# design 1

$ cat config.mk
export PLATFORM = sky130hd
export DESIGN_NAME = stopwatch_timebase
export DESIGN_NICKNAME = d
export VERILOG_FILES = /design/src/rtl/stopwatch_timebase.sv
export SDC_FILE = /design/constraint.sdc
export NUM_CORES = 1
export LEC_CHECK = 0
export CAP_MARGIN = 25
export CORE_ASPECT_RATIO = 1.25
export CORE_MARGIN = 8
export CORE_UTILIZATION = 55
export CTS_BUF_LIST = sky130_fd_sc_hd__clkbuf_2 sky130_fd_sc_hd__clkbuf_4 sky130_fd_sc_hd__clkbuf_8
export CTS_CLUSTER_DIAMETER = 150
export CTS_CLUSTER_SIZE = 10
export DETAILED_ROUTE_END_ITERATION = 10
export PLACE_DENSITY = 0.84
export SLEW_MARGIN = 20
export SYNTH_ARGS = -nofsm -noshare
export SYNTH_HDL_FRONTEND = slang
export SYNTH_SLANG_ARGS = --single-unit
export TNS_END_PERCENT = 5
$ cat constraint.sdc
create_clock -name userclock -period 2.78 [get_ports userclock]
set_input_delay 0.695 -clock userclock [delete_from_list [all_inputs] [get_ports userclock]]
set_output_delay 0.695 -clock userclock [all_outputs]
set_load 0.02 [all_outputs]
$ cat src/rtl/stopwatch_timebase.sv
// Stopwatch timebase: decodes the start/stop FSM state into a run enable, prescales
// userclock into centisecond ticks and keeps an MM:SS.cc BCD time for the display mux.
module stopwatch_timebase #(
  parameter int TICK_DIV = 500000,
  parameter int PRESC_W  = 19
) (
  input  logic       userclock,
  input  logic       resetn,
  input  logic [1:0] state,
  input  logic       clear,
  output logic [3:0] cs_ones,
  output logic [3:0] cs_tens,
  output logic [3:0] sec_ones,
  output logic [3:0] sec_tens,
  output logic [3:0] min_ones,
  output logic [3:0] min_tens,
  output logic       running,
  output logic       tick,
  output logic       wrap
);

  typedef enum logic [1:0] {
    ST_PAUSED      = 2'd0,
    ST_RUN_HELD    = 2'd1,
    ST_RUN         = 2'd2,
    ST_PAUSE_HELD  = 2'd3
  } sw_state_e;

  localparam int NUM_DIGITS = 6;
  localparam logic [PRESC_W-1:0] PRESC_LAST = PRESC_W'(TICK_DIV - 1);

  logic [PRESC_W-1:0]          presc_q, presc_d;
  logic [NUM_DIGITS-1:0][3:0]  digit_q, digit_d;
  logic                        running_q;
  logic                        tick_q, tick_d;
  logic                        wrap_q, wrap_d;

  logic                        run_en;
  logic                        advance;
  logic                        clear_digits;
  logic [NUM_DIGITS-1:0]       at_limit;
  logic [NUM_DIGITS:0]         carry;

  // Run decode is combinational so a pause on the terminal-count edge suppresses the tick.
  assign run_en = (sw_state_e'(state) == ST_RUN_HELD) || (sw_state_e'(state) == ST_RUN);

  always_comb begin
    presc_d      = presc_q;
    advance      = 1'b0;
    clear_digits = 1'b0;
    if (run_en) begin
      if (presc_q == PRESC_LAST) begin
        presc_d = '0;
        advance = 1'b1;
      end else begin
        presc_d = presc_q + 1'b1;
      end
    end else if (clear) begin
      presc_d      = '0;
      clear_digits = 1'b1;
    end
  end

  always_comb begin
    carry    = '0;
    carry[0] = advance;
    for (int i = 0; i < NUM_DIGITS; i++) begin
      carry[i+1] = carry[i] & at_limit[i];
    end
  end

  // Digit order from index 0: cs_ones, cs_tens, sec_ones, sec_tens, min_ones, min_tens.
  generate
    for (genvar gi = 0; gi < NUM_DIGITS; gi++) begin : g_digit
      localparam logic [3:0] LIMIT = ((gi == 3) || (gi == 5)) ? 4'd5 : 4'd9;
      assign at_limit[gi] = (digit_q[gi] >= LIMIT);
      assign digit_d[gi]  = clear_digits ? 4'd0 :
                            carry[gi]    ? (at_limit[gi] ? 4'd0 : digit_q[gi] + 4'd1) :
                                           digit_q[gi];
    end
  endgenerate

  assign tick_d = advance;
  assign wrap_d = carry[NUM_DIGITS];

  always_ff @(posedge userclock or negedge resetn) begin
    if (!resetn) begin
      presc_q   <= '0;
      digit_q   <= '0;
      running_q <= 1'b0;
      tick_q    <= 1'b0;
      wrap_q    <= 1'b0;
    end else begin
      presc_q   <= presc_d;
      digit_q   <= digit_d;
      running_q <= run_en;
      tick_q    <= tick_d;
      wrap_q    <= wrap_d;
    end
  end

  assign cs_ones  = digit_q[0];
  assign cs_tens  = digit_q[1];
  assign sec_ones = digit_q[2];
  assign sec_tens = digit_q[3];
  assign min_ones = digit_q[4];
  assign min_tens = digit_q[5];
  assign running  = running_q;
  assign tick     = tick_q;
  assign wrap     = wrap_q;

endmodule

design_1/clock_map.png
Scale bar: 20 um.
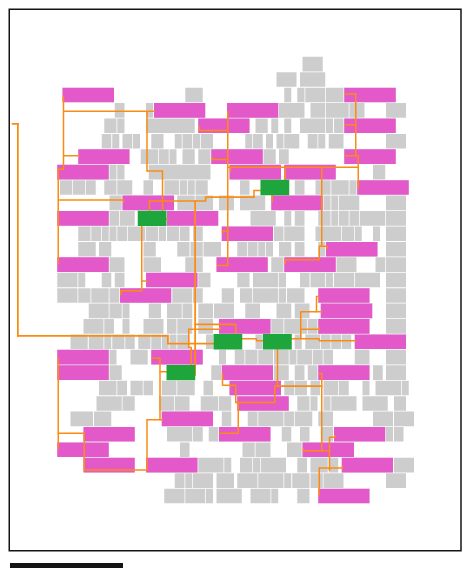
Magenta shows flip-flops, count 46. Green shows cells driving clock nets, count 5. Orange shows clock wires, length 568 um.
There are 6 routed clock nets.

==> impl_metrics.yaml <==
# generated from flow reports
power:
  static-leakage-power_uw: 0.00140
  power_clock_uw: 505
  power.combinational.fraction_pct: 10.0
  total_switching_power_uw: 339
  power.share.switching_pct: 24.9
routing:
  dr.first_iter.drc_count: 139
  detailroute.wirelength.met3_um: 327
yosys:
  synthDistinctLibCells: 53
  synth_flops: 46
  ys.flop_type: "sky130_fd_sc_hd__dfrtp_1"
  top_logic_kind: "simple AND/OR/NAND/NOR gates"
  post_synth_mux_area_share_pct: 1.86
sta:
  layout_setup_ws_ps: 322
  hold_violations: 0
clocking:
  cts_num_sinks: 46
outcome:
  status: "complete, no violations"
critical_path:
  timing.critical_path.depth: 7
global_route:
  gr-total-overflow: 0
==> synth_stat cells (all sizes together), types with 2 or more instances <==
| cell | instances | area (um2) |
|---|---|---|
| nor4b | 3 | 41.3 |
| inv | 21 | 78.8 |
| a21oi | 23 | 115 |
| nor3 | 2 | 10.0 |
| dfrtp | 46 | 1150 |
| nand2b | 6 | 37.5 |
| a22o | 3 | 26.3 |
| nand2 | 25 | 93.8 |
| xnor2 | 2 | 17.5 |
| and3 | 8 | 50.1 |
| buf | 2 | 16.3 |
| a211oi | 2 | 15.0 |
| nand4 | 9 | 62.6 |
| nor2 | 13 | 48.8 |
| o31ai | 5 | 37.5 |
| clkbuf | 13 | 48.8 |
| ha | 19 | 238 |
| o31a | 2 | 17.5 |
| nor3b | 2 | 15.0 |
| a41oi | 4 | 35.0 |
| o21ai | 20 | 100 |
| a311oi | 2 | 17.5 |
| mux2i | 4 | 40.0 |
| o22ai | 2 | 12.5 |
| nand3 | 20 | 105 |
| and4 | 2 | 17.5 |
| or4 | 3 | 26.3 |
| a31oi | 12 | 75.1 |
| or3 | 4 | 25.0 |
| nor4 | 4 | 25.0 |
| and2 | 3 | 18.8 |
| a21o | 3 | 22.5 |

# design 2

design_2/met4.png
Cells faint in the background.
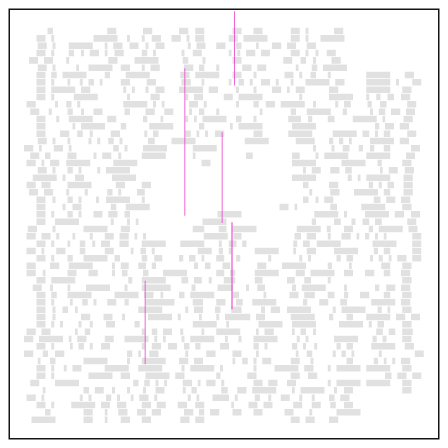
design_2/final_congestion.png
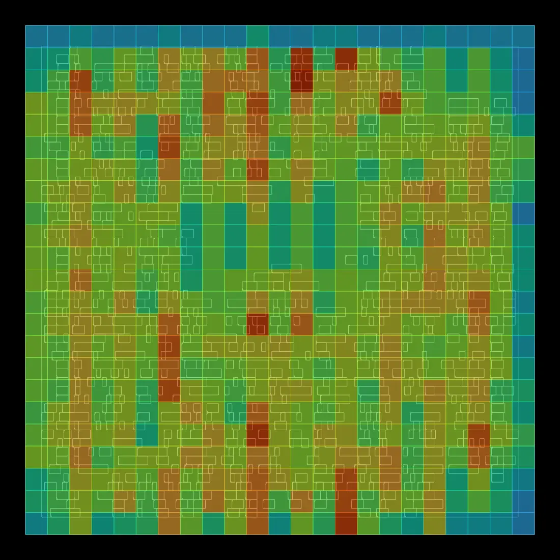
design_2/clock_map.png
Scale bar: 50 um.
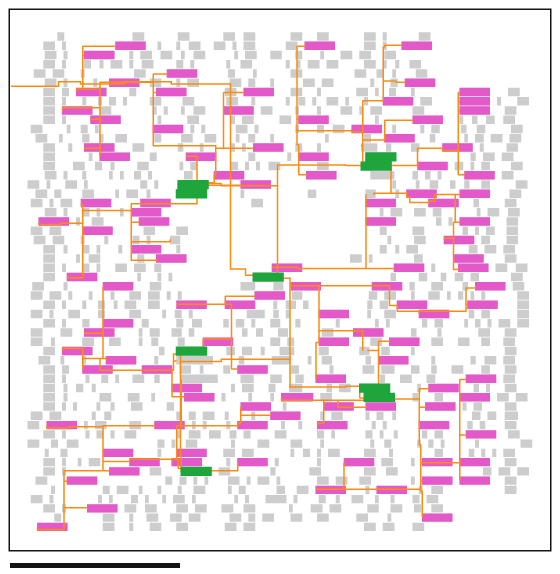
--- config.mk ---
export PLATFORM = sky130hd
export DESIGN_NAME = alu_share_arbiter_flat
export DESIGN_NICKNAME = d
export VERILOG_FILES = /design/src/rtl/alu_share_arbiter_if.sv /design/src/rtl/alu_share_arbiter.sv /design/src/flat_wrapper.sv
export SDC_FILE = /design/constraint.sdc
export NUM_CORES = 1
export LEC_CHECK = 0
export CAP_MARGIN = 20
export CELL_PAD_IN_SITES_DETAIL_PLACEMENT = 2
export CELL_PAD_IN_SITES_GLOBAL_PLACEMENT = 2
export CORE_MARGIN = 5
export CORE_UTILIZATION = 23
export CTS_CLUSTER_DIAMETER = 100
export CTS_CLUSTER_SIZE = 8
export DETAILED_ROUTE_END_ITERATION = 8
export GPL_ROUTABILITY_DRIVEN = 1
export PLACE_DENSITY_LB_ADDON = 0.2
export SLEW_MARGIN = 20
export SYNTH_ARGS = -nofsm -noshare
export SYNTH_HDL_FRONTEND = slang
export SYNTH_SLANG_ARGS = --single-unit
--- constraint.sdc ---
create_clock -name clk -period 4.7 [get_ports clk]
set_clock_uncertainty 0.15 [all_clocks]
set_input_delay 0.705 -clock clk [delete_from_list [all_inputs] [get_ports clk]]
set_output_delay 0.705 -clock clk [all_outputs]
set_load 0.02 [all_outputs]
--- src/rtl/alu_share_arbiter_if.sv ---
// Bundles the two requester channels, the ALU operand/result pins and the
// response channel of alu_share_arbiter.
//   slave  : the arbiter's view (requests/ALU result/rsp_ready in, the rest out)
//   master : the surrounding issue logic / ALU / consumer view
interface alu_share_arbiter_if #(
  parameter int unsigned DATA_W = 32
);
  localparam int unsigned OP_W = 4;

  // Requester 0
  logic              req0_valid;
  logic              req0_ready;
  logic [DATA_W-1:0] req0_a;
  logic [DATA_W-1:0] req0_b;
  logic [OP_W-1:0]   req0_op;

  // Requester 1
  logic              req1_valid;
  logic              req1_ready;
  logic [DATA_W-1:0] req1_a;
  logic [DATA_W-1:0] req1_b;
  logic [OP_W-1:0]   req1_op;

  // Shared ALU
  logic [DATA_W-1:0] alu_data_1;
  logic [DATA_W-1:0] alu_data_2;
  logic [OP_W-1:0]   alu_ctrl;
  logic [DATA_W-1:0] alu_result;
  logic              alu_zero;

  // Response
  logic              rsp_valid;
  logic              rsp_ready;
  logic              rsp_id;
  logic [DATA_W-1:0] rsp_result;
  logic              rsp_zero;
  logic              rsp_err;

  modport slave (
    input  req0_valid, req0_a, req0_b, req0_op,
    output req0_ready,
    input  req1_valid, req1_a, req1_b, req1_op,
    output req1_ready,
    output alu_data_1, alu_data_2, alu_ctrl,
    input  alu_result, alu_zero,
    output rsp_valid, rsp_id, rsp_result, rsp_zero, rsp_err,
    input  rsp_ready
  );

  modport master (
    output req0_valid, req0_a, req0_b, req0_op,
    input  req0_ready,
    output req1_valid, req1_a, req1_b, req1_op,
    input  req1_ready,
    input  alu_data_1, alu_data_2, alu_ctrl,
    output alu_result, alu_zero,
    input  rsp_valid, rsp_id, rsp_result, rsp_zero, rsp_err,
    output rsp_ready
  );
endinterface

--- src/rtl/alu_share_arbiter.sv ---
// Shares one external combinational ALU between two requesters.
// Round-robin grant in IDLE, operands/opcode registered onto the ALU pins,
// mul/div held MULDIV_LAT cycles before the result is captured, and the
// captured result is presented on a valid/ready response channel.
// Ports:
//   clk, rst_n : clock (rising edge), asynchronous active-low reset
//   bus        : alu_share_arbiter_if.slave (requesters, ALU pins, response)
module alu_share_arbiter #(
  parameter int unsigned DATA_W     = 32,
  parameter int unsigned MULDIV_LAT = 4
) (
  input  logic               clk,
  input  logic               rst_n,
  alu_share_arbiter_if.slave bus
);

  localparam int unsigned OP_W  = 4;
  localparam int unsigned CNT_W = 4;

  localparam logic [OP_W-1:0] OP_ADD = 4'b0010;
  localparam logic [OP_W-1:0] OP_SUB = 4'b0110;
  localparam logic [OP_W-1:0] OP_MUL = 4'b1111;
  localparam logic [OP_W-1:0] OP_DIV = 4'b1110;
  localparam logic [OP_W-1:0] OP_AND = 4'b0000;
  localparam logic [OP_W-1:0] OP_OR  = 4'b0001;
  localparam logic [OP_W-1:0] OP_NOR = 4'b1100;
  localparam logic [OP_W-1:0] OP_SLT = 4'b0111;

  typedef enum logic [1:0] {
    IDLE = 2'd0,
    EXEC = 2'd1,
    RESP = 2'd2
  } state_e;

  state_e            state_q, state_d;
  logic              grant_valid, grant;
  logic              ready0, ready1;
  logic [DATA_W-1:0] sel_a, sel_b;
  logic [OP_W-1:0]   sel_op;

  logic [DATA_W-1:0] data1_q, data2_q, rsp_result_q;
  logic [OP_W-1:0]   ctrl_q;
  logic [CNT_W-1:0]  cnt_q;
  logic              rsp_valid_q, rsp_id_q, rsp_zero_q, rsp_err_q, last_grant_q;

  function automatic logic op_legal(input logic [OP_W-1:0] op);
    case (op)
      OP_ADD, OP_SUB, OP_MUL, OP_DIV,
      OP_AND, OP_OR, OP_NOR, OP_SLT: op_legal = 1'b1;
      default:                       op_legal = 1'b0;
    endcase
  endfunction

  function automatic logic op_muldiv(input logic [OP_W-1:0] op);
    op_muldiv = (op == OP_MUL) || (op == OP_DIV);
  endfunction

  // State register
  always_ff @(posedge clk or negedge rst_n) begin
    if (!rst_n) state_q <= IDLE;
    else        state_q <= state_d;
  end

  // Next-state logic
  always_comb begin
    state_d = state_q;
    case (state_q)
      IDLE:    if (grant_valid) state_d = op_legal(sel_op) ? EXEC : RESP;
      EXEC:    if (cnt_q == '0) state_d = RESP;
      RESP:    if (bus.rsp_ready) state_d = IDLE;
      default: state_d = IDLE;
    endcase
  end

  // Grant / ready / operand select; a tie goes to the requester not served last
  always_comb begin
    grant_valid = 1'b0;
    grant       = 1'b0;
    if (state_q == IDLE) begin
      if (bus.req0_valid && bus.req1_valid) begin
        grant_valid = 1'b1;
        grant       = ~last_grant_q;
      end else if (bus.req0_valid) begin
        grant_valid = 1'b1;
      end else if (bus.req1_valid) begin
        grant_valid = 1'b1;
        grant       = 1'b1;
      end
    end
    ready0 = grant_valid && !grant;
    ready1 = grant_valid && grant;
    sel_a  = grant ? bus.req1_a  : bus.req0_a;
    sel_b  = grant ? bus.req1_b  : bus.req0_b;
    sel_op = grant ? bus.req1_op : bus.req0_op;
  end

  // Datapath: ALU pins, execution counter, response registers
  always_ff @(posedge clk or negedge rst_n) begin
    if (!rst_n) begin
      data1_q      <= '0;
      data2_q      <= '0;
      ctrl_q       <= '0;
      cnt_q        <= '0;
      rsp_valid_q  <= 1'b0;
      rsp_id_q     <= 1'b0;
      rsp_result_q <= '0;
      rsp_zero_q   <= 1'b0;
      rsp_err_q    <= 1'b0;
      last_grant_q <= 1'b1;
    end else begin
      case (state_q)
        IDLE: begin
          if (grant_valid) begin
            data1_q  <= sel_a;
            data2_q  <= sel_b;
            ctrl_q   <= sel_op;
            rsp_id_q <= grant;
            if (op_legal(sel_op)) begin
              cnt_q <= op_muldiv(sel_op) ? CNT_W'(MULDIV_LAT - 1) : '0;
            end else begin
              // Illegal opcode skips the ALU and reports straight away
              rsp_err_q    <= 1'b1;
              rsp_result_q <= '0;
              rsp_zero_q   <= 1'b0;
              rsp_valid_q  <= 1'b1;
            end
          end
        end
        EXEC: begin
          if (cnt_q == '0) begin
            rsp_result_q <= bus.alu_result;
            rsp_zero_q   <= bus.alu_zero;
            rsp_err_q    <= 1'b0;
            rsp_valid_q  <= 1'b1;
          end else begin
            cnt_q <= cnt_q - CNT_W'(1);
          end
        end
        RESP: begin
          if (bus.rsp_ready) begin
            rsp_valid_q  <= 1'b0;
            last_grant_q <= rsp_id_q;
          end
        end
        default: ;
      endcase
    end
  end

  assign bus.req0_ready = ready0;
  assign bus.req1_ready = ready1;
  assign bus.alu_data_1 = data1_q;
  assign bus.alu_data_2 = data2_q;
  assign bus.alu_ctrl   = ctrl_q;
  assign bus.rsp_valid  = rsp_valid_q;
  assign bus.rsp_id     = rsp_id_q;
  assign bus.rsp_result = rsp_result_q;
  assign bus.rsp_zero   = rsp_zero_q;
  assign bus.rsp_err    = rsp_err_q;

endmodule
--- src/flat_wrapper.sv ---
// flat-port wrapper written by rule: the top's interface ports become plain ports
module alu_share_arbiter_flat 
#(
  parameter int unsigned DATA_W     = 32,
  parameter int unsigned MULDIV_LAT = 4
)
  (clk, rst_n, bus_req0_valid, bus_req0_a, bus_req0_b, bus_req0_op, bus_req0_ready, bus_req1_valid, bus_req1_a, bus_req1_b, bus_req1_op, bus_req1_ready, bus_alu_data_1, bus_alu_data_2, bus_alu_ctrl, bus_alu_result, bus_alu_zero, bus_rsp_valid, bus_rsp_id, bus_rsp_result, bus_rsp_zero, bus_rsp_err, bus_rsp_ready);
  alu_share_arbiter_if #(.DATA_W(DATA_W)) bus_i ();
  input  logic clk;
  input  logic rst_n;
  input wire logic [$bits(bus_i.req0_valid)-1:0] bus_req0_valid;
  input wire logic [$bits(bus_i.req0_a)-1:0] bus_req0_a;
  input wire logic [$bits(bus_i.req0_b)-1:0] bus_req0_b;
  input wire logic [$bits(bus_i.req0_op)-1:0] bus_req0_op;
  output wire logic [$bits(bus_i.req0_ready)-1:0] bus_req0_ready;
  input wire logic [$bits(bus_i.req1_valid)-1:0] bus_req1_valid;
  input wire logic [$bits(bus_i.req1_a)-1:0] bus_req1_a;
  input wire logic [$bits(bus_i.req1_b)-1:0] bus_req1_b;
  input wire logic [$bits(bus_i.req1_op)-1:0] bus_req1_op;
  output wire logic [$bits(bus_i.req1_ready)-1:0] bus_req1_ready;
  output wire logic [$bits(bus_i.alu_data_1)-1:0] bus_alu_data_1;
  output wire logic [$bits(bus_i.alu_data_2)-1:0] bus_alu_data_2;
  output wire logic [$bits(bus_i.alu_ctrl)-1:0] bus_alu_ctrl;
  input wire logic [$bits(bus_i.alu_result)-1:0] bus_alu_result;
  input wire logic [$bits(bus_i.alu_zero)-1:0] bus_alu_zero;
  output wire logic [$bits(bus_i.rsp_valid)-1:0] bus_rsp_valid;
  output wire logic [$bits(bus_i.rsp_id)-1:0] bus_rsp_id;
  output wire logic [$bits(bus_i.rsp_result)-1:0] bus_rsp_result;
  output wire logic [$bits(bus_i.rsp_zero)-1:0] bus_rsp_zero;
  output wire logic [$bits(bus_i.rsp_err)-1:0] bus_rsp_err;
  input wire logic [$bits(bus_i.rsp_ready)-1:0] bus_rsp_ready;
  assign bus_i.req0_valid = bus_req0_valid;
  assign bus_i.req0_a = bus_req0_a;
  assign bus_i.req0_b = bus_req0_b;
  assign bus_i.req0_op = bus_req0_op;
  assign bus_req0_ready = bus_i.req0_ready;
  assign bus_i.req1_valid = bus_req1_valid;
  assign bus_i.req1_a = bus_req1_a;
  assign bus_i.req1_b = bus_req1_b;
  assign bus_i.req1_op = bus_req1_op;
  assign bus_req1_ready = bus_i.req1_ready;
  assign bus_alu_data_1 = bus_i.alu_data_1;
  assign bus_alu_data_2 = bus_i.alu_data_2;
  assign bus_alu_ctrl = bus_i.alu_ctrl;
  assign bus_i.alu_result = bus_alu_result;
  assign bus_i.alu_zero = bus_alu_zero;
  assign bus_rsp_valid = bus_i.rsp_valid;
  assign bus_rsp_id = bus_i.rsp_id;
  assign bus_rsp_result = bus_i.rsp_result;
  assign bus_rsp_zero = bus_i.rsp_zero;
  assign bus_rsp_err = bus_i.rsp_err;
  assign bus_i.rsp_ready = bus_rsp_ready;
  alu_share_arbiter #(.DATA_W(DATA_W), .MULDIV_LAT(MULDIV_LAT)) u_core (.clk(clk), .rst_n(rst_n), .bus(bus_i));
endmodule
==> impl_metrics.yaml <==
# generated from flow reports
die:
  floorplan.die.width_um: 159
routing:
  wl_met1_um: 8720
  detail-route-antenna-nets: 0
  top_layer_used: "met4"
global_route:
  antenna_violations_before_repair: 0
  gr-total-overflow: 0
sta:
  hold_violations: 0
yosys:
  ys_cells: 579
  synth-xor-area-share_pct: 0.344
outcome:
  status: "complete, no violations"
critical_path:
  critical-path-top-cell-by-count: "sky130_fd_sc_hd__clkdlybuf4s50_1"
  worst_r2r_startpoint: "u_core.state_q[1]"
  ff2ff_setup_slack_ps: 1750
layout:
  syn_to_final_growth_pct: 65.7
  layout.cells.most_common: "sky130_fd_sc_hd__clkdlybuf4s50_1"
  postLayoutCellArea_um2: 8430
placement:
  gp_routability_congestion: 0.726
  detailedPlacementHpwl_um: 16100
clocking:
  cts_post_setup_buffers_inserted: 0
About design_2/met4.png:
The wires run mostly vertical. The layer carries 178 um of wire. The longest straight run is 54.4 um.

About design_2/final_congestion.png:
met2 track utilization from global routing: 28.9%
met1 Usage GRT: 20.0%
GR peak layer: met2
post-layout util: 38.6%

About design_2/clock_map.png:
Green shows cells driving clock nets, count 9. Magenta shows flip-flops, count 111. Orange shows clock wires, length 1680 um.
Position of the flops: widely spread.

Yosys cell counts (4+ instances only):
library cell	count	area [um2]
sky130_fd_sc_hd__a21oi_1	5	25.0
sky130_fd_sc_hd__a22oi_1	33	248
sky130_fd_sc_hd__a31oi_1	69	432
sky130_fd_sc_hd__buf_2	13	65.1
sky130_fd_sc_hd__buf_4	4	30.0
sky130_fd_sc_hd__clkbuf_1	23	86.3
sky130_fd_sc_hd__dfrtp_1	110	2750
sky130_fd_sc_hd__inv_1	4	15.0
sky130_fd_sc_hd__nand2_1	174	653
sky130_fd_sc_hd__nor2_1	70	263
sky130_fd_sc_hd__o21ai_0	30	150
sky130_fd_sc_hd__o21ai_1	6	30.0
per-stage QoR:
| step | utilization (%) | setup WS [ps] | hold slack, ps | instances |
|---|---|---|---|---|
| CTS | 38.6 | 1130 | 355 | 1117 |
| global route | 38.6 | 1080 | 278 | 1118 |
| floorplan | - | 2170 | 259 | 579 |
| finish | 38.6 | 1200 | 219 | 1118 |
| detailed placement | 37.1 | 774 | 340 | 1101 |
| global placement | 37.1 | 964 | 326 | 1101 |
report_power, final:
group	internal, uW	switching (uW)	leakage [uW]
clock network	487	378	0.000163
logic	1390	1820	0.00197
registers	1450	319	0.00128

# design 3

design_3/final_congestion.png
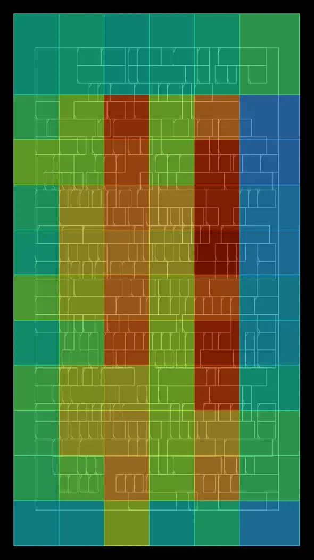
File: src/rtl/digit_serial_adder_pkg.sv
// Shared definitions for the digit-serial datapath units: FSM state encoding
// and a clamped clog2 used to size digit counters.
package digit_serial_adder_pkg;

    typedef enum logic [1:0] {
        IDLE = 2'b00,
        RUN  = 2'b01,
        DONE = 2'b10
    } state_t;

    // Never returns less than 1 so a single-digit unit still has a counter bit.
    function automatic int clog2_min1(input int n);
        int r;
        r = 0;
        for (int i = 0; i < 31; i++) begin
            if ((1 << i) < n) r = i + 1;
        end
        return (r < 1) ? 1 : r;
    endfunction

endpackage

File: src/rtl/digit_serial_adder_digit.sv
// Combinational DIGIT-bit ripple-carry adder slice used once per digit cycle.
module digit_serial_adder_digit #(
    parameter int DIGIT = 2
) (
    input  logic [DIGIT-1:0] x,
    input  logic [DIGIT-1:0] y,
    input  logic             ci,
    output logic [DIGIT-1:0] sum,
    output logic             co
);

    logic c;

    always_comb begin
        c   = ci;
        sum = '0;
        for (int i = 0; i < DIGIT; i++) begin
            sum[i] = x[i] ^ y[i] ^ c;
            c      = (x[i] & y[i]) | (c & (x[i] ^ y[i]));
        end
        co = c;
    end

endmodule

File: src/rtl/digit_serial_adder.sv
// Multi-cycle add/subtract unit: WIDTH-bit operands processed DIGIT bits per
// clock, LSB digit first, with valid/ready handshakes on input and output.
//
//   state | meaning
//   IDLE  | waiting for an operand set; in_ready high (outside reset)
//   RUN   | one digit added per cycle; result shifts in from the MSB end
//   DONE  | s/c_out final, out_valid high until out_ready
module digit_serial_adder
    import digit_serial_adder_pkg::*;
#(
    parameter int WIDTH = 8,
    parameter int DIGIT = 2
) (
    input  logic             clk,
    input  logic             rst,
    input  logic             in_valid,
    output logic             in_ready,
    input  logic [WIDTH-1:0] a,
    input  logic [WIDTH-1:0] b,
    input  logic             c_in,
    input  logic             sub,
    output logic             out_valid,
    input  logic             out_ready,
    output logic [WIDTH-1:0] s,
    output logic             c_out
);

    localparam int NDIG = WIDTH / DIGIT;
    localparam int CW   = clog2_min1(NDIG);
    localparam logic [CW-1:0] LAST = CW'(NDIG - 1);

    state_t           state;
    logic [CW-1:0]    cnt;
    logic [WIDTH-1:0] a_sr;
    logic [WIDTH-1:0] b_sr;
    logic [WIDTH-1:0] s_r;
    logic             carry;
    logic             c_out_r;
    logic             out_valid_r;

    logic [DIGIT-1:0] dig_sum;
    logic             dig_co;
    logic [WIDTH-1:0] s_shift;

    digit_serial_adder_digit #(.DIGIT(DIGIT)) u_digit (
        .x   (a_sr[DIGIT-1:0]),
        .y   (b_sr[DIGIT-1:0]),
        .ci  (carry),
        .sum (dig_sum),
        .co  (dig_co)
    );

    // With a single digit the whole result is produced in one cycle.
    generate
        if (DIGIT == WIDTH) begin : g_one_digit
            assign s_shift = dig_sum;
        end else begin : g_multi_digit
            assign s_shift = {dig_sum, s_r[WIDTH-1:DIGIT]};
        end
    endgenerate

    always_ff @(posedge clk) begin
        if (rst) begin
            state       <= IDLE;
            cnt         <= '0;
            a_sr        <= '0;
            b_sr        <= '0;
            carry       <= 1'b0;
            s_r         <= '0;
            c_out_r     <= 1'b0;
            out_valid_r <= 1'b0;
        end else begin
            case (state)
                IDLE: begin
                    if (in_valid) begin
                        a_sr  <= a;
                        b_sr  <= b ^ {WIDTH{sub}};
                        carry <= c_in ^ sub;
                        cnt   <= '0;
                        state <= RUN;
                    end
                end
                RUN: begin
                    a_sr  <= a_sr >> DIGIT;
                    b_sr  <= b_sr >> DIGIT;
                    carry <= dig_co;
                    s_r   <= s_shift;
                    if (cnt == LAST) begin
                        cnt         <= '0;
                        c_out_r     <= dig_co;
                        out_valid_r <= 1'b1;
                        state       <= DONE;
                    end else begin
                        cnt <= cnt + 1'b1;
                    end
                end
                DONE: begin
                    if (out_ready) begin
                        out_valid_r <= 1'b0;
                        state       <= IDLE;
                    end
                end
                default: state <= IDLE;
            endcase
        end
    end

    assign in_ready  = (state == IDLE) && !rst;
    assign out_valid = out_valid_r;
    assign s         = s_r;
    assign c_out     = c_out_r;

endmodule

File: config.mk
export PLATFORM = sky130hd
export DESIGN_NAME = digit_serial_adder
export DESIGN_NICKNAME = d
export VERILOG_FILES = /design/src/rtl/digit_serial_adder_pkg.sv /design/src/rtl/digit_serial_adder_digit.sv /design/src/rtl/digit_serial_adder.sv
export SDC_FILE = /design/constraint.sdc
export NUM_CORES = 1
export LEC_CHECK = 0
export ABC_AREA = 1
export CORE_ASPECT_RATIO = 2
export CORE_MARGIN = 3
export CORE_UTILIZATION = 53
export DETAILED_ROUTE_END_ITERATION = 10
export PLACE_DENSITY = 0.83
export SLEW_MARGIN = 10
export SYNTH_ARGS = -nofsm -noshare
export SYNTH_HDL_FRONTEND = slang
export SYNTH_SLANG_ARGS = --single-unit
File: constraint.sdc
create_clock -name clk -period 2.9 [get_ports clk]
set_input_delay 0.58 -clock clk [delete_from_list [all_inputs] [get_ports clk]]
set_output_delay 0.58 -clock clk [all_outputs]
set_load 0.1 [all_outputs]
==> impl_metrics.yaml <==
# generated from flow reports
clocking:
  cts_inserted_buffers: 5
critical_path:
  worst_r2r_startpoint: "a_sr[0]"
  crit_path_max_incr_delay_ps: 430
  critPathRequiredTime_ps: 2320
  path_cells: "clkdlybuf4s50_1 -> nor2_1 -> buf_12"
  r2r_cells: 8
  ff2ff_setup_slack_ps: 1300
  crit-reg2reg-capture: "carry"
sta:
  tightestPinTransition_ps: 428
  finalClockPeriodUsage_pct: 68.6
  hold_violations: 0
power:
  p_clk_share_pct: 31.7
  power.combinational.fraction_pct: 23.9
  power_leader: "registers"
yosys:
  synthDistinctLibCells: 19
  synth_flops: 31
  synth-xor-area-share_pct: 1.16
  post_synth_and_or_nand_nor_area_fraction_pct: 36.3
  ys_sh_adder_pct: 3.49
routing:
  detailroute.wirelength.met3_um: 189
global_route:
  grt_pass1_vias: 1249
  gr-total-overflow: 0
placement:
  gp_routability_congestion: 0.796
layout:
  drive_gt1_share_pct: 10.5
outcome:
  status: "complete, no violations"
flow_run:
  drv_cap: 0
min_path:
  min-delay-start: "c_out"
  whs_path_depth: 2
About design_3/final_congestion.png:
met3 track demand over resource in global routing: 6.65%
overall routing resource usage: 20.0%

cells in the mapped netlist, drive strengths merged:
master,n
xor2,2
dfxtp,31
fa,2
ha,1
nor2,36
nand2,66
buf,10
nand3b,1
o21ai,8
nand3,28
a21oi,12
inv,28
or2,1
worst max-delay path: cells and delay by family:
| family | cells | cell delay, ps |
|---|---|---|
| buffers and inverters | 2 | 630 |
| AND/OR/NAND/NOR | 1 | 200 |
through the flow:
| stage | instance area [um2] | hold WS, ps | setup slack (ps) | total power, uW |
|---|---|---|---|---|
| 6_report | 1890 | 461 | 910 | 1060 |
| 5_1_grt | 1890 | 477 | 897 | 1110 |
| 4_1_cts | 1890 | 465 | 905 | 1070 |
| 3_5_place_dp | 1800 | 454 | 850 | 736 |
| 3_3_place_gp | 1800 | 449 | 893 | 733 |
| 2_1_floorplan | 1510 | 438 | 117 | 667 |
state kept, by name, summed over array words and instances (netlist names):
signal / cells
out_valid: 1
c_out: 1
cnt: 2
carry: 1
state: 2
a_sr: 8
s: 8
b_sr: 8
area by class of cell:
type                       count  area, um2
clock buffer                   6       82.6
clock inverter                 1       5.00
fill                         230        749
inverter                      28        105
multi-input combinational    157        717
sequential                    31        621
tap                           28       35.0
timing repair buffer          34        320

# design 4

`config.mk`:
```
export PLATFORM = sky130hd
export DESIGN_NAME = bus_arbiter
export DESIGN_NICKNAME = d
export VERILOG_FILES = /design/src/rtl/bus_arbiter.sv
export SDC_FILE = /design/constraint.sdc
export NUM_CORES = 1
export LEC_CHECK = 0
export ABC_CLOCK_PERIOD_IN_PS = 4340
export CAP_MARGIN = 20
export CELL_PAD_IN_SITES_DETAIL_PLACEMENT = 1
export CELL_PAD_IN_SITES_GLOBAL_PLACEMENT = 1
export CORE_MARGIN = 8
export CORE_UTILIZATION = 47
export DETAILED_ROUTE_END_ITERATION = 8
export HOLD_SLACK_MARGIN = 0.12
export PLACE_DENSITY_LB_ADDON = 0.3
export SLEW_MARGIN = 20
export SYNTH_ARGS = -nofsm -noshare
export SYNTH_HDL_FRONTEND = slang
export SYNTH_SLANG_ARGS = --single-unit
```
`constraint.sdc`:
```
create_clock -name clk -period 4.34 [get_ports clk]
set_clock_uncertainty 0.15 [all_clocks]
set_input_delay 1.085 -clock clk [delete_from_list [all_inputs] [get_ports clk]]
set_output_delay 1.085 -clock clk [all_outputs]
set_load 0.02 [all_outputs]
```
`src/rtl/bus_arbiter.sv`:
```
// -----------------------------------------------------------------------------
// bus_arbiter
//
// Two-master arbiter in front of a 2:1 transaction switch. CPU A and CPU B
// raise a request level; the arbiter grants one of them, steers the switch
// with `select`, and gates each master's begin strobe so only the granted
// master reaches the switch. A grant ends on the downstream completion pulse
// or when the grant-hold watchdog expires; a one-cycle RELEASE state follows
// every grant before a new arbitration.
//
// Parameters
//   TIMEOUT              watchdog limit in clk cycles (0..65535, 0 = disabled)
//
// Ports
//   clk                  clock, rising edge
//   rst_n                asynchronous active-low reset
//   transaction_begin_a  CPU A request level
//   transaction_begin_b  CPU B request level
//   transaction_end_y    one-cycle completion pulse from the target
//   clear_error          synchronous clear of timeout_status
//   select               switch port select (0 = A, 1 = B), registered
//   begin_gated_a/_b     request AND grant, combinational, to the switch
//   grant_a/_b           registered grants, one-hot or zero
//   busy                 high while granting or releasing
//   timeout_pulse        one-cycle pulse in the grant cycle the watchdog fires
//   timeout_status       sticky watchdog flag
// -----------------------------------------------------------------------------
module bus_arbiter #(
  parameter int unsigned TIMEOUT = 1024
) (
  input  logic clk,
  input  logic rst_n,
  input  logic transaction_begin_a,
  input  logic transaction_begin_b,
  input  logic transaction_end_y,
  input  logic clear_error,
  output logic select,
  output logic begin_gated_a,
  output logic begin_gated_b,
  output logic grant_a,
  output logic grant_b,
  output logic busy,
  output logic timeout_pulse,
  output logic timeout_status
);

  typedef enum logic [1:0] {
    ST_IDLE    = 2'd0,
    ST_GRANT_A = 2'd1,
    ST_GRANT_B = 2'd2,
    ST_RELEASE = 2'd3
  } state_t;

  // The watchdog fires in the grant cycle whose counter value is TIMEOUT-1,
  // i.e. the TIMEOUT-th cycle of the grant.
  localparam bit          WD_EN      = (TIMEOUT != 0);
  localparam int unsigned WD_LIMIT_I = (TIMEOUT == 0) ? 0 : (TIMEOUT - 1);
  localparam logic [15:0] WD_LIMIT   = WD_LIMIT_I[15:0];
  localparam logic [15:0] WD_MAX     = 16'hFFFF;

  state_t      state_q, state_d;
  logic        select_q, select_d;
  logic        grant_a_q, grant_a_d;
  logic        grant_b_q, grant_b_d;
  logic        busy_q, busy_d;
  logic        status_q, status_d;
  logic [15:0] wd_cnt_q, wd_cnt_d;
  logic        last_grant_q, last_grant_d;  // 1 = B was served last
  logic        in_grant;
  logic        wd_fire;

  assign in_grant = (state_q == ST_GRANT_A) || (state_q == ST_GRANT_B);

  // A completion in the same cycle as the watchdog limit takes priority, so
  // the watchdog only fires when no end pulse is present.
  assign wd_fire = WD_EN && in_grant && (wd_cnt_q == WD_LIMIT) && !transaction_end_y;

  always_comb begin
    state_d      = state_q;
    select_d     = select_q;
    wd_cnt_d     = wd_cnt_q;
    last_grant_d = last_grant_q;
    status_d     = status_q;

    case (state_q)
      ST_IDLE: begin
        // A wins when alone, or on a tie when B was served last.
        if (transaction_begin_a && (!transaction_begin_b || last_grant_q)) begin
          state_d      = ST_GRANT_A;
          select_d     = 1'b0;
          last_grant_d = 1'b0;
          wd_cnt_d     = 16'd0;
        end else if (transaction_begin_b) begin
          state_d      = ST_GRANT_B;
          select_d     = 1'b1;
          last_grant_d = 1'b1;
          wd_cnt_d     = 16'd0;
        end
      end
      ST_GRANT_A, ST_GRANT_B: begin
        // Only completion or watchdog leaves a grant; a dropped request
        // does not.
        if (transaction_end_y || wd_fire) begin
          state_d = ST_RELEASE;
        end else if (wd_cnt_q != WD_MAX) begin
          wd_cnt_d = wd_cnt_q + 16'd1;
        end
      end
      ST_RELEASE: begin
        state_d = ST_IDLE;
      end
      default: begin
        state_d = ST_IDLE;
      end
    endcase

    // Setting the flag beats a simultaneous clear.
    if (wd_fire) begin
      status_d = 1'b1;
    end else if (clear_error) begin
      status_d = 1'b0;
    end

    grant_a_d = (state_d == ST_GRANT_A);
    grant_b_d = (state_d == ST_GRANT_B);
    busy_d    = (state_d != ST_IDLE);
  end

  always_ff @(posedge clk or negedge rst_n) begin
    if (!rst_n) begin
      state_q      <= ST_IDLE;
      select_q     <= 1'b0;
      grant_a_q    <= 1'b0;
      grant_b_q    <= 1'b0;
      busy_q       <= 1'b0;
      status_q     <= 1'b0;
      wd_cnt_q     <= 16'd0;
      last_grant_q <= 1'b1;
    end else begin
      state_q      <= state_d;
      select_q     <= select_d;
      grant_a_q    <= grant_a_d;
      grant_b_q    <= grant_b_d;
      busy_q       <= busy_d;
      status_q     <= status_d;
      wd_cnt_q     <= wd_cnt_d;
      last_grant_q <= last_grant_d;
    end
  end

  assign select         = select_q;
  assign grant_a        = grant_a_q;
  assign grant_b        = grant_b_q;
  assign busy           = busy_q;
  assign timeout_status = status_q;
  // Combinational so the pulse lands in the grant cycle that expires; it is
  // zero under reset because the state is IDLE there.
  assign timeout_pulse  = wd_fire;
  assign begin_gated_a  = transaction_begin_a & grant_a_q;
  assign begin_gated_b  = transaction_begin_b & grant_b_q;

endmodule

```
design_4/zoom.png
Scale bar: 10 um. Window x 0 to 40, y 0 to 40 um. Cells in grey, sequential cells in the stronger grey; small squares are vias.
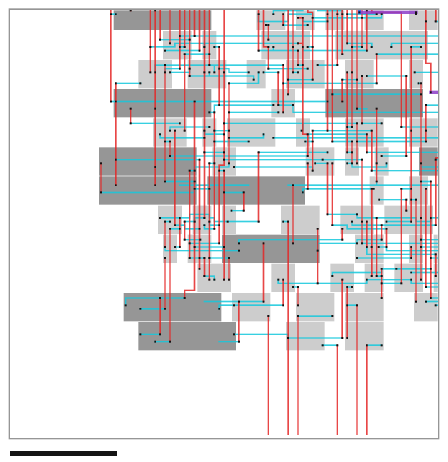
Purple shows met3. Cyan shows met1. Blue shows met4. Red shows met2.
58 logic cells have their middle in the window. Most frequent: dfrtp_1 (9), clkdlybuf4s50_1 (6), nand2_1 (5). Sequential cells in the window: 9. Netlist names of flops here include wd_cnt_q (5), state_q (2).

==> impl_metrics.yaml <==
# generated from flow reports
routing:
  avgRoutedWirePerCell_um: 20.0
  dr.first_iter.drc_count: 54
  drt_first_pass_iters: 4
sta:
  timing_max_transition_violations_final: 0
  tns_ps: 0
  finalClockPeriodUsage_pct: 94.6
layout:
  largest-register: "wd_cnt_q"
  final_net_count: 185
  filler_cell_count: 370
  sh_comb_area_pct: 49.3
  stdcell_count: 220
die:
  die_height_um: 72.5
critical_path:
  worst-path-max-fanout: 5
  critPathBufInv: 2
clocking:
  cts_post_setup_buffers_inserted: 0
  clk_pin_slew_ps: 140
outcome:
  status: "complete, no violations"
design_4/registers.png
Other sequential cells in the stronger grey, the rest of the logic in the fainter grey.
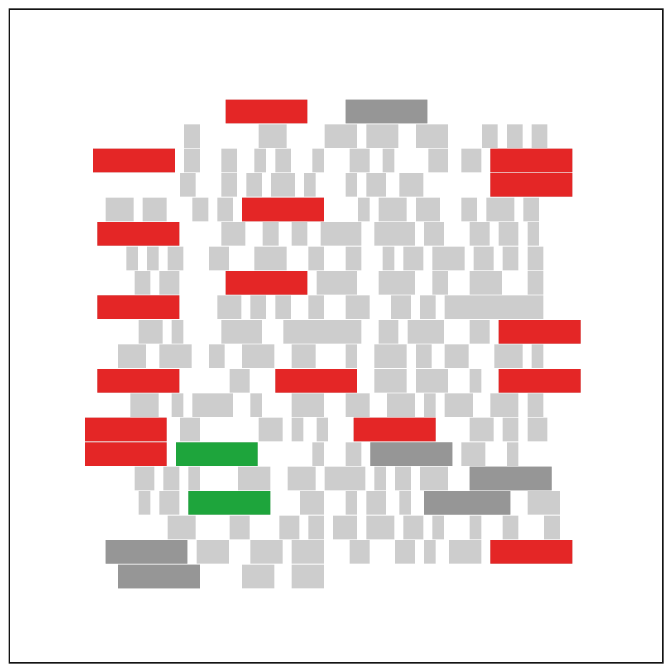
Red shows wd_cnt_q, flops 16. Green shows state_q, flops 2.

-- cell usage in the layout, fill, tap and decap left out, types with 3 or more instances in the layout --
master                            netlist  routed
sky130_fd_sc_hd__dfrtp_1               23      23
sky130_fd_sc_hd__nand3_1               16      16
sky130_fd_sc_hd__nand2_1               13      13
sky130_fd_sc_hd__o21ai_0               12      12
sky130_fd_sc_hd__clkdlybuf4s50_1        0      12
sky130_fd_sc_hd__nor2_1                10      10
sky130_fd_sc_hd__inv_1                  6       6
sky130_fd_sc_hd__a21oi_1                6       6
sky130_fd_sc_hd__nand4_1                5       5
sky130_fd_sc_hd__and3_1                 4       4
sky130_fd_sc_hd__o31ai_1                3       3
sky130_fd_sc_hd__and2_1                 3       3
sky130_fd_sc_hd__nor3_1                 3       3
sky130_fd_sc_hd__a211o_1                3       3
sky130_fd_sc_hd__a31oi_1                3       3
sky130_fd_sc_hd__clkbuf_4               0       3
-- kinds of logic (layout without fill, tap and decap cells) --
kind of cell / after synthesis / after routing / share of synthesized area (%)
and+or+nand+nor: 79 / 79 / 32.8
AOI/OAI and AO/OA: 47 / 47 / 21.7
DFF: 24 / 24 / 40.1
buffers and inverters: 13 / 24 / 3.75
adders and majority gates: 2 / 2 / 1.67

# design 5

design_5/pins.png
Pins as bars across the die edge, other pins in grey.
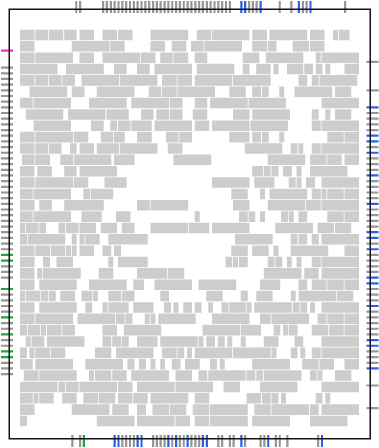
design_5/final_congestion.png
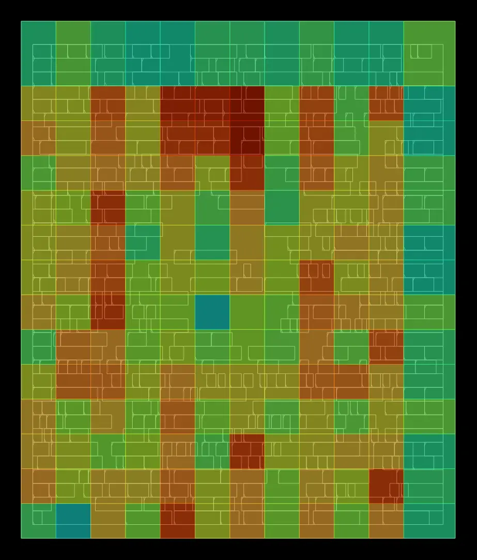
[config.mk]
export PLATFORM = sky130hd
export DESIGN_NAME = soc_mem_arbiter
export DESIGN_NICKNAME = d
export VERILOG_FILES = /design/src/rtl/soc_mem_arbiter.sv
export SDC_FILE = /design/constraint.sdc
export NUM_CORES = 1
export LEC_CHECK = 0
export CAP_MARGIN = 10
export CORE_ASPECT_RATIO = 1.2
export CORE_MARGIN = 2
export CORE_UTILIZATION = 55
export DETAILED_ROUTE_END_ITERATION = 8
export DONT_BUFFER_PORTS = 1
export GPL_TIMING_DRIVEN = 0
export HOLD_SLACK_MARGIN = 0.08
export MAX_ROUTING_LAYER = met4
export PLACE_DENSITY = 0.67
export SLEW_MARGIN = 15
export SYNTH_ARGS = -nofsm -noshare
export SYNTH_HDL_FRONTEND = slang
export SYNTH_SLANG_ARGS = --single-unit
export TNS_END_PERCENT = 100
[constraint.sdc]
create_clock -name clk -period 1.88 [get_ports clk]
set_clock_uncertainty 0.2 [all_clocks]
set_input_delay 0.282 -clock clk [delete_from_list [all_inputs] [get_ports clk]]
set_output_delay 0.282 -clock clk [all_outputs]
set_load 0.02 [all_outputs]
[src/rtl/soc_mem_arbiter.sv]
`default_nettype none
// +----------------------------------------------------------------------+
// | Module   : soc_mem_arbiter                                           |
// | Desc     : fetch/data two-master arbiter onto the BRAM valid/ready   |
// |            bus; define SOC_ARB_TIMEOUT_EN for the WAIT abort timer.  |
// | Revision : 1.0  initial release                                      |
// +----------------------------------------------------------------------+
module soc_mem_arbiter #(
   parameter int ADDR_WIDTH = 8,
   parameter int TIMEOUT    = 15
) (
   input  logic                  clk,
   input  logic                  rstn,
   input  logic                  i_req,
   input  logic [ADDR_WIDTH-1:0] i_addr,
   output logic [31:0]           i_rdata,
   output logic                  i_ack,
   input  logic                  d_req,
   input  logic                  d_rw,
   input  logic [ADDR_WIDTH-1:0] d_addr,
   input  logic [31:0]           d_wdata,
   output logic [31:0]           d_rdata,
   output logic                  d_ack,
   output logic [ADDR_WIDTH-1:0] m_addr,
   output logic [31:0]           m_dwrite,
   output logic                  m_rw,
   output logic                  m_valid,
   input  logic [31:0]           m_dread,
   input  logic                  m_ready,
   output logic                  err
);

   typedef enum logic [0:0] {
      S_IDLE = 1'b0,
      S_WAIT = 1'b1
   } state_t;

   localparam logic [31:0] c_abort_data = 32'hDEAD_BEEF;

   generate
      if (TIMEOUT < 1 || TIMEOUT > 255) begin : g_timeout_range
         $error("soc_mem_arbiter: TIMEOUT must be within 1..255");
      end
   endgenerate

   state_t r_state;
   logic   r_last_grant;
   logic   r_grant;
   logic   r_rdy_q;
   logic   w_pick_d;
   logic   w_done;
   logic   w_timeout;

   // Data wins alone, or under contention when fetch was the previous grant.
   assign w_pick_d = d_req & (~i_req | ~r_last_grant);
   // Only a rising ready counts; r_rdy_q is preloaded high at issue.
   assign w_done   = m_ready & ~r_rdy_q;

`ifdef SOC_ARB_TIMEOUT_EN
   localparam logic [7:0] c_timeout_last = 8'(TIMEOUT - 1);
   logic [7:0] r_cnt;
   assign w_timeout = (r_cnt == c_timeout_last);
`else
   assign w_timeout = 1'b0;
   assign err       = 1'b0;
`endif

   always_ff @(posedge clk or negedge rstn) begin
      if (!rstn) begin
         r_state      <= S_IDLE;
         r_last_grant <= 1'b1;
         r_grant      <= 1'b0;
         r_rdy_q      <= 1'b1;
         m_addr       <= '0;
         m_dwrite     <= '0;
         m_rw         <= 1'b0;
         m_valid      <= 1'b0;
         i_rdata      <= '0;
         i_ack        <= 1'b0;
         d_rdata      <= '0;
         d_ack        <= 1'b0;
`ifdef SOC_ARB_TIMEOUT_EN
         r_cnt        <= '0;
         err          <= 1'b0;
`endif
      end else begin
         i_ack <= 1'b0;
         d_ack <= 1'b0;
`ifdef SOC_ARB_TIMEOUT_EN
         err   <= 1'b0;
`endif
         case (r_state)
            S_IDLE: begin
               m_valid <= 1'b0;
               if (i_req | d_req) begin
                  r_grant      <= w_pick_d;
                  r_last_grant <= w_pick_d;
                  m_addr       <= w_pick_d ? d_addr : i_addr;
                  m_rw         <= w_pick_d & d_rw;
                  m_dwrite     <= (w_pick_d & d_rw) ? d_wdata : 32'd0;
                  m_valid      <= 1'b1;
                  r_rdy_q      <= 1'b1;
                  r_state      <= S_WAIT;
`ifdef SOC_ARB_TIMEOUT_EN
                  r_cnt        <= '0;
`endif
               end
            end
            S_WAIT: begin
               r_rdy_q <= m_ready;
`ifdef SOC_ARB_TIMEOUT_EN
               r_cnt   <= r_cnt + 8'd1;
`endif
               if (w_done | w_timeout) begin
                  m_valid <= 1'b0;
                  r_state <= S_IDLE;
                  if (r_grant) begin
                     d_ack   <= 1'b1;
                     d_rdata <= w_done ? (m_rw ? 32'd0 : m_dread) : c_abort_data;
                  end else begin
                     i_ack   <= 1'b1;
                     i_rdata <= w_done ? m_dread : c_abort_data;
                  end
`ifdef SOC_ARB_TIMEOUT_EN
                  err     <= ~w_done;
`endif
               end
            end
            default: r_state <= S_IDLE;
         endcase
      end
   end

endmodule
`default_nettype wire
==> impl_metrics.yaml <==
# generated from flow reports
layout:
  postLayoutCellArea_um2: 5580
  num_antenna_cells: 0
  layout.cells.most_common: "sky130_fd_sc_hd__dfrtp_1"
clocking:
  post_cts_resized: 0
  hold_bufs_inserted_after_cts: 84
  cts_max_level: 3
  cts_post_setup_buffers_inserted: 0
sta:
  finalClockPeriodUsage_pct: 93.5
  grt_setup_unrepaired: "false"
  worst_hold_slack_ps: -588
  hold_violations: 112
die:
  initCoreUtil_pct: 57.4
  floorplan.die.width_um: 86.1
  top_level_ports: 195
yosys:
  post_synth_inst_count: 344
  synth-edff-count: 0
  syn_area_um2: 4450
  synth.cells.most_frequent: "sky130_fd_sc_hd__dfrtp_1 (110), sky130_fd_sc_hd__nand2_1 (42), sky130_fd_sc_hd__o21ai_0 (33)"
global_route:
  grt_pass1_vias: 3126
placement:
  placedInstanceArea_um2: 4570
routing:
  top_layer_used: "met4"
outcome:
  status: "finished, violations left"
  failed_checks: "negative hold slack"
power:
  static-leakage-power_uw: 0.00254
critical_path:
  crit_family: "buffers and inverters"
## Picture notes: design_5/pins.png
Blue shows i_rdata, pins 32, direction output, edge 15 right, 12 bottom, 5 top. Magenta shows clk, pins 1, direction input, edge left. Green shows i_addr, pins 8, direction input, edge 7 left, 1 bottom.

## Picture notes: design_5/final_congestion.png
met2 track utilization from global routing: 38.2%
routed length per placed instance: 19.4 um
post-layout util: 72.0%
overall routing resource usage: 24.1%

power by group through the flow:
stage | registers [uW] | clock network, uW | logic (uW)
global placement | 5040 | 0 | 1090
global route | 5120 | 1420 | 1490
finish | 5010 | 1270 | 1320
detailed placement | 5060 | 0 | 1150
floorplan | 4830 | 0 | 982
CTS | 5020 | 1320 | 1310
cell families (layout without fill, tap and decap cells):
group | Yosys count | after routing | share of synthesized area, %
muxes | 32 | 32 | 8.10
other | 1 | 1 | 0.0843
AOI/OAI and AO/OA | 89 | 89 | 14.1
and+or+nand+nor | 82 | 82 | 10.0
DFF | 112 | 112 | 63.0
buffers and inverters | 28 | 127 | 4.64
cell type report:
type / instances / area [um2] / share of cell area (%)
clock buffer: 11 / 141 / 2.53
tap: 92 / 115 / 2.06
sequential: 112 / 2810 / 50.3
multi-input combinational: 204 / 1440 / 25.8
clock inverter: 4 / 31.3 / 0.561
inverter: 3 / 11.3 / 0.202
timing repair buffer: 84 / 841 / 15.1
buffer: 25 / 195 / 3.50

# design 6

==> src/rtl/conv_pkg.sv <==
// Shared definitions for the conv host sequencer: FSM encodings, lane count, address width helper.
package conv_pkg;

  localparam logic [2:0] StIdle  = 3'd0;
  localparam logic [2:0] StLoad  = 3'd1;
  localparam logic [2:0] StKick  = 3'd2;
  localparam logic [2:0] StWait  = 3'd3;
  localparam logic [2:0] StDrain = 3'd4;

  localparam int unsigned Lanes = 4;

  // One extra bit beyond the byte index range, matching the accelerator's port width.
  function automatic int unsigned addr_w(input int unsigned dsize);
    return $clog2(dsize) + 1;
  endfunction

endpackage

==> src/rtl/conv_byte_packer.sv <==
// Packs a byte stream into 32-bit words, little-endian lanes, flushing a zero-filled partial
// word on the last byte. Emits a registered word, one-cycle valid and the word index.
module conv_byte_packer
  import conv_pkg::*;
#(
  parameter int unsigned IdxW = 9
) (
  input  logic            clk,
  input  logic            rst,
  input  logic            clear_i,
  input  logic            byte_valid_i,
  input  logic [7:0]      byte_i,
  input  logic            byte_last_i,
  output logic [31:0]     word_o,
  output logic            word_valid_o,
  output logic [IdxW-1:0] word_idx_o
);

  logic [1:0]      lane_q, lane_d;
  logic [23:0]     acc_q, acc_d;
  logic [IdxW-1:0] idx_q, idx_d;
  logic [IdxW-1:0] widx_q, widx_d;
  logic [31:0]     word_q, word_d;
  logic            valid_q, valid_d;
  logic [31:0]     merged;

  always_comb begin
    merged  = {8'h00, acc_q} | ({24'h000000, byte_i} << {lane_q, 3'b000});
    lane_d  = lane_q;
    acc_d   = acc_q;
    idx_d   = idx_q;
    widx_d  = widx_q;
    word_d  = word_q;
    valid_d = 1'b0;
    if (clear_i) begin
      lane_d = 2'd0;
      acc_d  = 24'h000000;
      idx_d  = '0;
    end else if (byte_valid_i) begin
      if (lane_q == 2'(Lanes - 1) || byte_last_i) begin
        // Accumulator lanes not yet written are still zero, giving the zero fill.
        word_d  = merged;
        valid_d = 1'b1;
        widx_d  = idx_q;
        idx_d   = idx_q + 1'b1;
        lane_d  = 2'd0;
        acc_d   = 24'h000000;
      end else begin
        acc_d  = merged[23:0];
        lane_d = lane_q + 2'd1;
      end
    end
  end

  always_ff @(posedge clk or posedge rst) begin
    if (rst) begin
      lane_q  <= 2'd0;
      acc_q   <= 24'h000000;
      idx_q   <= '0;
      widx_q  <= '0;
      word_q  <= 32'h0;
      valid_q <= 1'b0;
    end else begin
      lane_q  <= lane_d;
      acc_q   <= acc_d;
      idx_q   <= idx_d;
      widx_q  <= widx_d;
      word_q  <= word_d;
      valid_q <= valid_d;
    end
  end

  assign word_o       = word_q;
  assign word_valid_o = valid_q;
  assign word_idx_o   = widx_q;

endmodule

==> src/rtl/conv_host_sequencer.sv <==
// Host-side sequencer: loads an image into the conv accelerator, kicks it, waits for done and
// streams the result window back out with last-marking.
module conv_host_sequencer
  import conv_pkg::*;
#(
  parameter int unsigned DSIZE = 1024,
  localparam int unsigned AW = addr_w(DSIZE)
) (
  input  logic          clk,
  input  logic          rst,
  input  logic          go,
  input  logic [7:0]    data_width,
  input  logic [7:0]    data_height,
  input  logic [7:0]    result_width,
  input  logic [7:0]    result_height,
  input  logic [7:0]    s_data,
  input  logic          s_valid,
  output logic          s_ready,
  output logic [7:0]    m_data,
  output logic          m_valid,
  input  logic          m_ready,
  output logic          m_last,
  output logic [AW-1:0] mi_addr,
  output logic [31:0]   mi_data,
  output logic          mi_wr,
  output logic [AW-1:0] mo_addr,
  input  logic [31:0]   mo_data,
  output logic          conv_start,
  input  logic          conv_done,
  output logic          busy,
  output logic          done,
  output logic          err
);

  logic [2:0]    state_q, state_d;
  logic [7:0]    dw_q, dw_d, rw_q, rw_d, rh_q, rh_d;
  logic [15:0]   n_q, n_d, cnt_q, cnt_d;
  logic          s_ready_q, s_ready_d, start_q, start_d;
  logic          busy_q, busy_d, done_q, done_d, err_q, err_d;
  logic          m_valid_q, m_valid_d, m_last_q, m_last_d, pend_q, pend_d;
  logic [7:0]    m_data_q, m_data_d, col_q, col_d, row_q, row_d;
  logic [15:0]   base_q, base_d;
  logic [AW-1:0] mo_addr_q, mo_addr_d;

  logic [15:0]   n_go;
  logic          s_hs, m_hs, byte_last, rd_last, pack_clear;
  logic          unused_mo_hi;

  assign n_go       = 16'(data_width) * 16'(data_height);
  assign s_hs       = s_valid && s_ready_q;
  assign m_hs       = m_valid_q && m_ready;
  assign byte_last  = (cnt_q == n_q - 16'd1);
  assign rd_last    = (col_q == rw_q) && (row_q == rh_q);
  assign pack_clear = (state_q == StIdle) && go;
  assign unused_mo_hi = ^mo_data[31:8];

  always_comb begin
    state_d = state_q;  dw_d = dw_q;  rw_d = rw_q;  rh_d = rh_q;  n_d = n_q;  cnt_d = cnt_q;
    s_ready_d = s_ready_q;  start_d = 1'b0;  busy_d = busy_q;  done_d = 1'b0;  err_d = 1'b0;
    m_valid_d = m_valid_q;  m_last_d = m_last_q;  m_data_d = m_data_q;  pend_d = pend_q;
    col_d = col_q;  row_d = row_q;  base_d = base_q;  mo_addr_d = mo_addr_q;
    case (state_q)
      StIdle: begin
        if (go) begin
          if (n_go == 16'd0 || 32'(n_go) > DSIZE) begin
            done_d = 1'b1;
            err_d  = 1'b1;
          end else begin
            dw_d      = data_width;
            rw_d      = result_width;
            rh_d      = result_height;
            n_d       = n_go;
            cnt_d     = 16'd0;
            s_ready_d = 1'b1;
            busy_d    = 1'b1;
            state_d   = StLoad;
          end
        end
      end
      StLoad: begin
        if (s_hs) begin
          cnt_d = cnt_q + 16'd1;
          if (byte_last) begin
            s_ready_d = 1'b0;
            state_d   = StKick;
          end
        end
      end
      StKick: begin
        start_d = 1'b1;
        state_d = StWait;
      end
      StWait: begin
        if (conv_done) begin
          col_d     = 8'd0;
          row_d     = 8'd0;
          base_d    = 16'd0;
          mo_addr_d = '0;
          pend_d    = 1'b1;
          state_d   = StDrain;
        end
      end
      StDrain: begin
        if (m_hs) begin
          m_valid_d = 1'b0;
          m_last_d  = 1'b0;
          if (m_last_q) begin
            done_d  = 1'b1;
            busy_d  = 1'b0;
            state_d = StIdle;
          end
        end
        // mo_addr_q already points at the byte to capture; advance it as we take it.
        if (pend_q && (!m_valid_q || m_ready)) begin
          m_valid_d = 1'b1;
          m_data_d  = mo_data[7:0];
          m_last_d  = rd_last;
          if (rd_last) begin
            pend_d = 1'b0;
          end else if (col_q == rw_q) begin
            col_d     = 8'd0;
            row_d     = row_q + 8'd1;
            base_d    = base_q + 16'(dw_q);
            mo_addr_d = AW'(base_q + 16'(dw_q));
          end else begin
            col_d     = col_q + 8'd1;
            mo_addr_d = AW'(base_q + 16'(col_q) + 16'd1);
          end
        end
      end
      default: state_d = StIdle;
    endcase
  end

  always_ff @(posedge clk or posedge rst) begin
    if (rst) begin
      state_q <= StIdle;  dw_q <= 8'd0;  rw_q <= 8'd0;  rh_q <= 8'd0;
      n_q <= 16'd0;  cnt_q <= 16'd0;  s_ready_q <= 1'b0;  start_q <= 1'b0;
      busy_q <= 1'b0;  done_q <= 1'b0;  err_q <= 1'b0;
      m_valid_q <= 1'b0;  m_last_q <= 1'b0;  m_data_q <= 8'd0;  pend_q <= 1'b0;
      col_q <= 8'd0;  row_q <= 8'd0;  base_q <= 16'd0;  mo_addr_q <= '0;
    end else begin
      state_q <= state_d;  dw_q <= dw_d;  rw_q <= rw_d;  rh_q <= rh_d;
      n_q <= n_d;  cnt_q <= cnt_d;  s_ready_q <= s_ready_d;  start_q <= start_d;
      busy_q <= busy_d;  done_q <= done_d;  err_q <= err_d;
      m_valid_q <= m_valid_d;  m_last_q <= m_last_d;  m_data_q <= m_data_d;  pend_q <= pend_d;
      col_q <= col_d;  row_q <= row_d;  base_q <= base_d;  mo_addr_q <= mo_addr_d;
    end
  end

  logic [AW-3:0] word_idx;

  conv_byte_packer #(
    .IdxW(AW - 2)
  ) u_packer (
    .clk         (clk),
    .rst         (rst),
    .clear_i     (pack_clear),
    .byte_valid_i(s_hs),
    .byte_i      (s_data),
    .byte_last_i (byte_last),
    .word_o      (mi_data),
    .word_valid_o(mi_wr),
    .word_idx_o  (word_idx)
  );

  assign mi_addr    = {word_idx, 2'b00};
  assign s_ready    = s_ready_q;
  assign m_data     = m_data_q;
  assign m_valid    = m_valid_q;
  assign m_last     = m_last_q;
  assign mo_addr    = mo_addr_q;
  assign conv_start = start_q;
  assign busy       = busy_q;
  assign done       = done_q;
  assign err        = err_q;

endmodule

==> config.mk <==
export PLATFORM = sky130hd
export DESIGN_NAME = conv_host_sequencer
export DESIGN_NICKNAME = d
export VERILOG_FILES = /design/src/rtl/conv_pkg.sv /design/src/rtl/conv_byte_packer.sv /design/src/rtl/conv_host_sequencer.sv
export SDC_FILE = /design/constraint.sdc
export NUM_CORES = 1
export LEC_CHECK = 0
export ABC_AREA = 1
export CORE_MARGIN = 3
export CORE_UTILIZATION = 62
export DETAILED_ROUTE_END_ITERATION = 8
export PLACE_DENSITY = 0.83
export SETUP_SLACK_MARGIN = 0.2
export SYNTH_ARGS = -nofsm -noshare
export SYNTH_HDL_FRONTEND = slang
export SYNTH_HIERARCHICAL = 1
export SYNTH_SLANG_ARGS = --single-unit
==> constraint.sdc <==
create_clock -name clk -period 11.35 [get_ports clk]
set_input_delay 2.27 -clock clk [delete_from_list [all_inputs] [get_ports clk]]
set_output_delay 2.27 -clock clk [all_outputs]
set_load 0.05 [all_outputs]
design_6/met4.png
Cells faint in the background.
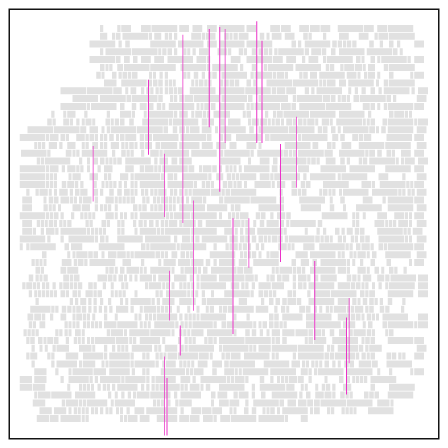
The layer holds 2.3% of the routed length. The layer carries 651 um of wire.

[routing by layer]
layer | global-route usage [%] | vias to the layer above | share of wire (%)
met5 | 0 | - | 0
met4 | 8.60 | 0 | 2.3
met3 | 4.71 | 48 | 5.3
met2 | 44.8 | 314 | 48
met1 | 36.1 | 5168 | 44
li1 | - | 5388 | -
[power breakdown]
| group | internal, uW | leakage, uW | switching [uW] |
|---|---|---|---|
| clock | 305 | 0.000295 | 306 |
| sequential | 844 | 0.00257 | 156 |
| combinational | 538 | 0.00469 | 1080 |
[critical path: cells and delay by family]
family | cells | cell delay [ps]
AND/OR/NAND/NOR | 13 | 1970
adder cells (fa/ha/maj) | 5 | 2420
AND-OR/OR-AND | 1 | 60
buffers and inverters | 4 | 940
[layout make-up]
type | instances | area (um2)
multi-input combinational | 1149 | 6590
fill | 1517 | 5230
sequential | 190 | 4750
timing repair buffer | 124 | 1230
inverter | 269 | 1020
clock buffer | 17 | 425
tap | 265 | 332
clock inverter | 15 | 193
antenna | 1 | 2.50
==> impl_metrics.yaml <==
# generated from flow reports
outcome:
  status: "complete, no violations"
placement:
  gp_routability_congestion: 0.888
  numPortBuffers: 121
die:
  die_height_um: 149
  initCoreUtil_pct: 64.3
  core-area_um2: 19800
critical_path:
  crit_arrival_ps: 7680
  path_cells: "clkdlybuf4s50_1 -> nand2_1 -> inv_1 -> fa_1 -> fa_1 -> fa_1 -> inv_1 -> fa_1 -> inv_1 -> ha_1 -> nand2_1 -> nor2_1 -> nand2_1 -> nand3_1 -> nand2_1 -> nand2_1 -> nand2_1 -> nand2_1 -> nand2_2 -> nor2_8 -> nand3_4 -> nor2_1 -> a21oi_2"
  worst-path-max-fanout: 77
sta:
  fin_crit_ps: 7390
  worst_hold_slack_ps: 475
yosys:
  synth-area-yosys_um2: 12700
  synthDistinctLibCells: 52
clocking:
  clock_path_buffers: 2
  clk_pin_slew_ps: 70
  cts_inserted_buffers: 17
routing:
  detail-route-antenna-nets: 0

# design 7

$ cat src/rtl/dsp_stream_pkg.sv
// Shared types and constants for the DSP stream blocks (framer, data switch).
package dsp_stream_pkg;

  // Frame length in force after reset, in beats.
  localparam int DSP_DEFAULT_LEN = 1024;

  // Default sample bus width used by the switch-side beat record.
  localparam int DSP_DATA_W = 32;

  // Framer state: IDLE means no frame open (beat counter is zero).
  typedef enum logic [0:0] {
    ST_IDLE  = 1'b0,
    ST_FRAME = 1'b1
  } frame_state_t;

  // One stream beat as it travels through register slices.
  typedef struct packed {
    logic [DSP_DATA_W-1:0] data;
    logic                  last;
    logic                  user;
  } dsp_beat_t;

endpackage

$ cat src/rtl/dsp_axis_skid_buf.sv
// Two-entry AXI-Stream register slice: a registered output stage plus one
// skid register. Full throughput, registered in_ready, order preserved.
module dsp_axis_skid_buf #(
  parameter int W = 8
) (
  input  logic         clk,
  input  logic         rst,
  input  logic [W-1:0] in_data,
  input  logic         in_valid,
  output logic         in_ready,
  output logic [W-1:0] out_data,
  output logic         out_valid,
  input  logic         out_ready
);

  logic [W-1:0] out_q, out_d, sk_q, sk_d;
  logic         out_v_q, out_v_d, sk_v_q, sk_v_d, rdy_q, rdy_d;

  // Next state: drain output, refill it from skid first, then from input.
  always_comb begin
    out_v_d = out_v_q;
    out_d   = out_q;
    sk_v_d  = sk_v_q;
    sk_d    = sk_q;
    if (out_v_q && out_ready) out_v_d = 1'b0;
    if (sk_v_q && !out_v_d) begin
      out_v_d = 1'b1;
      out_d   = sk_q;
      sk_v_d  = 1'b0;
    end
    // rdy_q implies the skid was empty, so the input never overtakes it.
    if (in_valid && rdy_q) begin
      if (!out_v_d) begin
        out_v_d = 1'b1;
        out_d   = in_data;
      end else begin
        sk_v_d = 1'b1;
        sk_d   = in_data;
      end
    end
    rdy_d = !sk_v_d;
  end

  // State registers; ready is held low through the reset cycle.
  always_ff @(posedge clk) begin
    if (rst) begin
      out_q   <= '0;
      out_v_q <= 1'b0;
      sk_q    <= '0;
      sk_v_q  <= 1'b0;
      rdy_q   <= 1'b0;
    end else begin
      out_q   <= out_d;
      out_v_q <= out_v_d;
      sk_q    <= sk_d;
      sk_v_q  <= sk_v_d;
      rdy_q   <= rdy_d;
    end
  end

  assign in_ready  = rdy_q;
  assign out_data  = out_q;
  assign out_valid = out_v_q;

endmodule

$ cat src/rtl/dsp_stream_framer.sv
// Cuts a continuous sample stream into frames of programmable length by
// generating m_axis_tlast. The length arrives on its own stream channel and is
// only applied between frames.
// Optional feature macro: DSP_FRAMER_TUSER_EN adds m_axis_tuser, set on the
// first beat of every frame.
module dsp_stream_framer
  import dsp_stream_pkg::*;
#(
  parameter int DATA_WIDTH_IN_BYTES = 4,
  parameter int LEN_WIDTH           = 16,
  parameter int DEFAULT_LEN         = DSP_DEFAULT_LEN
) (
  input  logic                             ACLK,
  input  logic                             ARESET,
  input  logic [LEN_WIDTH-1:0]             s_axis_tdata_len,
  input  logic                             s_axis_tvalid_len,
  output logic                             s_axis_tready_len,
  input  logic [8*DATA_WIDTH_IN_BYTES-1:0] s_axis_tdata,
  input  logic                             s_axis_tvalid,
  output logic                             s_axis_tready,
  output logic [8*DATA_WIDTH_IN_BYTES-1:0] m_axis_tdata,
  output logic                             m_axis_tvalid,
  output logic                             m_axis_tlast,
`ifdef DSP_FRAMER_TUSER_EN
  output logic                             m_axis_tuser,
`endif
  input  logic                             m_axis_tready,
  output logic [LEN_WIDTH-1:0]             frame_len,
  output logic                             len_err
);

  localparam int DW = 8 * DATA_WIDTH_IN_BYTES;
`ifdef DSP_FRAMER_TUSER_EN
  localparam int PW = DW + 2;
`else
  localparam int PW = DW + 1;
`endif

  frame_state_t         state_q, state_d;
  logic [LEN_WIDTH-1:0] cnt_q, cnt_d;
  logic [LEN_WIDTH-1:0] frame_len_q, frame_len_d;
  logic [LEN_WIDTH-1:0] pend_len_q, pend_len_d;
  logic                 pend_v_q, pend_v_d;
  logic                 len_err_q, len_err_d;

  logic                 beat_acc, len_acc, len_zero, new_len_v, apply, is_last;
  logic [LEN_WIDTH-1:0] new_len, eff_len;
  logic [PW-1:0]        pay_in, pay_out;

  assign s_axis_tready_len = !pend_v_q;
  assign beat_acc          = s_axis_tvalid && s_axis_tready;
  assign len_acc           = s_axis_tvalid_len && s_axis_tready_len;
  assign len_zero          = (s_axis_tdata_len == '0);

  // Length candidate: a held pending value, else a non-zero value arriving
  // now (the channel is blocked while one is pending, so they never clash).
  // It takes effect only between frames, and a first beat in that same cycle
  // already uses it.
  always_comb begin
    new_len_v = pend_v_q || (len_acc && !len_zero);
    new_len   = pend_v_q ? pend_len_q : s_axis_tdata_len;
    apply     = new_len_v && (state_q == ST_IDLE);
    eff_len   = apply ? new_len : frame_len_q;
    is_last   = (cnt_q == eff_len - LEN_WIDTH'(1));
  end

  // Frame counter, FSM and length bookkeeping. Beats are tagged as they are
  // accepted; the slice preserves order, so tags line up at the output.
  always_comb begin
    state_d     = state_q;
    cnt_d       = cnt_q;
    frame_len_d = frame_len_q;
    pend_len_d  = pend_len_q;
    pend_v_d    = pend_v_q;
    len_err_d   = len_acc && len_zero;
    if (apply) begin
      frame_len_d = new_len;
      pend_v_d    = 1'b0;
    end else if (len_acc && !len_zero) begin
      pend_len_d = s_axis_tdata_len;
      pend_v_d   = 1'b1;
    end
    if (beat_acc) begin
      if (is_last) begin
        cnt_d   = '0;
        state_d = ST_IDLE;
      end else begin
        cnt_d   = cnt_q + LEN_WIDTH'(1);
        state_d = ST_FRAME;
      end
    end
  end

  // Control registers; reset abandons any open frame and pending length.
  always_ff @(posedge ACLK) begin
    if (ARESET) begin
      state_q     <= ST_IDLE;
      cnt_q       <= '0;
      frame_len_q <= LEN_WIDTH'(DEFAULT_LEN);
      pend_len_q  <= '0;
      pend_v_q    <= 1'b0;
      len_err_q   <= 1'b0;
    end else begin
      state_q     <= state_d;
      cnt_q       <= cnt_d;
      frame_len_q <= frame_len_d;
      pend_len_q  <= pend_len_d;
      pend_v_q    <= pend_v_d;
      len_err_q   <= len_err_d;
    end
  end

`ifdef DSP_FRAMER_TUSER_EN
  assign pay_in = {(cnt_q == '0), is_last, s_axis_tdata};
  assign m_axis_tuser = pay_out[DW+1];
`else
  assign pay_in = {is_last, s_axis_tdata};
`endif

  dsp_axis_skid_buf #(.W(PW)) u_slice (
    .clk       (ACLK),
    .rst       (ARESET),
    .in_data   (pay_in),
    .in_valid  (s_axis_tvalid),
    .in_ready  (s_axis_tready),
    .out_data  (pay_out),
    .out_valid (m_axis_tvalid),
    .out_ready (m_axis_tready)
  );

  assign m_axis_tdata = pay_out[DW-1:0];
  assign m_axis_tlast = pay_out[DW];
  assign frame_len    = frame_len_q;
  assign len_err      = len_err_q;

endmodule

$ cat config.mk
export PLATFORM = sky130hd
export DESIGN_NAME = dsp_stream_framer
export DESIGN_NICKNAME = d
export VERILOG_FILES = /design/src/rtl/dsp_stream_pkg.sv /design/src/rtl/dsp_axis_skid_buf.sv /design/src/rtl/dsp_stream_framer.sv
export SDC_FILE = /design/constraint.sdc
export NUM_CORES = 1
export LEC_CHECK = 0
export CORE_MARGIN = 2
export CORE_UTILIZATION = 57
export DETAILED_ROUTE_END_ITERATION = 10
export PLACE_DENSITY = 0.86
export SLEW_MARGIN = 25
export SYNTH_ARGS = -nofsm -noshare
export SYNTH_HDL_FRONTEND = slang
export SYNTH_SLANG_ARGS = --single-unit
$ cat constraint.sdc
create_clock -name ACLK -period 9.4 [get_ports ACLK]
set_clock_uncertainty 0.05 [all_clocks]
set_input_delay 2.35 -clock ACLK [delete_from_list [all_inputs] [get_ports ACLK]]
set_output_delay 2.35 -clock ACLK [all_outputs]
set_load 0.1 [all_outputs]
design_7/final_congestion.png
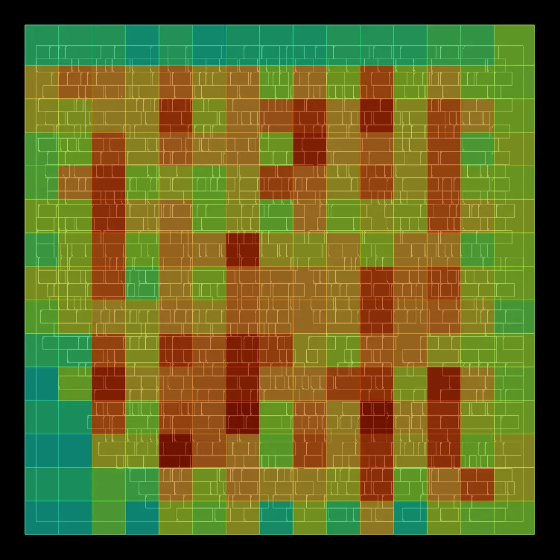
GR peak layer: met2
overall routing resource usage: 29.5%
met2 track utilization from global routing: 47.8%
met1 Usage GRT: 37.3%
met3 track demand over resource in global routing: 7.92%

==> impl_metrics.yaml <==
# generated from flow reports
outcome:
  status: "complete, no violations"
sta:
  timing_max_transition_violations_final: 0
  highest_clock_rate_mhz: 155
  tns_ps: 0
  tightestPinTransition_ps: 1050
  hold_violations: 0
power:
  fin_total_pwr_uw: 1490
  power.combinational.fraction_pct: 20.5
yosys:
  synth-edff-count: 0
  syn_area_um2: 5800
  post_synth_and_or_nand_nor_area_fraction_pct: 21.3
  post-synth-top-area-cell: "sky130_fd_sc_hd__dfxtp_1"
  synth.top_cells.by_area: "sky130_fd_sc_hd__dfxtp_1 (41%), sky130_fd_sc_hd__mux2i_1 (10%), sky130_fd_sc_hd__nor2_1 (6.3%)"
critical_path:
  ff2ff_setup_slack_ps: 5150
routing:
  dr.first_iter.drc_count: 409
layout:
  post_layout_util_pct: 76.5
  num_antenna_cells: 0
global_route:
  grt_pass1_wl_um: 26100
  gr-total-overflow: 0
design_7/clock_map.png
Scale bar: 20 um.
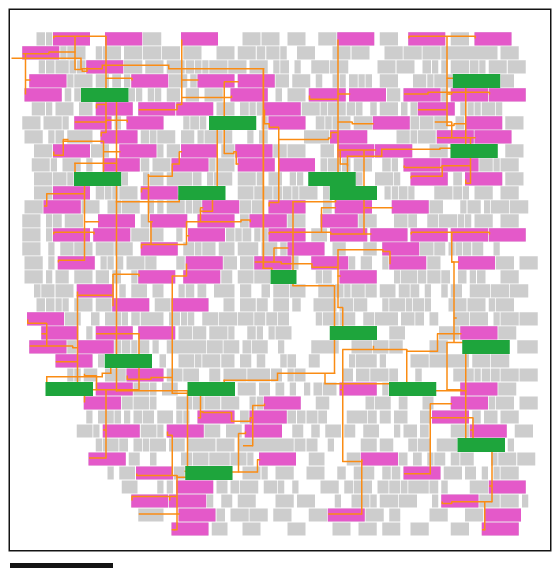
Green shows cells driving clock nets, count 17. Orange shows clock wires, length 1520 um. Magenta shows flip-flops, count 120.
There are 18 routed clock nets. Position of the flops: widely spread.

## synth_stat cells, types with 10 or more instances
cell	number
sky130_fd_sc_hd__a211oi_1	36
sky130_fd_sc_hd__dfxtp_1	120
sky130_fd_sc_hd__mux2i_1	60
sky130_fd_sc_hd__o21ai_0	12
sky130_fd_sc_hd__xor2_1	25
sky130_fd_sc_hd__nand3_1	10
sky130_fd_sc_hd__a21oi_1	52
sky130_fd_sc_hd__xnor2_1	16
sky130_fd_sc_hd__clkbuf_1	34
sky130_fd_sc_hd__nor2_1	97
sky130_fd_sc_hd__nand2_1	86
sky130_fd_sc_hd__nor3_1	15
## per-stage QoR
stage / std cells / setup WS [ps]
2_1_floorplan: 679 / 3670
3_3_place_gp: 881 / 2760
3_5_place_dp: 881 / 2580
4_1_cts: 913 / 3070
5_1_grt: 914 / 2640
6_report: 914 / 2950
## final cells by class
class	count	area, um2
Sequential cell	120	2400
Fill cell	705	2310
Multi-Input combinational cell	514	3240
Clock inverter	11	120
Tap cell	133	166
Timing Repair Buffer	112	1100
Inverter	3	11.3
Clock buffer	21	469
## layer usage
metal  vias up  wire length [um]
li1       2580                 -
met4         0               357
met3        44              1130
met1      2541              6650
met2       215              7920
met5         -                 0

# design 8

design_8/registers.png
Other sequential cells in the stronger grey, the rest of the logic in the fainter grey.
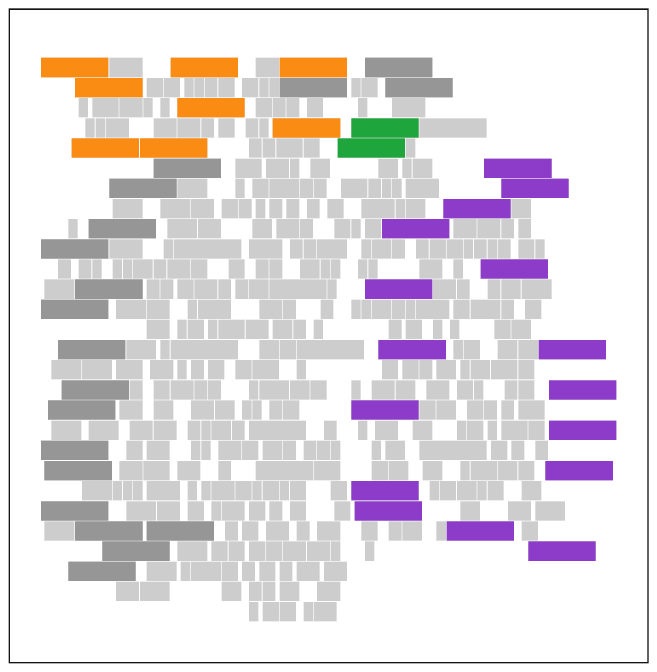
design_8/clock_map.png
Scale bar: 20 um.
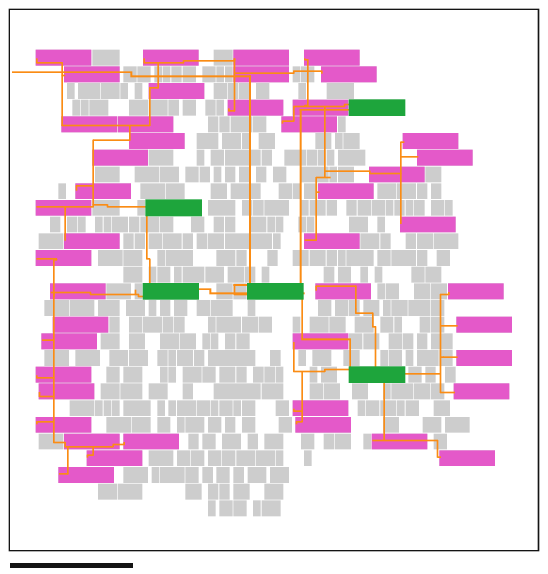
design_8/final_congestion.png
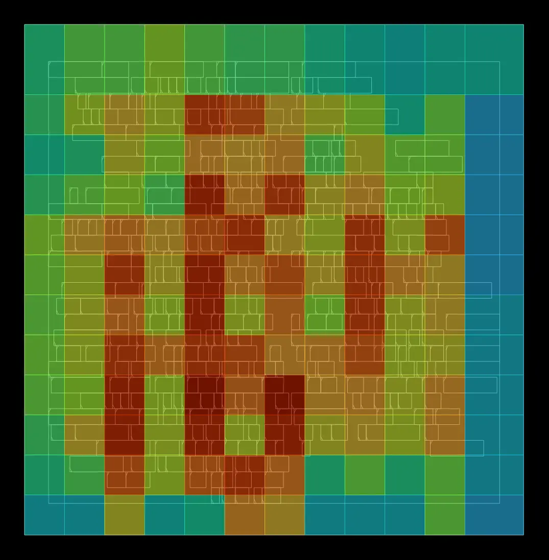
==> src/rtl/pulse_stretch_pkg.sv <==
// Shared constants and state encoding for the pulse stretcher.
package pulse_stretch_pkg;
  localparam int DEF_WIDTH        = 16;
  localparam int DEF_MISSED_WIDTH = 8;

  typedef enum logic [1:0] {
    IDLE   = 2'd0,
    DELAY  = 2'd1,
    ACTIVE = 2'd2
  } state_t;
endpackage

==> src/rtl/stretch_down_counter.sv <==
// Loadable down-counter shared by the delay and active phases; holds at zero.
module stretch_down_counter #(
  parameter int WIDTH = 16
) (
  input  logic             clk_in,
  input  logic             rst_n,
  input  logic             load,
  input  logic             en,
  input  logic [WIDTH-1:0] load_val,
  output logic [WIDTH-1:0] cnt,
  output logic             zero
);

  always_ff @(posedge clk_in or negedge rst_n) begin
    if (!rst_n) begin
      cnt <= '0;
    end else if (load) begin
      cnt <= load_val;
    end else if (en && (cnt != '0)) begin
      cnt <= cnt - WIDTH'(1);
    end
  end

  assign zero = (cnt == '0);

endmodule

==> src/rtl/pulse_stretch.sv <==
// Turns a strobe rising edge into a delayed pulse of programmable width,
// with optional retrigger and a saturating count of dropped triggers.
//
// state  | meaning
// IDLE   | waiting for a trigger, out low
// DELAY  | counting down the start delay, out low
// ACTIVE | pulse in progress, out high
module pulse_stretch
  import pulse_stretch_pkg::*;
#(
  parameter int WIDTH        = DEF_WIDTH,
  parameter int MISSED_WIDTH = DEF_MISSED_WIDTH
) (
  input  logic                    clk_in,
  input  logic                    rst_n,
  input  logic                    in,
  input  logic [WIDTH-1:0]        delay,
  input  logic [WIDTH-1:0]        length,
  input  logic                    retrigger,
  input  logic                    clear_missed,
  output logic                    out,
  output logic                    busy,
  output logic [MISSED_WIDTH-1:0] missed_cnt
);

  state_t           state, state_next;
  logic             in_d;
  logic             trig, accept, miss;
  logic [WIDTH-1:0] len_q;
  logic             cnt_load, cnt_en, cnt_zero;
  logic [WIDTH-1:0] cnt_load_val, cnt;

  assign trig = in && !in_d;

  // The last ACTIVE cycle accepts a new trigger so pulses can chain gap-free.
  assign accept = trig && ((state == IDLE) || retrigger ||
                           ((state == ACTIVE) && cnt_zero));
  assign miss   = trig && !accept;

  always_comb begin
    state_next   = state;
    cnt_load     = 1'b0;
    cnt_en       = 1'b0;
    cnt_load_val = '0;
    case (state)
      DELAY: begin
        cnt_en = 1'b1;
        if (cnt_zero) begin
          state_next   = ACTIVE;
          cnt_load     = 1'b1;
          cnt_load_val = len_q - WIDTH'(1);
        end
      end
      ACTIVE: begin
        cnt_en = 1'b1;
        if (cnt_zero) state_next = IDLE;
      end
      default: state_next = IDLE;
    endcase
    if (accept) begin
      if (length == '0) begin
        state_next = IDLE;
      end else if (delay == '0) begin
        state_next   = ACTIVE;
        cnt_load     = 1'b1;
        cnt_load_val = length - WIDTH'(1);
      end else begin
        state_next   = DELAY;
        cnt_load     = 1'b1;
        cnt_load_val = delay - WIDTH'(1);
      end
    end
  end

  always_ff @(posedge clk_in or negedge rst_n) begin
    if (!rst_n) begin
      state      <= IDLE;
      in_d       <= 1'b0;
      len_q      <= '0;
      out        <= 1'b0;
      busy       <= 1'b0;
      missed_cnt <= '0;
    end else begin
      state <= state_next;
      in_d  <= in;
      out   <= (state_next == ACTIVE);
      busy  <= (state_next != IDLE);
      if (accept) len_q <= length;
      if (clear_missed) begin
        missed_cnt <= '0;
      end else if (miss && (missed_cnt != {MISSED_WIDTH{1'b1}})) begin
        missed_cnt <= missed_cnt + MISSED_WIDTH'(1);
      end
    end
  end

  stretch_down_counter #(.WIDTH(WIDTH)) u_cnt (
    .clk_in   (clk_in),
    .rst_n    (rst_n),
    .load     (cnt_load),
    .en       (cnt_en),
    .load_val (cnt_load_val),
    .cnt      (cnt),
    .zero     (cnt_zero)
  );

endmodule

==> config.mk <==
export PLATFORM = sky130hd
export DESIGN_NAME = pulse_stretch
export DESIGN_NICKNAME = d
export VERILOG_FILES = /design/src/rtl/pulse_stretch_pkg.sv /design/src/rtl/stretch_down_counter.sv /design/src/rtl/pulse_stretch.sv
export SDC_FILE = /design/constraint.sdc
export NUM_CORES = 1
export LEC_CHECK = 0
export ABC_CLOCK_PERIOD_IN_PS = 3800
export CORE_AREA = 4 4 82 84
export CTS_BUF_LIST = sky130_fd_sc_hd__clkbuf_16
export DETAILED_ROUTE_END_ITERATION = 10
export DIE_AREA = 0 0 86 88
export DONT_BUFFER_PORTS = 1
export GPL_ROUTABILITY_DRIVEN = 0
export PLACE_DENSITY = 0.81
export SKIP_CTS_REPAIR_TIMING = 1
export SLEW_MARGIN = 20
export SYNTH_ARGS = -nofsm -noshare
export SYNTH_HDL_FRONTEND = slang
export SYNTH_HIERARCHICAL = 1
export SYNTH_SLANG_ARGS = --single-unit
==> constraint.sdc <==
create_clock -name clk_in -period 3.8 [get_ports clk_in]
set_clock_uncertainty 0.05 [all_clocks]
set_input_delay 0.76 -clock clk_in [delete_from_list [all_inputs] [get_ports clk_in]]
set_output_delay 0.76 -clock clk_in [all_outputs]
set_load 0.005 [all_outputs]
==> impl_metrics.yaml <==
# generated from flow reports
routing:
  avgViaCountPerCell: 6.69
  dr.first_iter.drc_count: 204
  avgRoutedWirePerCell_um: 18.4
  wl_um: 8610
critical_path:
  setup_crit_end_kind: "flop"
  worst-path-max-fanout: 29
  startpoint_type: "flop"
sta:
  worst_hold_slack_ps: 113
  layout_setup_ws_ps: 276
  grt_setup_unrepaired: "false"
  tightestPinTransition_ps: 990
  timing_max_transition_violations_final: 0
layout:
  postLayoutCellArea_um2: 3640
  top_logic_cells_by_instance_count_in_the_layout: "sky130_fd_sc_hd__dfrtp_1 (45), sky130_fd_sc_hd__nor2_1 (37), sky130_fd_sc_hd__nand2_1 (29)"
global_route:
  gr-total-overflow: 0
  grt_max_degree: 46
  grt_pass1_vias: 2977
yosys:
  synth.cells.most_frequent: "sky130_fd_sc_hd__dfrtp_1 (45), sky130_fd_sc_hd__nor2_1 (37), sky130_fd_sc_hd__nand2_1 (29)"
  synth-edff-count: 0
clocking:
  cts_num_sinks: 45
flow_run:
  drv_cap: 0
  tool_warnings: 28
die:
  floorplan.die.width_um: 86
  die_height_um: 88
  core-area_um2: 5920
power:
  maximum_vdd_drop_mv: 0.288
outcome:
  status: "complete, no violations"
min_path:
  worstHoldPathType: "primary input to asynchronous set/reset pin"
## Picture notes: design_8/registers.png
Orange shows missed_cnt, flops 8. Green shows state, flops 2. Purple shows u_cnt/cnt, flops 16.
Another 19 sequential cells are not coloured.

## Picture notes: design_8/clock_map.png
Magenta shows flip-flops, count 45. Orange shows clock wires, length 604 um. Green shows cells driving clock nets, count 5.
Position of the flops: widely spread.

## Picture notes: design_8/final_congestion.png
met3 track demand over resource in global routing: 5.46%
met2 track utilization from global routing: 38.3%
overall routing resource usage: 23.8%
GR peak layer: met2

## layout make-up
cell class	instances	area [um2]	share of cell area, %
Multi-Input combinational cell	322	2190	60.1
Sequential cell	45	1130	30.9
Clock buffer	5	125	3.43
Tap cell	75	93.8	2.58
Timing Repair Buffer	7	52.6	1.44
Inverter	12	45.0	1.24
Clock inverter	3	12.5	0.343
## routing by layer
metal  track usage, %  vias up  routed length, um
li1                 -     1493                  -
met1             31.1     1503               3610
met2             38.3      126               4130
met3             5.46       16                659
met4             9.64        0                216
met5                0        -                  0
## power by group
part           total, uW  switching [uW]  internal [uW]
clock                414             176            238
combinational        290             150            139
sequential           631            84.2            546
total               1330             410            923
## registers in the layout, indices dropped and copies added, names as in the netlist
signal / cells
out: 1
u_cnt/cnt: 16
missed_cnt: 8
in_d: 1
state: 2
len_q: 16
busy: 1
## kinds of logic (layout without fill, tap and decap cells)
group,count (synthesis),after routing,synth area share (%)
xor+xnor,28,28,7.15
mux,16,16,5.21
compound gates,102,102,19.9
simple gates,169,169,28.6
buf+inv,30,27,3.83
fa+ha+maj,7,7,2.55
flops,45,45,32.8

# design 9

## src/rtl/dmem_port_arbiter.sv

```systemverilog
// dmem_port_arbiter: shares the data memory between the MEM stage and a word-burst DMA engine.
// Define DMEM_ARB_FAIRNESS_EN to add a starve counter that forces DMA grants under CPU pressure.
module dmem_port_arbiter #(
  parameter int MEM_BYTES    = 1024,
  parameter int STARVE_LIMIT = 4
) (
  input  logic        clk,
  input  logic        reset,
  input  logic        cpu_req,
  input  logic        cpu_we,
  input  logic [31:0] cpu_addr,
  input  logic [31:0] cpu_wdata,
  output logic        cpu_stall,
  output logic [31:0] cpu_rdata,
  output logic        cpu_rvalid,
  input  logic        dma_start,
  input  logic        dma_we,
  input  logic [31:0] dma_base,
  input  logic [7:0]  dma_len,
  input  logic [31:0] dma_wdata,
  output logic        dma_wready,
  output logic [31:0] dma_rdata,
  output logic        dma_rvalid,
  output logic        dma_busy,
  output logic        dma_done,
  output logic        dma_err,
  output logic [31:0] mem_addr,
  output logic [31:0] mem_wdata,
  output logic        mem_write,
  output logic        mem_read,
  input  logic [31:0] mem_rdata
);
  typedef enum logic {IDLE, BURST} state_t;
  state_t      state_q, state_d;
  logic [31:0] burst_addr_q, burst_addr_d;
  logic [7:0]  remaining_q, remaining_d;
  logic        burst_we_q, burst_we_d, done_q, done_d;
  logic        tag_v_q, tag_v_d, tag_dma_q, tag_dma_d;
  logic        burst, cpu_grant, dma_grant, start_try, start_bad, start_ok;
  logic [32:0] burst_end;
  assign burst     = state_q == BURST;
  assign burst_end = {1'b0, dma_base} + {23'd0, dma_len, 2'b00};
  assign start_try = ~reset & dma_start & ~burst & (dma_len != 8'd0);
  assign start_bad = (dma_base[1:0] != 2'b00) | (burst_end > 33'(MEM_BYTES));
  assign start_ok  = start_try & ~start_bad;
`ifdef DMEM_ARB_FAIRNESS_EN
  logic [2:0] starve_q, starve_d;
  assign cpu_grant = ~reset & cpu_req & ~(burst & (starve_q >= 3'(STARVE_LIMIT)));
  always_comb starve_d = dma_grant ? 3'd0 : (burst & cpu_req) ? starve_q + 3'd1 : starve_q;
  always_ff @(posedge clk) starve_q <= reset ? 3'd0 : starve_d;
`else
  assign cpu_grant = ~reset & cpu_req;
`endif
  assign dma_grant = ~reset & burst & ~cpu_grant;
  always_comb begin
    state_d      = state_q;
    burst_addr_d = burst_addr_q;
    remaining_d  = remaining_q;
    burst_we_d   = burst_we_q;
    if (start_ok) begin
      state_d      = BURST;
      burst_addr_d = dma_base;
      remaining_d  = dma_len;
      burst_we_d   = dma_we;
    end else if (dma_grant) begin
      state_d      = (remaining_q == 8'd1) ? IDLE : BURST;
      burst_addr_d = burst_addr_q + 32'd4;
      remaining_d  = remaining_q - 8'd1;
    end
    done_d    = dma_grant & (remaining_q == 8'd1);
    tag_v_d   = mem_read;
    tag_dma_d = dma_grant;
  end
  always_ff @(posedge clk) begin
    if (reset) begin
      state_q      <= IDLE;
      burst_addr_q <= '0;
      remaining_q  <= '0;
      burst_we_q   <= 1'b0;
      done_q       <= 1'b0;
      tag_v_q      <= 1'b0;
      tag_dma_q    <= 1'b0;
    end else begin
      state_q      <= state_d;
      burst_addr_q <= burst_addr_d;
      remaining_q  <= remaining_d;
      burst_we_q   <= burst_we_d;
      done_q       <= done_d;
      tag_v_q      <= tag_v_d;
      tag_dma_q    <= tag_dma_d;
    end
  end
  assign mem_addr   = cpu_grant ? cpu_addr : dma_grant ? burst_addr_q : '0;
  assign mem_wdata  = cpu_grant ? cpu_wdata : dma_grant ? dma_wdata : '0;
  assign mem_write  = (cpu_grant & cpu_we) | (dma_grant & burst_we_q);
  assign mem_read   = (cpu_grant & ~cpu_we) | (dma_grant & ~burst_we_q);
  assign cpu_stall  = ~reset & cpu_req & ~cpu_grant;
  assign dma_wready = dma_grant & burst_we_q;
  assign dma_err    = start_try & start_bad;
  assign dma_busy   = burst;
  assign dma_done   = done_q;
  assign cpu_rdata  = mem_rdata;
  assign dma_rdata  = mem_rdata;
  assign cpu_rvalid = tag_v_q & ~tag_dma_q;
  assign dma_rvalid = tag_v_q & tag_dma_q;
endmodule

```

## config.mk

```make
export PLATFORM = sky130hd
export DESIGN_NAME = dmem_port_arbiter
export DESIGN_NICKNAME = d
export VERILOG_FILES = /design/src/rtl/dmem_port_arbiter.sv
export SDC_FILE = /design/constraint.sdc
export NUM_CORES = 1
export LEC_CHECK = 0
export ABC_AREA = 1
export CAP_MARGIN = 15
export CELL_PAD_IN_SITES_DETAIL_PLACEMENT = 0
export CELL_PAD_IN_SITES_GLOBAL_PLACEMENT = 1
export CORE_MARGIN = 1.5
export CORE_UTILIZATION = 25
export DETAILED_ROUTE_END_ITERATION = 16
export PLACE_DENSITY_LB_ADDON = 0.1
export SYNTH_ARGS = -nofsm -noshare
export SYNTH_HDL_FRONTEND = slang
export SYNTH_SLANG_ARGS = --single-unit
export TNS_END_PERCENT = 50
```

## constraint.sdc

```tcl
create_clock -name clk -period 3.83 [get_ports clk]
set_clock_uncertainty 0.15 [all_clocks]
set_input_delay 0.5745 -clock clk [delete_from_list [all_inputs] [get_ports clk]]
set_output_delay 0.5745 -clock clk [all_outputs]
set_load 0.02 [all_outputs]
```

design_9/pins.png
Pins as bars across the die edge, other pins in grey.
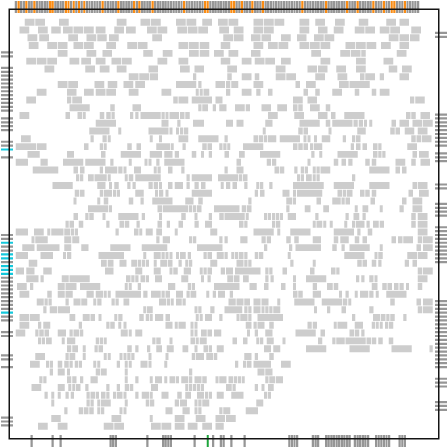
Green shows reset, pins 1, direction input, edge bottom. Cyan shows dma_len, pins 8, direction input, edge left. Orange shows cpu_wdata, pins 32, direction input, edge top.
All pins by edge: 154 top, 54 right, 53 left, 50 bottom.

design_9/registers.png
Other sequential cells in the stronger grey, the rest of the logic in the fainter grey.
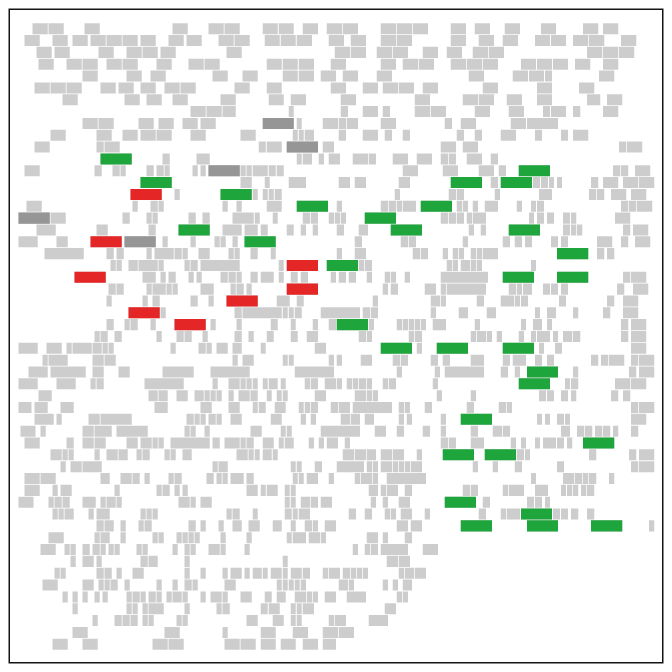
Red shows remaining_q, flops 8, where left middle. Green shows burst_addr_q, flops 32.

==> impl_metrics.yaml <==
# generated from flow reports
min_path:
  worstHoldPathType: "flop to flop"
critical_path:
  worst_r2r_startpoint: "burst_addr_q[3]"
  worstSetupEndpoint: "mem_addr[15]"
global_route:
  grt_pass1_vias: 6083
  global_route.peak_usage_layer: "met2"
  grt_pass1_wl_um: 33400
  globalRouteTotalUtil_pct: 18.8
layout:
  comb.multi_input.count: 642
  final.signal_buffer_count: 300
  layout.cells.most_common: "sky130_fd_sc_hd__nand2_1"
  register_area_um2: 901
yosys:
  ys.flop_type: "sky130_fd_sc_hd__dfxtp_1"
  synth-area-yosys_um2: 5390
placement:
  numPortBuffers: 213
clocking:
  clock_path_buffers: 2
  cts_inserted_buffers: 5
die:
  tap-cell-count: 275
routing:
  total_vias_in_the_final_route: 6405
outcome:
  status: "complete, no violations"
design_9/metal_stack.png
Scale bar: 50 um.
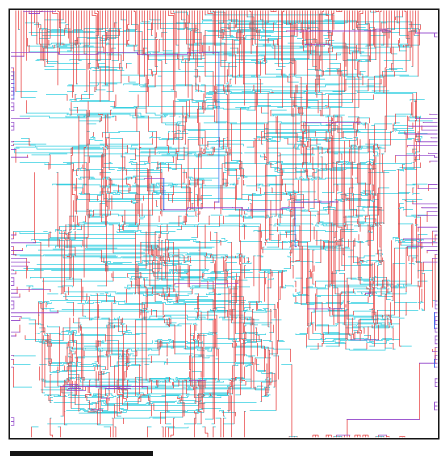
Blue shows met4, wire length 94.5 um. Purple shows met3, wire length 733 um. Cyan shows met1, wire length 10900 um. Red shows met2, wire length 10100 um.

[registers in the layout (all words and copies together), names as in the netlist]
| signal | flops |
|---|---|
| burst_addr_q | 32 |
| remaining_q | 8 |
| burst_we_q | 1 |
| dma_busy | 1 |
| dma_done | 1 |
| tag_dma_q | 1 |
| tag_v_q | 1 |
[logic make-up (layout without fill, tap and decap cells)]
family	after synthesis	count (layout)	synth area share (%)
simple gates	468	468	38.8
fa+ha+maj	12	12	2.93
buf+inv	225	426	20.9
other cells	1	1	0.0696
compound gates	138	138	16.9
flops	45	45	16.7
xor+xnor	23	23	3.74
[stage by stage]
stage	setup slack, ps	setup TNS [ps]
after floorplan	672	0
after global placement	-439	-439
after detailed placement	-493	-495
after CTS	80.7	0
after global routing	69.7	0
final	323	0
[power groups by stage]
stage	Combinational [uW]	Sequential [uW]	Clock (uW)
after floorplan	303	479	0
after global placement	547	479	0
after detailed placement	542	479	0
after global routing	614	468	560
final	565	468	530
after CTS	556	468	542
[repair_timing]
item	in CTS	in global routing
hold buffers	0	0
pin swaps	0	6
setup buffers	0	1
endpoints found under the setup margin	1	1
gates resized	21	23

# design 10

$ cat src/rtl/pool_layer.sv
// Max-pooling stage: reduces each POOL_SIZE consecutive input vectors to their per-channel signed maximum.
// Optional build macro POOL_RELU_EN clamps negative input words to zero before the compare.
module pool_layer #(
    parameter int unsigned N_CHANNELS   = 1,
    parameter int unsigned WORD_SIZE    = 16,
    parameter int unsigned POOL_SIZE    = 2,
    parameter int unsigned INPUT_LENGTH = 4
) (
    input  logic                             clk_i,
    input  logic                             reset_n_i,
    input  logic                             start_i,
    output logic                             pool_ready_o,
    input  logic                             valid_i,
    output logic                             ready_o,
    input  logic [N_CHANNELS*WORD_SIZE-1:0]  data_i,
    output logic                             valid_o,
    input  logic                             ready_i,
    output logic [N_CHANNELS*WORD_SIZE-1:0]  data_o
);

    localparam int unsigned DATA_W     = N_CHANNELS * WORD_SIZE;
    localparam int unsigned IN_CNT_W   = $clog2(INPUT_LENGTH + 1);
    localparam int unsigned POOL_CNT_W = (POOL_SIZE > 1) ? $clog2(POOL_SIZE) : 1;

    localparam logic [IN_CNT_W-1:0]   IN_LAST   = IN_CNT_W'(INPUT_LENGTH - 1);
    localparam logic [IN_CNT_W-1:0]   IN_FULL   = IN_CNT_W'(INPUT_LENGTH);
    localparam logic [POOL_CNT_W-1:0] POOL_LAST = POOL_CNT_W'(POOL_SIZE - 1);

    typedef enum logic [1:0] {
        eIDLE  = 2'd0,
        eACCUM = 2'd1,
        eEMIT  = 2'd2
    } state_e;

    state_e                  state_q, state_d;
    logic [IN_CNT_W-1:0]     in_cnt_q, in_cnt_d;
    logic [POOL_CNT_W-1:0]   pool_cnt_q, pool_cnt_d;
    logic [DATA_W-1:0]       max_q, max_d;
    logic                    ready_q, valid_q, pool_ready_q;
    logic [DATA_W-1:0]       data_cond;
    logic                    hs_in, hs_out;

    // Input word conditioning (ReLU clamp when enabled)
    always_comb begin
        data_cond = data_i;
`ifdef POOL_RELU_EN
        for (int unsigned c = 0; c < N_CHANNELS; c++) begin
            if (data_i[c*WORD_SIZE + WORD_SIZE - 1]) begin
                data_cond[c*WORD_SIZE +: WORD_SIZE] = '0;
            end
        end
`endif
    end

    // Handshakes use registered ready/valid only, so no input-to-output combinational path exists
    assign hs_in  = valid_i && ready_q;
    assign hs_out = valid_q && ready_i;

    always_comb begin
        logic [WORD_SIZE-1:0] cur_w;
        logic [WORD_SIZE-1:0] in_w;
        state_d    = state_q;
        in_cnt_d   = in_cnt_q;
        pool_cnt_d = pool_cnt_q;
        max_d      = max_q;
        cur_w      = '0;
        in_w       = '0;
        case (state_q)
            eIDLE: begin
                in_cnt_d   = '0;
                pool_cnt_d = '0;
                if (start_i) begin
                    state_d = eACCUM;
                end
            end
            eACCUM: begin
                if (hs_in) begin
                    for (int unsigned c = 0; c < N_CHANNELS; c++) begin
                        cur_w = max_q[c*WORD_SIZE +: WORD_SIZE];
                        in_w  = data_cond[c*WORD_SIZE +: WORD_SIZE];
                        if ((pool_cnt_q == '0) || ($signed(in_w) > $signed(cur_w))) begin
                            max_d[c*WORD_SIZE +: WORD_SIZE] = in_w;
                        end
                    end
                    in_cnt_d = in_cnt_q + IN_CNT_W'(1);
                    if (pool_cnt_q == POOL_LAST) begin
                        pool_cnt_d = '0;
                        state_d    = eEMIT;
                    end else begin
                        pool_cnt_d = pool_cnt_q + POOL_CNT_W'(1);
                        // Tail vector of an incomplete window: consume and drop the partial result
                        if (in_cnt_q == IN_LAST) begin
                            state_d = eIDLE;
                        end
                    end
                end
            end
            eEMIT: begin
                if (hs_out) begin
                    state_d = (in_cnt_q == IN_FULL) ? eIDLE : eACCUM;
                end
            end
            default: state_d = eIDLE;
        endcase
    end

    always_ff @(posedge clk_i or negedge reset_n_i) begin
        if (!reset_n_i) begin
            state_q      <= eIDLE;
            in_cnt_q     <= '0;
            pool_cnt_q   <= '0;
            max_q        <= '0;
            ready_q      <= 1'b0;
            valid_q      <= 1'b0;
            pool_ready_q <= 1'b1;
        end else begin
            state_q      <= state_d;
            in_cnt_q     <= in_cnt_d;
            pool_cnt_q   <= pool_cnt_d;
            max_q        <= max_d;
            ready_q      <= (state_d == eACCUM);
            valid_q      <= (state_d == eEMIT);
            pool_ready_q <= (state_d == eIDLE);
        end
    end

    assign ready_o      = ready_q;
    assign valid_o      = valid_q;
    assign pool_ready_o = pool_ready_q;
    assign data_o       = max_q;

endmodule

$ cat config.mk
export PLATFORM = sky130hd
export DESIGN_NAME = pool_layer
export DESIGN_NICKNAME = d
export VERILOG_FILES = /design/src/rtl/pool_layer.sv
export SDC_FILE = /design/constraint.sdc
export NUM_CORES = 1
export LEC_CHECK = 0
export CAP_MARGIN = 30
export CORE_UTILIZATION = 50
export CTS_BUF_LIST = sky130_fd_sc_hd__clkbuf_2 sky130_fd_sc_hd__clkbuf_4 sky130_fd_sc_hd__clkbuf_8
export CTS_CLUSTER_DIAMETER = 200
export CTS_CLUSTER_SIZE = 40
export DETAILED_ROUTE_END_ITERATION = 7
export PLACE_DENSITY = 0.82
export SETUP_SLACK_MARGIN = 0.2
export SYNTH_ARGS = -nofsm -noshare
export SYNTH_HDL_FRONTEND = slang
export SYNTH_SLANG_ARGS = --single-unit
$ cat constraint.sdc
create_clock -name clk_i -period 2.7 [get_ports clk_i]
set_clock_uncertainty 0.05 [all_clocks]
set_input_delay 0.54 -clock clk_i [delete_from_list [all_inputs] [get_ports clk_i]]
set_output_delay 0.54 -clock clk_i [all_outputs]
set_load 0.05 [all_outputs]
design_10/registers.png
Other sequential cells in the stronger grey, the rest of the logic in the fainter grey.
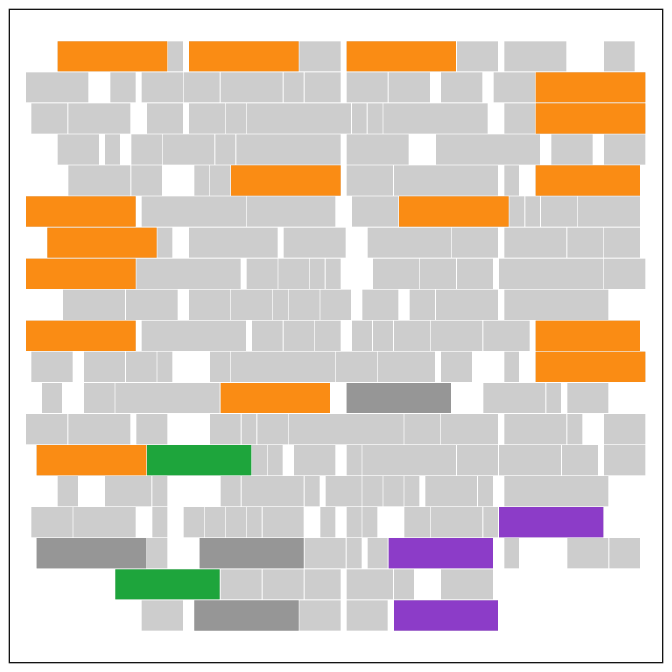
Orange shows data_o, flops 16. Green shows state_q, flops 2. Purple shows in_cnt_q, flops 3.
Another 4 sequential cells are not coloured.

==> impl_metrics.yaml <==
# generated from flow reports
yosys:
  synth.top_cells.by_area: "sky130_fd_sc_hd__dfrtp_1 (40%), sky130_fd_sc_hd__ha_1 (16%), sky130_fd_sc_hd__mux2_4 (9.9%)"
  post-synth-top-area-cell: "sky130_fd_sc_hd__dfrtp_1"
  post_synth_inst_count: 135
  post_synth_mux_area_share_pct: 17.9
  synth-xor-area-share_pct: 0
  syn_area_um2: 1520
sta:
  hold_violations: 0
  grt_setup_unrepaired: "true"
  final_setup_violations: 0
outcome:
  failed_checks: "design-rule violations"
  status: "finished, violations left"
power:
  power.density_cell_area_nw_per_um2: 1350
critical_path:
  worst-path-max-fanout: 4
  ff2ff_setup_slack_ps: 90
  timing.setup.critical_path_class: "flop to flop"
  crit-reg2reg-capture: "data_o[11]"
global_route:
  gr-total-overflow: 0
  grt_pass1_wl_um: 6390
die:
  initCoreUtil_pct: 54.1
routing:
  drc: 4
  avgRoutedWirePerCell_um: 19.1
  detail-route-antenna-nets: 0
layout:
  postLayoutCellArea_um2: 2370
placement:
  detailedPlacementHpwl_um: 2440
design_10/pins.png
Pins as bars across the die edge, other pins in grey.
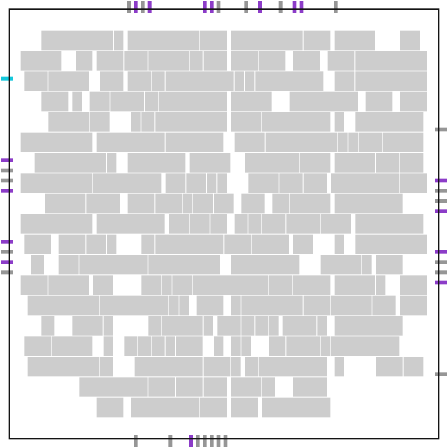
Cyan shows clk_i, pins 1, direction input, edge left. Purple shows data_i, pins 16, direction input, edge 7 top, 4 right, 4 left, 1 bottom.

metal layers:
layer	up-vias	global-route usage, %	wire, um
li1	591	-	-
met1	621	30.1	1680
met2	51	49.1	2320
met3	12	3.40	161
met4	0	6.97	109
met5	-	0	0
where the power goes:
part	switching, uW	total, uW	internal [uW]
registers	160	732	573
clock network	118	186	67.8
logic	1220	2290	1070
total	1490	3210	1710
worst max path at each step:
stage / slack (ps) / startpoint / cells after the start / to
6_report: 90 / data_o[7] / 10 / data_o[11]
3_5_place_dp: -470 / data_i[15] / 9 / data_o[5]
5_1_grt: 70 / data_o[7] / 10 / data_o[11]
3_3_place_gp: -400 / data_i[15] / 9 / data_o[9]
2_1_floorplan: 90 / data_o[1] / 9 / data_o[11]
4_1_cts: 140 / data_o[4] / 10 / data_o[12]
state kept, by name, summed over array words and instances, names as in the netlist:
name,flops
valid_o,1
data_o,16
pool_cnt_q,1
state_q,2
ready_o,1
in_cnt_q,3
pool_ready_o,1
layout make-up:
class | instances | area share, %
clock buffer | 4 | 1.27
inverter | 19 | 3.01
timing repair buffer | 57 | 22.8
tap | 31 | 1.64
multi-input combinational | 88 | 44.1
sequential | 25 | 27.2

# design 11

design_11/clock_map.png
Scale bar: 20 um.
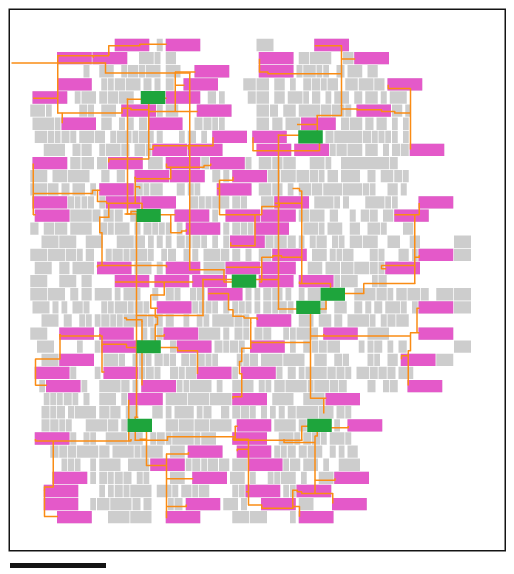
design_11/metal_stack.png
Scale bar: 20 um.
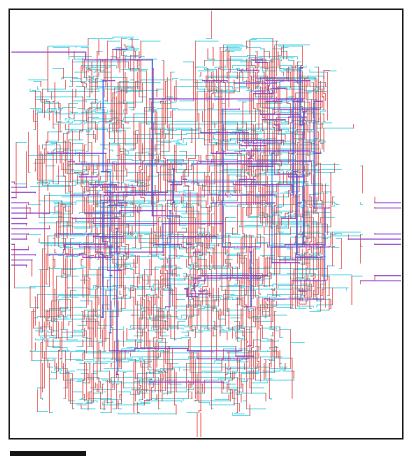
==> src/rtl/watchdog_top_if.sv <==
// ---------------------------------------------------------------------------
// watchdog_top_if
// Groups the register/data bus and the status outputs of the watchdog.
//   abus     [2:0]  register address (000 FRAME, 001 SVC, 011 LIMIT, 010 CTRL)
//   dbus     [15:0] data / unlock key bus, sampled every rising edge
//   adc_in   [19:0] unsigned supply-voltage sample
//   rstout          registered system reset request
//   wdfail          registered watchdog failure / recovery in progress
//   flstat   [2:0]  failure cause (000 none, 001 early, 010 timeout, 100 brownout)
//   brownout        registered brownout flag
// master: the side that drives the bus (system / testbench)
// slave : the watchdog itself
// ---------------------------------------------------------------------------
interface watchdog_top_if;
   logic [2:0]  abus;
   logic [15:0] dbus;
   logic [19:0] adc_in;
   logic        rstout;
   logic        wdfail;
   logic [2:0]  flstat;
   logic        brownout;

   modport master (
      output abus, dbus, adc_in,
      input  rstout, wdfail, flstat, brownout
   );

   modport slave (
      input  abus, dbus, adc_in,
      output rstout, wdfail, flstat, brownout
   );
endinterface

==> src/rtl/watchdog_top.sv <==
// ---------------------------------------------------------------------------
// watchdog_top
// Windowed watchdog with key-protected configuration and brownout detection.
//   clk  : single clock, all state changes on the rising edge
//   rst  : synchronous active-high reset
//   bus  : watchdog_top_if.slave (abus/dbus/adc_in in; rstout/wdfail/
//          flstat/brownout out, all outputs registered)
// Writes are only accepted during a short window opened by the key pair
// KEY1 followed by KEY2.  CTRL is a write-only command register: bit4 INIT
// starts/restarts the frame, bit3 KICK services the watchdog.
// ---------------------------------------------------------------------------
module watchdog_top #(
   parameter logic [15:0] KEY1      = 16'hAAAA,
   parameter logic [15:0] KEY2      = 16'h5555,
   parameter int unsigned WR_CYCLES = 4,
   parameter logic [19:0] BO_THRESH = 20'h80000
) (
   input logic           clk,
   input logic           rst,
   watchdog_top_if.slave bus
);

   localparam logic [15:0] WR_LOAD = 16'(WR_CYCLES);

   localparam logic [2:0] ADDR_FRAME = 3'b000;
   localparam logic [2:0] ADDR_SVC   = 3'b001;
   localparam logic [2:0] ADDR_CTRL  = 3'b010;
   localparam logic [2:0] ADDR_LIMIT = 3'b011;

   localparam logic [2:0] CAUSE_NONE    = 3'b000;
   localparam logic [2:0] CAUSE_EARLY   = 3'b001;
   localparam logic [2:0] CAUSE_TIMEOUT = 3'b010;
   localparam logic [2:0] CAUSE_BROWN   = 3'b100;

   typedef enum logic [1:0] {
      U_IDLE,
      U_ARMED,
      U_WINDOW
   } unlock_state_t;

   typedef enum logic [1:0] {
      WD_IDLE,
      WD_RUN,
      WD_RECOVER
   } wd_state_t;

   unlock_state_t unlock_state_q, unlock_state_d;
   logic [15:0]   win_cnt_q, win_cnt_d;

   logic [15:0] frame_q, frame_d;
   logic [15:0] svc_q, svc_d;
   logic [15:0] limit_q, limit_d;

   wd_state_t   wd_state_q, wd_state_d;
   logic [15:0] frame_cnt_q, frame_cnt_d;
   logic [15:0] down_cnt_q, down_cnt_d;

   logic        rstout_q, rstout_d;
   logic        wdfail_q, wdfail_d;
   logic [2:0]  flstat_q, flstat_d;
   logic        brownout_q, brownout_d;

   logic write_en;
   logic ctrl_wr;
   logic init_cmd;
   logic kick_cmd;
   logic bo_now;

   // Unlock sequencer: KEY1 (possibly repeated) arms, the next differing
   // value must be KEY2 to open the write window.  Values sampled while the
   // window is open are data, never keys, so KEY1 cannot close the window.
   always_comb begin
      unlock_state_d = unlock_state_q;
      win_cnt_d      = win_cnt_q;
      case (unlock_state_q)
         U_IDLE: begin
            if (bus.dbus == KEY1) begin
               unlock_state_d = U_ARMED;
            end
         end
         U_ARMED: begin
            if (bus.dbus == KEY1) begin
               unlock_state_d = U_ARMED;
            end else if (bus.dbus == KEY2 && WR_LOAD != 16'd0) begin
               unlock_state_d = U_WINDOW;
               win_cnt_d      = WR_LOAD;
            end else begin
               unlock_state_d = U_IDLE;
            end
         end
         U_WINDOW: begin
            // The edge consuming the last remaining slot closes the window.
            if (win_cnt_q <= 16'd1) begin
               unlock_state_d = U_IDLE;
               win_cnt_d      = 16'd0;
            end else begin
               win_cnt_d = win_cnt_q - 16'd1;
            end
         end
         default: begin
            unlock_state_d = U_IDLE;
            win_cnt_d      = 16'd0;
         end
      endcase
   end

   // Register writes and CTRL command decode.  INIT has priority over KICK
   // when both bits arrive in the same CTRL write.
   always_comb begin
      write_en = (unlock_state_q == U_WINDOW);
      ctrl_wr  = write_en && (bus.abus == ADDR_CTRL);
      init_cmd = ctrl_wr && bus.dbus[4];
      kick_cmd = ctrl_wr && bus.dbus[3] && !bus.dbus[4];
      bo_now   = (bus.adc_in < BO_THRESH);

      frame_d = frame_q;
      svc_d   = svc_q;
      limit_d = limit_q;
      if (write_en) begin
         case (bus.abus)
            ADDR_FRAME: frame_d = bus.dbus;
            ADDR_SVC:   svc_d   = bus.dbus;
            ADDR_LIMIT: limit_d = bus.dbus;
            default:    ;
         endcase
      end
   end

   // Watchdog sequencer.  Brownout is evaluated on the current ADC sample so
   // that BROWNOUT, RSTOUT and FLSTAT=100 all appear on the same edge, and it
   // takes precedence over anything the watchdog would otherwise do.
   always_comb begin
      wd_state_d  = wd_state_q;
      frame_cnt_d = frame_cnt_q;
      down_cnt_d  = down_cnt_q;
      rstout_d    = rstout_q;
      wdfail_d    = wdfail_q;
      flstat_d    = flstat_q;
      brownout_d  = bo_now;

      if (bo_now) begin
         wd_state_d  = WD_IDLE;
         frame_cnt_d = 16'd0;
         down_cnt_d  = 16'd0;
         rstout_d    = 1'b1;
         wdfail_d    = 1'b0;
         flstat_d    = CAUSE_BROWN;
      end else begin
         case (wd_state_q)
            WD_IDLE: begin
               rstout_d = 1'b0;
               wdfail_d = 1'b0;
               if (init_cmd) begin
                  wd_state_d  = WD_RUN;
                  frame_cnt_d = 16'd0;
                  flstat_d    = CAUSE_NONE;
               end
            end
            WD_RUN: begin
               rstout_d = 1'b0;
               wdfail_d = 1'b0;
               // An early kick is checked before the timeout so that an
               // SVC >= FRAME setting turns every kick into an early fail.
               if (init_cmd) begin
                  frame_cnt_d = 16'd0;
               end else if (kick_cmd && frame_cnt_q < svc_q) begin
                  wd_state_d  = WD_RECOVER;
                  frame_cnt_d = 16'd0;
                  down_cnt_d  = limit_q;
                  rstout_d    = 1'b1;
                  wdfail_d    = 1'b1;
                  flstat_d    = CAUSE_EARLY;
               end else if (frame_cnt_q >= frame_q) begin
                  wd_state_d  = WD_RECOVER;
                  frame_cnt_d = 16'd0;
                  down_cnt_d  = limit_q;
                  rstout_d    = 1'b1;
                  wdfail_d    = 1'b1;
                  flstat_d    = CAUSE_TIMEOUT;
               end else if (kick_cmd) begin
                  frame_cnt_d = 16'd0;
               end else begin
                  frame_cnt_d = frame_cnt_q + 16'd1;
               end
            end
            WD_RECOVER: begin
               // The load edge counts as the first recovery cycle, so LIMIT
               // cycles of RSTOUT are produced; LIMIT=0 still gives one.
               rstout_d = 1'b1;
               wdfail_d = 1'b1;
               if (down_cnt_q <= 16'd1) begin
                  wd_state_d = WD_IDLE;
                  down_cnt_d = 16'd0;
                  rstout_d   = 1'b0;
                  wdfail_d   = 1'b0;
               end else begin
                  down_cnt_d = down_cnt_q - 16'd1;
               end
            end
            default: begin
               wd_state_d  = WD_IDLE;
               frame_cnt_d = 16'd0;
               down_cnt_d  = 16'd0;
               rstout_d    = 1'b0;
               wdfail_d    = 1'b0;
            end
         endcase
      end
   end

   // State and output registers with synchronous reset.
   always_ff @(posedge clk) begin
      if (rst) begin
         unlock_state_q <= U_IDLE;
         win_cnt_q      <= 16'd0;
         frame_q        <= 16'h0010;
         svc_q          <= 16'h0004;
         limit_q        <= 16'h0004;
         wd_state_q     <= WD_IDLE;
         frame_cnt_q    <= 16'd0;
         down_cnt_q     <= 16'd0;
         rstout_q       <= 1'b0;
         wdfail_q       <= 1'b0;
         flstat_q       <= CAUSE_NONE;
         brownout_q     <= 1'b0;
      end else begin
         unlock_state_q <= unlock_state_d;
         win_cnt_q      <= win_cnt_d;
         frame_q        <= frame_d;
         svc_q          <= svc_d;
         limit_q        <= limit_d;
         wd_state_q     <= wd_state_d;
         frame_cnt_q    <= frame_cnt_d;
         down_cnt_q     <= down_cnt_d;
         rstout_q       <= rstout_d;
         wdfail_q       <= wdfail_d;
         flstat_q       <= flstat_d;
         brownout_q     <= brownout_d;
      end
   end

   assign bus.rstout   = rstout_q;
   assign bus.wdfail   = wdfail_q;
   assign bus.flstat   = flstat_q;
   assign bus.brownout = brownout_q;

endmodule

==> src/flat_wrapper.sv <==
// flat-port wrapper written by rule: the top's interface ports become plain ports
module watchdog_top_flat 
#(
   parameter logic [15:0] KEY1      = 16'hAAAA,
   parameter logic [15:0] KEY2      = 16'h5555,
   parameter int unsigned WR_CYCLES = 4,
   parameter logic [19:0] BO_THRESH = 20'h80000
)
  (clk, rst, bus_abus, bus_dbus, bus_adc_in, bus_rstout, bus_wdfail, bus_flstat, bus_brownout);
  watchdog_top_if bus_i ();
  input logic clk;
  input logic rst;
  input wire logic [$bits(bus_i.abus)-1:0] bus_abus;
  input wire logic [$bits(bus_i.dbus)-1:0] bus_dbus;
  input wire logic [$bits(bus_i.adc_in)-1:0] bus_adc_in;
  output wire logic [$bits(bus_i.rstout)-1:0] bus_rstout;
  output wire logic [$bits(bus_i.wdfail)-1:0] bus_wdfail;
  output wire logic [$bits(bus_i.flstat)-1:0] bus_flstat;
  output wire logic [$bits(bus_i.brownout)-1:0] bus_brownout;
  assign bus_i.abus = bus_abus;
  assign bus_i.dbus = bus_dbus;
  assign bus_i.adc_in = bus_adc_in;
  assign bus_rstout = bus_i.rstout;
  assign bus_wdfail = bus_i.wdfail;
  assign bus_flstat = bus_i.flstat;
  assign bus_brownout = bus_i.brownout;
  watchdog_top #(.KEY1(KEY1), .KEY2(KEY2), .WR_CYCLES(WR_CYCLES), .BO_THRESH(BO_THRESH)) u_core (.clk(clk), .rst(rst), .bus(bus_i));
endmodule
==> config.mk <==
export PLATFORM = sky130hd
export DESIGN_NAME = watchdog_top_flat
export DESIGN_NICKNAME = d
export VERILOG_FILES = /design/src/rtl/watchdog_top_if.sv /design/src/rtl/watchdog_top.sv /design/src/flat_wrapper.sv
export SDC_FILE = /design/constraint.sdc
export NUM_CORES = 1
export LEC_CHECK = 0
export CAP_MARGIN = 10
export CORE_ASPECT_RATIO = 1.1
export CORE_MARGIN = 4
export CORE_UTILIZATION = 58
export DETAILED_ROUTE_END_ITERATION = 8
export GPL_TIMING_DRIVEN = 0
export HOLD_SLACK_MARGIN = 0.15
export PLACE_DENSITY = 0.88
export SYNTH_ARGS = -nofsm -noshare
export SYNTH_HDL_FRONTEND = slang
export SYNTH_SLANG_ARGS = --single-unit
==> constraint.sdc <==
create_clock -name clk -period 3.3 [get_ports clk]
set_input_delay 0.66 -clock clk [delete_from_list [all_inputs] [get_ports clk]]
set_output_delay 0.66 -clock clk [all_outputs]
set_load 0.05 [all_outputs]
==> impl_metrics.yaml <==
# generated from flow reports
layout:
  seq_area_share_pct: 33.7
  post_layout_util_pct: 66.3
routing:
  wl_um: 14300
  wl_met1_um: 5850
  avgRoutedWirePerCell_um: 16.3
  avgViaCountPerCell: 6.12
  dr.first_iter.drc_count: 482
  detail-route-antenna-nets: 0
outcome:
  status: "complete, no violations"
yosys:
  synth.top_cells.by_area: "sky130_fd_sc_hd__dfxtp_1 (37%), sky130_fd_sc_hd__ha_1 (9.2%), sky130_fd_sc_hd__nand2_1 (8.8%)"
  ys_sh_aoi_pct: 17.4
  synth-xor-area-share_pct: 5.22
  post_synth_mux_area_share_pct: 0.176
  fp_nets: 805
  ys_sh_adder_pct: 9.22
  synthDistinctLibCells: 58
power:
  p_clk_share_pct: 35.5
  power.density_cell_area_nw_per_um2: 339
clocking:
  cts_inserted_buffers: 9
sta:
  worst_clock_skew_ps: 12.5
die:
  placement_rows: 37
global_route:
  grt_pass1_wl_um: 23900
min_path:
  worstHoldPathType: "flop to flop"
  hold_path_end: "u_core.limit_q[15]"
placement:
  numPortBuffers: 26
  detailedPlacementHpwl_um: 10900
critical_path:
  r2r_cells: 10
About design_11/clock_map.png:
Orange shows clock wires, length 1210 um. Magenta shows flip-flops, count 106. Green shows cells driving clock nets, count 9.
Position of the flops: widely spread. There are 10 routed clock nets.

About design_11/metal_stack.png:
Blue shows met4, wire length 436 um. Purple shows met3, wire length 1090 um. Cyan shows met1, wire length 5850 um. Red shows met2, wire length 6970 um.

how the worst max path moves through the flow:
| stage | start | end | slack (ps) | cells after the start |
|---|---|---|---|---|
| floorplan | u_core.frame_cnt_q[1] | u_core.down_cnt_q[8] | 810 | 9 |
| global placement | bus_abus[0] | u_core.down_cnt_q[8] | -50 | 9 |
| detailed placement | bus_dbus[14] | u_core.win_cnt_q[10] | -150 | 8 |
| CTS | u_core.frame_cnt_q[1] | u_core.down_cnt_q[3] | 150 | 9 |
| global route | bus_dbus[14] | u_core.win_cnt_q[14] | 0.3 | 8 |
| finish | bus_dbus[14] | u_core.win_cnt_q[15] | 260 | 8 |
repair_timing:
item,CTS,global route
endpoints found under the setup margin,10,10
hold endpoints to repair,0,0
resized,1,3
buffers inserted,0,0
power groups by stage:
stage               clock network, uW  registers (uW)  logic [uW]
finish                            757            1280        94.8
CTS                               759            1280        92.5
global placement                    0            1310        89.8
global route                      818            1280        98.2
detailed placement                  0            1310        92.2
floorplan                           0            1320        27.5
layer usage:
| metal | up-vias | track usage (%) |
|---|---|---|
| li1 | 2571 | - |
| met2 | 245 | 42.1 |
| met3 | 41 | 4.64 |
| met1 | 2538 | 33.2 |
| met5 | - | 0 |
| met4 | 0 | 9.97 |

# design 12

`src/rtl/swt16_pkg.sv`:
```
// Shared swt16 pipeline types: default widths, word/index typedefs and the
// operand bypass source encoding.
package swt16_pkg;
    localparam int WORD_WIDTH = 16;
    localparam int IDX_WIDTH  = 4;

    typedef logic [IDX_WIDTH-1:0]  reg_idx_t;
    typedef logic [WORD_WIDTH-1:0] word_t;

    typedef enum logic [2:0] {
        BYP_ZERO,
        BYP_EX,
        BYP_MEM,
        BYP_WB,
        BYP_RF
    } byp_sel_t;
endpackage

```
`src/rtl/operand_bypass_mux.sv`:
```
// Operand bypass for one source: picks zero / EX / MEM / WB / regfile by
// fixed priority and muxes the selected word.
module operand_bypass_mux #(
    parameter int WORD_WIDTH = swt16_pkg::WORD_WIDTH,
    parameter int IDX_WIDTH  = swt16_pkg::IDX_WIDTH
) (
    input  logic [IDX_WIDTH-1:0]  src_idx,
    input  logic                  use_src,
    input  logic                  ex_wr,
    input  logic [IDX_WIDTH-1:0]  ex_dst_idx,
    input  logic [WORD_WIDTH-1:0] ex_result,
    input  logic                  mem_wr,
    input  logic [IDX_WIDTH-1:0]  mem_dst_idx,
    input  logic [WORD_WIDTH-1:0] mem_result,
    input  logic                  wb_wr,
    input  logic [IDX_WIDTH-1:0]  wb_dst_idx,
    input  logic [WORD_WIDTH-1:0] wb_result,
    input  logic [WORD_WIDTH-1:0] rf_data,
    output logic [WORD_WIDTH-1:0] operand
);
    import swt16_pkg::*;

    byp_sel_t sel;

    always_comb begin
        sel = BYP_RF;
        if (!use_src || src_idx == '0) begin
            sel = BYP_ZERO;
        end else if (ex_wr && ex_dst_idx == src_idx) begin
            sel = BYP_EX;
        end else if (mem_wr && mem_dst_idx == src_idx) begin
            sel = BYP_MEM;
        end else if (wb_wr && wb_dst_idx == src_idx) begin
            // Regfile write lands at the clock edge, so the same-cycle read is stale.
            sel = BYP_WB;
        end
    end

    always_comb begin
        operand = '0;
        case (sel)
            BYP_ZERO: operand = '0;
            BYP_EX:   operand = ex_result;
            BYP_MEM:  operand = mem_result;
            BYP_WB:   operand = wb_result;
            BYP_RF:   operand = rf_data;
            default:  operand = '0;
        endcase
    end
endmodule

```
`src/rtl/operand_fetch_stage.sv`:
```
// swt16 ID/EX stage: operand bypass, RAW hazard stall and the ID/EX register.
// Build option FORWARDING_EN: full EX/MEM/WB bypass; undefined: WB bypass plus pending-write scoreboard.
module operand_fetch_stage #(
    parameter int WORD_WIDTH = swt16_pkg::WORD_WIDTH,
    parameter int IDX_WIDTH  = swt16_pkg::IDX_WIDTH,
    parameter int CTRL_WIDTH = 8
) (
    input  logic                  clock,
    input  logic                  reset,
    input  logic                  in_valid,
    output logic                  in_ready,
    input  logic [IDX_WIDTH-1:0]  in_src1_idx,
    input  logic [IDX_WIDTH-1:0]  in_src2_idx,
    input  logic                  in_use_src1,
    input  logic                  in_use_src2,
    input  logic [IDX_WIDTH-1:0]  in_dst_idx,
    input  logic                  in_dst_wr,
    input  logic                  in_is_load,
    input  logic [CTRL_WIDTH-1:0] in_ctrl,
    output logic [IDX_WIDTH-1:0]  rf_src1_idx,
    output logic [IDX_WIDTH-1:0]  rf_src2_idx,
    input  logic [WORD_WIDTH-1:0] rf_src1,
    input  logic [WORD_WIDTH-1:0] rf_src2,
    input  logic [WORD_WIDTH-1:0] ex_result,
    input  logic                  mem_wr,
    input  logic [IDX_WIDTH-1:0]  mem_dst_idx,
    input  logic [WORD_WIDTH-1:0] mem_result,
    input  logic                  wb_wr,
    input  logic [IDX_WIDTH-1:0]  wb_dst_idx,
    input  logic [WORD_WIDTH-1:0] wb_result,
    input  logic                  flush,
    output logic                  out_valid,
    input  logic                  out_ready,
    output logic [WORD_WIDTH-1:0] out_op1,
    output logic [WORD_WIDTH-1:0] out_op2,
    output logic [IDX_WIDTH-1:0]  out_dst_idx,
    output logic                  out_dst_wr,
    output logic                  out_is_load,
    output logic [CTRL_WIDTH-1:0] out_ctrl
);
    import swt16_pkg::*;

`ifdef FORWARDING_EN
    localparam logic FWD_ON = 1'b1;
`else
    localparam logic FWD_ON = 1'b0;
`endif

    logic                  out_valid_q, out_valid_d;
    logic [WORD_WIDTH-1:0] out_op1_q, out_op1_d, out_op2_q, out_op2_d;
    logic [IDX_WIDTH-1:0]  out_dst_idx_q, out_dst_idx_d;
    logic                  out_dst_wr_q, out_dst_wr_d;
    logic                  out_is_load_q, out_is_load_d;
    logic [CTRL_WIDTH-1:0] out_ctrl_q, out_ctrl_d;

    logic [WORD_WIDTH-1:0] op1, op2;
    logic                  ex_byp_wr, mem_byp_wr;
    logic                  used1, used2, load_use, sb_stall, capture;

    assign rf_src1_idx = in_src1_idx;
    assign rf_src2_idx = in_src2_idx;

    // A load in the out register has no EX result yet; it must not bypass from EX.
    assign ex_byp_wr  = FWD_ON & out_valid_q & out_dst_wr_q & ~out_is_load_q;
    assign mem_byp_wr = FWD_ON & mem_wr;

    operand_bypass_mux #(.WORD_WIDTH(WORD_WIDTH), .IDX_WIDTH(IDX_WIDTH)) u_byp1 (
        .src_idx(in_src1_idx), .use_src(in_use_src1),
        .ex_wr(ex_byp_wr), .ex_dst_idx(out_dst_idx_q), .ex_result(ex_result),
        .mem_wr(mem_byp_wr), .mem_dst_idx(mem_dst_idx), .mem_result(mem_result),
        .wb_wr(wb_wr), .wb_dst_idx(wb_dst_idx), .wb_result(wb_result),
        .rf_data(rf_src1), .operand(op1)
    );

    operand_bypass_mux #(.WORD_WIDTH(WORD_WIDTH), .IDX_WIDTH(IDX_WIDTH)) u_byp2 (
        .src_idx(in_src2_idx), .use_src(in_use_src2),
        .ex_wr(ex_byp_wr), .ex_dst_idx(out_dst_idx_q), .ex_result(ex_result),
        .mem_wr(mem_byp_wr), .mem_dst_idx(mem_dst_idx), .mem_result(mem_result),
        .wb_wr(wb_wr), .wb_dst_idx(wb_dst_idx), .wb_result(wb_result),
        .rf_data(rf_src2), .operand(op2)
    );

    assign used1 = in_use_src1 & (in_src1_idx != '0);
    assign used2 = in_use_src2 & (in_src2_idx != '0);

    assign load_use = FWD_ON & out_valid_q & out_is_load_q & out_dst_wr_q & (out_dst_idx_q != '0) &
                      ((used1 & (in_src1_idx == out_dst_idx_q)) | (used2 & (in_src2_idx == out_dst_idx_q)));

    assign in_ready = ~flush & ~load_use & ~sb_stall & (~out_valid_q | out_ready);
    assign capture  = in_valid & in_ready;

`ifdef FORWARDING_EN
    assign sb_stall = 1'b0;
`else
    localparam int NREG = 2 ** IDX_WIDTH;

    logic [NREG-1:0] pend_q, pend_d;

    // A WB write to the source in this cycle is bypassed, so it need not stall.
    assign sb_stall = (used1 & pend_q[in_src1_idx] & ~(wb_wr & (wb_dst_idx == in_src1_idx))) |
                      (used2 & pend_q[in_src2_idx] & ~(wb_wr & (wb_dst_idx == in_src2_idx)));

    always_comb begin
        pend_d = pend_q;
        if (wb_wr) pend_d[wb_dst_idx] = 1'b0;
        if (flush && out_valid_q && out_dst_wr_q) pend_d[out_dst_idx_q] = 1'b0;
        if (capture && in_dst_wr) pend_d[in_dst_idx] = 1'b1;
        pend_d[0] = 1'b0;
    end

    always_ff @(posedge clock or posedge reset) begin
        if (reset) pend_q <= '0;
        else       pend_q <= pend_d;
    end
`endif

    always_comb begin
        out_valid_d   = out_valid_q;
        out_op1_d     = out_op1_q;
        out_op2_d     = out_op2_q;
        out_dst_idx_d = out_dst_idx_q;
        out_dst_wr_d  = out_dst_wr_q;
        out_is_load_d = out_is_load_q;
        out_ctrl_d    = out_ctrl_q;
        if (flush) begin
            out_valid_d = 1'b0;
        end else if (capture) begin
            out_valid_d   = 1'b1;
            out_op1_d     = op1;
            out_op2_d     = op2;
            out_dst_idx_d = in_dst_idx;
            out_dst_wr_d  = in_dst_wr;
            out_is_load_d = in_is_load;
            out_ctrl_d    = in_ctrl;
        end else if (out_ready) begin
            out_valid_d = 1'b0;
        end
    end

    always_ff @(posedge clock or posedge reset) begin
        if (reset) begin
            out_valid_q   <= 1'b0;
            out_op1_q     <= '0;
            out_op2_q     <= '0;
            out_dst_idx_q <= '0;
            out_dst_wr_q  <= 1'b0;
            out_is_load_q <= 1'b0;
            out_ctrl_q    <= '0;
        end else begin
            out_valid_q   <= out_valid_d;
            out_op1_q     <= out_op1_d;
            out_op2_q     <= out_op2_d;
            out_dst_idx_q <= out_dst_idx_d;
            out_dst_wr_q  <= out_dst_wr_d;
            out_is_load_q <= out_is_load_d;
            out_ctrl_q    <= out_ctrl_d;
        end
    end

    assign out_valid   = out_valid_q;
    assign out_op1     = out_op1_q;
    assign out_op2     = out_op2_q;
    assign out_dst_idx = out_dst_idx_q;
    assign out_dst_wr  = out_dst_wr_q;
    assign out_is_load = out_is_load_q;
    assign out_ctrl    = out_ctrl_q;
endmodule

```
`config.mk`:
```
export PLATFORM = sky130hd
export DESIGN_NAME = operand_fetch_stage
export DESIGN_NICKNAME = d
export VERILOG_FILES = /design/src/rtl/swt16_pkg.sv /design/src/rtl/operand_bypass_mux.sv /design/src/rtl/operand_fetch_stage.sv
export SDC_FILE = /design/constraint.sdc
export NUM_CORES = 1
export LEC_CHECK = 0
export ABC_CLOCK_PERIOD_IN_PS = 7200
export CORE_MARGIN = 5
export CORE_UTILIZATION = 43
export CTS_BUF_LIST = sky130_fd_sc_hd__clkbuf_4 sky130_fd_sc_hd__clkbuf_8 sky130_fd_sc_hd__clkbuf_16
export DETAILED_ROUTE_END_ITERATION = 12
export PLACE_DENSITY = 0.86
export REMOVE_ABC_BUFFERS = 1
export SLEW_MARGIN = 15
export SYNTH_ARGS = -nofsm -noshare
export SYNTH_HDL_FRONTEND = slang
export SYNTH_SLANG_ARGS = --single-unit
```
`constraint.sdc`:
```
create_clock -name clock -period 7.2 [get_ports clock]
set_input_delay 2.16 -clock clock [delete_from_list [all_inputs] [get_ports clock]]
set_output_delay 2.16 -clock clock [all_outputs]
set_load 0.01 [all_outputs]
```
design_12/pins.png
Pins as bars across the die edge, other pins in grey.
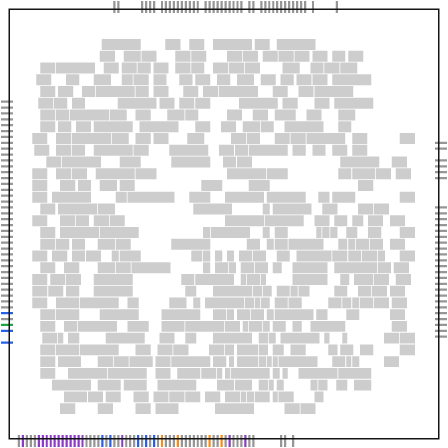
Orange shows in_dst_idx, pins 4, direction input, edge bottom. Blue shows in_ctrl, pins 8, direction input, edge 5 bottom, 3 left. Purple shows ex_result, pins 16, direction input, edge bottom. Green shows reset, pins 1, direction input, edge left.
All pins by edge: 63 bottom, 42 top, 41 left, 29 right.

==> impl_metrics.yaml <==
# generated from flow reports
outcome:
  status: "complete, no violations"
critical_path:
  path_cells: "clkdlybuf4s50_1 -> mux2_4 -> a2111oi_4 -> a31oi_1 -> o211ai_4 -> nand2_1 -> inv_1 -> clkdlybuf4s50_1"
  crit-reg2reg-capture: "out_ctrl[6]"
  startpoint_type: "primary input"
  r2r_cells: 7
  timing.setup.critical_path_class: "primary input to output pin"
  crit_family: "buffers and inverters"
global_route:
  grtUsageMet3_pct: 6.45
  grt_max_degree: 63
  globalRouteTotalUtil_pct: 20.5
routing:
  wl_met1_um: 3890
  wl_um: 9930
  total_vias_in_the_final_route: 2943
  detailroute.wirelength.met3_um: 767
  drc: 0
sta:
  tns_ps: 0
  worst_hold_slack_ps: 494
  fin_crit_ps: 6940
placement:
  gp_routability_congestion: 1.07
  placed_cells: 498
  detailedPlacementHpwl_um: 7420
yosys:
  synth-edff-count: 0
  top_logic_kind: "multiplexers"
layout:
  filler_cell_count: 613
  register_area_um2: 1550
flow_run:
  tool_warnings: 62
die:
  die_height_um: 99.1
clocking:
  cts_inserted_buffers: 9
power:
  static-leakage-power_uw: 0.00204
-- registers in the layout (all words and copies together) (netlist names) --
| register | flops |
|---|---|
| out_dst_wr | 1 |
| out_ctrl | 8 |
| out_dst_idx | 4 |
| out_op1 | 16 |
| out_valid | 1 |
| pend_q | 15 |
| out_is_load | 1 |
| out_op2 | 16 |
-- layout make-up --
cell class                      instances  share of cell area (%)
Sequential cell                        62                    31.0
Inverter                                5                   0.375
Tap cell                              102                    2.55
Multi-Input combinational cell        187                    33.7
Timing Repair Buffer                  142                    28.2
Clock inverter                          3                   0.851
Clock buffer                           13                    3.33
-- report_power, final --
group / switching [uW] / internal, uW
combinational: 153 / 237
clock: 128 / 186
sequential: 53.2 / 420
-- logic make-up (layout without fill, tap and decap cells) --
kind of cell	count (synthesis)	after routing
AOI/OAI and AO/OA	74	74
DFF	62	62
xor gates and xnor gates	8	8
buffers and inverters	28	163
and+or+nand+nor	49	49
muxes	56	56

# design 13

design_13/final_congestion.png
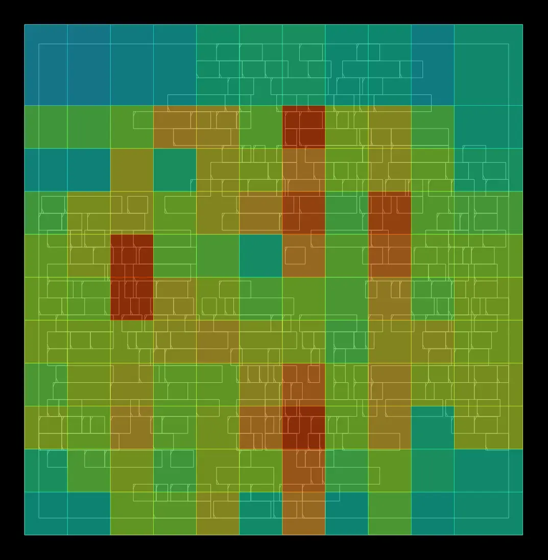
design_13/pins.png
Pins as bars across the die edge, other pins in grey.
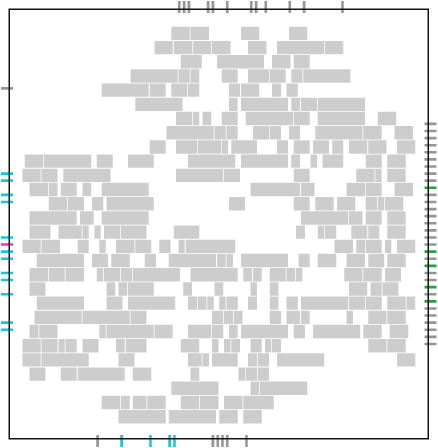
**src/rtl/pipeline_hazard_ctrl.sv**
```systemverilog
// pipeline_hazard_ctrl: stall/flush controller for the five-stage LEGv8 pipeline.
// Detects load-use hazards, redirects on taken branches resolved in MEM, freezes
// the pipeline on data-memory wait states and halts on a hung memory access.
module pipeline_hazard_ctrl #(
  parameter int unsigned MAX_WAIT = 15,
  parameter int unsigned CNT_W    = 16
) (
  input  logic             clk,
  input  logic             rst_n,
  input  logic [4:0]       id_rs1,
  input  logic [4:0]       id_rs2,
  input  logic             id_uses_rs1,
  input  logic             id_uses_rs2,
  input  logic             ex_memRead,
  input  logic [4:0]       ex_write_reg,
  input  logic             mem_isZeroBranch,
  input  logic             mem_isUnconBranch,
  input  logic             mem_alu_zero,
  input  logic             mem_memRead,
  input  logic             mem_memwrite,
  input  logic             dmem_ready,
  output logic             pc_we,
  output logic             ifid_we,
  output logic             idex_we,
  output logic             exmem_we,
  output logic             memwb_we,
  output logic             ifid_flush,
  output logic             idex_bubble,
  output logic             exmem_bubble,
  output logic             pc_sel_branch,
  output logic             mem_timeout,
  output logic [CNT_W-1:0] stall_cycles,
  output logic [CNT_W-1:0] flush_count
);

  localparam int unsigned WAIT_W = 8;
  localparam logic [WAIT_W-1:0] MAX_WAIT_V = WAIT_W'(MAX_WAIT);
  localparam logic [4:0] XZR = 5'd31;

  typedef enum logic [1:0] {
    S_RUN      = 2'd0,
    S_MEM_WAIT = 2'd1,
    S_HALT     = 2'd2
  } state_t;

  state_t              r_state;
  logic [WAIT_W-1:0]   r_wait_cnt;
  logic [CNT_W-1:0]    r_stall_cycles;
  logic [CNT_W-1:0]    r_flush_count;

  logic w_mem_acc;
  logic w_taken;
  logic w_lu;
  logic w_frozen;
  logic w_active;
  logic w_pc_we;
  logic w_stall_inc;
  logic w_flush_inc;

  // Hazard terms; XZR as a destination never creates a dependency
  assign w_mem_acc = mem_memRead | mem_memwrite;
  assign w_taken   = mem_isUnconBranch | (mem_isZeroBranch & mem_alu_zero);
  assign w_lu      = ex_memRead & (ex_write_reg != XZR) &
                     ((id_uses_rs1 & (id_rs1 == ex_write_reg)) |
                      (id_uses_rs2 & (id_rs2 == ex_write_reg)));
  assign w_frozen  = ((r_state == S_RUN) & w_mem_acc & ~dmem_ready) |
                     ((r_state == S_MEM_WAIT) & ~dmem_ready);
  // Controller may act on taken/lu only outside reset, halt and freeze
  assign w_active  = rst_n & (r_state != S_HALT) & ~w_frozen;

  // Combinational control outputs: freeze > taken > load-use > normal
  always_comb begin
    w_pc_we       = 1'b0;
    ifid_we       = 1'b0;
    idex_we       = 1'b0;
    exmem_we      = 1'b0;
    memwb_we      = 1'b0;
    ifid_flush    = 1'b0;
    idex_bubble   = 1'b0;
    exmem_bubble  = 1'b0;
    pc_sel_branch = 1'b0;
    if (w_active) begin
      if (w_taken) begin
        w_pc_we       = 1'b1;
        ifid_we       = 1'b1;
        idex_we       = 1'b1;
        exmem_we      = 1'b1;
        memwb_we      = 1'b1;
        ifid_flush    = 1'b1;
        idex_bubble   = 1'b1;
        exmem_bubble  = 1'b1;
        pc_sel_branch = 1'b1;
      end else if (w_lu) begin
        idex_we     = 1'b1;
        idex_bubble = 1'b1;
        exmem_we    = 1'b1;
        memwb_we    = 1'b1;
      end else begin
        w_pc_we  = 1'b1;
        ifid_we  = 1'b1;
        idex_we  = 1'b1;
        exmem_we = 1'b1;
        memwb_we = 1'b1;
      end
    end
  end

  assign pc_we        = w_pc_we;
  assign mem_timeout  = rst_n & (r_state == S_HALT);
  assign w_stall_inc  = ~w_pc_we & (r_state != S_HALT);
  assign w_flush_inc  = w_active & w_taken;
  assign stall_cycles = r_stall_cycles;
  assign flush_count  = r_flush_count;

  // Memory-wait FSM with consecutive not-ready counter; HALT is left only by reset
  always_ff @(posedge clk or negedge rst_n) begin
    if (!rst_n) begin
      r_state    <= S_RUN;
      r_wait_cnt <= '0;
    end else begin
      case (r_state)
        S_RUN: begin
          if (w_mem_acc && !dmem_ready) begin
            r_state    <= S_MEM_WAIT;
            r_wait_cnt <= WAIT_W'(1);
          end
        end
        S_MEM_WAIT: begin
          if (dmem_ready) begin
            r_state    <= S_RUN;
            r_wait_cnt <= '0;
          end else begin
            r_wait_cnt <= r_wait_cnt + WAIT_W'(1);
            if (r_wait_cnt == MAX_WAIT_V) begin
              r_state <= S_HALT;
            end
          end
        end
        S_HALT: begin
          r_state <= S_HALT;
        end
        default: begin
          r_state    <= S_RUN;
          r_wait_cnt <= '0;
        end
      endcase
    end
  end

  // Saturating statistics counters
  always_ff @(posedge clk or negedge rst_n) begin
    if (!rst_n) begin
      r_stall_cycles <= '0;
      r_flush_count  <= '0;
    end else begin
      if (w_stall_inc && (r_stall_cycles != '1)) begin
        r_stall_cycles <= r_stall_cycles + CNT_W'(1);
      end
      if (w_flush_inc && (r_flush_count != '1)) begin
        r_flush_count <= r_flush_count + CNT_W'(1);
      end
    end
  end

endmodule

```
**config.mk**
```make
export PLATFORM = sky130hd
export DESIGN_NAME = pipeline_hazard_ctrl
export DESIGN_NICKNAME = d
export VERILOG_FILES = /design/src/rtl/pipeline_hazard_ctrl.sv
export SDC_FILE = /design/constraint.sdc
export NUM_CORES = 1
export LEC_CHECK = 0
export CAP_MARGIN = 20
export CORE_AREA = 2 2 78 80
export DETAILED_ROUTE_END_ITERATION = 12
export DIE_AREA = 0 0 80 82
export PLACE_DENSITY = 0.79
export SLEW_MARGIN = 20
export SYNTH_ARGS = -nofsm -noshare
export SYNTH_HDL_FRONTEND = slang
export SYNTH_SLANG_ARGS = --single-unit
```
**constraint.sdc**
```tcl
create_clock -name clk -period 4.7 [get_ports clk]
set_clock_uncertainty 0.15 [all_clocks]
set_input_delay 0.47 -clock clk [delete_from_list [all_inputs] [get_ports clk]]
set_output_delay 0.47 -clock clk [all_outputs]
set_load 0.01 [all_outputs]
```
==> impl_metrics.yaml <==
# generated from flow reports
power:
  power_leader: "registers"
  p_clk_share_pct: 22.6
  seq_power_uw: 481
sta:
  highest_clock_rate_mhz: 320
  fin_crit_ps: 3120
global_route:
  met2_track_utilization_from_global_routing_pct: 26.5
  global_route.peak_usage_layer: "met2"
yosys:
  yosys.area.top_type_share_pct: 47.9
  ys.flop_type: "sky130_fd_sc_hd__dfrtp_1"
  ys_cells: 205
  synth-xor-area-share_pct: 16.0
  fp_nets: 234
routing:
  wl_met1_um: 2130
  drt_first_pass_iters: 4
die:
  top_level_ports: 68
  die_height_um: 82
  initCoreUtil_pct: 38.2
outcome:
  status: "complete, no violations"
layout:
  clockBufferCount: 6
About design_13/final_congestion.png:
post-layout util: 52.0%
met3 track demand over resource in global routing: 4.84%
met1 Usage GRT: 19.5%

About design_13/pins.png:
Cyan shows flush_count, pins 16, direction output, edge 12 left, 4 bottom. Green shows id_rs2, pins 5, direction input, edge right. Magenta shows exmem_bubble, pins 1, direction output, edge left.

==> final timing paths <==
| path | start | to | slack [ps] |
|---|---|---|---|
| setup / recovery | mem_memwrite | pc_we | 1580 |
| hold / removal | rst_n | r_wait_cnt[1] | 140 |
| setup reg to reg | r_state[0] | stall_cycles[7] | 1900 |
| hold reg to reg | stall_cycles[10] | stall_cycles[10] | 350 |
| max in group asynchronous | rst_n | stall_cycles[6] | 3900 |
| min in group clk | stall_cycles[10] | stall_cycles[10] | 350 |
==> through the flow <==
stage	total power (uW)	std cells
floorplan	624	205
global placement	782	340
detailed placement	790	340
CTS	1020	346
global route	1080	346
finish	1010	346
==> worst max-delay path, stage by stage <==
cell and delay [ps]:
sky130_fd_sc_hd__clkdlybuf4s50_1 410, sky130_fd_sc_hd__nor3_1 290, sky130_fd_sc_hd__o311ai_2 220, sky130_fd_sc_hd__a31oi_1 470, sky130_fd_sc_hd__clkdlybuf4s50_1 640
==> flip-flops by register name, indices dropped and copies added, names as in the netlist <==
signal        flops
r_wait_cnt        8
r_state           2
flush_count      16
stall_cycles     16

# design 14

design_14/clock_map.png
Scale bar: 20 um.
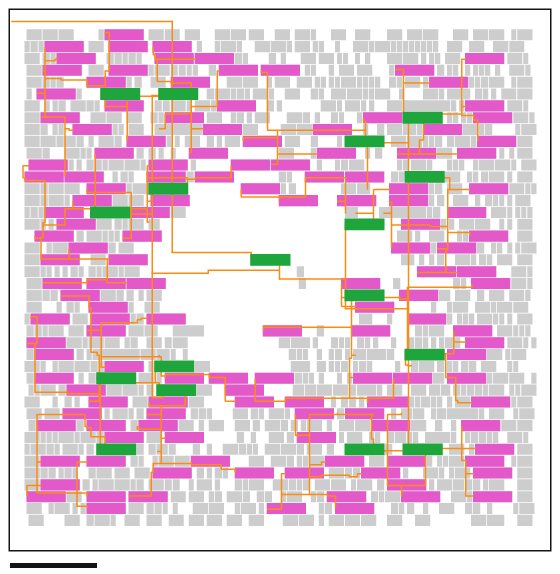
design_14/final_congestion.png
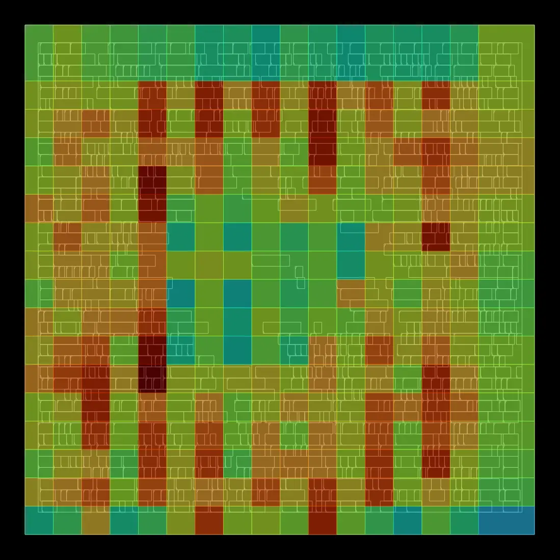
**src/rtl/mem_bus_pkg.sv**
```systemverilog
// rtl/mem_bus_pkg.sv - shared constants and FSM encoding for the memory bus arbiter
//
// Purpose: op/write-code constants and arbiter state type.
// Ports:   none (package).
package mem_bus_pkg;

  // Write codes on mem_write; the same values are used as request op codes,
  // where 0 means read rather than "no write".
  localparam logic [1:0] MW_NONE = 2'd0;
  localparam logic [1:0] MW_WORD = 2'd1;
  localparam logic [1:0] MW_DMA  = 2'd2;
  localparam logic [1:0] MW_BYTE = 2'd3;
  localparam logic [1:0] OP_READ = 2'd0;

  typedef enum logic [1:0] {
    ST_IDLE  = 2'd0,
    ST_ISSUE = 2'd1,
    ST_WAIT  = 2'd2,
    ST_DONE  = 2'd3
  } state_e;

endpackage

```
**src/rtl/rr_arb2.sv**
```systemverilog
// rtl/rr_arb2.sv - combinational two-way round-robin picker
//
// Purpose: pick one of two eligible ports, preferring the one not granted last.
// Ports:   elig_i  - eligible vector (bit N = port N)
//          last_i  - index of the port granted last
//          gnt_o   - chosen port index (meaningful only when valid_o)
//          valid_o - at least one port is eligible
module rr_arb2 (
  input  logic [1:0] elig_i,
  input  logic       last_i,
  output logic       gnt_o,
  output logic       valid_o
);

  assign valid_o = |elig_i;
  // On a tie the port that did not win last time goes next; otherwise the
  // single eligible port wins.
  assign gnt_o   = (elig_i == 2'b11) ? ~last_i : elig_i[1];

endmodule

```
**src/rtl/mem_bus_arbiter.sv**
```systemverilog
// rtl/mem_bus_arbiter.sv - two-port req/ack arbiter onto a single memory bus
//
// Purpose: share one memory bus between the CPU (port 0) and a secondary master
//          (port 1), one transfer at a time, round-robin, fixed read latency.
// Ports:   clk, rst_n                 - clock, async active-low reset
//          req, ack                   - per-port request level / completion pulse
//          op0/op1, addr0/addr1,
//          wdata0/wdata1              - per-port transfer description
//          rdata0, rdata1             - per-port read data, held until next read
//          mem_addr, mem_read,
//          mem_write, mem_wdata       - memory bus outputs (registered)
//          mem_rdata                  - memory read data
//          busy                       - arbiter not idle
module mem_bus_arbiter #(
  parameter int AW       = 32,
  parameter int DW       = 32,
  parameter int READ_LAT = 1
) (
  input  logic          clk,
  input  logic          rst_n,
  input  logic [1:0]    req,
  input  logic [1:0]    op0,
  input  logic [1:0]    op1,
  input  logic [AW-1:0] addr0,
  input  logic [AW-1:0] addr1,
  input  logic [DW-1:0] wdata0,
  input  logic [DW-1:0] wdata1,
  output logic [1:0]    ack,
  output logic [DW-1:0] rdata0,
  output logic [DW-1:0] rdata1,
  output logic [AW-1:0] mem_addr,
  output logic          mem_read,
  output logic [1:0]    mem_write,
  output logic [DW-1:0] mem_wdata,
  input  logic [DW-1:0] mem_rdata,
  output logic          busy
);
  import mem_bus_pkg::*;

  localparam logic [2:0] LAT_M1 = 3'(READ_LAT - 1);

  state_e        state_q;
  logic [2:0]    cnt_q;
  logic          gnt_q;
  logic          rd_q;
  logic          last_q;
  logic [1:0]    ack_q;
  logic          mem_read_q;
  logic [1:0]    mem_write_q;
  logic [AW-1:0] mem_addr_q;
  logic [DW-1:0] mem_wdata_q;
  logic [DW-1:0] rdata0_q;
  logic [DW-1:0] rdata1_q;
  logic          busy_q;

  logic [1:0]    elig_d;
  logic          win_d;
  logic          win_valid_d;
  logic [1:0]    win_op_d;
  logic [AW-1:0] win_addr_d;
  logic [DW-1:0] win_wdata_d;

  // A port is not eligible during its own ack cycle, so a master that keeps
  // req high for a follow-on transfer cannot be re-granted immediately.
  assign elig_d = req & ~ack_q;

  rr_arb2 u_arb (
    .elig_i  (elig_d),
    .last_i  (last_q),
    .gnt_o   (win_d),
    .valid_o (win_valid_d)
  );

  assign win_op_d    = win_d ? op1    : op0;
  assign win_addr_d  = win_d ? addr1  : addr0;
  assign win_wdata_d = win_d ? wdata1 : wdata0;

  always_ff @(posedge clk or negedge rst_n) begin
    if (!rst_n) begin
      state_q     <= ST_IDLE;
      cnt_q       <= 3'd0;
      gnt_q       <= 1'b0;
      rd_q        <= 1'b0;
      last_q      <= 1'b1;  // port 0 wins the first tie
      ack_q       <= 2'b00;
      mem_read_q  <= 1'b0;
      mem_write_q <= MW_NONE;
      mem_addr_q  <= '0;
      mem_wdata_q <= '0;
      rdata0_q    <= '0;
      rdata1_q    <= '0;
      busy_q      <= 1'b0;
    end else begin
      // Strobes and ack are single-cycle pulses.
      ack_q       <= 2'b00;
      mem_read_q  <= 1'b0;
      mem_write_q <= MW_NONE;
      case (state_q)
        // DONE (the ack cycle) arbitrates like IDLE so the other port's
        // strobe can follow the ack directly.
        ST_IDLE, ST_DONE: begin
          if (win_valid_d) begin
            gnt_q      <= win_d;
            last_q     <= win_d;
            rd_q       <= (win_op_d == OP_READ);
            mem_addr_q <= win_addr_d;
            if (win_op_d == OP_READ) begin
              mem_read_q <= 1'b1;
            end else begin
              mem_write_q <= win_op_d;
              mem_wdata_q <= win_wdata_d;
            end
            state_q <= ST_ISSUE;
            busy_q  <= 1'b1;
          end else begin
            state_q <= ST_IDLE;
            busy_q  <= 1'b0;
          end
        end
        ST_ISSUE: begin
          if (rd_q) begin
            state_q <= ST_WAIT;
            cnt_q   <= LAT_M1;
          end else begin
            state_q <= ST_DONE;
            ack_q   <= gnt_q ? 2'b10 : 2'b01;
          end
        end
        ST_WAIT: begin
          if (cnt_q == 3'd0) begin
            state_q <= ST_DONE;
            ack_q   <= gnt_q ? 2'b10 : 2'b01;
            if (gnt_q) rdata1_q <= mem_rdata;
            else       rdata0_q <= mem_rdata;
          end else begin
            cnt_q <= cnt_q - 3'd1;
          end
        end
        default: state_q <= ST_IDLE;
      endcase
    end
  end

  assign ack       = ack_q;
  assign rdata0    = rdata0_q;
  assign rdata1    = rdata1_q;
  assign mem_addr  = mem_addr_q;
  assign mem_read  = mem_read_q;
  assign mem_write = mem_write_q;
  assign mem_wdata = mem_wdata_q;
  assign busy      = busy_q;

endmodule

```
**config.mk**
```make
export PLATFORM = sky130hd
export DESIGN_NAME = mem_bus_arbiter
export DESIGN_NICKNAME = d
export VERILOG_FILES = /design/src/rtl/mem_bus_pkg.sv /design/src/rtl/rr_arb2.sv /design/src/rtl/mem_bus_arbiter.sv
export SDC_FILE = /design/constraint.sdc
export NUM_CORES = 1
export LEC_CHECK = 0
export ABC_AREA = 1
export CAP_MARGIN = 5
export CORE_MARGIN = 3
export CORE_UTILIZATION = 44
export DETAILED_ROUTE_END_ITERATION = 12
export GPL_ROUTABILITY_DRIVEN = 0
export PLACE_DENSITY = 0.9
export SYNTH_ARGS = -nofsm -noshare
export SYNTH_HDL_FRONTEND = slang
export SYNTH_SLANG_ARGS = --single-unit
```
**constraint.sdc**
```tcl
create_clock -name clk -period 2.83 [get_ports clk]
set_clock_uncertainty 0.05 [all_clocks]
set_input_delay 0.566 -clock clk [delete_from_list [all_inputs] [get_ports clk]]
set_output_delay 0.566 -clock clk [all_outputs]
set_load 0.03 [all_outputs]
```
==> impl_metrics.yaml <==
# generated from flow reports
routing:
  drc: 0
  avgViaCountPerCell: 5.00
  detail-route-antenna-nets: 0
yosys:
  synth.cells.most_frequent: "sky130_fd_sc_hd__nand2_1 (280), sky130_fd_sc_hd__dfrtp_1 (141), sky130_fd_sc_hd__o21ai_0 (116)"
  postSynthSeqShare_pct: 58.0
power:
  static-leakage-power_uw: 0.00471
  maximum_vdd_drop_mv: 0.872
layout:
  stdcell_count: 1214
  syn_to_final_growth_pct: 61.5
  filler_cell_count: 939
placement:
  pre_cts_slack_ps: 398
  detailedPlacementHpwl_um: 14300
critical_path:
  worst_r2r_startpoint: "state_q[0]"
  timing.setup.critical_path_class: "flop to output pin"
  r2r_cells: 8
  crit_arrival_ps: 1560
  path_cells: "clkdlybuf4s50_1"
  crit-reg2reg-capture: "mem_wdata[31]"
clocking:
  cts_inserted_buffers: 17
  hold_bufs_inserted_after_cts: 0
  cts_max_level: 4
  ctsRootBufferMaster: "sky130_fd_sc_hd__clkbuf_16"
sta:
  tightestPinTransition_ps: 661
  fin_crit_ps: 2180
  layout_setup_ws_ps: 653
outcome:
  status: "complete, no violations"
die:
  die_height_um: 124
About design_14/clock_map.png:
Magenta shows flip-flops, count 142. Orange shows clock wires, length 1740 um. Green shows cells driving clock nets, count 17.
There are 18 routed clock nets.

About design_14/final_congestion.png:
routed length per placed instance: 16.7 um
met2 track utilization from global routing: 44.5%
met1 Usage GRT: 28.3%

-- power by group --
part           switching, uW  total (uW)  internal, uW
Clock                    875        2350          1470
Combinational           4450        7120          2670
Sequential               587        3660          3080
Total                   5910       13100          7220
-- layer usage --
layer / share of wire, % / vias to the layer above
li1: - / 2903
met1: 36 / 2840
met2: 49 / 284
met3: 12 / 43
met4: 3.0 / 0
met5: 0 / -
-- sequential cells by signal, indices dropped and copies added (netlist names) --
register   cells
mem_addr      32
mem_wdata     32
rdata0        32
rdata1        32
cnt_q          3
ack            2
mem_write      2
state_q        2
busy           1
gnt_q          1
last_q         1
mem_read       1
rd_q           1
-- final cells by class --
cell class              instances  area [um2]  area share (%)
clock buffers                  17         425            4.30
clock inverters                14         193            1.95
inverters                      51         191            1.93
multi-input cells             502        2190            22.2
flip-flops and latches        142        3550            35.9
well taps                     176         220            2.22
repair buffers                312        3120            31.5
-- cells by family (layout without fill, tap and decap cells) --
logic type	Yosys count	in the layout	synth area share, %
AOI/OAI and AO/OA	139	139	11.6
adders and majority gates	4	4	0.817
buffers and inverters	93	394	6.41
DFF	142	142	58.0
and+or+nand+nor	359	359	23.2

# design 15

design_15/final_congestion.png
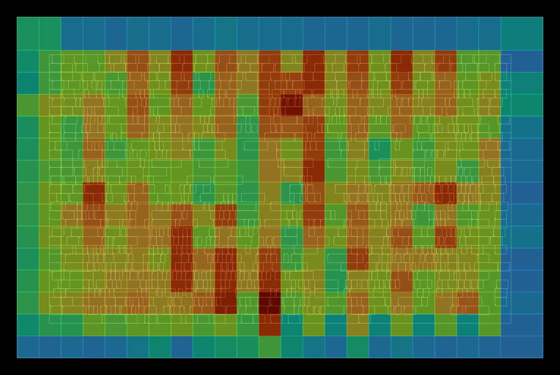
==> config.mk <==
export PLATFORM = sky130hd
export DESIGN_NAME = net_bus_tx_n
export DESIGN_NICKNAME = d
export VERILOG_FILES = /design/src/rtl/net_bus_pkg.sv /design/src/rtl/net_bus_rr_pick.sv /design/src/rtl/net_bus_tx_n.sv
export SDC_FILE = /design/constraint.sdc
export NUM_CORES = 1
export LEC_CHECK = 0
export ABC_AREA = 1
export CAP_MARGIN = 5
export CORE_ASPECT_RATIO = 0.6
export CORE_MARGIN = 10
export CORE_UTILIZATION = 46
export DETAILED_ROUTE_END_ITERATION = 6
export PLACE_DENSITY_LB_ADDON = 0.25
export RECOVER_POWER = 50
export SYNTH_ARGS = -nofsm -noshare
export SYNTH_HDL_FRONTEND = slang
export SYNTH_SLANG_ARGS = --single-unit
export TNS_END_PERCENT = 100
==> constraint.sdc <==
create_clock -name CLK -period 6.2 [get_ports CLK]
set_clock_uncertainty 0.1 [all_clocks]
set_input_delay 1.24 -clock CLK [delete_from_list [all_inputs] [get_ports CLK]]
set_output_delay 1.24 -clock CLK [all_outputs]
set_load 0.03 [all_outputs]
==> src/rtl/net_bus_pkg.sv <==
// Shared NetBus definitions: word width helper and transfer mode codes.
package net_bus_pkg;

  localparam logic MODE_BCAST = 1'b0;
  localparam logic MODE_ANY   = 1'b1;

  // A NetBus word carries nine payload units plus 14 framing/control bits.
  function automatic int net_bus_width(input int data_width);
    return data_width * 9 + 14;
  endfunction

endpackage

==> src/rtl/net_bus_rr_pick.sv <==
// Round-robin picker: finds the first set mask bit strictly after ptr,
// wrapping around, so the channel at ptr itself is considered last.
module net_bus_rr_pick #(
  parameter int N  = 3,
  parameter int PW = (N > 1) ? $clog2(N) : 1
) (
  input  logic [N-1:0]  mask,
  input  logic [PW-1:0] ptr,
  output logic [PW-1:0] grant_idx,
  output logic          grant_valid
);

  // Cyclic scan starting one past the last grant.
  always_comb begin
    int j;
    logic [PW-1:0] jv;
    j           = 0;
    jv          = '0;
    grant_idx   = '0;
    grant_valid = 1'b0;
    for (int k = 1; k <= N; k++) begin
      j  = (int'(ptr) + k) % N;
      jv = PW'(j);
      if (!grant_valid && mask[jv]) begin
        grant_valid = 1'b1;
        grant_idx   = jv;
      end
    end
  end

endmodule

==> src/rtl/net_bus_tx_n.sv <==
// NetBus transmit fan-out: holds one word and delivers it to CHANNELS ports,
// either to every enabled port (broadcast) or to one port picked round-robin
// (anycast). Each port is tracked on its own so no port sees a word twice.
//
// Handshake: every port uses valid/ready. A transfer happens at a CLK edge
// where valid and ready are both high. Valid, once raised, stays high with
// stable data until its transfer; ready may come and go freely. The input
// side follows the same rules with VALID/READY; READY depends combinationally
// on WREADY so a completing word can be replaced in the same cycle.
module net_bus_tx_n
  import net_bus_pkg::*;
#(
  parameter int DATA_WIDTH = 4,
  parameter int CHANNELS   = 3,
  parameter int CNT_WIDTH  = 32,
  localparam int W         = net_bus_width(DATA_WIDTH),
  localparam int PTR_W     = (CHANNELS > 1) ? $clog2(CHANNELS) : 1
) (
  input  logic                  CLK,
  input  logic                  RST,
  input  logic [W-1:0]          DATA,
  input  logic                  MODE,
  input  logic                  VALID,
  output logic                  READY,
  input  logic [CHANNELS-1:0]   CH_EN,
  output logic [CHANNELS-1:0]   WCLK,
  output logic [CHANNELS*W-1:0] WDATA,
  output logic [CHANNELS-1:0]   WVALID,
  input  logic [CHANNELS-1:0]   WREADY,
  output logic [CNT_WIDTH-1:0]  SENT_CNT,
  output logic [15:0]           DROP_CNT
);

  logic                hold_valid;
  logic [W-1:0]        hold_data;
  logic [CHANNELS-1:0] pending;
  logic [PTR_W-1:0]    rr_ptr;

  logic [CHANNELS-1:0] xfer;
  logic                complete;
  logic                accept;
  logic [PTR_W-1:0]    grant_idx;
  logic                grant_valid;
  logic [CHANNELS-1:0] grant_oh;
  logic [CHANNELS-1:0] target;

  net_bus_rr_pick #(
    .N  (CHANNELS),
    .PW (PTR_W)
  ) u_pick (
    .mask        (CH_EN),
    .ptr         (rr_ptr),
    .grant_idx   (grant_idx),
    .grant_valid (grant_valid)
  );

  assign WCLK     = {CHANNELS{CLK}};
  assign WDATA    = {CHANNELS{hold_data}};
  // Reset silences the ports immediately, even before the held word is dropped.
  assign WVALID   = {CHANNELS{hold_valid & ~RST}} & pending;
  assign xfer     = WVALID & WREADY;
  assign complete = hold_valid & ((pending & ~xfer) == '0);
  assign READY    = ~RST & (~hold_valid | complete);
  assign accept   = VALID & READY;

  // Target mask for a word being loaded this cycle.
  always_comb begin
    grant_oh = '0;
    for (int i = 0; i < CHANNELS; i++) begin
      grant_oh[i] = grant_valid && (grant_idx == PTR_W'(i));
    end
    target = (MODE == MODE_ANY) ? grant_oh : CH_EN;
  end

  // Hold register, per-channel pending bits, anycast pointer and counters.
  always_ff @(posedge CLK) begin
    if (RST) begin
      hold_valid <= 1'b0;
      hold_data  <= '0;
      pending    <= '0;
      rr_ptr     <= PTR_W'(CHANNELS - 1);
      SENT_CNT   <= '0;
      DROP_CNT   <= '0;
    end else begin
      if (complete) begin
        SENT_CNT <= SENT_CNT + 1'b1;
      end
      if (accept) begin
        // A fresh load replaces whatever the transfer clear would have left.
        hold_data  <= DATA;
        pending    <= target;
        hold_valid <= (target != '0);
        if (target == '0 && DROP_CNT != 16'hFFFF) begin
          DROP_CNT <= DROP_CNT + 16'd1;
        end
        if (MODE == MODE_ANY && grant_valid) begin
          rr_ptr <= grant_idx;
        end
      end else begin
        pending <= pending & ~xfer;
        if (complete) begin
          hold_valid <= 1'b0;
        end
      end
    end
  end

endmodule

==> impl_metrics.yaml <==
# generated from flow reports
outcome:
  status: "complete, no violations"
layout:
  top_logic_cells_by_instance_count_in_the_layout: "sky130_fd_sc_hd__nand2_1 (233), sky130_fd_sc_hd__dlygate4sd3_1 (154), sky130_fd_sc_hd__clkdlybuf4s50_1 (109)"
  layout.clock.cell_area_share_pct: 5.34
  syn_to_final_growth_pct: 40.5
  layout.cells.most_common: "sky130_fd_sc_hd__nand2_1"
  final.signal_buffer_count: 264
critical_path:
  cpMaxStageDelayCell: "sky130_fd_sc_hd__clkdlybuf4s50_1"
  critical-path-top-cell-by-count: "sky130_fd_sc_hd__clkbuf_16"
  crit_path_max_incr_delay_ps: 590
yosys:
  top_logic_kind: "simple AND/OR/NAND/NOR gates"
  ys_sh_aoi_pct: 7.80
  syn_area_um2: 5810
  post_synth_and_or_nand_nor_area_fraction_pct: 30.8
routing:
  dr.first_iter.drc_count: 515
global_route:
  grt_pass1_wl_um: 28900
  gr-total-overflow: 0
sta:
  worst_hold_slack_ps: 389
  timing_max_transition_violations_final: 0
die:
  chipArea_um2: 17700
  floorplan.die.width_um: 165
  tap-cell-count: 165
placement:
  placedInstanceArea_um2: 7750
clocking:
  post_cts_resized: 0
  clock_latency_ps: 450
  cts_post_setup_buffers_inserted: 0
## Picture notes: design_15/final_congestion.png
overall routing resource usage: 20.4%
GR peak layer: met2
post-layout util: 66.7%
met3 track demand over resource in global routing: 8.63%

==> critical path, delay by kind of cell <==
kind / cells / cell delay (ps)
buffers and inverters: 3 / 850
==> routing by layer <==
layer	vias to the layer above	GRT usage, %
met4	0	5.16
met3	17	8.63
met1	2619	25.2
met2	236	32.0
li1	2885	-
met5	-	0
==> report_power, final <==
group          internal, uW  switching [uW]  leakage [uW]
Clock                   473             327      0.000204
Combinational           175             313       0.00251
Sequential              702            36.1      0.000850
Total                  1350             676       0.00356
==> flip-flops by register name (all words and copies together) (netlist names) <==
register,flops
DROP_CNT,16
rr_ptr,2
hold_valid,1
pending,3
SENT_CNT,32
hold_data,50
==> logic make-up after synthesis <==
logic type / Yosys count
simple gates: 416
flops: 104
xor+xnor: 34
buf+inv: 188
fa+ha+maj: 5
compound gates: 89
==> final timing paths <==
path	start	to	slack [ps]	cells past startpoint
worst max-delay path	CLK	WCLK[0]	900	3
worst min-delay path	hold_data[19]	hold_data[19]	390	2
worst max register to register	hold_valid	DROP_CNT[0]	3230	11
worst min register to register	hold_data[19]	hold_data[19]	390	2

# design 16

<file path="src/rtl/bcd_stopwatch_ctrl.sv">
// bcd_stopwatch_ctrl: run/pause/clear controller for a 3-digit BCD count (000-999)
// driven by a prescaled tick, with active-low 7-segment decode of each digit.
// Latency: a key first sampled low at edge k acts at edge k+2 (plus DEB_CYC with debounce).
// Backpressure: none; presses while a key is held do not repeat, and SS in DONE is ignored.
//
// Ports:
//   Clock, Resetn        system clock and asynchronous active-low reset
//   KeyStartStop         raw active-low pushbutton (start/pause/resume), async to Clock
//   KeyClear             raw active-low pushbutton (clear), async to Clock
//   BCD[11:0]            count: [11:8] hundreds, [7:4] tens, [3:0] ones
//   HEX0/HEX1/HEX2[0:6]  ones/tens/hundreds segments, active-low, bit 0 = a .. bit 6 = g
//   Running, Done        high in RUN / DONE state (registered)
//
// Optional build macro STOPWATCH_DEBOUNCE_EN inserts a DEB_CYC-cycle debouncer
// between each key synchronizer and its press detector.
module bcd_stopwatch_ctrl #(
  parameter int DIV   = 50000000,
  parameter int DIV_W = 26
) (
  input  logic        Clock,
  input  logic        Resetn,
  input  logic        KeyStartStop,
  input  logic        KeyClear,
  output logic [11:0] BCD,
  output logic [0:6]  HEX0,
  output logic [0:6]  HEX1,
  output logic [0:6]  HEX2,
  output logic        Running,
  output logic        Done
);

  typedef enum logic [1:0] {ST_IDLE, ST_RUN, ST_PAUSE, ST_DONE} state_e;

  state_e           state_q, state_d;
  logic [3:0]       ones_q, tens_q, hund_q;
  logic [3:0]       ones_d, tens_d, hund_d;
  logic [DIV_W-1:0] presc_q, presc_d;
  logic             running_q, done_q;

  logic ss_s1_q, ss_s2_q, clr_s1_q, clr_s2_q;
  logic ss_prev_q, clr_prev_q;
  logic ss_k, clr_k;

`ifdef STOPWATCH_DEBOUNCE_EN
  localparam int DEB_CYC = 1000000;
  localparam int DEB_W   = $clog2(DEB_CYC);

  logic             ss_deb_q, clr_deb_q;
  logic [DEB_W-1:0] ss_cnt_q, clr_cnt_q;

  // Output flips only after the synced key has disagreed with it for DEB_CYC
  // consecutive cycles; any agreement in between restarts the count.
  always_ff @(posedge Clock or negedge Resetn) begin
    if (!Resetn) begin
      ss_deb_q  <= 1'b1;
      clr_deb_q <= 1'b1;
      ss_cnt_q  <= '0;
      clr_cnt_q <= '0;
    end else begin
      if (ss_s2_q == ss_deb_q) begin
        ss_cnt_q <= '0;
      end else if (ss_cnt_q == DEB_W'(DEB_CYC - 1)) begin
        ss_deb_q <= ss_s2_q;
        ss_cnt_q <= '0;
      end else begin
        ss_cnt_q <= ss_cnt_q + 1'b1;
      end
      if (clr_s2_q == clr_deb_q) begin
        clr_cnt_q <= '0;
      end else if (clr_cnt_q == DEB_W'(DEB_CYC - 1)) begin
        clr_deb_q <= clr_s2_q;
        clr_cnt_q <= '0;
      end else begin
        clr_cnt_q <= clr_cnt_q + 1'b1;
      end
    end
  end

  assign ss_k  = ss_deb_q;
  assign clr_k = clr_deb_q;
`else
  assign ss_k  = ss_s2_q;
  assign clr_k = clr_s2_q;
`endif

  // Falling edge of the conditioned key = one press pulse; clear beats start/stop.
  logic ss_pulse, clr_pulse, ss_go;
  assign ss_pulse  = ss_prev_q & ~ss_k;
  assign clr_pulse = clr_prev_q & ~clr_k;
  assign ss_go     = ss_pulse & ~clr_pulse;

  logic tick, at_max;
  assign tick   = (state_q == ST_RUN) && (presc_q == DIV_W'(DIV - 1));
  assign at_max = (hund_q == 4'd9) && (tens_q == 4'd9) && (ones_q == 4'd9);

  always_comb begin
    state_d = state_q;
    ones_d  = ones_q;
    tens_d  = tens_q;
    hund_d  = hund_q;
    presc_d = presc_q;
    case (state_q)
      ST_IDLE: begin
        if (clr_pulse) begin
          {hund_d, tens_d, ones_d} = '0;
          presc_d = '0;
        end else if (ss_go) begin
          state_d = ST_RUN;
          presc_d = '0;
        end
      end
      ST_RUN: begin
        if (clr_pulse) begin
          {hund_d, tens_d, ones_d} = '0;
          presc_d = '0;
        end else if (tick) begin
          presc_d = '0;
          if (at_max) begin
            state_d = ST_DONE;
          end else begin
            if (ss_go) state_d = ST_PAUSE;
            if (ones_q == 4'd9) begin
              ones_d = 4'd0;
              if (tens_q == 4'd9) begin
                tens_d = 4'd0;
                hund_d = hund_q + 4'd1;
              end else begin
                tens_d = tens_q + 4'd1;
              end
            end else begin
              ones_d = ones_q + 4'd1;
            end
          end
        end else if (ss_go) begin
          // Prescaler is frozen on the pause edge so resume continues exactly.
          state_d = ST_PAUSE;
        end else begin
          presc_d = presc_q + 1'b1;
        end
      end
      ST_PAUSE: begin
        if (clr_pulse) begin
          state_d = ST_IDLE;
          {hund_d, tens_d, ones_d} = '0;
          presc_d = '0;
        end else if (ss_go) begin
          state_d = ST_RUN;
        end
      end
      ST_DONE: begin
        if (clr_pulse) begin
          state_d = ST_IDLE;
          {hund_d, tens_d, ones_d} = '0;
          presc_d = '0;
        end
      end
      default: state_d = ST_IDLE;
    endcase
  end

  always_ff @(posedge Clock or negedge Resetn) begin
    if (!Resetn) begin
      state_q    <= ST_IDLE;
      ones_q     <= 4'd0;
      tens_q     <= 4'd0;
      hund_q     <= 4'd0;
      presc_q    <= '0;
      running_q  <= 1'b0;
      done_q     <= 1'b0;
      ss_s1_q    <= 1'b1;
      ss_s2_q    <= 1'b1;
      clr_s1_q   <= 1'b1;
      clr_s2_q   <= 1'b1;
      ss_prev_q  <= 1'b1;
      clr_prev_q <= 1'b1;
    end else begin
      state_q    <= state_d;
      ones_q     <= ones_d;
      tens_q     <= tens_d;
      hund_q     <= hund_d;
      presc_q    <= presc_d;
      running_q  <= (state_d == ST_RUN);
      done_q     <= (state_d == ST_DONE);
      ss_s1_q    <= KeyStartStop;
      ss_s2_q    <= ss_s1_q;
      clr_s1_q   <= KeyClear;
      clr_s2_q   <= clr_s1_q;
      ss_prev_q  <= ss_k;
      clr_prev_q <= clr_k;
    end
  end

  // Pattern is written a..g from MSB down, so it lands on HEX[0]=a .. HEX[6]=g.
  function automatic logic [6:0] seg7(input logic [3:0] d);
    case (d)
      4'd0:    seg7 = 7'b0000001;
      4'd1:    seg7 = 7'b1001111;
      4'd2:    seg7 = 7'b0010010;
      4'd3:    seg7 = 7'b0000110;
      4'd4:    seg7 = 7'b1001100;
      4'd5:    seg7 = 7'b0100100;
      4'd6:    seg7 = 7'b1100000;
      4'd7:    seg7 = 7'b0001111;
      4'd8:    seg7 = 7'b0000000;
      4'd9:    seg7 = 7'b0001100;
      default: seg7 = 7'b1111111;
    endcase
  endfunction

  assign BCD     = {hund_q, tens_q, ones_q};
  assign HEX0    = seg7(ones_q);
  assign HEX1    = seg7(tens_q);
  assign HEX2    = seg7(hund_q);
  assign Running = running_q;
  assign Done    = done_q;

endmodule

</file>
<file path="config.mk">
export PLATFORM = sky130hd
export DESIGN_NAME = bcd_stopwatch_ctrl
export DESIGN_NICKNAME = d
export VERILOG_FILES = /design/src/rtl/bcd_stopwatch_ctrl.sv
export SDC_FILE = /design/constraint.sdc
export NUM_CORES = 1
export LEC_CHECK = 0
export ABC_AREA = 1
export CORE_MARGIN = 5
export CORE_UTILIZATION = 52
export CTS_CLUSTER_SIZE = 25
export DETAILED_ROUTE_END_ITERATION = 10
export GPL_TIMING_DRIVEN = 0
export PLACE_DENSITY = 0.77
export SETUP_SLACK_MARGIN = 0.4
export SLEW_MARGIN = 30
export SYNTH_ARGS = -nofsm -noshare
export SYNTH_HDL_FRONTEND = slang
export SYNTH_SLANG_ARGS = --single-unit
</file>
<file path="constraint.sdc">
create_clock -name Clock -period 1.95 [get_ports Clock]
set_clock_uncertainty 0.1 [all_clocks]
set_input_delay 0.195 -clock Clock [delete_from_list [all_inputs] [get_ports Clock]]
set_output_delay 0.195 -clock Clock [all_outputs]
set_load 0.05 [all_outputs]
</file>
design_16/clock_map.png
Scale bar: 20 um.
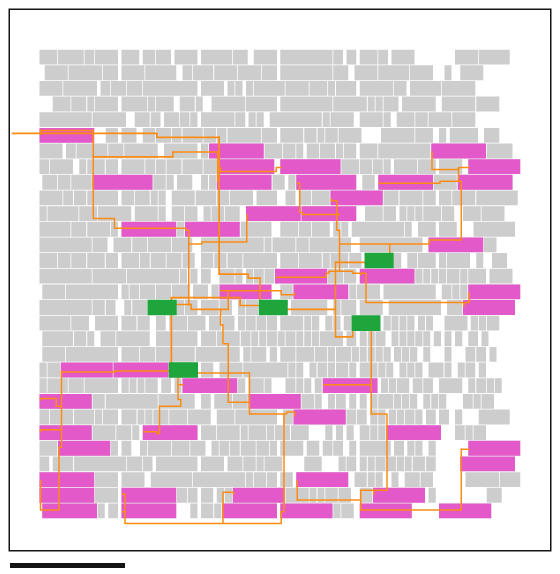
Orange shows clock wires, length 707 um. Green shows cells driving clock nets, count 5. Magenta shows flip-flops, count 48.
Position of the flops: widely spread. There are 6 routed clock nets.

design_16/met4.png
Cells faint in the background.
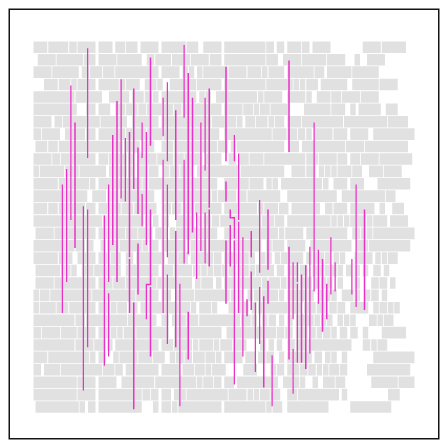
The longest straight run is 40.1 um. The wires run mostly vertical. The layer carries 1520 um of wire.

design_16/final_congestion.png
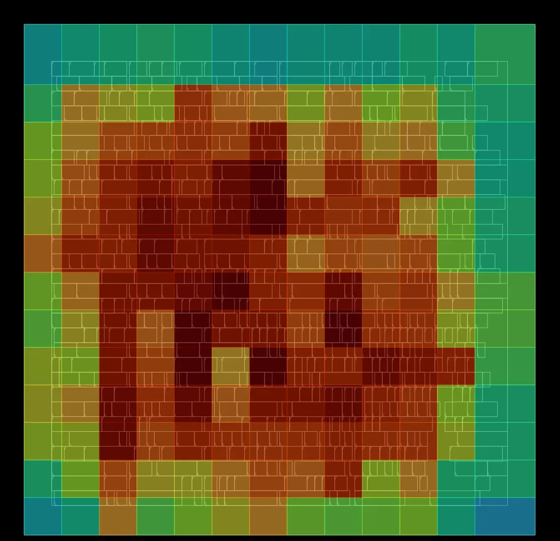
GR peak layer: met2
met2 track utilization from global routing: 50.7%
routed length per placed instance: 23.1 um

==> impl_metrics.yaml <==
# generated from flow reports
clocking:
  cts_tree: "yes"
  cts_num_sinks: 48
  clock_path_buffers: 2
layout:
  layout.clock.cell_area_share_pct: 2.25
  largest_contributor_to_cell_area_by_class: "multi-input combinational cells"
  layout.cells.most_common: "sky130_fd_sc_hd__nand2_1"
  postLayoutCellArea_um2: 6110
  comb.multi_input.count: 417
  clockBufferCount: 5
yosys:
  fp_nets: 556
die:
  chipArea_um2: 8810
  floorplan.die.width_um: 93.9
sta:
  hold_violations: 0
  final_setup_violations: 45
  layout_setup_ws_ps: -203
critical_path:
  timing.setup.critical_path_class: "flop to flop"
  setup_crit_end_kind: "flop"
power:
  power_report.internal_total_uw: 3170
outcome:
  failed_checks: "negative setup slack"
  status: "finished, violations left"
placement:
  numPortBuffers: 38
  placed_cells: 667
min_path:
  hold_path_end: "clr_s1_q"
flow_run:
  drv_cap: 0
global_route:
  grt_pass1_vias: 4180
[per-layer routing]
layer / vias to the layer above / share of wire, %
li1: 1973 / -
met1: 2236 / 34
met2: 501 / 45
met3: 177 / 12
met4: 0 / 8.8
met5: - / 0
[worst max-delay path: stages (launching register included)]
cell and delay, ps:
sky130_fd_sc_hd__dfrtp_1 570, sky130_fd_sc_hd__nand2_1 180, sky130_fd_sc_hd__nor2_1 290, sky130_fd_sc_hd__nand2_1 220, sky130_fd_sc_hd__xor2_1 210, sky130_fd_sc_hd__nor3_1 350
sky130_fd_sc_hd__nand2_4 90, sky130_fd_sc_hd__o21ai_2 80
[cells by family after synthesis]
family                   count (synthesis)
AND/OR/NAND/NOR                        322
flip-flops                              48
XOR/XNOR                                13
AND-OR/OR-AND                           63
buffers and inverters                   68
adder cells (fa/ha/maj)                 19
[power groups by stage]
stage / logic [uW] / registers [uW] / clock network, uW
after floorplan: 1650 / 1430 / 0
final: 3910 / 1280 / 920
after global routing: 4010 / 1280 / 945
after CTS: 3110 / 1250 / 886
after detailed placement: 2480 / 1280 / 0
after global placement: 2450 / 1280 / 0

# design 17

design_17/clock_map.png
Scale bar: 20 um.
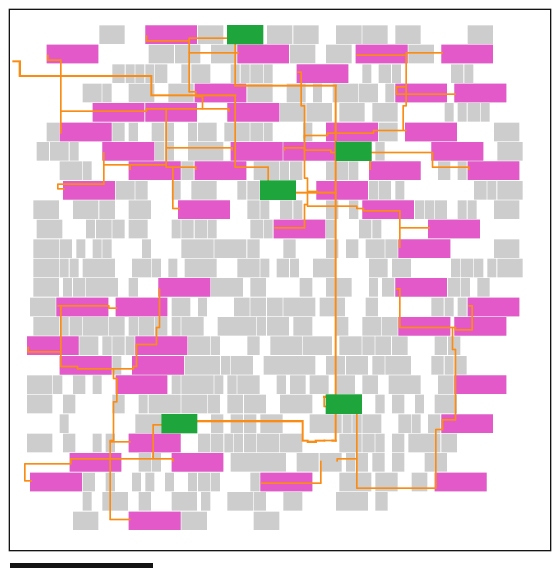
design_17/final_congestion.png
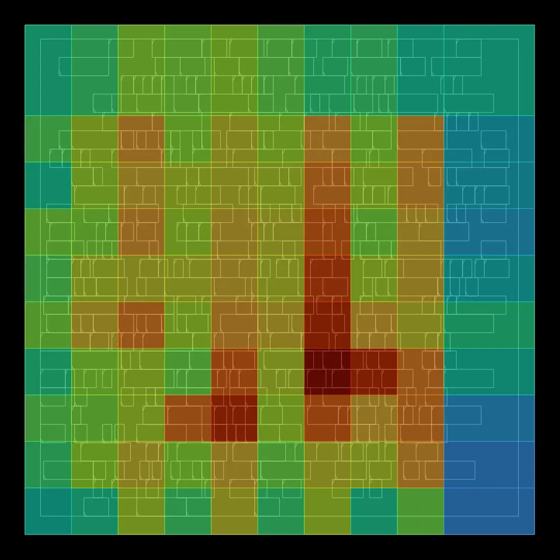
## src/rtl/booth_mult_seq_if.sv

```systemverilog
// Operand/result bundle for the sequential Booth multiplier.
// Handshake: the caller raises start for one cycle together with is_signed,
// multiplicand and multiplier; the unit accepts it only while busy=0 (IDLE),
// ignores start whenever busy=1, and pulses done for one cycle when product
// becomes valid. product then holds until the next accepted operation finishes.
interface booth_mult_seq_if #(
  parameter int WIDTH = 8,
  parameter int CW    = $clog2(WIDTH + 2)
);
  logic               start;
  logic               is_signed;
  logic [WIDTH-1:0]   multiplicand;
  logic [WIDTH-1:0]   multiplier;
  logic               busy;
  logic               done;
  logic [2*WIDTH-1:0] product;
  logic [CW-1:0]      step;
  logic [1:0]         fsm_state;

  modport master (
    output start, is_signed, multiplicand, multiplier,
    input  busy, done, product, step, fsm_state
  );

  modport slave (
    input  start, is_signed, multiplicand, multiplier,
    output busy, done, product, step, fsm_state
  );
endinterface

```

## src/rtl/booth_mult_seq.sv

```systemverilog
// Sequential radix-2 Booth multiplier. Operands are widened by one bit so
// signed and unsigned modes share the same signed datapath; the accumulator
// carries one more bit so subtracting the most-negative multiplicand is safe.
// One EVAL + one SHIFT cycle per iteration, N = WIDTH+1 iterations.
module booth_mult_seq #(
  parameter int WIDTH = 8,
  parameter int CW    = $clog2(WIDTH + 2)
) (
  input  logic            clk,
  input  logic            rst,
  booth_mult_seq_if.slave bus
);

  localparam int N = WIDTH + 1;

  typedef enum logic [1:0] {
    IDLE  = 2'd0,
    EVAL  = 2'd1,
    SHIFT = 2'd2,
    DONE  = 2'd3
  } state_t;

  state_t             state_q;
  state_t             state_d;
  logic [N:0]         a_q;
  logic [N-1:0]       q_q;
  logic               q1_q;
  logic [N-1:0]       m_q;
  logic [CW-1:0]      step_q;
  logic [2*WIDTH-1:0] product_q;

  // Widened operands: sign bit replicated only in signed mode.
  logic [N-1:0] ext_mcand;
  logic [N-1:0] ext_mplier;
  logic [N:0]   m_sxt;

  // Result of one arithmetic right shift of {A,Q,Q_1}.
  logic [N:0]   a_sh;
  logic [N-1:0] q_sh;
  logic         q1_sh;
  logic [2*N:0] aq_sh;
  logic         last_shift;

  assign ext_mcand  = {bus.is_signed & bus.multiplicand[WIDTH-1], bus.multiplicand};
  assign ext_mplier = {bus.is_signed & bus.multiplier[WIDTH-1], bus.multiplier};
  assign m_sxt      = {m_q[N-1], m_q};
  assign {a_sh, q_sh, q1_sh} = {a_q[N], a_q, q_q};
  assign aq_sh      = {a_sh, q_sh};
  assign last_shift = (step_q == CW'(1));

  // State register.
  always_ff @(posedge clk) begin
    if (rst) begin
      state_q <= IDLE;
    end else begin
      state_q <= state_d;
    end
  end

  // Next-state logic; start only matters in IDLE.
  always_comb begin
    state_d = state_q;
    case (state_q)
      IDLE:    if (bus.start) state_d = EVAL;
      EVAL:    state_d = SHIFT;
      SHIFT:   state_d = last_shift ? DONE : EVAL;
      DONE:    state_d = IDLE;
      default: state_d = IDLE;
    endcase
  end

  // Status outputs decoded from the current state.
  always_comb begin
    bus.busy      = (state_q != IDLE);
    bus.done      = (state_q == DONE);
    bus.fsm_state = state_q;
    bus.product   = product_q;
    bus.step      = step_q;
  end

  // Datapath: operand load, Booth add/subtract, shift and product capture.
  always_ff @(posedge clk) begin
    if (rst) begin
      a_q       <= '0;
      q_q       <= '0;
      q1_q      <= 1'b0;
      m_q       <= '0;
      step_q    <= '0;
      product_q <= '0;
    end else begin
      case (state_q)
        IDLE: begin
          if (bus.start) begin
            a_q    <= '0;
            q_q    <= ext_mplier;
            q1_q   <= 1'b0;
            m_q    <= ext_mcand;
            step_q <= CW'(N);
          end
        end
        EVAL: begin
          case ({q_q[0], q1_q})
            2'b01:   a_q <= a_q + m_sxt;
            2'b10:   a_q <= a_q - m_sxt;
            default: a_q <= a_q;
          endcase
        end
        SHIFT: begin
          a_q    <= a_sh;
          q_q    <= q_sh;
          q1_q   <= q1_sh;
          step_q <= step_q - CW'(1);
          // Capture on the edge that enters DONE so product is valid with done.
          if (last_shift) begin
            product_q <= aq_sh[2*WIDTH-1:0];
          end
        end
        default: begin
        end
      endcase
    end
  end

endmodule

```

## src/flat_wrapper.sv

```systemverilog
// flat-port wrapper written by rule: the top's interface ports become plain ports
module booth_mult_seq_flat 
#(
  parameter int WIDTH = 8,
  parameter int CW    = $clog2(WIDTH + 2)
)
  (clk, rst, bus_start, bus_is_signed, bus_multiplicand, bus_multiplier, bus_busy, bus_done, bus_product, bus_step, bus_fsm_state);
  booth_mult_seq_if #(.WIDTH(WIDTH), .CW(CW)) bus_i ();
  input  logic clk;
  input  logic rst;
  input wire logic [$bits(bus_i.start)-1:0] bus_start;
  input wire logic [$bits(bus_i.is_signed)-1:0] bus_is_signed;
  input wire logic [$bits(bus_i.multiplicand)-1:0] bus_multiplicand;
  input wire logic [$bits(bus_i.multiplier)-1:0] bus_multiplier;
  output wire logic [$bits(bus_i.busy)-1:0] bus_busy;
  output wire logic [$bits(bus_i.done)-1:0] bus_done;
  output wire logic [$bits(bus_i.product)-1:0] bus_product;
  output wire logic [$bits(bus_i.step)-1:0] bus_step;
  output wire logic [$bits(bus_i.fsm_state)-1:0] bus_fsm_state;
  assign bus_i.start = bus_start;
  assign bus_i.is_signed = bus_is_signed;
  assign bus_i.multiplicand = bus_multiplicand;
  assign bus_i.multiplier = bus_multiplier;
  assign bus_busy = bus_i.busy;
  assign bus_done = bus_i.done;
  assign bus_product = bus_i.product;
  assign bus_step = bus_i.step;
  assign bus_fsm_state = bus_i.fsm_state;
  booth_mult_seq #(.WIDTH(WIDTH), .CW(CW)) u_core (.clk(clk), .rst(rst), .bus(bus_i));
endmodule
```

## config.mk

```make
export PLATFORM = sky130hd
export DESIGN_NAME = booth_mult_seq_flat
export DESIGN_NICKNAME = d
export VERILOG_FILES = /design/src/rtl/booth_mult_seq_if.sv /design/src/rtl/booth_mult_seq.sv /design/src/flat_wrapper.sv
export SDC_FILE = /design/constraint.sdc
export NUM_CORES = 1
export LEC_CHECK = 0
export CORE_MARGIN = 2
export CORE_UTILIZATION = 53
export DETAILED_ROUTE_END_ITERATION = 16
export PLACE_DENSITY = 0.78
export RECOVER_POWER = 100
export SLEW_MARGIN = 0
export SYNTH_ARGS = -nofsm -noshare
export SYNTH_HDL_FRONTEND = slang
export SYNTH_SLANG_ARGS = --single-unit
```

## constraint.sdc

```tcl
create_clock -name clk -period 3.6 [get_ports clk]
set_input_delay 0.54 -clock clk [delete_from_list [all_inputs] [get_ports clk]]
set_output_delay 0.54 -clock clk [all_outputs]
set_load 0.1 [all_outputs]
```

==> impl_metrics.yaml <==
# generated from flow reports
outcome:
  status: "complete, no violations"
yosys:
  synth-xor-area-share_pct: 4.52
  synth.cells.most_frequent: "sky130_fd_sc_hd__nand2_1 (62), sky130_fd_sc_hd__dfxtp_1 (51), sky130_fd_sc_hd__a21oi_1 (45)"
  post_synth_and_or_nand_nor_area_fraction_pct: 21.6
sta:
  grt_setup_unrepaired: "false"
  final_setup_violations: 0
  fin_crit_ps: 2980
clocking:
  clk_pin_slew_ps: 90
  cts_num_sinks: 51
  cts_inserted_buffers: 5
  clock_latency_ps: 320
global_route:
  grt_pass1_wl_um: 10200
  grtUsageMet3_pct: 4.50
routing:
  avgRoutedWirePerCell_um: 13.5
  drc: 0
  detailed_route_wirelength_on_metal2_um: 2800
placement:
  detailedPlacementHpwl_um: 4480
  placed_cells: 441
die:
  floorplan.die.width_um: 75.5
critical_path:
  critical-path-top-cell-by-count: "sky130_fd_sc_hd__ha_1"
  critPathBufInv: 1
  timing.setup.critical_path_class: "flop to flop"
power:
  static-leakage-power_uw: 0.00122
flow_run:
  drv_cap: 0
layout:
  stdcell_count: 449
## Picture notes: design_17/clock_map.png
Orange shows clock wires, length 615 um. Green shows cells driving clock nets, count 5. Magenta shows flip-flops, count 51.
Position of the flops: widely spread.

## Picture notes: design_17/final_congestion.png
GR peak layer: met2
met2 track utilization from global routing: 35.4%
met1 Usage GRT: 32.7%

[final timing paths]
kind                                             start                endpoint  slack, ps  cells past startpoint
worst max-delay path                     u_core.m_q[0]           u_core.a_q[9]        620                     10
worst min-delay path            u_core.bus.product[15]  u_core.bus.product[15]        450                      2
worst max register to register           u_core.m_q[0]           u_core.a_q[9]        620                     10
worst min register to register  u_core.bus.product[15]  u_core.bus.product[15]        450                      2
[power breakdown]
part / total, uW / switching (uW) / internal, uW
Combinational: 706 / 440 / 266
Sequential: 669 / 55.5 / 613
Clock: 353 / 196 / 157
[metrics by stage]
step	total power, uW	cell area (um2)	hold WS, ps	worst slack, ps
floorplan	1240	2710	445	223
global placement	1380	3180	443	782
detailed placement	1400	3180	445	680
CTS	1750	3280	459	649
global route	1850	3270	472	259
finish	1730	3270	453	619
[state kept, by name (all words and copies together), names as in the netlist]
signal,cells
u_core.bus.product,16
u_core.a_q,10
u_core.m_q,9
u_core.q_q,9
u_core.bus.step,4
u_core.bus.fsm_state,2
u_core.q1_q,1
[cell type report]
class	instances	share of cell area (%)
sequential	51	31.3
clock buffer	6	2.53
inverter	12	1.38
clock inverter	2	0.421
tap	70	2.68
multi-input combinational	261	48.0
timing repair buffer	47	13.7

# design 18

design_18/met4.png
Cells faint in the background.
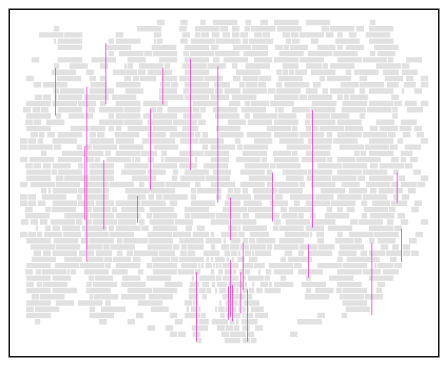
==> src/rtl/cdb_arbiter_pkg.sv <==
`default_nettype none
// ============================================================================
//  Module      : cdb_arbiter_pkg
//  Description : Shared types and widths for the CDB transmitter slice.
//  Revision    : 1.0 - initial release
// ============================================================================
package cdb_arbiter_pkg;

    // Core-wide widths (mirror the global ROB/datapath sizing)
    localparam int ROB_DEPTH_BITS = 7;
    localparam int DATA_WIDTH     = 32;

    // Which execution source produced the current broadcast
    typedef enum logic {
        CDB_SRC_ALU = 1'b0,
        CDB_SRC_LD  = 1'b1
    } CdbSource;

    // One buffered completion waiting for the bus
    typedef struct packed {
        logic [ROB_DEPTH_BITS-1:0] tag;
        logic [DATA_WIDTH-1:0]     data;
    } cdb_entry_t;

    localparam int ENTRY_WIDTH = $bits(cdb_entry_t);

endpackage
`default_nettype wire

==> src/rtl/cdb_arbiter_if.sv <==
`default_nettype none
// ============================================================================
//  Module      : cdb_arbiter_if
//  Description : Execution-unit result inputs and CDB broadcast outputs.
//  Revision    : 1.0 - initial release
// ============================================================================
interface cdb_arbiter_if;
    import cdb_arbiter_pkg::*;

    logic                      flush;
    logic                      alu_valid;
    logic [ROB_DEPTH_BITS-1:0] alu_tag;
    logic [DATA_WIDTH-1:0]     alu_result;
    logic                      ld_valid;
    logic [ROB_DEPTH_BITS-1:0] ld_tag;
    logic [DATA_WIDTH-1:0]     ld_data;
    logic                      alu_full;
    logic                      ld_full;
    logic                      cdb_valid;
    logic [ROB_DEPTH_BITS-1:0] cdb_tag;
    logic [DATA_WIDTH-1:0]     cdb_data;
    CdbSource                  cdb_src;
    logic                      overflow_err;

    // Producer side: execution units, flush source and CDB listeners
    modport master (
        output flush, alu_valid, alu_tag, alu_result, ld_valid, ld_tag, ld_data,
        input  alu_full, ld_full, cdb_valid, cdb_tag, cdb_data, cdb_src, overflow_err
    );

    // Arbiter side
    modport slave (
        input  flush, alu_valid, alu_tag, alu_result, ld_valid, ld_tag, ld_data,
        output alu_full, ld_full, cdb_valid, cdb_tag, cdb_data, cdb_src, overflow_err
    );

endinterface
`default_nettype wire

==> src/rtl/cdb_fifo.sv <==
`default_nettype none
// ============================================================================
//  Module      : cdb_fifo
//  Description : Small synchronous FIFO with registered count and clear.
//                Read data is the head entry, valid whenever !empty.
//  Revision    : 1.0 - initial release
// ============================================================================
module cdb_fifo #(
    parameter int DEPTH = 4,
    parameter int WIDTH = 8
) (
    input  wire logic             clk,
    input  wire logic             rst_n,
    input  wire logic             push,
    input  wire logic             pop,
    input  wire logic             clear,
    input  wire logic [WIDTH-1:0] din,
    output logic      [WIDTH-1:0] dout,
    output logic                  empty,
    output logic                  full
);
    localparam int AW = $clog2(DEPTH);
    localparam int CW = AW + 1;

    logic [WIDTH-1:0] mem [DEPTH];
    logic [AW-1:0]    wr_ptr;
    logic [AW-1:0]    rd_ptr;
    logic [CW-1:0]    count;
    logic             do_push;
    logic             do_pop;

    // Pushes while full are dropped; a clear discards everything presented
    assign do_push = push && !full  && !clear;
    assign do_pop  = pop  && !empty && !clear;

    assign full  = (count == CW'(DEPTH));
    assign empty = (count == '0);
    assign dout  = mem[rd_ptr];

    // Pointer and occupancy tracking; pointers wrap naturally (DEPTH is 2^n)
    always_ff @(posedge clk) begin
        if (!rst_n || clear) begin
            wr_ptr <= '0;
            rd_ptr <= '0;
            count  <= '0;
        end else begin
            if (do_push) wr_ptr <= wr_ptr + 1'b1;
            if (do_pop)  rd_ptr <= rd_ptr + 1'b1;
            case ({do_push, do_pop})
                2'b10:   count <= count + 1'b1;
                2'b01:   count <= count - 1'b1;
                default: count <= count;
            endcase
        end
    end

    // Storage array; contents need no reset since count gates visibility
    always_ff @(posedge clk) begin
        if (do_push) mem[wr_ptr] <= din;
    end

endmodule
`default_nettype wire

==> src/rtl/cdb_arbiter.sv <==
`default_nettype none
// ============================================================================
//  Module      : cdb_arbiter
//  Description : Buffers ALU and load completions and broadcasts one per
//                cycle on the common data bus with round-robin arbitration.
//  Revision    : 1.0 - initial release
// ============================================================================
module cdb_arbiter
    import cdb_arbiter_pkg::*;
#(
    parameter int DEPTH = 4
) (
    input  wire logic     clk,
    input  wire logic     rst_n,
    cdb_arbiter_if.slave  bus
);
    cdb_entry_t alu_head;
    cdb_entry_t ld_head;
    logic       alu_empty;
    logic       ld_empty;
    logic       alu_full;
    logic       ld_full;
    logic       grant_alu;
    logic       grant_ld;

    CdbSource                  last_grant;
    logic                      cdb_valid;
    logic [ROB_DEPTH_BITS-1:0] cdb_tag;
    logic [DATA_WIDTH-1:0]     cdb_data;
    CdbSource                  cdb_src;
    logic                      overflow_err;

    cdb_fifo #(.DEPTH(DEPTH), .WIDTH(ENTRY_WIDTH)) u_alu_fifo (
        .clk   (clk),
        .rst_n (rst_n),
        .push  (bus.alu_valid),
        .pop   (grant_alu),
        .clear (bus.flush),
        .din   ({bus.alu_tag, bus.alu_result}),
        .dout  (alu_head),
        .empty (alu_empty),
        .full  (alu_full)
    );

    cdb_fifo #(.DEPTH(DEPTH), .WIDTH(ENTRY_WIDTH)) u_ld_fifo (
        .clk   (clk),
        .rst_n (rst_n),
        .push  (bus.ld_valid),
        .pop   (grant_ld),
        .clear (bus.flush),
        .din   ({bus.ld_tag, bus.ld_data}),
        .dout  (ld_head),
        .empty (ld_empty),
        .full  (ld_full)
    );

    // Round-robin on registered FIFO state: a lone requester always wins,
    // on a tie the source that did not win last time goes
    always_comb begin
        grant_alu = !alu_empty && (ld_empty  || (last_grant == CDB_SRC_LD));
        grant_ld  = !ld_empty  && (alu_empty || (last_grant == CDB_SRC_ALU));
    end

    // CDB output register and arbitration history; flush clears the bus
    // but leaves the fairness pointer where it was
    always_ff @(posedge clk) begin
        if (!rst_n) begin
            cdb_valid  <= 1'b0;
            cdb_tag    <= '0;
            cdb_data   <= '0;
            cdb_src    <= CDB_SRC_ALU;
            last_grant <= CDB_SRC_LD;
        end else if (bus.flush) begin
            cdb_valid  <= 1'b0;
            cdb_tag    <= '0;
            cdb_data   <= '0;
            cdb_src    <= CDB_SRC_ALU;
        end else if (grant_alu) begin
            cdb_valid  <= 1'b1;
            cdb_tag    <= alu_head.tag;
            cdb_data   <= alu_head.data;
            cdb_src    <= CDB_SRC_ALU;
            last_grant <= CDB_SRC_ALU;
        end else if (grant_ld) begin
            cdb_valid  <= 1'b1;
            cdb_tag    <= ld_head.tag;
            cdb_data   <= ld_head.data;
            cdb_src    <= CDB_SRC_LD;
            last_grant <= CDB_SRC_LD;
        end else begin
            cdb_valid  <= 1'b0;
        end
    end

    // Sticky record of any result dropped against a full FIFO
    always_ff @(posedge clk) begin
        if (!rst_n) begin
            overflow_err <= 1'b0;
        end else if (!bus.flush && ((bus.alu_valid && alu_full) || (bus.ld_valid && ld_full))) begin
            overflow_err <= 1'b1;
        end
    end

    assign bus.alu_full     = alu_full;
    assign bus.ld_full      = ld_full;
    assign bus.cdb_valid    = cdb_valid;
    assign bus.cdb_tag      = cdb_tag;
    assign bus.cdb_data     = cdb_data;
    assign bus.cdb_src      = cdb_src;
    assign bus.overflow_err = overflow_err;

endmodule
`default_nettype wire

==> src/flat_wrapper.sv <==
// flat-port wrapper written by rule: the top's interface ports become plain ports
module cdb_arbiter_flat import cdb_arbiter_pkg::*;
#(
    parameter int DEPTH = 4
)
  (clk, rst_n, bus_flush, bus_alu_valid, bus_alu_tag, bus_alu_result, bus_ld_valid, bus_ld_tag, bus_ld_data, bus_alu_full, bus_ld_full, bus_cdb_valid, bus_cdb_tag, bus_cdb_data, bus_cdb_src, bus_overflow_err);
  cdb_arbiter_if bus_i ();
  input  wire logic clk;
  input  wire logic rst_n;
  input wire logic [$bits(bus_i.flush)-1:0] bus_flush;
  input wire logic [$bits(bus_i.alu_valid)-1:0] bus_alu_valid;
  input wire logic [$bits(bus_i.alu_tag)-1:0] bus_alu_tag;
  input wire logic [$bits(bus_i.alu_result)-1:0] bus_alu_result;
  input wire logic [$bits(bus_i.ld_valid)-1:0] bus_ld_valid;
  input wire logic [$bits(bus_i.ld_tag)-1:0] bus_ld_tag;
  input wire logic [$bits(bus_i.ld_data)-1:0] bus_ld_data;
  output wire logic [$bits(bus_i.alu_full)-1:0] bus_alu_full;
  output wire logic [$bits(bus_i.ld_full)-1:0] bus_ld_full;
  output wire logic [$bits(bus_i.cdb_valid)-1:0] bus_cdb_valid;
  output wire logic [$bits(bus_i.cdb_tag)-1:0] bus_cdb_tag;
  output wire logic [$bits(bus_i.cdb_data)-1:0] bus_cdb_data;
  output wire logic [$bits(bus_i.cdb_src)-1:0] bus_cdb_src;
  output wire logic [$bits(bus_i.overflow_err)-1:0] bus_overflow_err;
  assign bus_i.flush = bus_flush;
  assign bus_i.alu_valid = bus_alu_valid;
  assign bus_i.alu_tag = bus_alu_tag;
  assign bus_i.alu_result = bus_alu_result;
  assign bus_i.ld_valid = bus_ld_valid;
  assign bus_i.ld_tag = bus_ld_tag;
  assign bus_i.ld_data = bus_ld_data;
  assign bus_alu_full = bus_i.alu_full;
  assign bus_ld_full = bus_i.ld_full;
  assign bus_cdb_valid = bus_i.cdb_valid;
  assign bus_cdb_tag = bus_i.cdb_tag;
  assign bus_cdb_data = bus_i.cdb_data;
  assign bus_cdb_src = bus_i.cdb_src;
  assign bus_overflow_err = bus_i.overflow_err;
  cdb_arbiter #(.DEPTH(DEPTH)) u_core (.clk(clk), .rst_n(rst_n), .bus(bus_i));
endmodule
==> config.mk <==
export PLATFORM = sky130hd
export DESIGN_NAME = cdb_arbiter_flat
export DESIGN_NICKNAME = d
export VERILOG_FILES = /design/src/rtl/cdb_arbiter_pkg.sv /design/src/rtl/cdb_arbiter_if.sv /design/src/rtl/cdb_fifo.sv /design/src/rtl/cdb_arbiter.sv /design/src/flat_wrapper.sv
export SDC_FILE = /design/constraint.sdc
export NUM_CORES = 1
export LEC_CHECK = 0
export CAP_MARGIN = 10
export CORE_ASPECT_RATIO = 0.8
export CORE_MARGIN = 4
export CORE_UTILIZATION = 55
export CTS_BUF_LIST = sky130_fd_sc_hd__clkbuf_4
export DETAILED_ROUTE_END_ITERATION = 10
export PLACE_DENSITY = 0.77
export RECOVER_POWER = 50
export SLEW_MARGIN = 20
export SYNTH_ARGS = -nofsm -noshare
export SYNTH_HDL_FRONTEND = slang
export SYNTH_SLANG_ARGS = --single-unit
export TNS_END_PERCENT = 20
==> constraint.sdc <==
create_clock -name clk -period 7 [get_ports clk]
set_input_delay 1.4 -clock clk [delete_from_list [all_inputs] [get_ports clk]]
set_output_delay 1.4 -clock clk [all_outputs]
set_load 0.05 [all_outputs]
==> impl_metrics.yaml <==
# generated from flow reports
critical_path:
  timing.setup.critical_path_class: "primary input to flop"
  ff2ff_setup_slack_ps: 2960
  startpoint_of_the_worst_setup_timing_path: "bus_flush"
  startpoint_type: "primary input"
flow_run:
  drv_cap: 3
yosys:
  syn_area_um2: 14000
  synthesized_area_per_cell_um2: 21.3
  fp_nets: 753
  synthDistinctLibCells: 39
layout:
  drive_gt1_share_pct: 28.3
  seq_cells: 373
clocking:
  hold_bufs_inserted_after_cts: 0
  cts_tree: "yes"
outcome:
  status: "finished, violations left"
  failed_checks: "max-capacitance violations, max-slew violations"
power:
  power_combinational_uw: 238
sta:
  timing_max_transition_violations_final: 120
  final_setup_violations: 0
placement:
  numPortBuffers: 126
global_route:
  grtUsageMet3_pct: 5.21
Notes on design_18/met4.png above:
The layer holds 2.3% of the routed length. The longest straight run is 76.2 um.

sequential cells by signal (all words and copies together) (netlist names), named ones only:
name                      cells
u_core.bus.cdb_valid          1
u_core.bus.cdb_data          32
u_core.u_ld_fifo.rd_ptr       2
u_core.u_alu_fifo.mem       156
u_core.u_ld_fifo.count        3
u_core.bus.cdb_src            1
u_core.last_grant             1
u_core.bus.overflow_err       1
u_core.bus.cdb_tag            7
u_core.u_ld_fifo.mem        156
u_core.u_alu_fifo.rd_ptr      2
u_core.u_alu_fifo.wr_ptr      2
u_core.u_ld_fifo.wr_ptr       2
u_core.u_alu_fifo.count       3
per-layer routing:
metal | wire [um] | vias up
li1 | - | 3133
met1 | 11600 | 3660
met2 | 14500 | 311
met3 | 1960 | 54
met4 | 663 | 0
met5 | 0 | -
metrics by stage:
stage / hold slack, ps / std cells / power, uW
finish: 466 / 1245 / 4540
global route: 488 / 1245 / 4730
CTS: 469 / 1244 / 4600
detailed placement: 450 / 1078 / 2760
global placement: 445 / 1077 / 2750
floorplan: 462 / 658 / 2650

# design 19

--- config.mk ---
export PLATFORM = sky130hd
export DESIGN_NAME = timer_ctrl
export DESIGN_NICKNAME = d
export VERILOG_FILES = /design/src/rtl/timer_ctrl.sv
export SDC_FILE = /design/constraint.sdc
export NUM_CORES = 1
export LEC_CHECK = 0
export ABC_AREA = 1
export CAP_MARGIN = 0
export CORE_ASPECT_RATIO = 1.4
export CORE_MARGIN = 1
export CORE_UTILIZATION = 42
export CTS_BUF_LIST = sky130_fd_sc_hd__clkbuf_4
export CTS_CLUSTER_SIZE = 20
export DETAILED_ROUTE_END_ITERATION = 10
export GPL_TIMING_DRIVEN = 0
export PLACE_DENSITY = 0.78
export SLEW_MARGIN = 15
export SYNTH_ARGS = -nofsm -noshare
export SYNTH_HDL_FRONTEND = slang
export SYNTH_SLANG_ARGS = --single-unit
--- constraint.sdc ---
create_clock -name clk -period 1.35 [get_ports clk]
set_clock_uncertainty 0.1 [all_clocks]
set_input_delay 0.3375 -clock clk [delete_from_list [all_inputs] [get_ports clk]]
set_output_delay 0.3375 -clock clk [all_outputs]
set_load 0.02 [all_outputs]
--- src/rtl/timer_ctrl.sv ---
// rtl/timer_ctrl.sv - one-shot/periodic timer sequencer driving an external loadable up-counter
// Captures start/terminal values, loads and gates the counter, and reports expiries.
module timer_ctrl #(
    parameter int WIDTH   = 5,
    parameter int TALLY_W = 8
) (
    input  logic               clk,
    input  logic               rst_,
    input  logic               start,
    input  logic               stop,
    input  logic               periodic,
    input  logic [WIDTH-1:0]   start_val,
    input  logic [WIDTH-1:0]   term_val,
    input  logic               tick,
    input  logic               tally_clr,
    input  logic [WIDTH-1:0]   count,
    output logic               load,
    output logic [WIDTH-1:0]   data,
    output logic               enable,
    output logic               busy,
    output logic               expire,
    output logic [TALLY_W-1:0] expire_tally
);

    typedef enum logic [1:0] {
        IDLE = 2'd0,
        LOAD = 2'd1,
        RUN  = 2'd2
    } state_t;

    state_t             state_q, state_d;
    logic [WIDTH-1:0]   start_q, start_d;
    logic [WIDTH-1:0]   term_q, term_d;
    logic               periodic_q, periodic_d;
    logic               expire_q, expire_d;
    logic [TALLY_W-1:0] tally_q, tally_d;
    logic               hit;
    logic               capture;

    assign hit = (state_q == RUN) && (count == term_q);

    always_ff @(posedge clk or negedge rst_) begin
        if (!rst_) begin
            state_q    <= IDLE;
            start_q    <= '0;
            term_q     <= '0;
            periodic_q <= 1'b0;
            expire_q   <= 1'b0;
            tally_q    <= '0;
        end else begin
            state_q    <= state_d;
            start_q    <= start_d;
            term_q     <= term_d;
            periodic_q <= periodic_d;
            expire_q   <= expire_d;
            tally_q    <= tally_d;
        end
    end

    // stop outranks start, and both outrank an expiry in RUN
    always_comb begin
        state_d  = state_q;
        capture  = 1'b0;
        expire_d = 1'b0;
        case (state_q)
            IDLE: begin
                if (start && !stop) begin
                    capture = 1'b1;
                    state_d = LOAD;
                end
            end
            LOAD: state_d = stop ? IDLE : RUN;
            RUN: begin
                if (stop) begin
                    state_d = IDLE;
                end else if (start) begin
                    capture = 1'b1;
                    state_d = LOAD;
                end else if (hit) begin
                    expire_d = 1'b1;
                    state_d  = periodic_q ? LOAD : IDLE;
                end
            end
            default: state_d = IDLE;
        endcase

        start_d    = capture ? start_val : start_q;
        term_d     = capture ? term_val  : term_q;
        periodic_d = capture ? periodic  : periodic_q;

        tally_d = tally_q;
        if (tally_clr) begin
            tally_d = '0;
        end else if (expire_q && (tally_q != {TALLY_W{1'b1}})) begin
            tally_d = tally_q + 1'b1;
        end
    end

    always_comb begin
        load         = (state_q == LOAD);
        busy         = (state_q != IDLE);
        enable       = (state_q == RUN) && tick && !hit && !stop && !start;
        data         = start_q;
        expire       = expire_q;
        expire_tally = tally_q;
    end

endmodule

design_19/clock_map.png
Scale bar: 10 um.
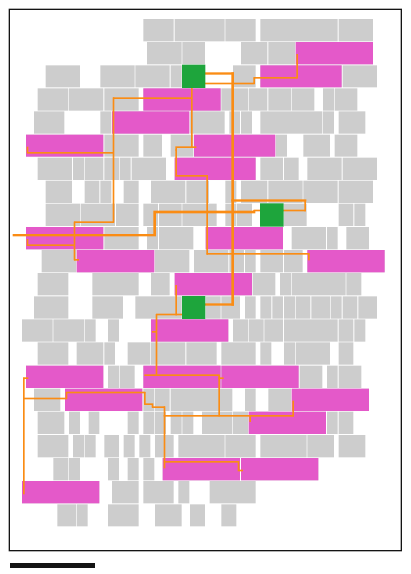
Green shows cells driving clock nets, count 3. Orange shows clock wires, length 285 um. Magenta shows flip-flops, count 22.
There are 4 routed clock nets.

design_19/pins.png
Pins as bars across the die edge, other pins in grey.
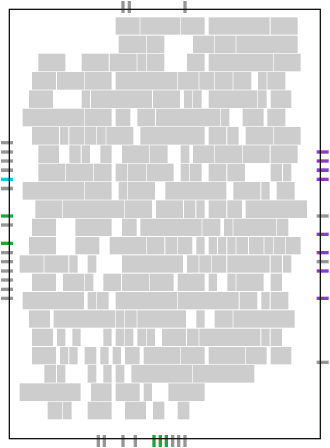
Cyan shows periodic, pins 1, direction input, edge left. Green shows start_val, pins 5, direction input, edge 3 bottom, 2 left. Purple shows expire_tally, pins 8, direction output, edge right.

==> impl_metrics.yaml <==
# generated from flow reports
yosys:
  synth-area-yosys_um2: 1140
  most_used_standard_cell_by_instance_count_after_synthesis: "sky130_fd_sc_hd__nand2_1"
  synthesized_area_per_cell_um2: 8.55
  synthDistinctLibCells: 23
  syn_area_um2: 1140
routing:
  detail-route-antenna-nets: 0
  top_layer_used: "met4"
global_route:
  met2_track_utilization_from_global_routing_pct: 42.3
  antenna_violations_before_repair: 0
critical_path:
  crit_path_max_incr_delay_ps: 480
outcome:
  status: "finished, violations left"
  failed_checks: "negative setup slack"
placement:
  placed_cells: 207
  pre_cts_slack_ps: -1040
clocking:
  cts_inserted_buffers: 3
  clock_path_buffers: 2
  cts_tree: "yes"
sta:
  final_setup_violations: 21
  layout_setup_ws_ps: -515
  tightestPinTransition_ps: 976
flow_run:
  drv_cap: 0
die:
  die_height_um: 63.6
design_19/registers.png
Other sequential cells in the stronger grey, the rest of the logic in the fainter grey.
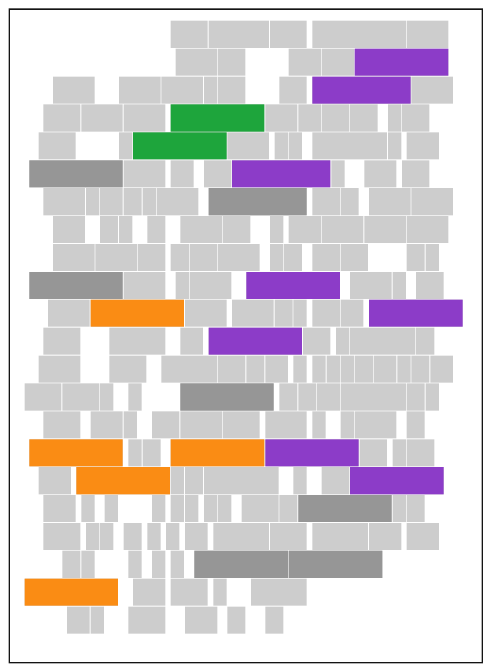
Purple shows expire_tally, flops 8. Orange shows term_q, flops 5. Green shows state_q, flops 2.
Another 7 sequential cells are not coloured.

## worst paths after layout
check                           startpoint              end  slack, ps  cells past startpoint
worst min-delay path                  rst_  expire_tally[4]        170                      1
max in group asynchronous             rst_  expire_tally[1]        330                      1
worst max-delay path                 start           enable       -520                      7
worst min register to register     data[4]          data[4]        430                      1
worst max register to register   term_q[1]           expire       -340                     11
min in group clk                      stop       state_q[1]        320                      2
## area by class of cell
class | instances | area, um2
multi-input cells | 89 | 657
fillers | 200 | 633
repair buffers | 63 | 562
flip-flops and latches | 22 | 554
inverters | 21 | 91.3
well taps | 36 | 45.0
clock buffers | 4 | 30.0
plain buffers | 1 | 15.0
## stage by stage
stage | hold WS, ps | utilization [%]
after global placement | 385 | 61.5
after CTS | 230 | 69.1
after global routing | 266 | 75.5
after floorplan | -58.1 | -
final | 169 | 75.5
after detailed placement | 398 | 61.5
## power by group
part           internal [uW]  switching, uW  total, uW
logic                    609            520       1130
registers                847            136        983
clock network            136            216        352
## critical path: cells and delay by family
kind,cells,cell delay (ps)
buffers and inverters,4,790
and+or+nand+nor,3,290

# design 20

design_20/registers.png
Other sequential cells in the stronger grey, the rest of the logic in the fainter grey.
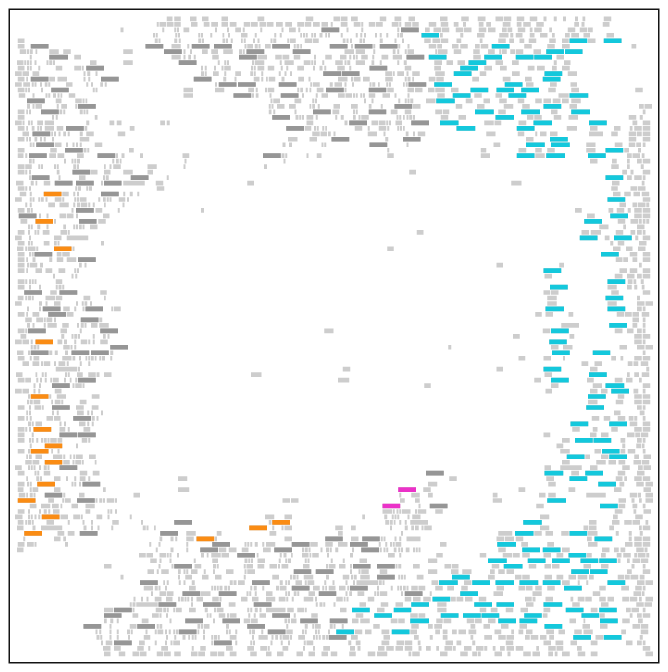
design_20/final_congestion.png
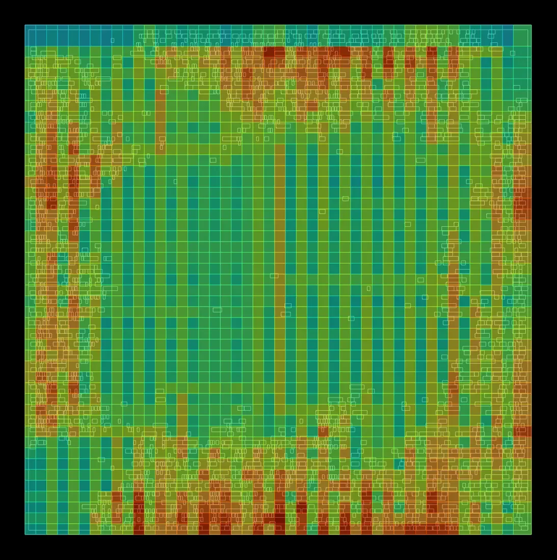
design_20/clock_map.png
Scale bar: 100 um.
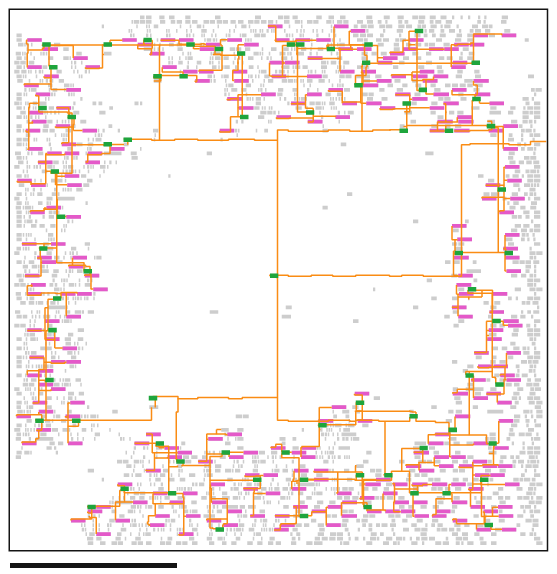
File: config.mk
export PLATFORM = sky130hd
export DESIGN_NAME = cache_arbiter_flat
export DESIGN_NICKNAME = d
export VERILOG_FILES = /design/src/rtl/cache_arbiter_if.sv /design/src/rtl/cache_arbiter.sv /design/src/flat_wrapper.sv
export SDC_FILE = /design/constraint.sdc
export NUM_CORES = 1
export LEC_CHECK = 0
export ABC_AREA = 1
export CORE_AREA = 2 2 320 322
export CTS_BUF_LIST = sky130_fd_sc_hd__clkbuf_8
export CTS_CLUSTER_DIAMETER = 40
export CTS_CLUSTER_SIZE = 25
export DETAILED_ROUTE_END_ITERATION = 12
export DIE_AREA = 0 0 322 324
export GPL_ROUTABILITY_DRIVEN = 0
export GPL_TIMING_DRIVEN = 0
export PLACE_DENSITY = 0.48
export SKIP_LAST_GASP = 1
export SLEW_MARGIN = 0
export SYNTH_ARGS = -nofsm -noshare
export SYNTH_HDL_FRONTEND = slang
export SYNTH_SLANG_ARGS = --single-unit
File: constraint.sdc
create_clock -name clk -period 1.73 [get_ports clk]
set_input_delay 0.2595 -clock clk [delete_from_list [all_inputs] [get_ports clk]]
set_output_delay 0.2595 -clock clk [all_outputs]
set_load 0.02 [all_outputs]
File: src/rtl/cache_arbiter_if.sv
// Line-fill / write-back bus between a cache-side requester and its responder.
// master drives the request and line; slave returns the completion pulse and read line.
interface cache_arbiter_if;
  logic         read;
  logic         write;
  logic [15:0]  address;
  logic [127:0] wdata;
  logic         resp;
  logic [127:0] rdata;

  modport master (
    output read, write, address, wdata,
    input  resp, rdata
  );

  modport slave (
    input  read, write, address, wdata,
    output resp, rdata
  );
endinterface

File: src/rtl/cache_arbiter.sv
// Two-port L1 (I/D) to single L2 arbiter: one transaction in flight, round-robin on
// contention, every output driven from a register.
//
//   state   | meaning
//   --------+----------------------------------------------------------
//   IDLE    | no transaction; choose a pending port and latch its request
//   GRANT_I | I-cache request presented to L2, waiting for l2.resp
//   GRANT_D | D-cache request presented to L2, waiting for l2.resp
//   RESP    | one-cycle completion pulse to the granted port
module cache_arbiter (
  input  logic            clk,
  input  logic            rst_n,
  cache_arbiter_if.slave  i_arb,
  cache_arbiter_if.slave  d_arb,
  cache_arbiter_if.master l2
);

  typedef enum logic [1:0] {IDLE, GRANT_I, GRANT_D, RESP} state_t;
  typedef enum logic {PORT_I, PORT_D} port_t;

  state_t       state;
  port_t        last_grant;
  logic         l2_read_q;
  logic         l2_write_q;
  logic [15:0]  l2_address_q;
  logic [127:0] l2_wdata_q;
  logic [127:0] rdata_q;
  logic         i_resp_q;
  logic         d_resp_q;

  logic i_pend;
  logic d_pend;
  logic pick_d;

  assign i_pend = i_arb.read | i_arb.write;
  assign d_pend = d_arb.read | d_arb.write;
  // D wins when alone, or on contention when I was served last.
  assign pick_d = d_pend & (~i_pend | (last_grant == PORT_I));

  always_ff @(posedge clk or negedge rst_n) begin
    if (!rst_n) begin
      state        <= IDLE;
      last_grant   <= PORT_I;
      l2_read_q    <= 1'b0;
      l2_write_q   <= 1'b0;
      l2_address_q <= 16'h0000;
      l2_wdata_q   <= 128'd0;
      rdata_q      <= 128'd0;
      i_resp_q     <= 1'b0;
      d_resp_q     <= 1'b0;
    end else begin
      case (state)
        IDLE: begin
          i_resp_q <= 1'b0;
          d_resp_q <= 1'b0;
          // Read and write together is illegal; write takes priority.
          if (pick_d) begin
            l2_address_q <= d_arb.address;
            l2_wdata_q   <= d_arb.wdata;
            l2_write_q   <= d_arb.write;
            l2_read_q    <= d_arb.read & ~d_arb.write;
            last_grant   <= PORT_D;
            state        <= GRANT_D;
          end else if (i_pend) begin
            l2_address_q <= i_arb.address;
            l2_wdata_q   <= i_arb.wdata;
            l2_write_q   <= i_arb.write;
            l2_read_q    <= i_arb.read & ~i_arb.write;
            last_grant   <= PORT_I;
            state        <= GRANT_I;
          end
        end
        GRANT_I, GRANT_D: begin
          if (l2.resp) begin
            rdata_q    <= l2.rdata;
            l2_read_q  <= 1'b0;
            l2_write_q <= 1'b0;
            i_resp_q   <= (state == GRANT_I);
            d_resp_q   <= (state == GRANT_D);
            state      <= RESP;
          end
        end
        RESP: begin
          i_resp_q <= 1'b0;
          d_resp_q <= 1'b0;
          state    <= IDLE;
        end
        default: state <= IDLE;
      endcase
    end
  end

  assign l2.read     = l2_read_q;
  assign l2.write    = l2_write_q;
  assign l2.address  = l2_address_q;
  assign l2.wdata    = l2_wdata_q;
  assign i_arb.resp  = i_resp_q;
  assign i_arb.rdata = rdata_q;
  assign d_arb.resp  = d_resp_q;
  assign d_arb.rdata = rdata_q;

endmodule

File: src/flat_wrapper.sv
// flat-port wrapper written by rule: the top's interface ports become plain ports
module cache_arbiter_flat 
  (clk, rst_n, i_arb_read, i_arb_write, i_arb_address, i_arb_wdata, i_arb_resp, i_arb_rdata, d_arb_read, d_arb_write, d_arb_address, d_arb_wdata, d_arb_resp, d_arb_rdata, l2_read, l2_write, l2_address, l2_wdata, l2_resp, l2_rdata);
  cache_arbiter_if i_arb_i ();
  cache_arbiter_if d_arb_i ();
  cache_arbiter_if l2_i ();
  input  logic clk;
  input  logic rst_n;
  input wire logic [$bits(i_arb_i.read)-1:0] i_arb_read;
  input wire logic [$bits(i_arb_i.write)-1:0] i_arb_write;
  input wire logic [$bits(i_arb_i.address)-1:0] i_arb_address;
  input wire logic [$bits(i_arb_i.wdata)-1:0] i_arb_wdata;
  output wire logic [$bits(i_arb_i.resp)-1:0] i_arb_resp;
  output wire logic [$bits(i_arb_i.rdata)-1:0] i_arb_rdata;
  input wire logic [$bits(d_arb_i.read)-1:0] d_arb_read;
  input wire logic [$bits(d_arb_i.write)-1:0] d_arb_write;
  input wire logic [$bits(d_arb_i.address)-1:0] d_arb_address;
  input wire logic [$bits(d_arb_i.wdata)-1:0] d_arb_wdata;
  output wire logic [$bits(d_arb_i.resp)-1:0] d_arb_resp;
  output wire logic [$bits(d_arb_i.rdata)-1:0] d_arb_rdata;
  output wire logic [$bits(l2_i.read)-1:0] l2_read;
  output wire logic [$bits(l2_i.write)-1:0] l2_write;
  output wire logic [$bits(l2_i.address)-1:0] l2_address;
  output wire logic [$bits(l2_i.wdata)-1:0] l2_wdata;
  input wire logic [$bits(l2_i.resp)-1:0] l2_resp;
  input wire logic [$bits(l2_i.rdata)-1:0] l2_rdata;
  assign i_arb_i.read = i_arb_read;
  assign i_arb_i.write = i_arb_write;
  assign i_arb_i.address = i_arb_address;
  assign i_arb_i.wdata = i_arb_wdata;
  assign i_arb_resp = i_arb_i.resp;
  assign i_arb_rdata = i_arb_i.rdata;
  assign d_arb_i.read = d_arb_read;
  assign d_arb_i.write = d_arb_write;
  assign d_arb_i.address = d_arb_address;
  assign d_arb_i.wdata = d_arb_wdata;
  assign d_arb_resp = d_arb_i.resp;
  assign d_arb_rdata = d_arb_i.rdata;
  assign l2_read = l2_i.read;
  assign l2_write = l2_i.write;
  assign l2_address = l2_i.address;
  assign l2_wdata = l2_i.wdata;
  assign l2_i.resp = l2_resp;
  assign l2_i.rdata = l2_rdata;
  cache_arbiter u_core (.clk(clk), .rst_n(rst_n), .i_arb(i_arb_i), .d_arb(d_arb_i), .l2(l2_i));
endmodule
==> impl_metrics.yaml <==
# generated from flow reports
outcome:
  status: "complete, no violations"
sta:
  slew-limit-headroom_pct: 46.5
  worst_clock_skew_ps: 22.7
layout:
  post_layout_util_pct: 25.2
  filler_cell_count: 11100
clocking:
  post_cts_resized: 1532
  ctsRootBufferMaster: "sky130_fd_sc_hd__clkbuf_8"
power:
  static-leakage-power_uw: 0.0119
  fin_total_pwr_uw: 51800
routing:
  drt_first_pass_iters: 4
die:
  chipArea_um2: 104000
critical_path:
  ff2ff_setup_slack_ps: 70
  r2r_cells: 6
yosys:
  postSynthSeqShare_pct: 51.2
  yosys.area.top_type_share_pct: 51.2
## Picture notes: design_20/registers.png
Magenta shows u_core.state, flops 2. Cyan shows u_core.d_arb.rdata, flops 128. Orange shows u_core.l2.address, flops 16.

## Picture notes: design_20/final_congestion.png
routed length per placed instance: 18.4 um
GR peak layer: met2
met2 track utilization from global routing: 23.0%
overall routing resource usage: 13.0%
met1 Usage GRT: 14.1%

## Picture notes: design_20/clock_map.png
Orange shows clock wires, length 5850 um. Magenta shows flip-flops, count 279. Green shows cells driving clock nets, count 71.
Position of the flops: widely spread. There are 72 routed clock nets.

[sequential cells by signal (all words and copies together), names as in the netlist]
signal              cells
u_core.d_arb.rdata    128
u_core.d_arb.resp       1
u_core.i_arb.resp       1
u_core.l2.address      16
u_core.l2.read          1
u_core.l2.wdata       128
u_core.l2.write         1
u_core.last_grant       1
u_core.state            2
[tightest hold or removal path: cells and delay by family]
family | cells | cell delay, ps
AND-OR/OR-AND | 1 | 70
AND/OR/NAND/NOR | 1 | 100
buffers and inverters | 1 | 400
[final cells by class]
type                            count  area [um2]  area share (%)
Timing Repair Buffer              852        8140            32.0
Buffer                            200        1740            6.83
Sequential cell                   279        7020            27.6
Inverter                          154         591            2.32
Clock inverter                     33         359            1.41
Antenna cell                        7        17.5          0.0689
Clock buffer                       94        1290            5.09
Tap cell                         1309        1640            6.44
Multi-Input combinational cell    891        4640            18.2
[power by group through the flow]
stage                     Sequential [uW]  Clock (uW)  Combinational, uW
after global routing                13300       10200              31600
final                               12900        9540              29400
after CTS                           13000        9940              29800
after detailed placement            12900           0              30600
after floorplan                     16000           0              12100
after global placement              12900           0              30600

# design 21

design_21/met4.png
Cells faint in the background.
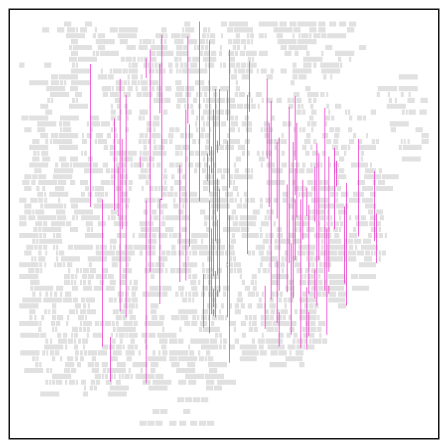
design_21/registers.png
Other sequential cells in the stronger grey, the rest of the logic in the fainter grey.
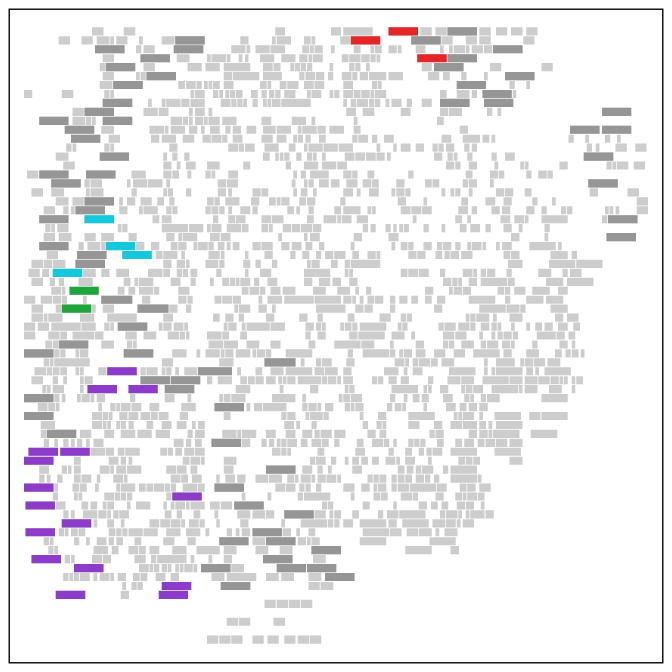
design_21/clock_map.png
Scale bar: 50 um.
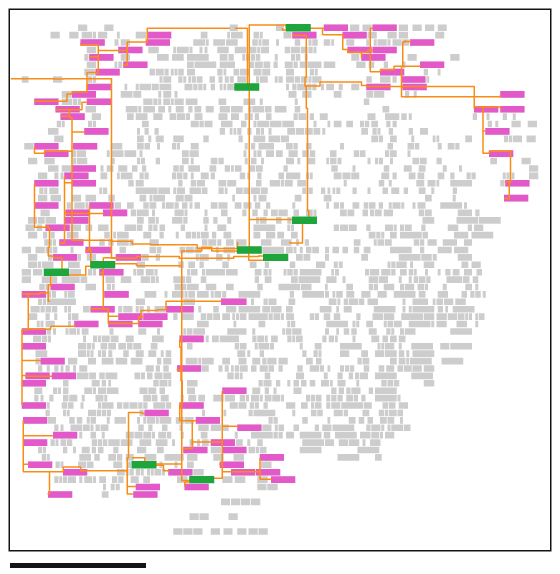
[config.mk]
export PLATFORM = sky130hd
export DESIGN_NAME = seq_alu_n
export DESIGN_NICKNAME = d
export VERILOG_FILES = /design/src/rtl/seq_alu_n.sv
export SDC_FILE = /design/constraint.sdc
export NUM_CORES = 1
export LEC_CHECK = 0
export CAP_MARGIN = 20
export CORE_MARGIN = 4
export CORE_UTILIZATION = 35
export DETAILED_ROUTE_END_ITERATION = 6
export HOLD_SLACK_MARGIN = 0.05
export SLEW_MARGIN = 0
export SYNTH_ARGS = -nofsm -noshare
export SYNTH_HDL_FRONTEND = slang
export SYNTH_SLANG_ARGS = --single-unit
[constraint.sdc]
create_clock -name clk -period 4.3 [get_ports clk]
set_clock_uncertainty 0.05 [all_clocks]
set_input_delay 0.86 -clock clk [delete_from_list [all_inputs] [get_ports clk]]
set_output_delay 0.86 -clock clk [all_outputs]
set_load 0.02 [all_outputs]
[src/rtl/seq_alu_n.sv]
// rtl/seq_alu_n.sv - registered, handshaked WIDTH-bit ALU with iterative radix-2 Booth multiplier
module seq_alu_n #(
  parameter int WIDTH = 16,
  parameter int SHW   = $clog2(WIDTH)
) (
  input  logic             clk,
  input  logic             reset_n,
  input  logic             in_valid,
  output logic             in_ready,
  input  logic [WIDTH-1:0] valA,
  input  logic [WIDTH-1:0] valB,
  input  logic [3:0]       aluop,
  output logic             out_valid,
  input  logic             out_ready,
  output logic [WIDTH-1:0] result,
  output logic [3:0]       cc,
  output logic             illegal
);

  localparam logic [3:0] OP_ADD  = 4'b0001;
  localparam logic [3:0] OP_SUB  = 4'b0010;
  localparam logic [3:0] OP_SHL  = 4'b0101;
  localparam logic [3:0] OP_SHAR = 4'b0110;
  localparam logic [3:0] OP_SHLR = 4'b0111;
  localparam logic [3:0] OP_RL   = 4'b1000;
  localparam logic [3:0] OP_RR   = 4'b1001;
  localparam logic [3:0] OP_AND  = 4'b1011;
  localparam logic [3:0] OP_OR   = 4'b1100;
  localparam logic [3:0] OP_XOR  = 4'b1101;
  localparam logic [3:0] OP_NOT  = 4'b1110;
  localparam logic [3:0] OP_MUL  = 4'b1111;

  typedef enum logic [1:0] {S_IDLE, S_EXEC, S_MUL, S_DONE} state_t;

  state_t state_q, state_d;

  logic [WIDTH-1:0]   a_q, b_q;
  logic [3:0]         op_q;
  logic [WIDTH:0]     acc_q, acc_sum, a_ext;
  logic [WIDTH-1:0]   mplr_q;
  logic               qm1_q;
  logic [SHW-1:0]     cnt_q;

  logic [WIDTH-1:0]   res_d;
  logic               c_d, v_d, ill_d;

  logic [SHW-1:0]     sh_n;
  logic [SHW:0]       inv_n;
  logic [WIDTH:0]     add_sum, sub_sum, shl_ext, shr_ext, sar_ext;
  logic [WIDTH-1:0]   b_inv, shl_back, rl_res, rr_res;
  logic [2*WIDTH-1:0] prod;
  logic [WIDTH:0]     prod_top;
  logic               mul_ovf;

  always_ff @(posedge clk or negedge reset_n) begin
    if (!reset_n) state_q <= S_IDLE;
    else          state_q <= state_d;
  end

  always_comb begin
    state_d   = state_q;
    in_ready  = 1'b0;
    out_valid = 1'b0;
    case (state_q)
      S_IDLE: begin
        in_ready = 1'b1;
        if (in_valid) state_d = (aluop == OP_MUL) ? S_MUL : S_EXEC;
      end
      S_MUL:  if (cnt_q == SHW'(WIDTH-1)) state_d = S_EXEC;
      S_EXEC: state_d = S_DONE;
      S_DONE: begin
        out_valid = 1'b1;
        if (out_ready) state_d = S_IDLE;
      end
      default: state_d = S_IDLE;
    endcase
  end

  // Accumulator carries one guard bit so subtracting the most negative multiplicand cannot wrap.
  assign a_ext = {a_q[WIDTH-1], a_q};

  always_comb begin
    acc_sum = acc_q;
    case ({mplr_q[0], qm1_q})
      2'b01:   acc_sum = acc_q + a_ext;
      2'b10:   acc_sum = acc_q - a_ext;
      default: acc_sum = acc_q;
    endcase
  end

  assign prod     = {acc_q[WIDTH-1:0], mplr_q};
  assign prod_top = prod[2*WIDTH-1:WIDTH-1];
  assign mul_ovf  = !((&prod_top) || !(|prod_top));

  assign sh_n     = b_q[SHW-1:0];
  assign inv_n    = (SHW+1)'(WIDTH) - {1'b0, sh_n};
  assign b_inv    = ~b_q;
  assign add_sum  = {1'b0, a_q} + {1'b0, b_q};
  assign sub_sum  = {1'b0, a_q} + {1'b0, b_inv} + {{WIDTH{1'b0}}, 1'b1};
  // The extra bit beyond the data catches the last bit shifted out (zero when n=0).
  assign shl_ext  = {1'b0, a_q} << sh_n;
  assign shr_ext  = {a_q, 1'b0} >> sh_n;
  assign sar_ext  = $signed({a_q, 1'b0}) >>> sh_n;
  assign shl_back = $signed(shl_ext[WIDTH-1:0]) >>> sh_n;
  assign rl_res   = (a_q << sh_n) | (a_q >> inv_n);
  assign rr_res   = (a_q >> sh_n) | (a_q << inv_n);

  always_comb begin
    res_d = '0;
    c_d   = 1'b0;
    v_d   = 1'b0;
    ill_d = 1'b0;
    case (op_q)
      OP_ADD: begin
        res_d = add_sum[WIDTH-1:0];
        c_d   = add_sum[WIDTH];
        v_d   = (a_q[WIDTH-1] == b_q[WIDTH-1]) && (add_sum[WIDTH-1] != a_q[WIDTH-1]);
      end
      OP_SUB: begin
        res_d = sub_sum[WIDTH-1:0];
        c_d   = sub_sum[WIDTH];
        v_d   = (a_q[WIDTH-1] == b_inv[WIDTH-1]) && (sub_sum[WIDTH-1] != a_q[WIDTH-1]);
      end
      OP_SHL: begin
        res_d = shl_ext[WIDTH-1:0];
        c_d   = shl_ext[WIDTH];
        v_d   = (shl_back != a_q);
      end
      OP_SHAR: begin
        res_d = sar_ext[WIDTH:1];
        c_d   = sar_ext[0];
      end
      OP_SHLR: begin
        res_d = shr_ext[WIDTH:1];
        c_d   = shr_ext[0];
      end
      OP_RL: begin
        res_d = rl_res;
        c_d   = (sh_n != '0) && rl_res[0];
      end
      OP_RR: begin
        res_d = rr_res;
        c_d   = (sh_n != '0) && rr_res[WIDTH-1];
      end
      OP_AND: res_d = a_q & b_q;
      OP_OR:  res_d = a_q | b_q;
      OP_XOR: res_d = a_q ^ b_q;
      OP_NOT: res_d = b_inv;
      OP_MUL: begin
        res_d = prod[WIDTH-1:0];
        c_d   = mul_ovf;
        v_d   = mul_ovf;
      end
      default: ill_d = 1'b1;
    endcase
  end

  always_ff @(posedge clk or negedge reset_n) begin
    if (!reset_n) begin
      a_q     <= '0;
      b_q     <= '0;
      op_q    <= '0;
      acc_q   <= '0;
      mplr_q  <= '0;
      qm1_q   <= 1'b0;
      cnt_q   <= '0;
      result  <= '0;
      cc      <= '0;
      illegal <= 1'b0;
    end else begin
      case (state_q)
        S_IDLE: if (in_valid) begin
          a_q    <= valA;
          b_q    <= valB;
          op_q   <= aluop;
          acc_q  <= '0;
          mplr_q <= valB;
          qm1_q  <= 1'b0;
          cnt_q  <= '0;
        end
        S_MUL: begin
          acc_q  <= {acc_sum[WIDTH], acc_sum[WIDTH:1]};
          mplr_q <= {acc_sum[0], mplr_q[WIDTH-1:1]};
          qm1_q  <= mplr_q[0];
          cnt_q  <= cnt_q + SHW'(1);
        end
        S_EXEC: begin
          result  <= res_d;
          cc      <= {res_d[WIDTH-1], (res_d == '0), c_d, v_d};
          illegal <= ill_d;
        end
        default: ;
      endcase
    end
  end

endmodule

==> impl_metrics.yaml <==
# generated from flow reports
routing:
  detail-route-antenna-nets: 0
global_route:
  grt_max_degree: 86
clocking:
  hold_bufs_inserted_after_cts: 0
  clock_latency_ps: 380
  cts_tree: "yes"
  clk_pin_slew_ps: 90
placement:
  gp_routability_congestion: 1.04
critical_path:
  crit_family: "simple AND/OR/NAND/NOR gates"
  timing.setup.critical_path_class: "flop to flop"
  crit_path_max_incr_delay_ps: 720
  worst_r2r_startpoint: "b_q[2]"
  startpoint_of_the_worst_setup_timing_path: "b_q[2]"
  r2r_cells: 12
sta:
  tightestPinTransition_ps: 868
  final_setup_violations: 0
yosys:
  synthesized_area_per_cell_um2: 8.17
  yosys.area.top_type_share_pct: 18.8
  ys_cells: 1550
  post_synth_inst_count: 1550
die:
  top_level_ports: 63
  core-area_um2: 35700
  floorplan.die.width_um: 198
outcome:
  status: "complete, no violations"
## Picture notes: design_21/met4.png
The layer carries 3430 um of wire. 73 nets have wire on it. The longest straight run is 107 um. The layer holds 6.4% of the routed length. The wires run mostly vertical.

## Picture notes: design_21/registers.png
Cyan shows op_q, flops 4. Red shows cc, flops 3. Purple shows acc_q, flops 16, where bottom left. Green shows state_q, flops 2.

## Picture notes: design_21/clock_map.png
Orange shows clock wires, length 1780 um. Green shows cells driving clock nets, count 9. Magenta shows flip-flops, count 95.
There are 10 routed clock nets.

## cell families after synthesis
logic type | synth area share [%]
flops | 18.8
compound gates | 25.6
buf+inv | 6.88
simple gates | 18.6
xor+xnor | 2.90
fa+ha+maj | 7.98
mux | 19.2
## area by class of cell
class	instances	area, um2
fill	3656	21400
multi-input combinational	1245	9450
sequential	95	2380
timing repair buffer	144	1260
tap	461	577
inverter	75	282
clock buffer	9	225
clock inverter	7	83.8
## routing by layer
| layer | vias up | routed length [um] |
|---|---|---|
| met3 | 182 | 4780 |
| met4 | 0 | 3430 |
| met1 | 6435 | 22400 |
| li1 | 5892 | - |
| met5 | - | 0 |
| met2 | 794 | 22800 |
## worst min path at each step
stage / start / to
3_3_place_gp: illegal / illegal
5_1_grt: result[0] / result[0]
3_5_place_dp: result[14] / result[14]
2_1_floorplan: mplr_q[4] / mplr_q[4]
6_report: result[0] / result[0]
4_1_cts: illegal / illegal

# design 22

design_22/registers.png
Other sequential cells in the stronger grey, the rest of the logic in the fainter grey.
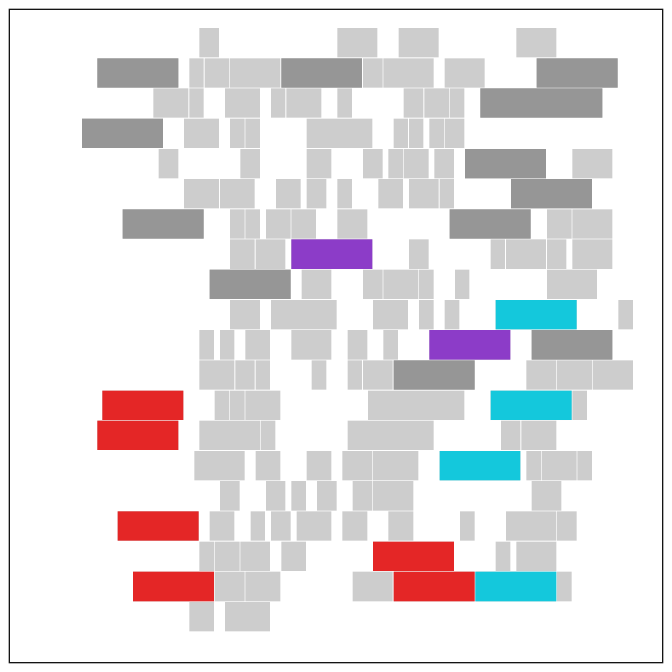
design_22/final_congestion.png
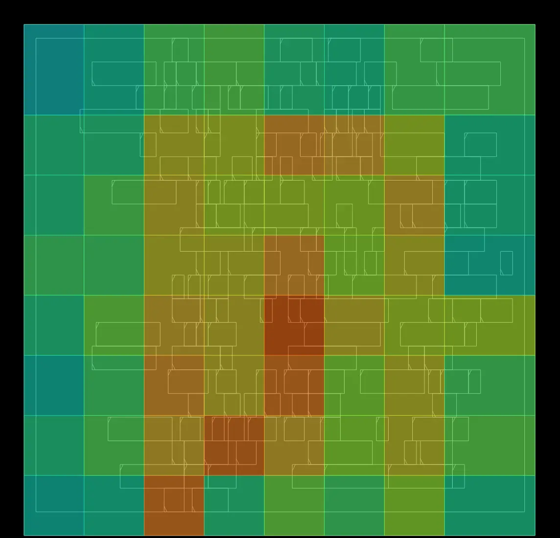
===== src/rtl/cpu_ce_switch_if.sv =====
// Handshake bundle between the top level and the CPU clock-enable switch.
// The switch drives the enables and status; the requester drives mode and wait.
interface cpu_ce_switch_if #(
   parameter int MW = 1
);
   logic [MW-1:0] mode_req;
   logic          wait_req;
   logic          ce_p;
   logic          ce_n;
   logic [MW-1:0] mode_cur;
   logic          switching;
   logic          ce_psg;

   modport master (
      output mode_req, wait_req,
      input  ce_p, ce_n, mode_cur, switching, ce_psg
   );

   modport slave (
      input  mode_req, wait_req,
      output ce_p, ce_n, mode_cur, switching, ce_psg
   );
endinterface


===== src/rtl/cpu_ce_switch.sv =====
// CPU clock-enable generator: paired ce_p/ce_n at a selectable period, glitch-free mode
// changes through a silent gap, per-mode contention wait, and a free-running PSG enable.
module cpu_ce_switch #(
   parameter int                       NMODES    = 2,
   parameter int                       DIV_W     = 6,
   parameter logic [NMODES*DIV_W-1:0]  PERIODS   = {6'd54, 6'd16},
   parameter logic [NMODES-1:0]        WAIT_MASK = 2'b01,
   parameter int                       GAP_CYC   = 64,
   parameter int                       PSG_DIV   = 12
) (
   input logic              clk_sys,
   input logic              reset,
   cpu_ce_switch_if.slave   bus
);

   localparam int MW = (NMODES > 1) ? $clog2(NMODES) : 1;
   localparam int GW = (GAP_CYC > 1) ? $clog2(GAP_CYC) : 1;
   localparam int PW = $clog2(PSG_DIV);

   typedef enum logic [1:0] {
      ST_RUN,
      ST_STOP,
      ST_GAP
   } state_e;

   state_e            state_q, state_d;
   logic [DIV_W-1:0]  phase_q, phase_d;
   logic              hold_q, hold_d;
   logic [GW-1:0]     gap_q, gap_d;
   logic [MW-1:0]     mode_q, mode_d;
   logic              ce_p_q, ce_p_d;
   logic              ce_n_q, ce_n_d;
   logic              switching_q, switching_d;
   logic [PW-1:0]     psg_q, psg_d;
   logic              ce_psg_q, ce_psg_d;

   logic [DIV_W-1:0]  period;
   logic [DIV_W-1:0]  phase_last;
   logic [DIV_W-1:0]  phase_half;
   logic              req_valid;
   logic              req_change;
   logic              hold_now;

   always_comb begin
      period     = PERIODS[32'(mode_q) * DIV_W +: DIV_W];
      phase_last = period - 1'b1;
      phase_half = period >> 1;
      req_valid  = 32'(bus.mode_req) < NMODES;
      req_change = req_valid && (bus.mode_req != mode_q);
      // Wait is sampled only on the period boundary so a period is either fully run or fully frozen.
      hold_now   = (phase_q == '0) ? (bus.wait_req & WAIT_MASK[mode_q]) : hold_q;
   end

   // NOTE: every next-state value gets a default before the case so no path leaves one
   // unassigned; otherwise synthesis infers a latch to hold the old value.
   always_comb begin
      state_d  = state_q;
      phase_d  = phase_q;
      hold_d   = hold_q;
      gap_d    = gap_q;
      mode_d   = mode_q;
      ce_p_d   = 1'b0;
      ce_n_d   = 1'b0;
      psg_d    = (psg_q == PW'(PSG_DIV - 1)) ? '0 : psg_q + 1'b1;
      ce_psg_d = (psg_q == '0);

      unique case (state_q)
         ST_RUN: begin
            hold_d  = hold_now;
            phase_d = (phase_q == phase_last) ? '0 : phase_q + 1'b1;
            ce_p_d  = (phase_q == '0) && !hold_now;
            ce_n_d  = (phase_q == phase_half) && !hold_q;
            // A switch is only taken at the end of a full CPU period.
            if ((phase_q == phase_last) && req_change) begin
               state_d = ST_STOP;
            end
         end
         ST_STOP: begin
            gap_d   = GW'(GAP_CYC - 1);
            state_d = ST_GAP;
         end
         ST_GAP: begin
            if (gap_q == '0) begin
               state_d = ST_RUN;
               phase_d = '0;
               if (req_valid) begin
                  mode_d = bus.mode_req;
               end
            end else begin
               gap_d = gap_q - 1'b1;
            end
         end
         default: begin
            state_d = ST_RUN;
            phase_d = '0;
         end
      endcase

      switching_d = (state_d != ST_RUN);
   end

   // NOTE: state is updated with non-blocking assignments so every register samples the
   // values from before this edge, independent of statement order.
   always_ff @(posedge clk_sys) begin
      if (reset) begin
         state_q     <= ST_RUN;
         phase_q     <= '0;
         hold_q      <= 1'b0;
         gap_q       <= '0;
         mode_q      <= req_valid ? bus.mode_req : '0;
         ce_p_q      <= 1'b0;
         ce_n_q      <= 1'b0;
         switching_q <= 1'b0;
         psg_q       <= '0;
         ce_psg_q    <= 1'b0;
      end else begin
         state_q     <= state_d;
         phase_q     <= phase_d;
         hold_q      <= hold_d;
         gap_q       <= gap_d;
         mode_q      <= mode_d;
         ce_p_q      <= ce_p_d;
         ce_n_q      <= ce_n_d;
         switching_q <= switching_d;
         psg_q       <= psg_d;
         ce_psg_q    <= ce_psg_d;
      end
   end

   assign bus.ce_p      = ce_p_q;
   assign bus.ce_n      = ce_n_q;
   assign bus.mode_cur  = mode_q;
   assign bus.switching = switching_q;
   assign bus.ce_psg    = ce_psg_q;

endmodule


===== src/flat_wrapper.sv =====
// flat-port wrapper written by rule: the top's interface ports become plain ports
module cpu_ce_switch_flat 
#(
   parameter int                       NMODES    = 2,
   parameter int                       DIV_W     = 6,
   parameter logic [NMODES*DIV_W-1:0]  PERIODS   = {6'd54, 6'd16},
   parameter logic [NMODES-1:0]        WAIT_MASK = 2'b01,
   parameter int                       GAP_CYC   = 64,
   parameter int                       PSG_DIV   = 12
)
  (clk_sys, reset, bus_mode_req, bus_wait_req, bus_ce_p, bus_ce_n, bus_mode_cur, bus_switching, bus_ce_psg);
  cpu_ce_switch_if #(.MW(1)) bus_i ();
  input logic clk_sys;
  input logic reset;
  input wire logic [$bits(bus_i.mode_req)-1:0] bus_mode_req;
  input wire logic [$bits(bus_i.wait_req)-1:0] bus_wait_req;
  output wire logic [$bits(bus_i.ce_p)-1:0] bus_ce_p;
  output wire logic [$bits(bus_i.ce_n)-1:0] bus_ce_n;
  output wire logic [$bits(bus_i.mode_cur)-1:0] bus_mode_cur;
  output wire logic [$bits(bus_i.switching)-1:0] bus_switching;
  output wire logic [$bits(bus_i.ce_psg)-1:0] bus_ce_psg;
  assign bus_i.mode_req = bus_mode_req;
  assign bus_i.wait_req = bus_wait_req;
  assign bus_ce_p = bus_i.ce_p;
  assign bus_ce_n = bus_i.ce_n;
  assign bus_mode_cur = bus_i.mode_cur;
  assign bus_switching = bus_i.switching;
  assign bus_ce_psg = bus_i.ce_psg;
  cpu_ce_switch #(.NMODES(NMODES), .DIV_W(DIV_W), .PERIODS(PERIODS), .WAIT_MASK(WAIT_MASK), .GAP_CYC(GAP_CYC), .PSG_DIV(PSG_DIV)) u_core (.clk_sys(clk_sys), .reset(reset), .bus(bus_i));
endmodule

===== config.mk =====
export PLATFORM = sky130hd
export DESIGN_NAME = cpu_ce_switch_flat
export DESIGN_NICKNAME = d
export VERILOG_FILES = /design/src/rtl/cpu_ce_switch_if.sv /design/src/rtl/cpu_ce_switch.sv /design/src/flat_wrapper.sv
export SDC_FILE = /design/constraint.sdc
export NUM_CORES = 1
export LEC_CHECK = 0
export CORE_UTILIZATION = 40
export DETAILED_ROUTE_END_ITERATION = 8
export GPL_TIMING_DRIVEN = 0
export PLACE_DENSITY = 0.63
export SLEW_MARGIN = 5
export SYNTH_ARGS = -nofsm -noshare
export SYNTH_HDL_FRONTEND = slang
export SYNTH_SLANG_ARGS = --single-unit

===== constraint.sdc =====
create_clock -name clk_sys -period 2.4 [get_ports clk_sys]
set_input_delay 0.36 -clock clk_sys [delete_from_list [all_inputs] [get_ports clk_sys]]
set_output_delay 0.36 -clock clk_sys [all_outputs]
set_load 0.005 [all_outputs]

==> impl_metrics.yaml <==
# generated from flow reports
outcome:
  status: "complete, no violations"
layout:
  layout.cells.most_common: "sky130_fd_sc_hd__dfxtp_1"
  num_antenna_cells: 0
  drive_gt1_share_pct: 12.3
die:
  initCoreUtil_pct: 42.1
routing:
  dr.first_iter.drc_count: 49
  drt_first_pass_iters: 4
critical_path:
  worstSetupEndpoint: "u_core.phase_q[5]"
  crit_arrival_ps: 1980
  cpMaxStageDelayCell: "sky130_fd_sc_hd__nor4b_4"
power:
  power_report.internal_total_uw: 515
  power.combinational.fraction_pct: 10.1
  power.share.switching_pct: 24.7
  static-leakage-power_uw: 0.000525
  maximum_vdd_drop_mv: 0.155
  fin_total_pwr_uw: 683
yosys:
  synth_flops: 24
sta:
  tightestPinTransition_ps: 566
  finalClockPeriodUsage_pct: 71.1
  grt_setup_unrepaired: "false"
  slew-limit-headroom_pct: 62.3
  fin_crit_ps: 1710
placement:
  numPortBuffers: 7
min_path:
  hold_path_end: "u_core.psg_q[0]"
About design_22/registers.png:
Purple shows u_core.state_q, flops 2. Cyan shows u_core.psg_q, flops 4. Red shows u_core.gap_q, flops 6.
Another 12 sequential cells are not coloured.

About design_22/final_congestion.png:
GR peak layer: met2
overall routing resource usage: 17.8%
met1 Usage GRT: 23.7%

-- cell usage after synthesis (2+ instances only) --
cell type and number:
sky130_fd_sc_hd__clkbuf_1 2, sky130_fd_sc_hd__a22o_1 2, sky130_fd_sc_hd__nand2_1 15, sky130_fd_sc_hd__nor3_1 5
sky130_fd_sc_hd__dfxtp_1 23, sky130_fd_sc_hd__nor4b_1 2, sky130_fd_sc_hd__nand2b_1 4, sky130_fd_sc_hd__nor4_1 4
sky130_fd_sc_hd__buf_2 5, sky130_fd_sc_hd__nor2_1 13, sky130_fd_sc_hd__a31oi_1 5, sky130_fd_sc_hd__mux2i_1 3
sky130_fd_sc_hd__ha_1 5, sky130_fd_sc_hd__a211o_1 2, sky130_fd_sc_hd__inv_1 8, sky130_fd_sc_hd__nand3_1 5
sky130_fd_sc_hd__a21oi_1 2, sky130_fd_sc_hd__nand4_1 3, sky130_fd_sc_hd__nor3b_1 2, sky130_fd_sc_hd__o21ai_0 3
-- final cells by class --
cell class                 instances  area [um2]
clock buffer                       4        26.3
fill                             326        1620
inverter                           8        30.0
sequential                        24         490
tap                               44        55.1
buffer                             8        43.8
timing repair buffer               7        70.1
multi-input combinational        103         722

# design 23

design_23/pins.png
Pins as bars across the die edge, other pins in grey.
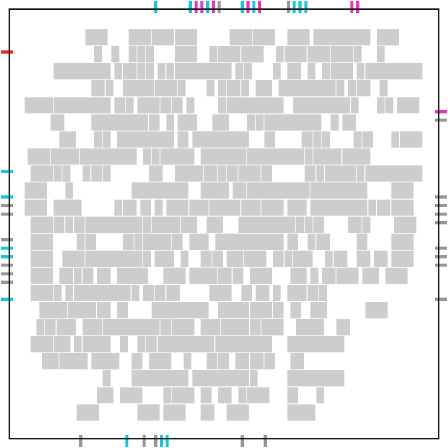
design_23/final_congestion.png
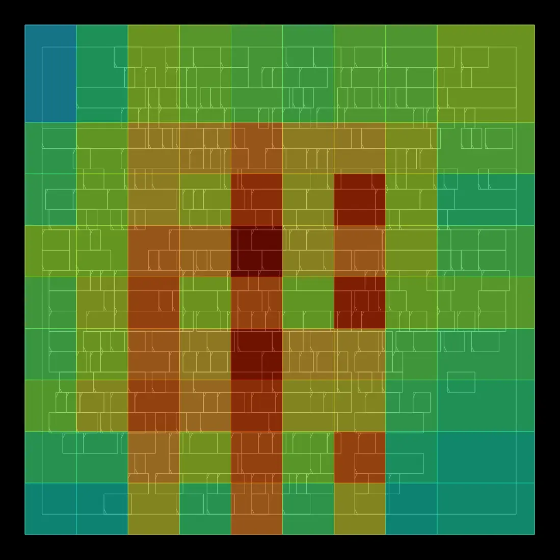
$ cat src/rtl/div_pkg.sv
// Shared widths, FSM state type and overflow result constants for the
// sequential 16/8 restoring divider.
package div_pkg;

    localparam int DIVIDEND_W = 16;
    localparam int DIVISOR_W  = 8;
    localparam int STEPS      = 8;
    localparam int CNT_W      = $clog2(STEPS);

    typedef enum logic [1:0] {
        IDLE = 2'd0,
        RUN  = 2'd1,
        DONE = 2'd2
    } div_state_t;

    // Result presented when the divisor is zero or the quotient cannot fit
    localparam logic [DIVISOR_W-1:0] Q_OVF = 8'hFF;
    localparam logic [DIVISOR_W-1:0] R_OVF = 8'h00;

endpackage : div_pkg

$ cat src/rtl/div_16x8_seq_step.sv
// One radix-2 restoring step: trial-subtract the divisor from the partial
// remainder extended by the next dividend bit, keep the difference if it does
// not borrow.
module div_step
    import div_pkg::*;
(
    input  logic [DIVISOR_W-1:0] rem,
    input  logic                 in_bit,
    input  logic [DIVISOR_W-1:0] div,
    output logic [DIVISOR_W-1:0] rem_next,
    output logic                 qbit
);

    logic [DIVISOR_W:0] trial;

    // Bit 8 of the 9-bit difference is the borrow while rem < div holds
    always_comb begin
        trial    = {rem, in_bit} - {1'b0, div};
        qbit     = ~trial[DIVISOR_W];
        rem_next = qbit ? trial[DIVISOR_W-1:0] : {rem[DIVISOR_W-2:0], in_bit};
    end

endmodule : div_step

$ cat src/rtl/div_16x8_seq.sv
// Sequential 16-bit by 8-bit restoring divider with valid/ready on both
// sides. Fixed latency: 8 step cycles regardless of data or overflow.
module div_16x8_seq
    import div_pkg::*;
(
    input  logic                  clk,
    input  logic                  rst_n,
    input  logic                  in_valid,
    output logic                  in_ready,
    input  logic [DIVIDEND_W-1:0] dividend,
    input  logic [DIVISOR_W-1:0]  divisor,
    output logic                  out_valid,
    input  logic                  out_ready,
    output logic [DIVISOR_W-1:0]  quotient,
    output logic [DIVISOR_W-1:0]  remainder,
    output logic                  ovf
);

    div_state_t           state_q, state_d;
    logic [CNT_W-1:0]     cnt_q, cnt_d;
    logic [DIVISOR_W-1:0] rem_q, rem_d;
    logic [DIVISOR_W-1:0] sh_q, sh_d;
    logic [DIVISOR_W-1:0] div_q, div_d;
    logic                 ovf_q, ovf_d;

    logic [DIVISOR_W-1:0] step_rem;
    logic                 step_qbit;

    // Single shared step datapath, fed from the operand registers every cycle
    div_step u_step (
        .rem      (rem_q),
        .in_bit   (sh_q[DIVISOR_W-1]),
        .div      (div_q),
        .rem_next (step_rem),
        .qbit     (step_qbit)
    );

    // Handshake and result outputs depend on registered state only
    always_comb begin
        in_ready  = (state_q == IDLE);
        out_valid = (state_q == DONE);
        quotient  = '0;
        remainder = '0;
        ovf       = 1'b0;
        if (state_q == DONE) begin
            quotient  = ovf_q ? Q_OVF : sh_q;
            remainder = ovf_q ? R_OVF : rem_q;
            ovf       = ovf_q;
        end
    end

    // Next-state, counter and operand register updates
    always_comb begin
        state_d = state_q;
        cnt_d   = cnt_q;
        rem_d   = rem_q;
        sh_d    = sh_q;
        div_d   = div_q;
        ovf_d   = ovf_q;
        unique case (state_q)
            IDLE: begin
                if (in_valid) begin
                    div_d   = divisor;
                    rem_d   = dividend[DIVIDEND_W-1:DIVISOR_W];
                    sh_d    = dividend[DIVISOR_W-1:0];
                    // High half >= divisor means the quotient needs > 8 bits
                    ovf_d   = (divisor == '0) ||
                              (dividend[DIVIDEND_W-1:DIVISOR_W] >= divisor);
                    cnt_d   = '0;
                    state_d = RUN;
                end
            end
            RUN: begin
                rem_d = step_rem;
                sh_d  = {sh_q[DIVISOR_W-2:0], step_qbit};
                cnt_d = cnt_q + 1'b1;
                if (cnt_q == CNT_W'(STEPS - 1)) begin
                    state_d = DONE;
                end
            end
            DONE: begin
                if (out_ready) begin
                    state_d = IDLE;
                end
            end
            default: state_d = IDLE;
        endcase
    end

    // State and datapath registers; reset aborts any operation in flight
    always_ff @(posedge clk or negedge rst_n) begin
        if (!rst_n) begin
            state_q <= IDLE;
            cnt_q   <= '0;
            rem_q   <= '0;
            sh_q    <= '0;
            div_q   <= '0;
            ovf_q   <= 1'b0;
        end else begin
            state_q <= state_d;
            cnt_q   <= cnt_d;
            rem_q   <= rem_d;
            sh_q    <= sh_d;
            div_q   <= div_d;
            ovf_q   <= ovf_d;
        end
    end

endmodule : div_16x8_seq
$ cat config.mk
export PLATFORM = sky130hd
export DESIGN_NAME = div_16x8_seq
export DESIGN_NICKNAME = d
export VERILOG_FILES = /design/src/rtl/div_pkg.sv /design/src/rtl/div_16x8_seq_step.sv /design/src/rtl/div_16x8_seq.sv
export SDC_FILE = /design/constraint.sdc
export NUM_CORES = 1
export LEC_CHECK = 0
export CAP_MARGIN = 15
export CORE_MARGIN = 2
export CORE_UTILIZATION = 50
export DETAILED_ROUTE_END_ITERATION = 16
export PLACE_DENSITY = 0.8
export SYNTH_ARGS = -nofsm -noshare
export SYNTH_HDL_FRONTEND = slang
export SYNTH_SLANG_ARGS = --single-unit
$ cat constraint.sdc
create_clock -name clk -period 4.1 [get_ports clk]
set_input_delay 0.41 -clock clk [delete_from_list [all_inputs] [get_ports clk]]
set_output_delay 0.41 -clock clk [all_outputs]
set_load 0.05 [all_outputs]
==> impl_metrics.yaml <==
# generated from flow reports
outcome:
  status: "complete, no violations"
critical_path:
  path_cells: "inv_1 -> ha_1 -> inv_1 -> fa_1 -> a211oi_1 -> nor3_2 -> mux2i_1 -> a2111oi_4 -> mux2_4 -> a221oi_1"
  timing.critical_path.depth: 10
  crit_arrival_ps: 3410
global_route:
  grt_pass1_wl_um: 8270
  grt_max_degree: 31
power:
  static-leakage-power_uw: 0.00121
  seq_power_uw: 577
  power.share.switching_pct: 44.9
  p_clk_share_pct: 13.3
sta:
  timing_max_transition_violations_final: 0
  worst_clock_skew_ps: 8.96
  fin_crit_ps: 3220
  layout_setup_ws_ps: 876
  highest_clock_rate_mhz: 310
yosys:
  ys_sh_aoi_pct: 18.4
  top_logic_kind: "simple AND/OR/NAND/NOR gates"
  post_synth_inst_count: 250
die:
  die_height_um: 68.2
  top_level_ports: 47
  core-area_um2: 3970
  initCoreUtil_pct: 52.0
clocking:
  cts_tree: "yes"
placement:
  numPortBuffers: 46
layout:
  post_layout_util_pct: 67.4
routing:
  detail-route-antenna-nets: 0
Notes on design_23/pins.png above:
Cyan shows dividend, pins 16, direction input, edge 8 top, 5 left, 3 bottom. Red shows clk, pins 1, direction input, edge left. Magenta shows quotient, pins 8, direction output, edge 7 top, 1 right.
All pins by edge: 17 top, 12 left, 10 right, 8 bottom.

Notes on design_23/final_congestion.png above:
met3 track demand over resource in global routing: 5.92%
met2 track utilization from global routing: 35.7%
met1 Usage GRT: 35.3%
overall routing resource usage: 24.3%

-- layout by cell type (no fill, tap or decap), drive strengths merged, types with 2 or more instances in the layout --
cell           synthesis  layout
and2                   8       8
a21oi                 14      14
nor2b                  3       3
dfrtp                 30      30
nor3                   4       4
nand2b                 3       3
clkdlybuf4s50          0      46
nor2                  30      30
nand2                 37      37
o21ai                 23      23
ha                    18      18
clkinv                 0       2
o21a                   2       2
buf                    0       3
xor2                   2       2
a21o                   2       2
inv                   21      21
clkbuf                11       5
or3                    5       5
a211oi                 2       2
xnor2                  3       3
a31oi                  7       7
mux2i                  7       7
nor4                   2       2
a221oi                 2       2
-- per-layer routing --
metal | vias up | routed length (um)
met4 | 0 | 76
met2 | 61 | 2260
met3 | 10 | 280
met5 | - | 0
met1 | 882 | 2360
li1 | 943 | -
-- final cells by class --
cell class / instances / area [um2] / area share (%)
clock buffer: 5 / 68.8 / 2.57
clock inverter: 3 / 40.0 / 1.50
inverter: 21 / 78.8 / 2.95
multi-input combinational: 188 / 1190 / 44.6
sequential: 30 / 751 / 28.1
tap: 50 / 62.6 / 2.34
timing repair buffer: 49 / 483 / 18.0


## Gallery

Clock network drawn from the DEF.
(a)
Scale bar: 20 um.
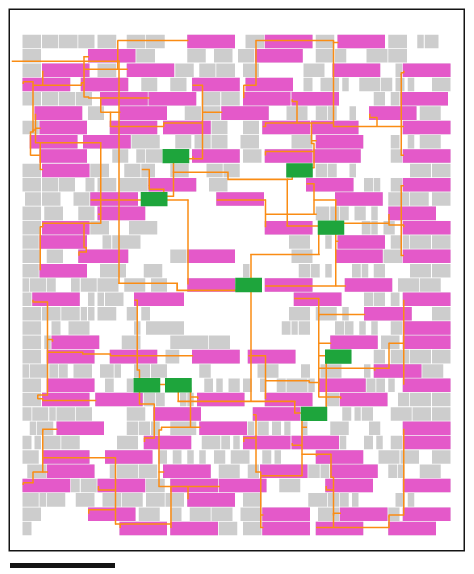
(b)
Scale bar: 10 um.
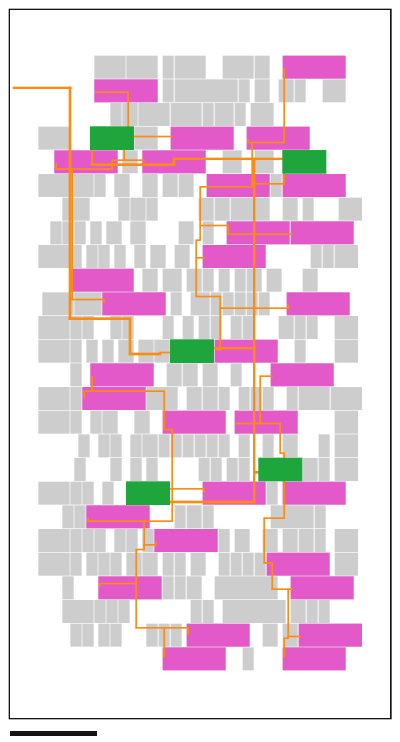
(c)
Scale bar: 50 um.
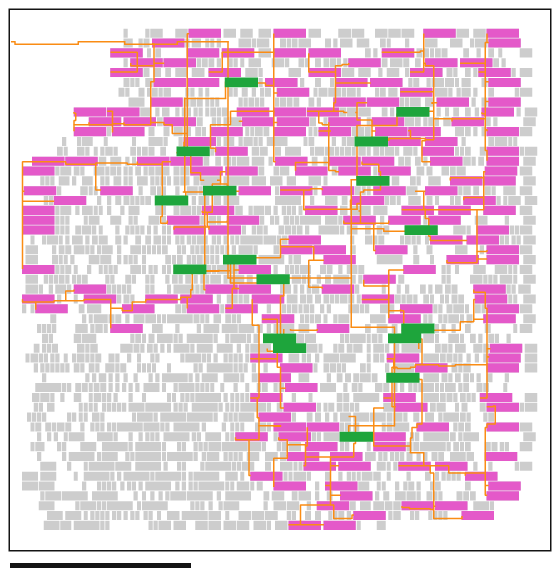
(d)
Scale bar: 20 um.
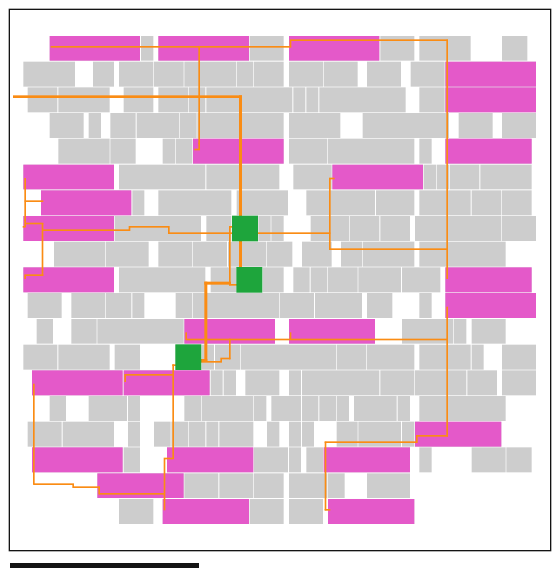
(e)
Scale bar: 20 um.
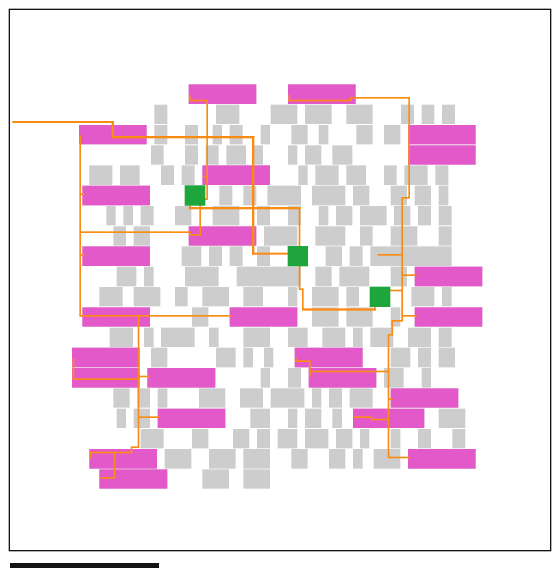
(f)
Scale bar: 20 um.
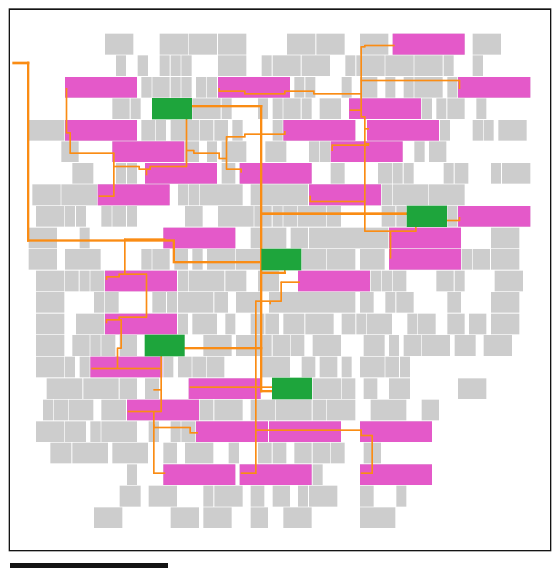
Design 4 is (e).
Design 5 is (a).
Design 3 is (b).
Design 10 is (d).
Design 23 is (f).
Design 6 is (c).
Of these, most sequential cells: (c)
Of these, largest die: (c)


==> gallery <==
Wiring by layer.
picture 1
Scale bar: 20 um.
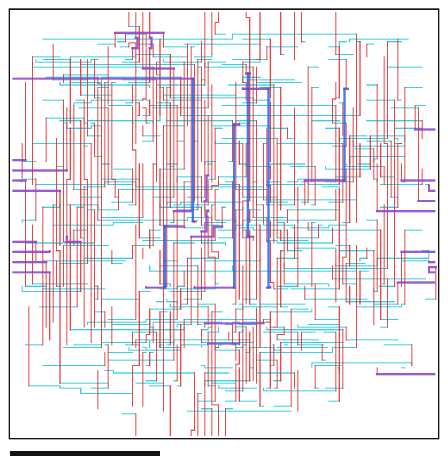
picture 2
Scale bar: 20 um.
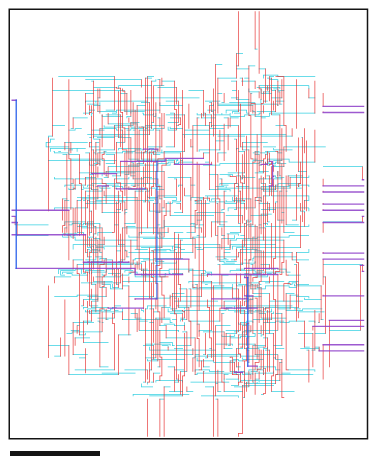
picture 3
Scale bar: 10 um.
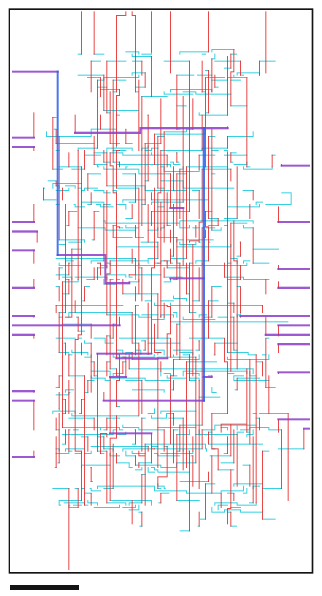
picture 4
Scale bar: 20 um.
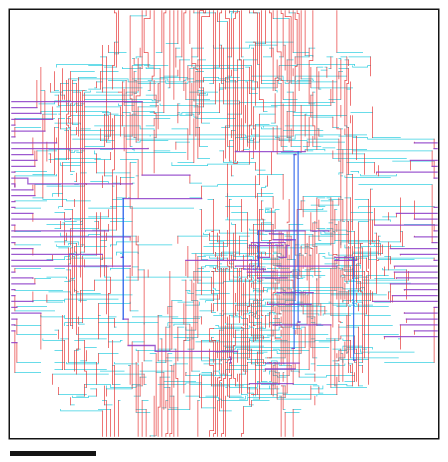
For design 3, see picture 3.
For design 12, see picture 4.
For design 1, see picture 2.
For design 10, see picture 1.
- least wire: picture 3
- most wire: picture 4

Power and IR drop assume default switching activity.
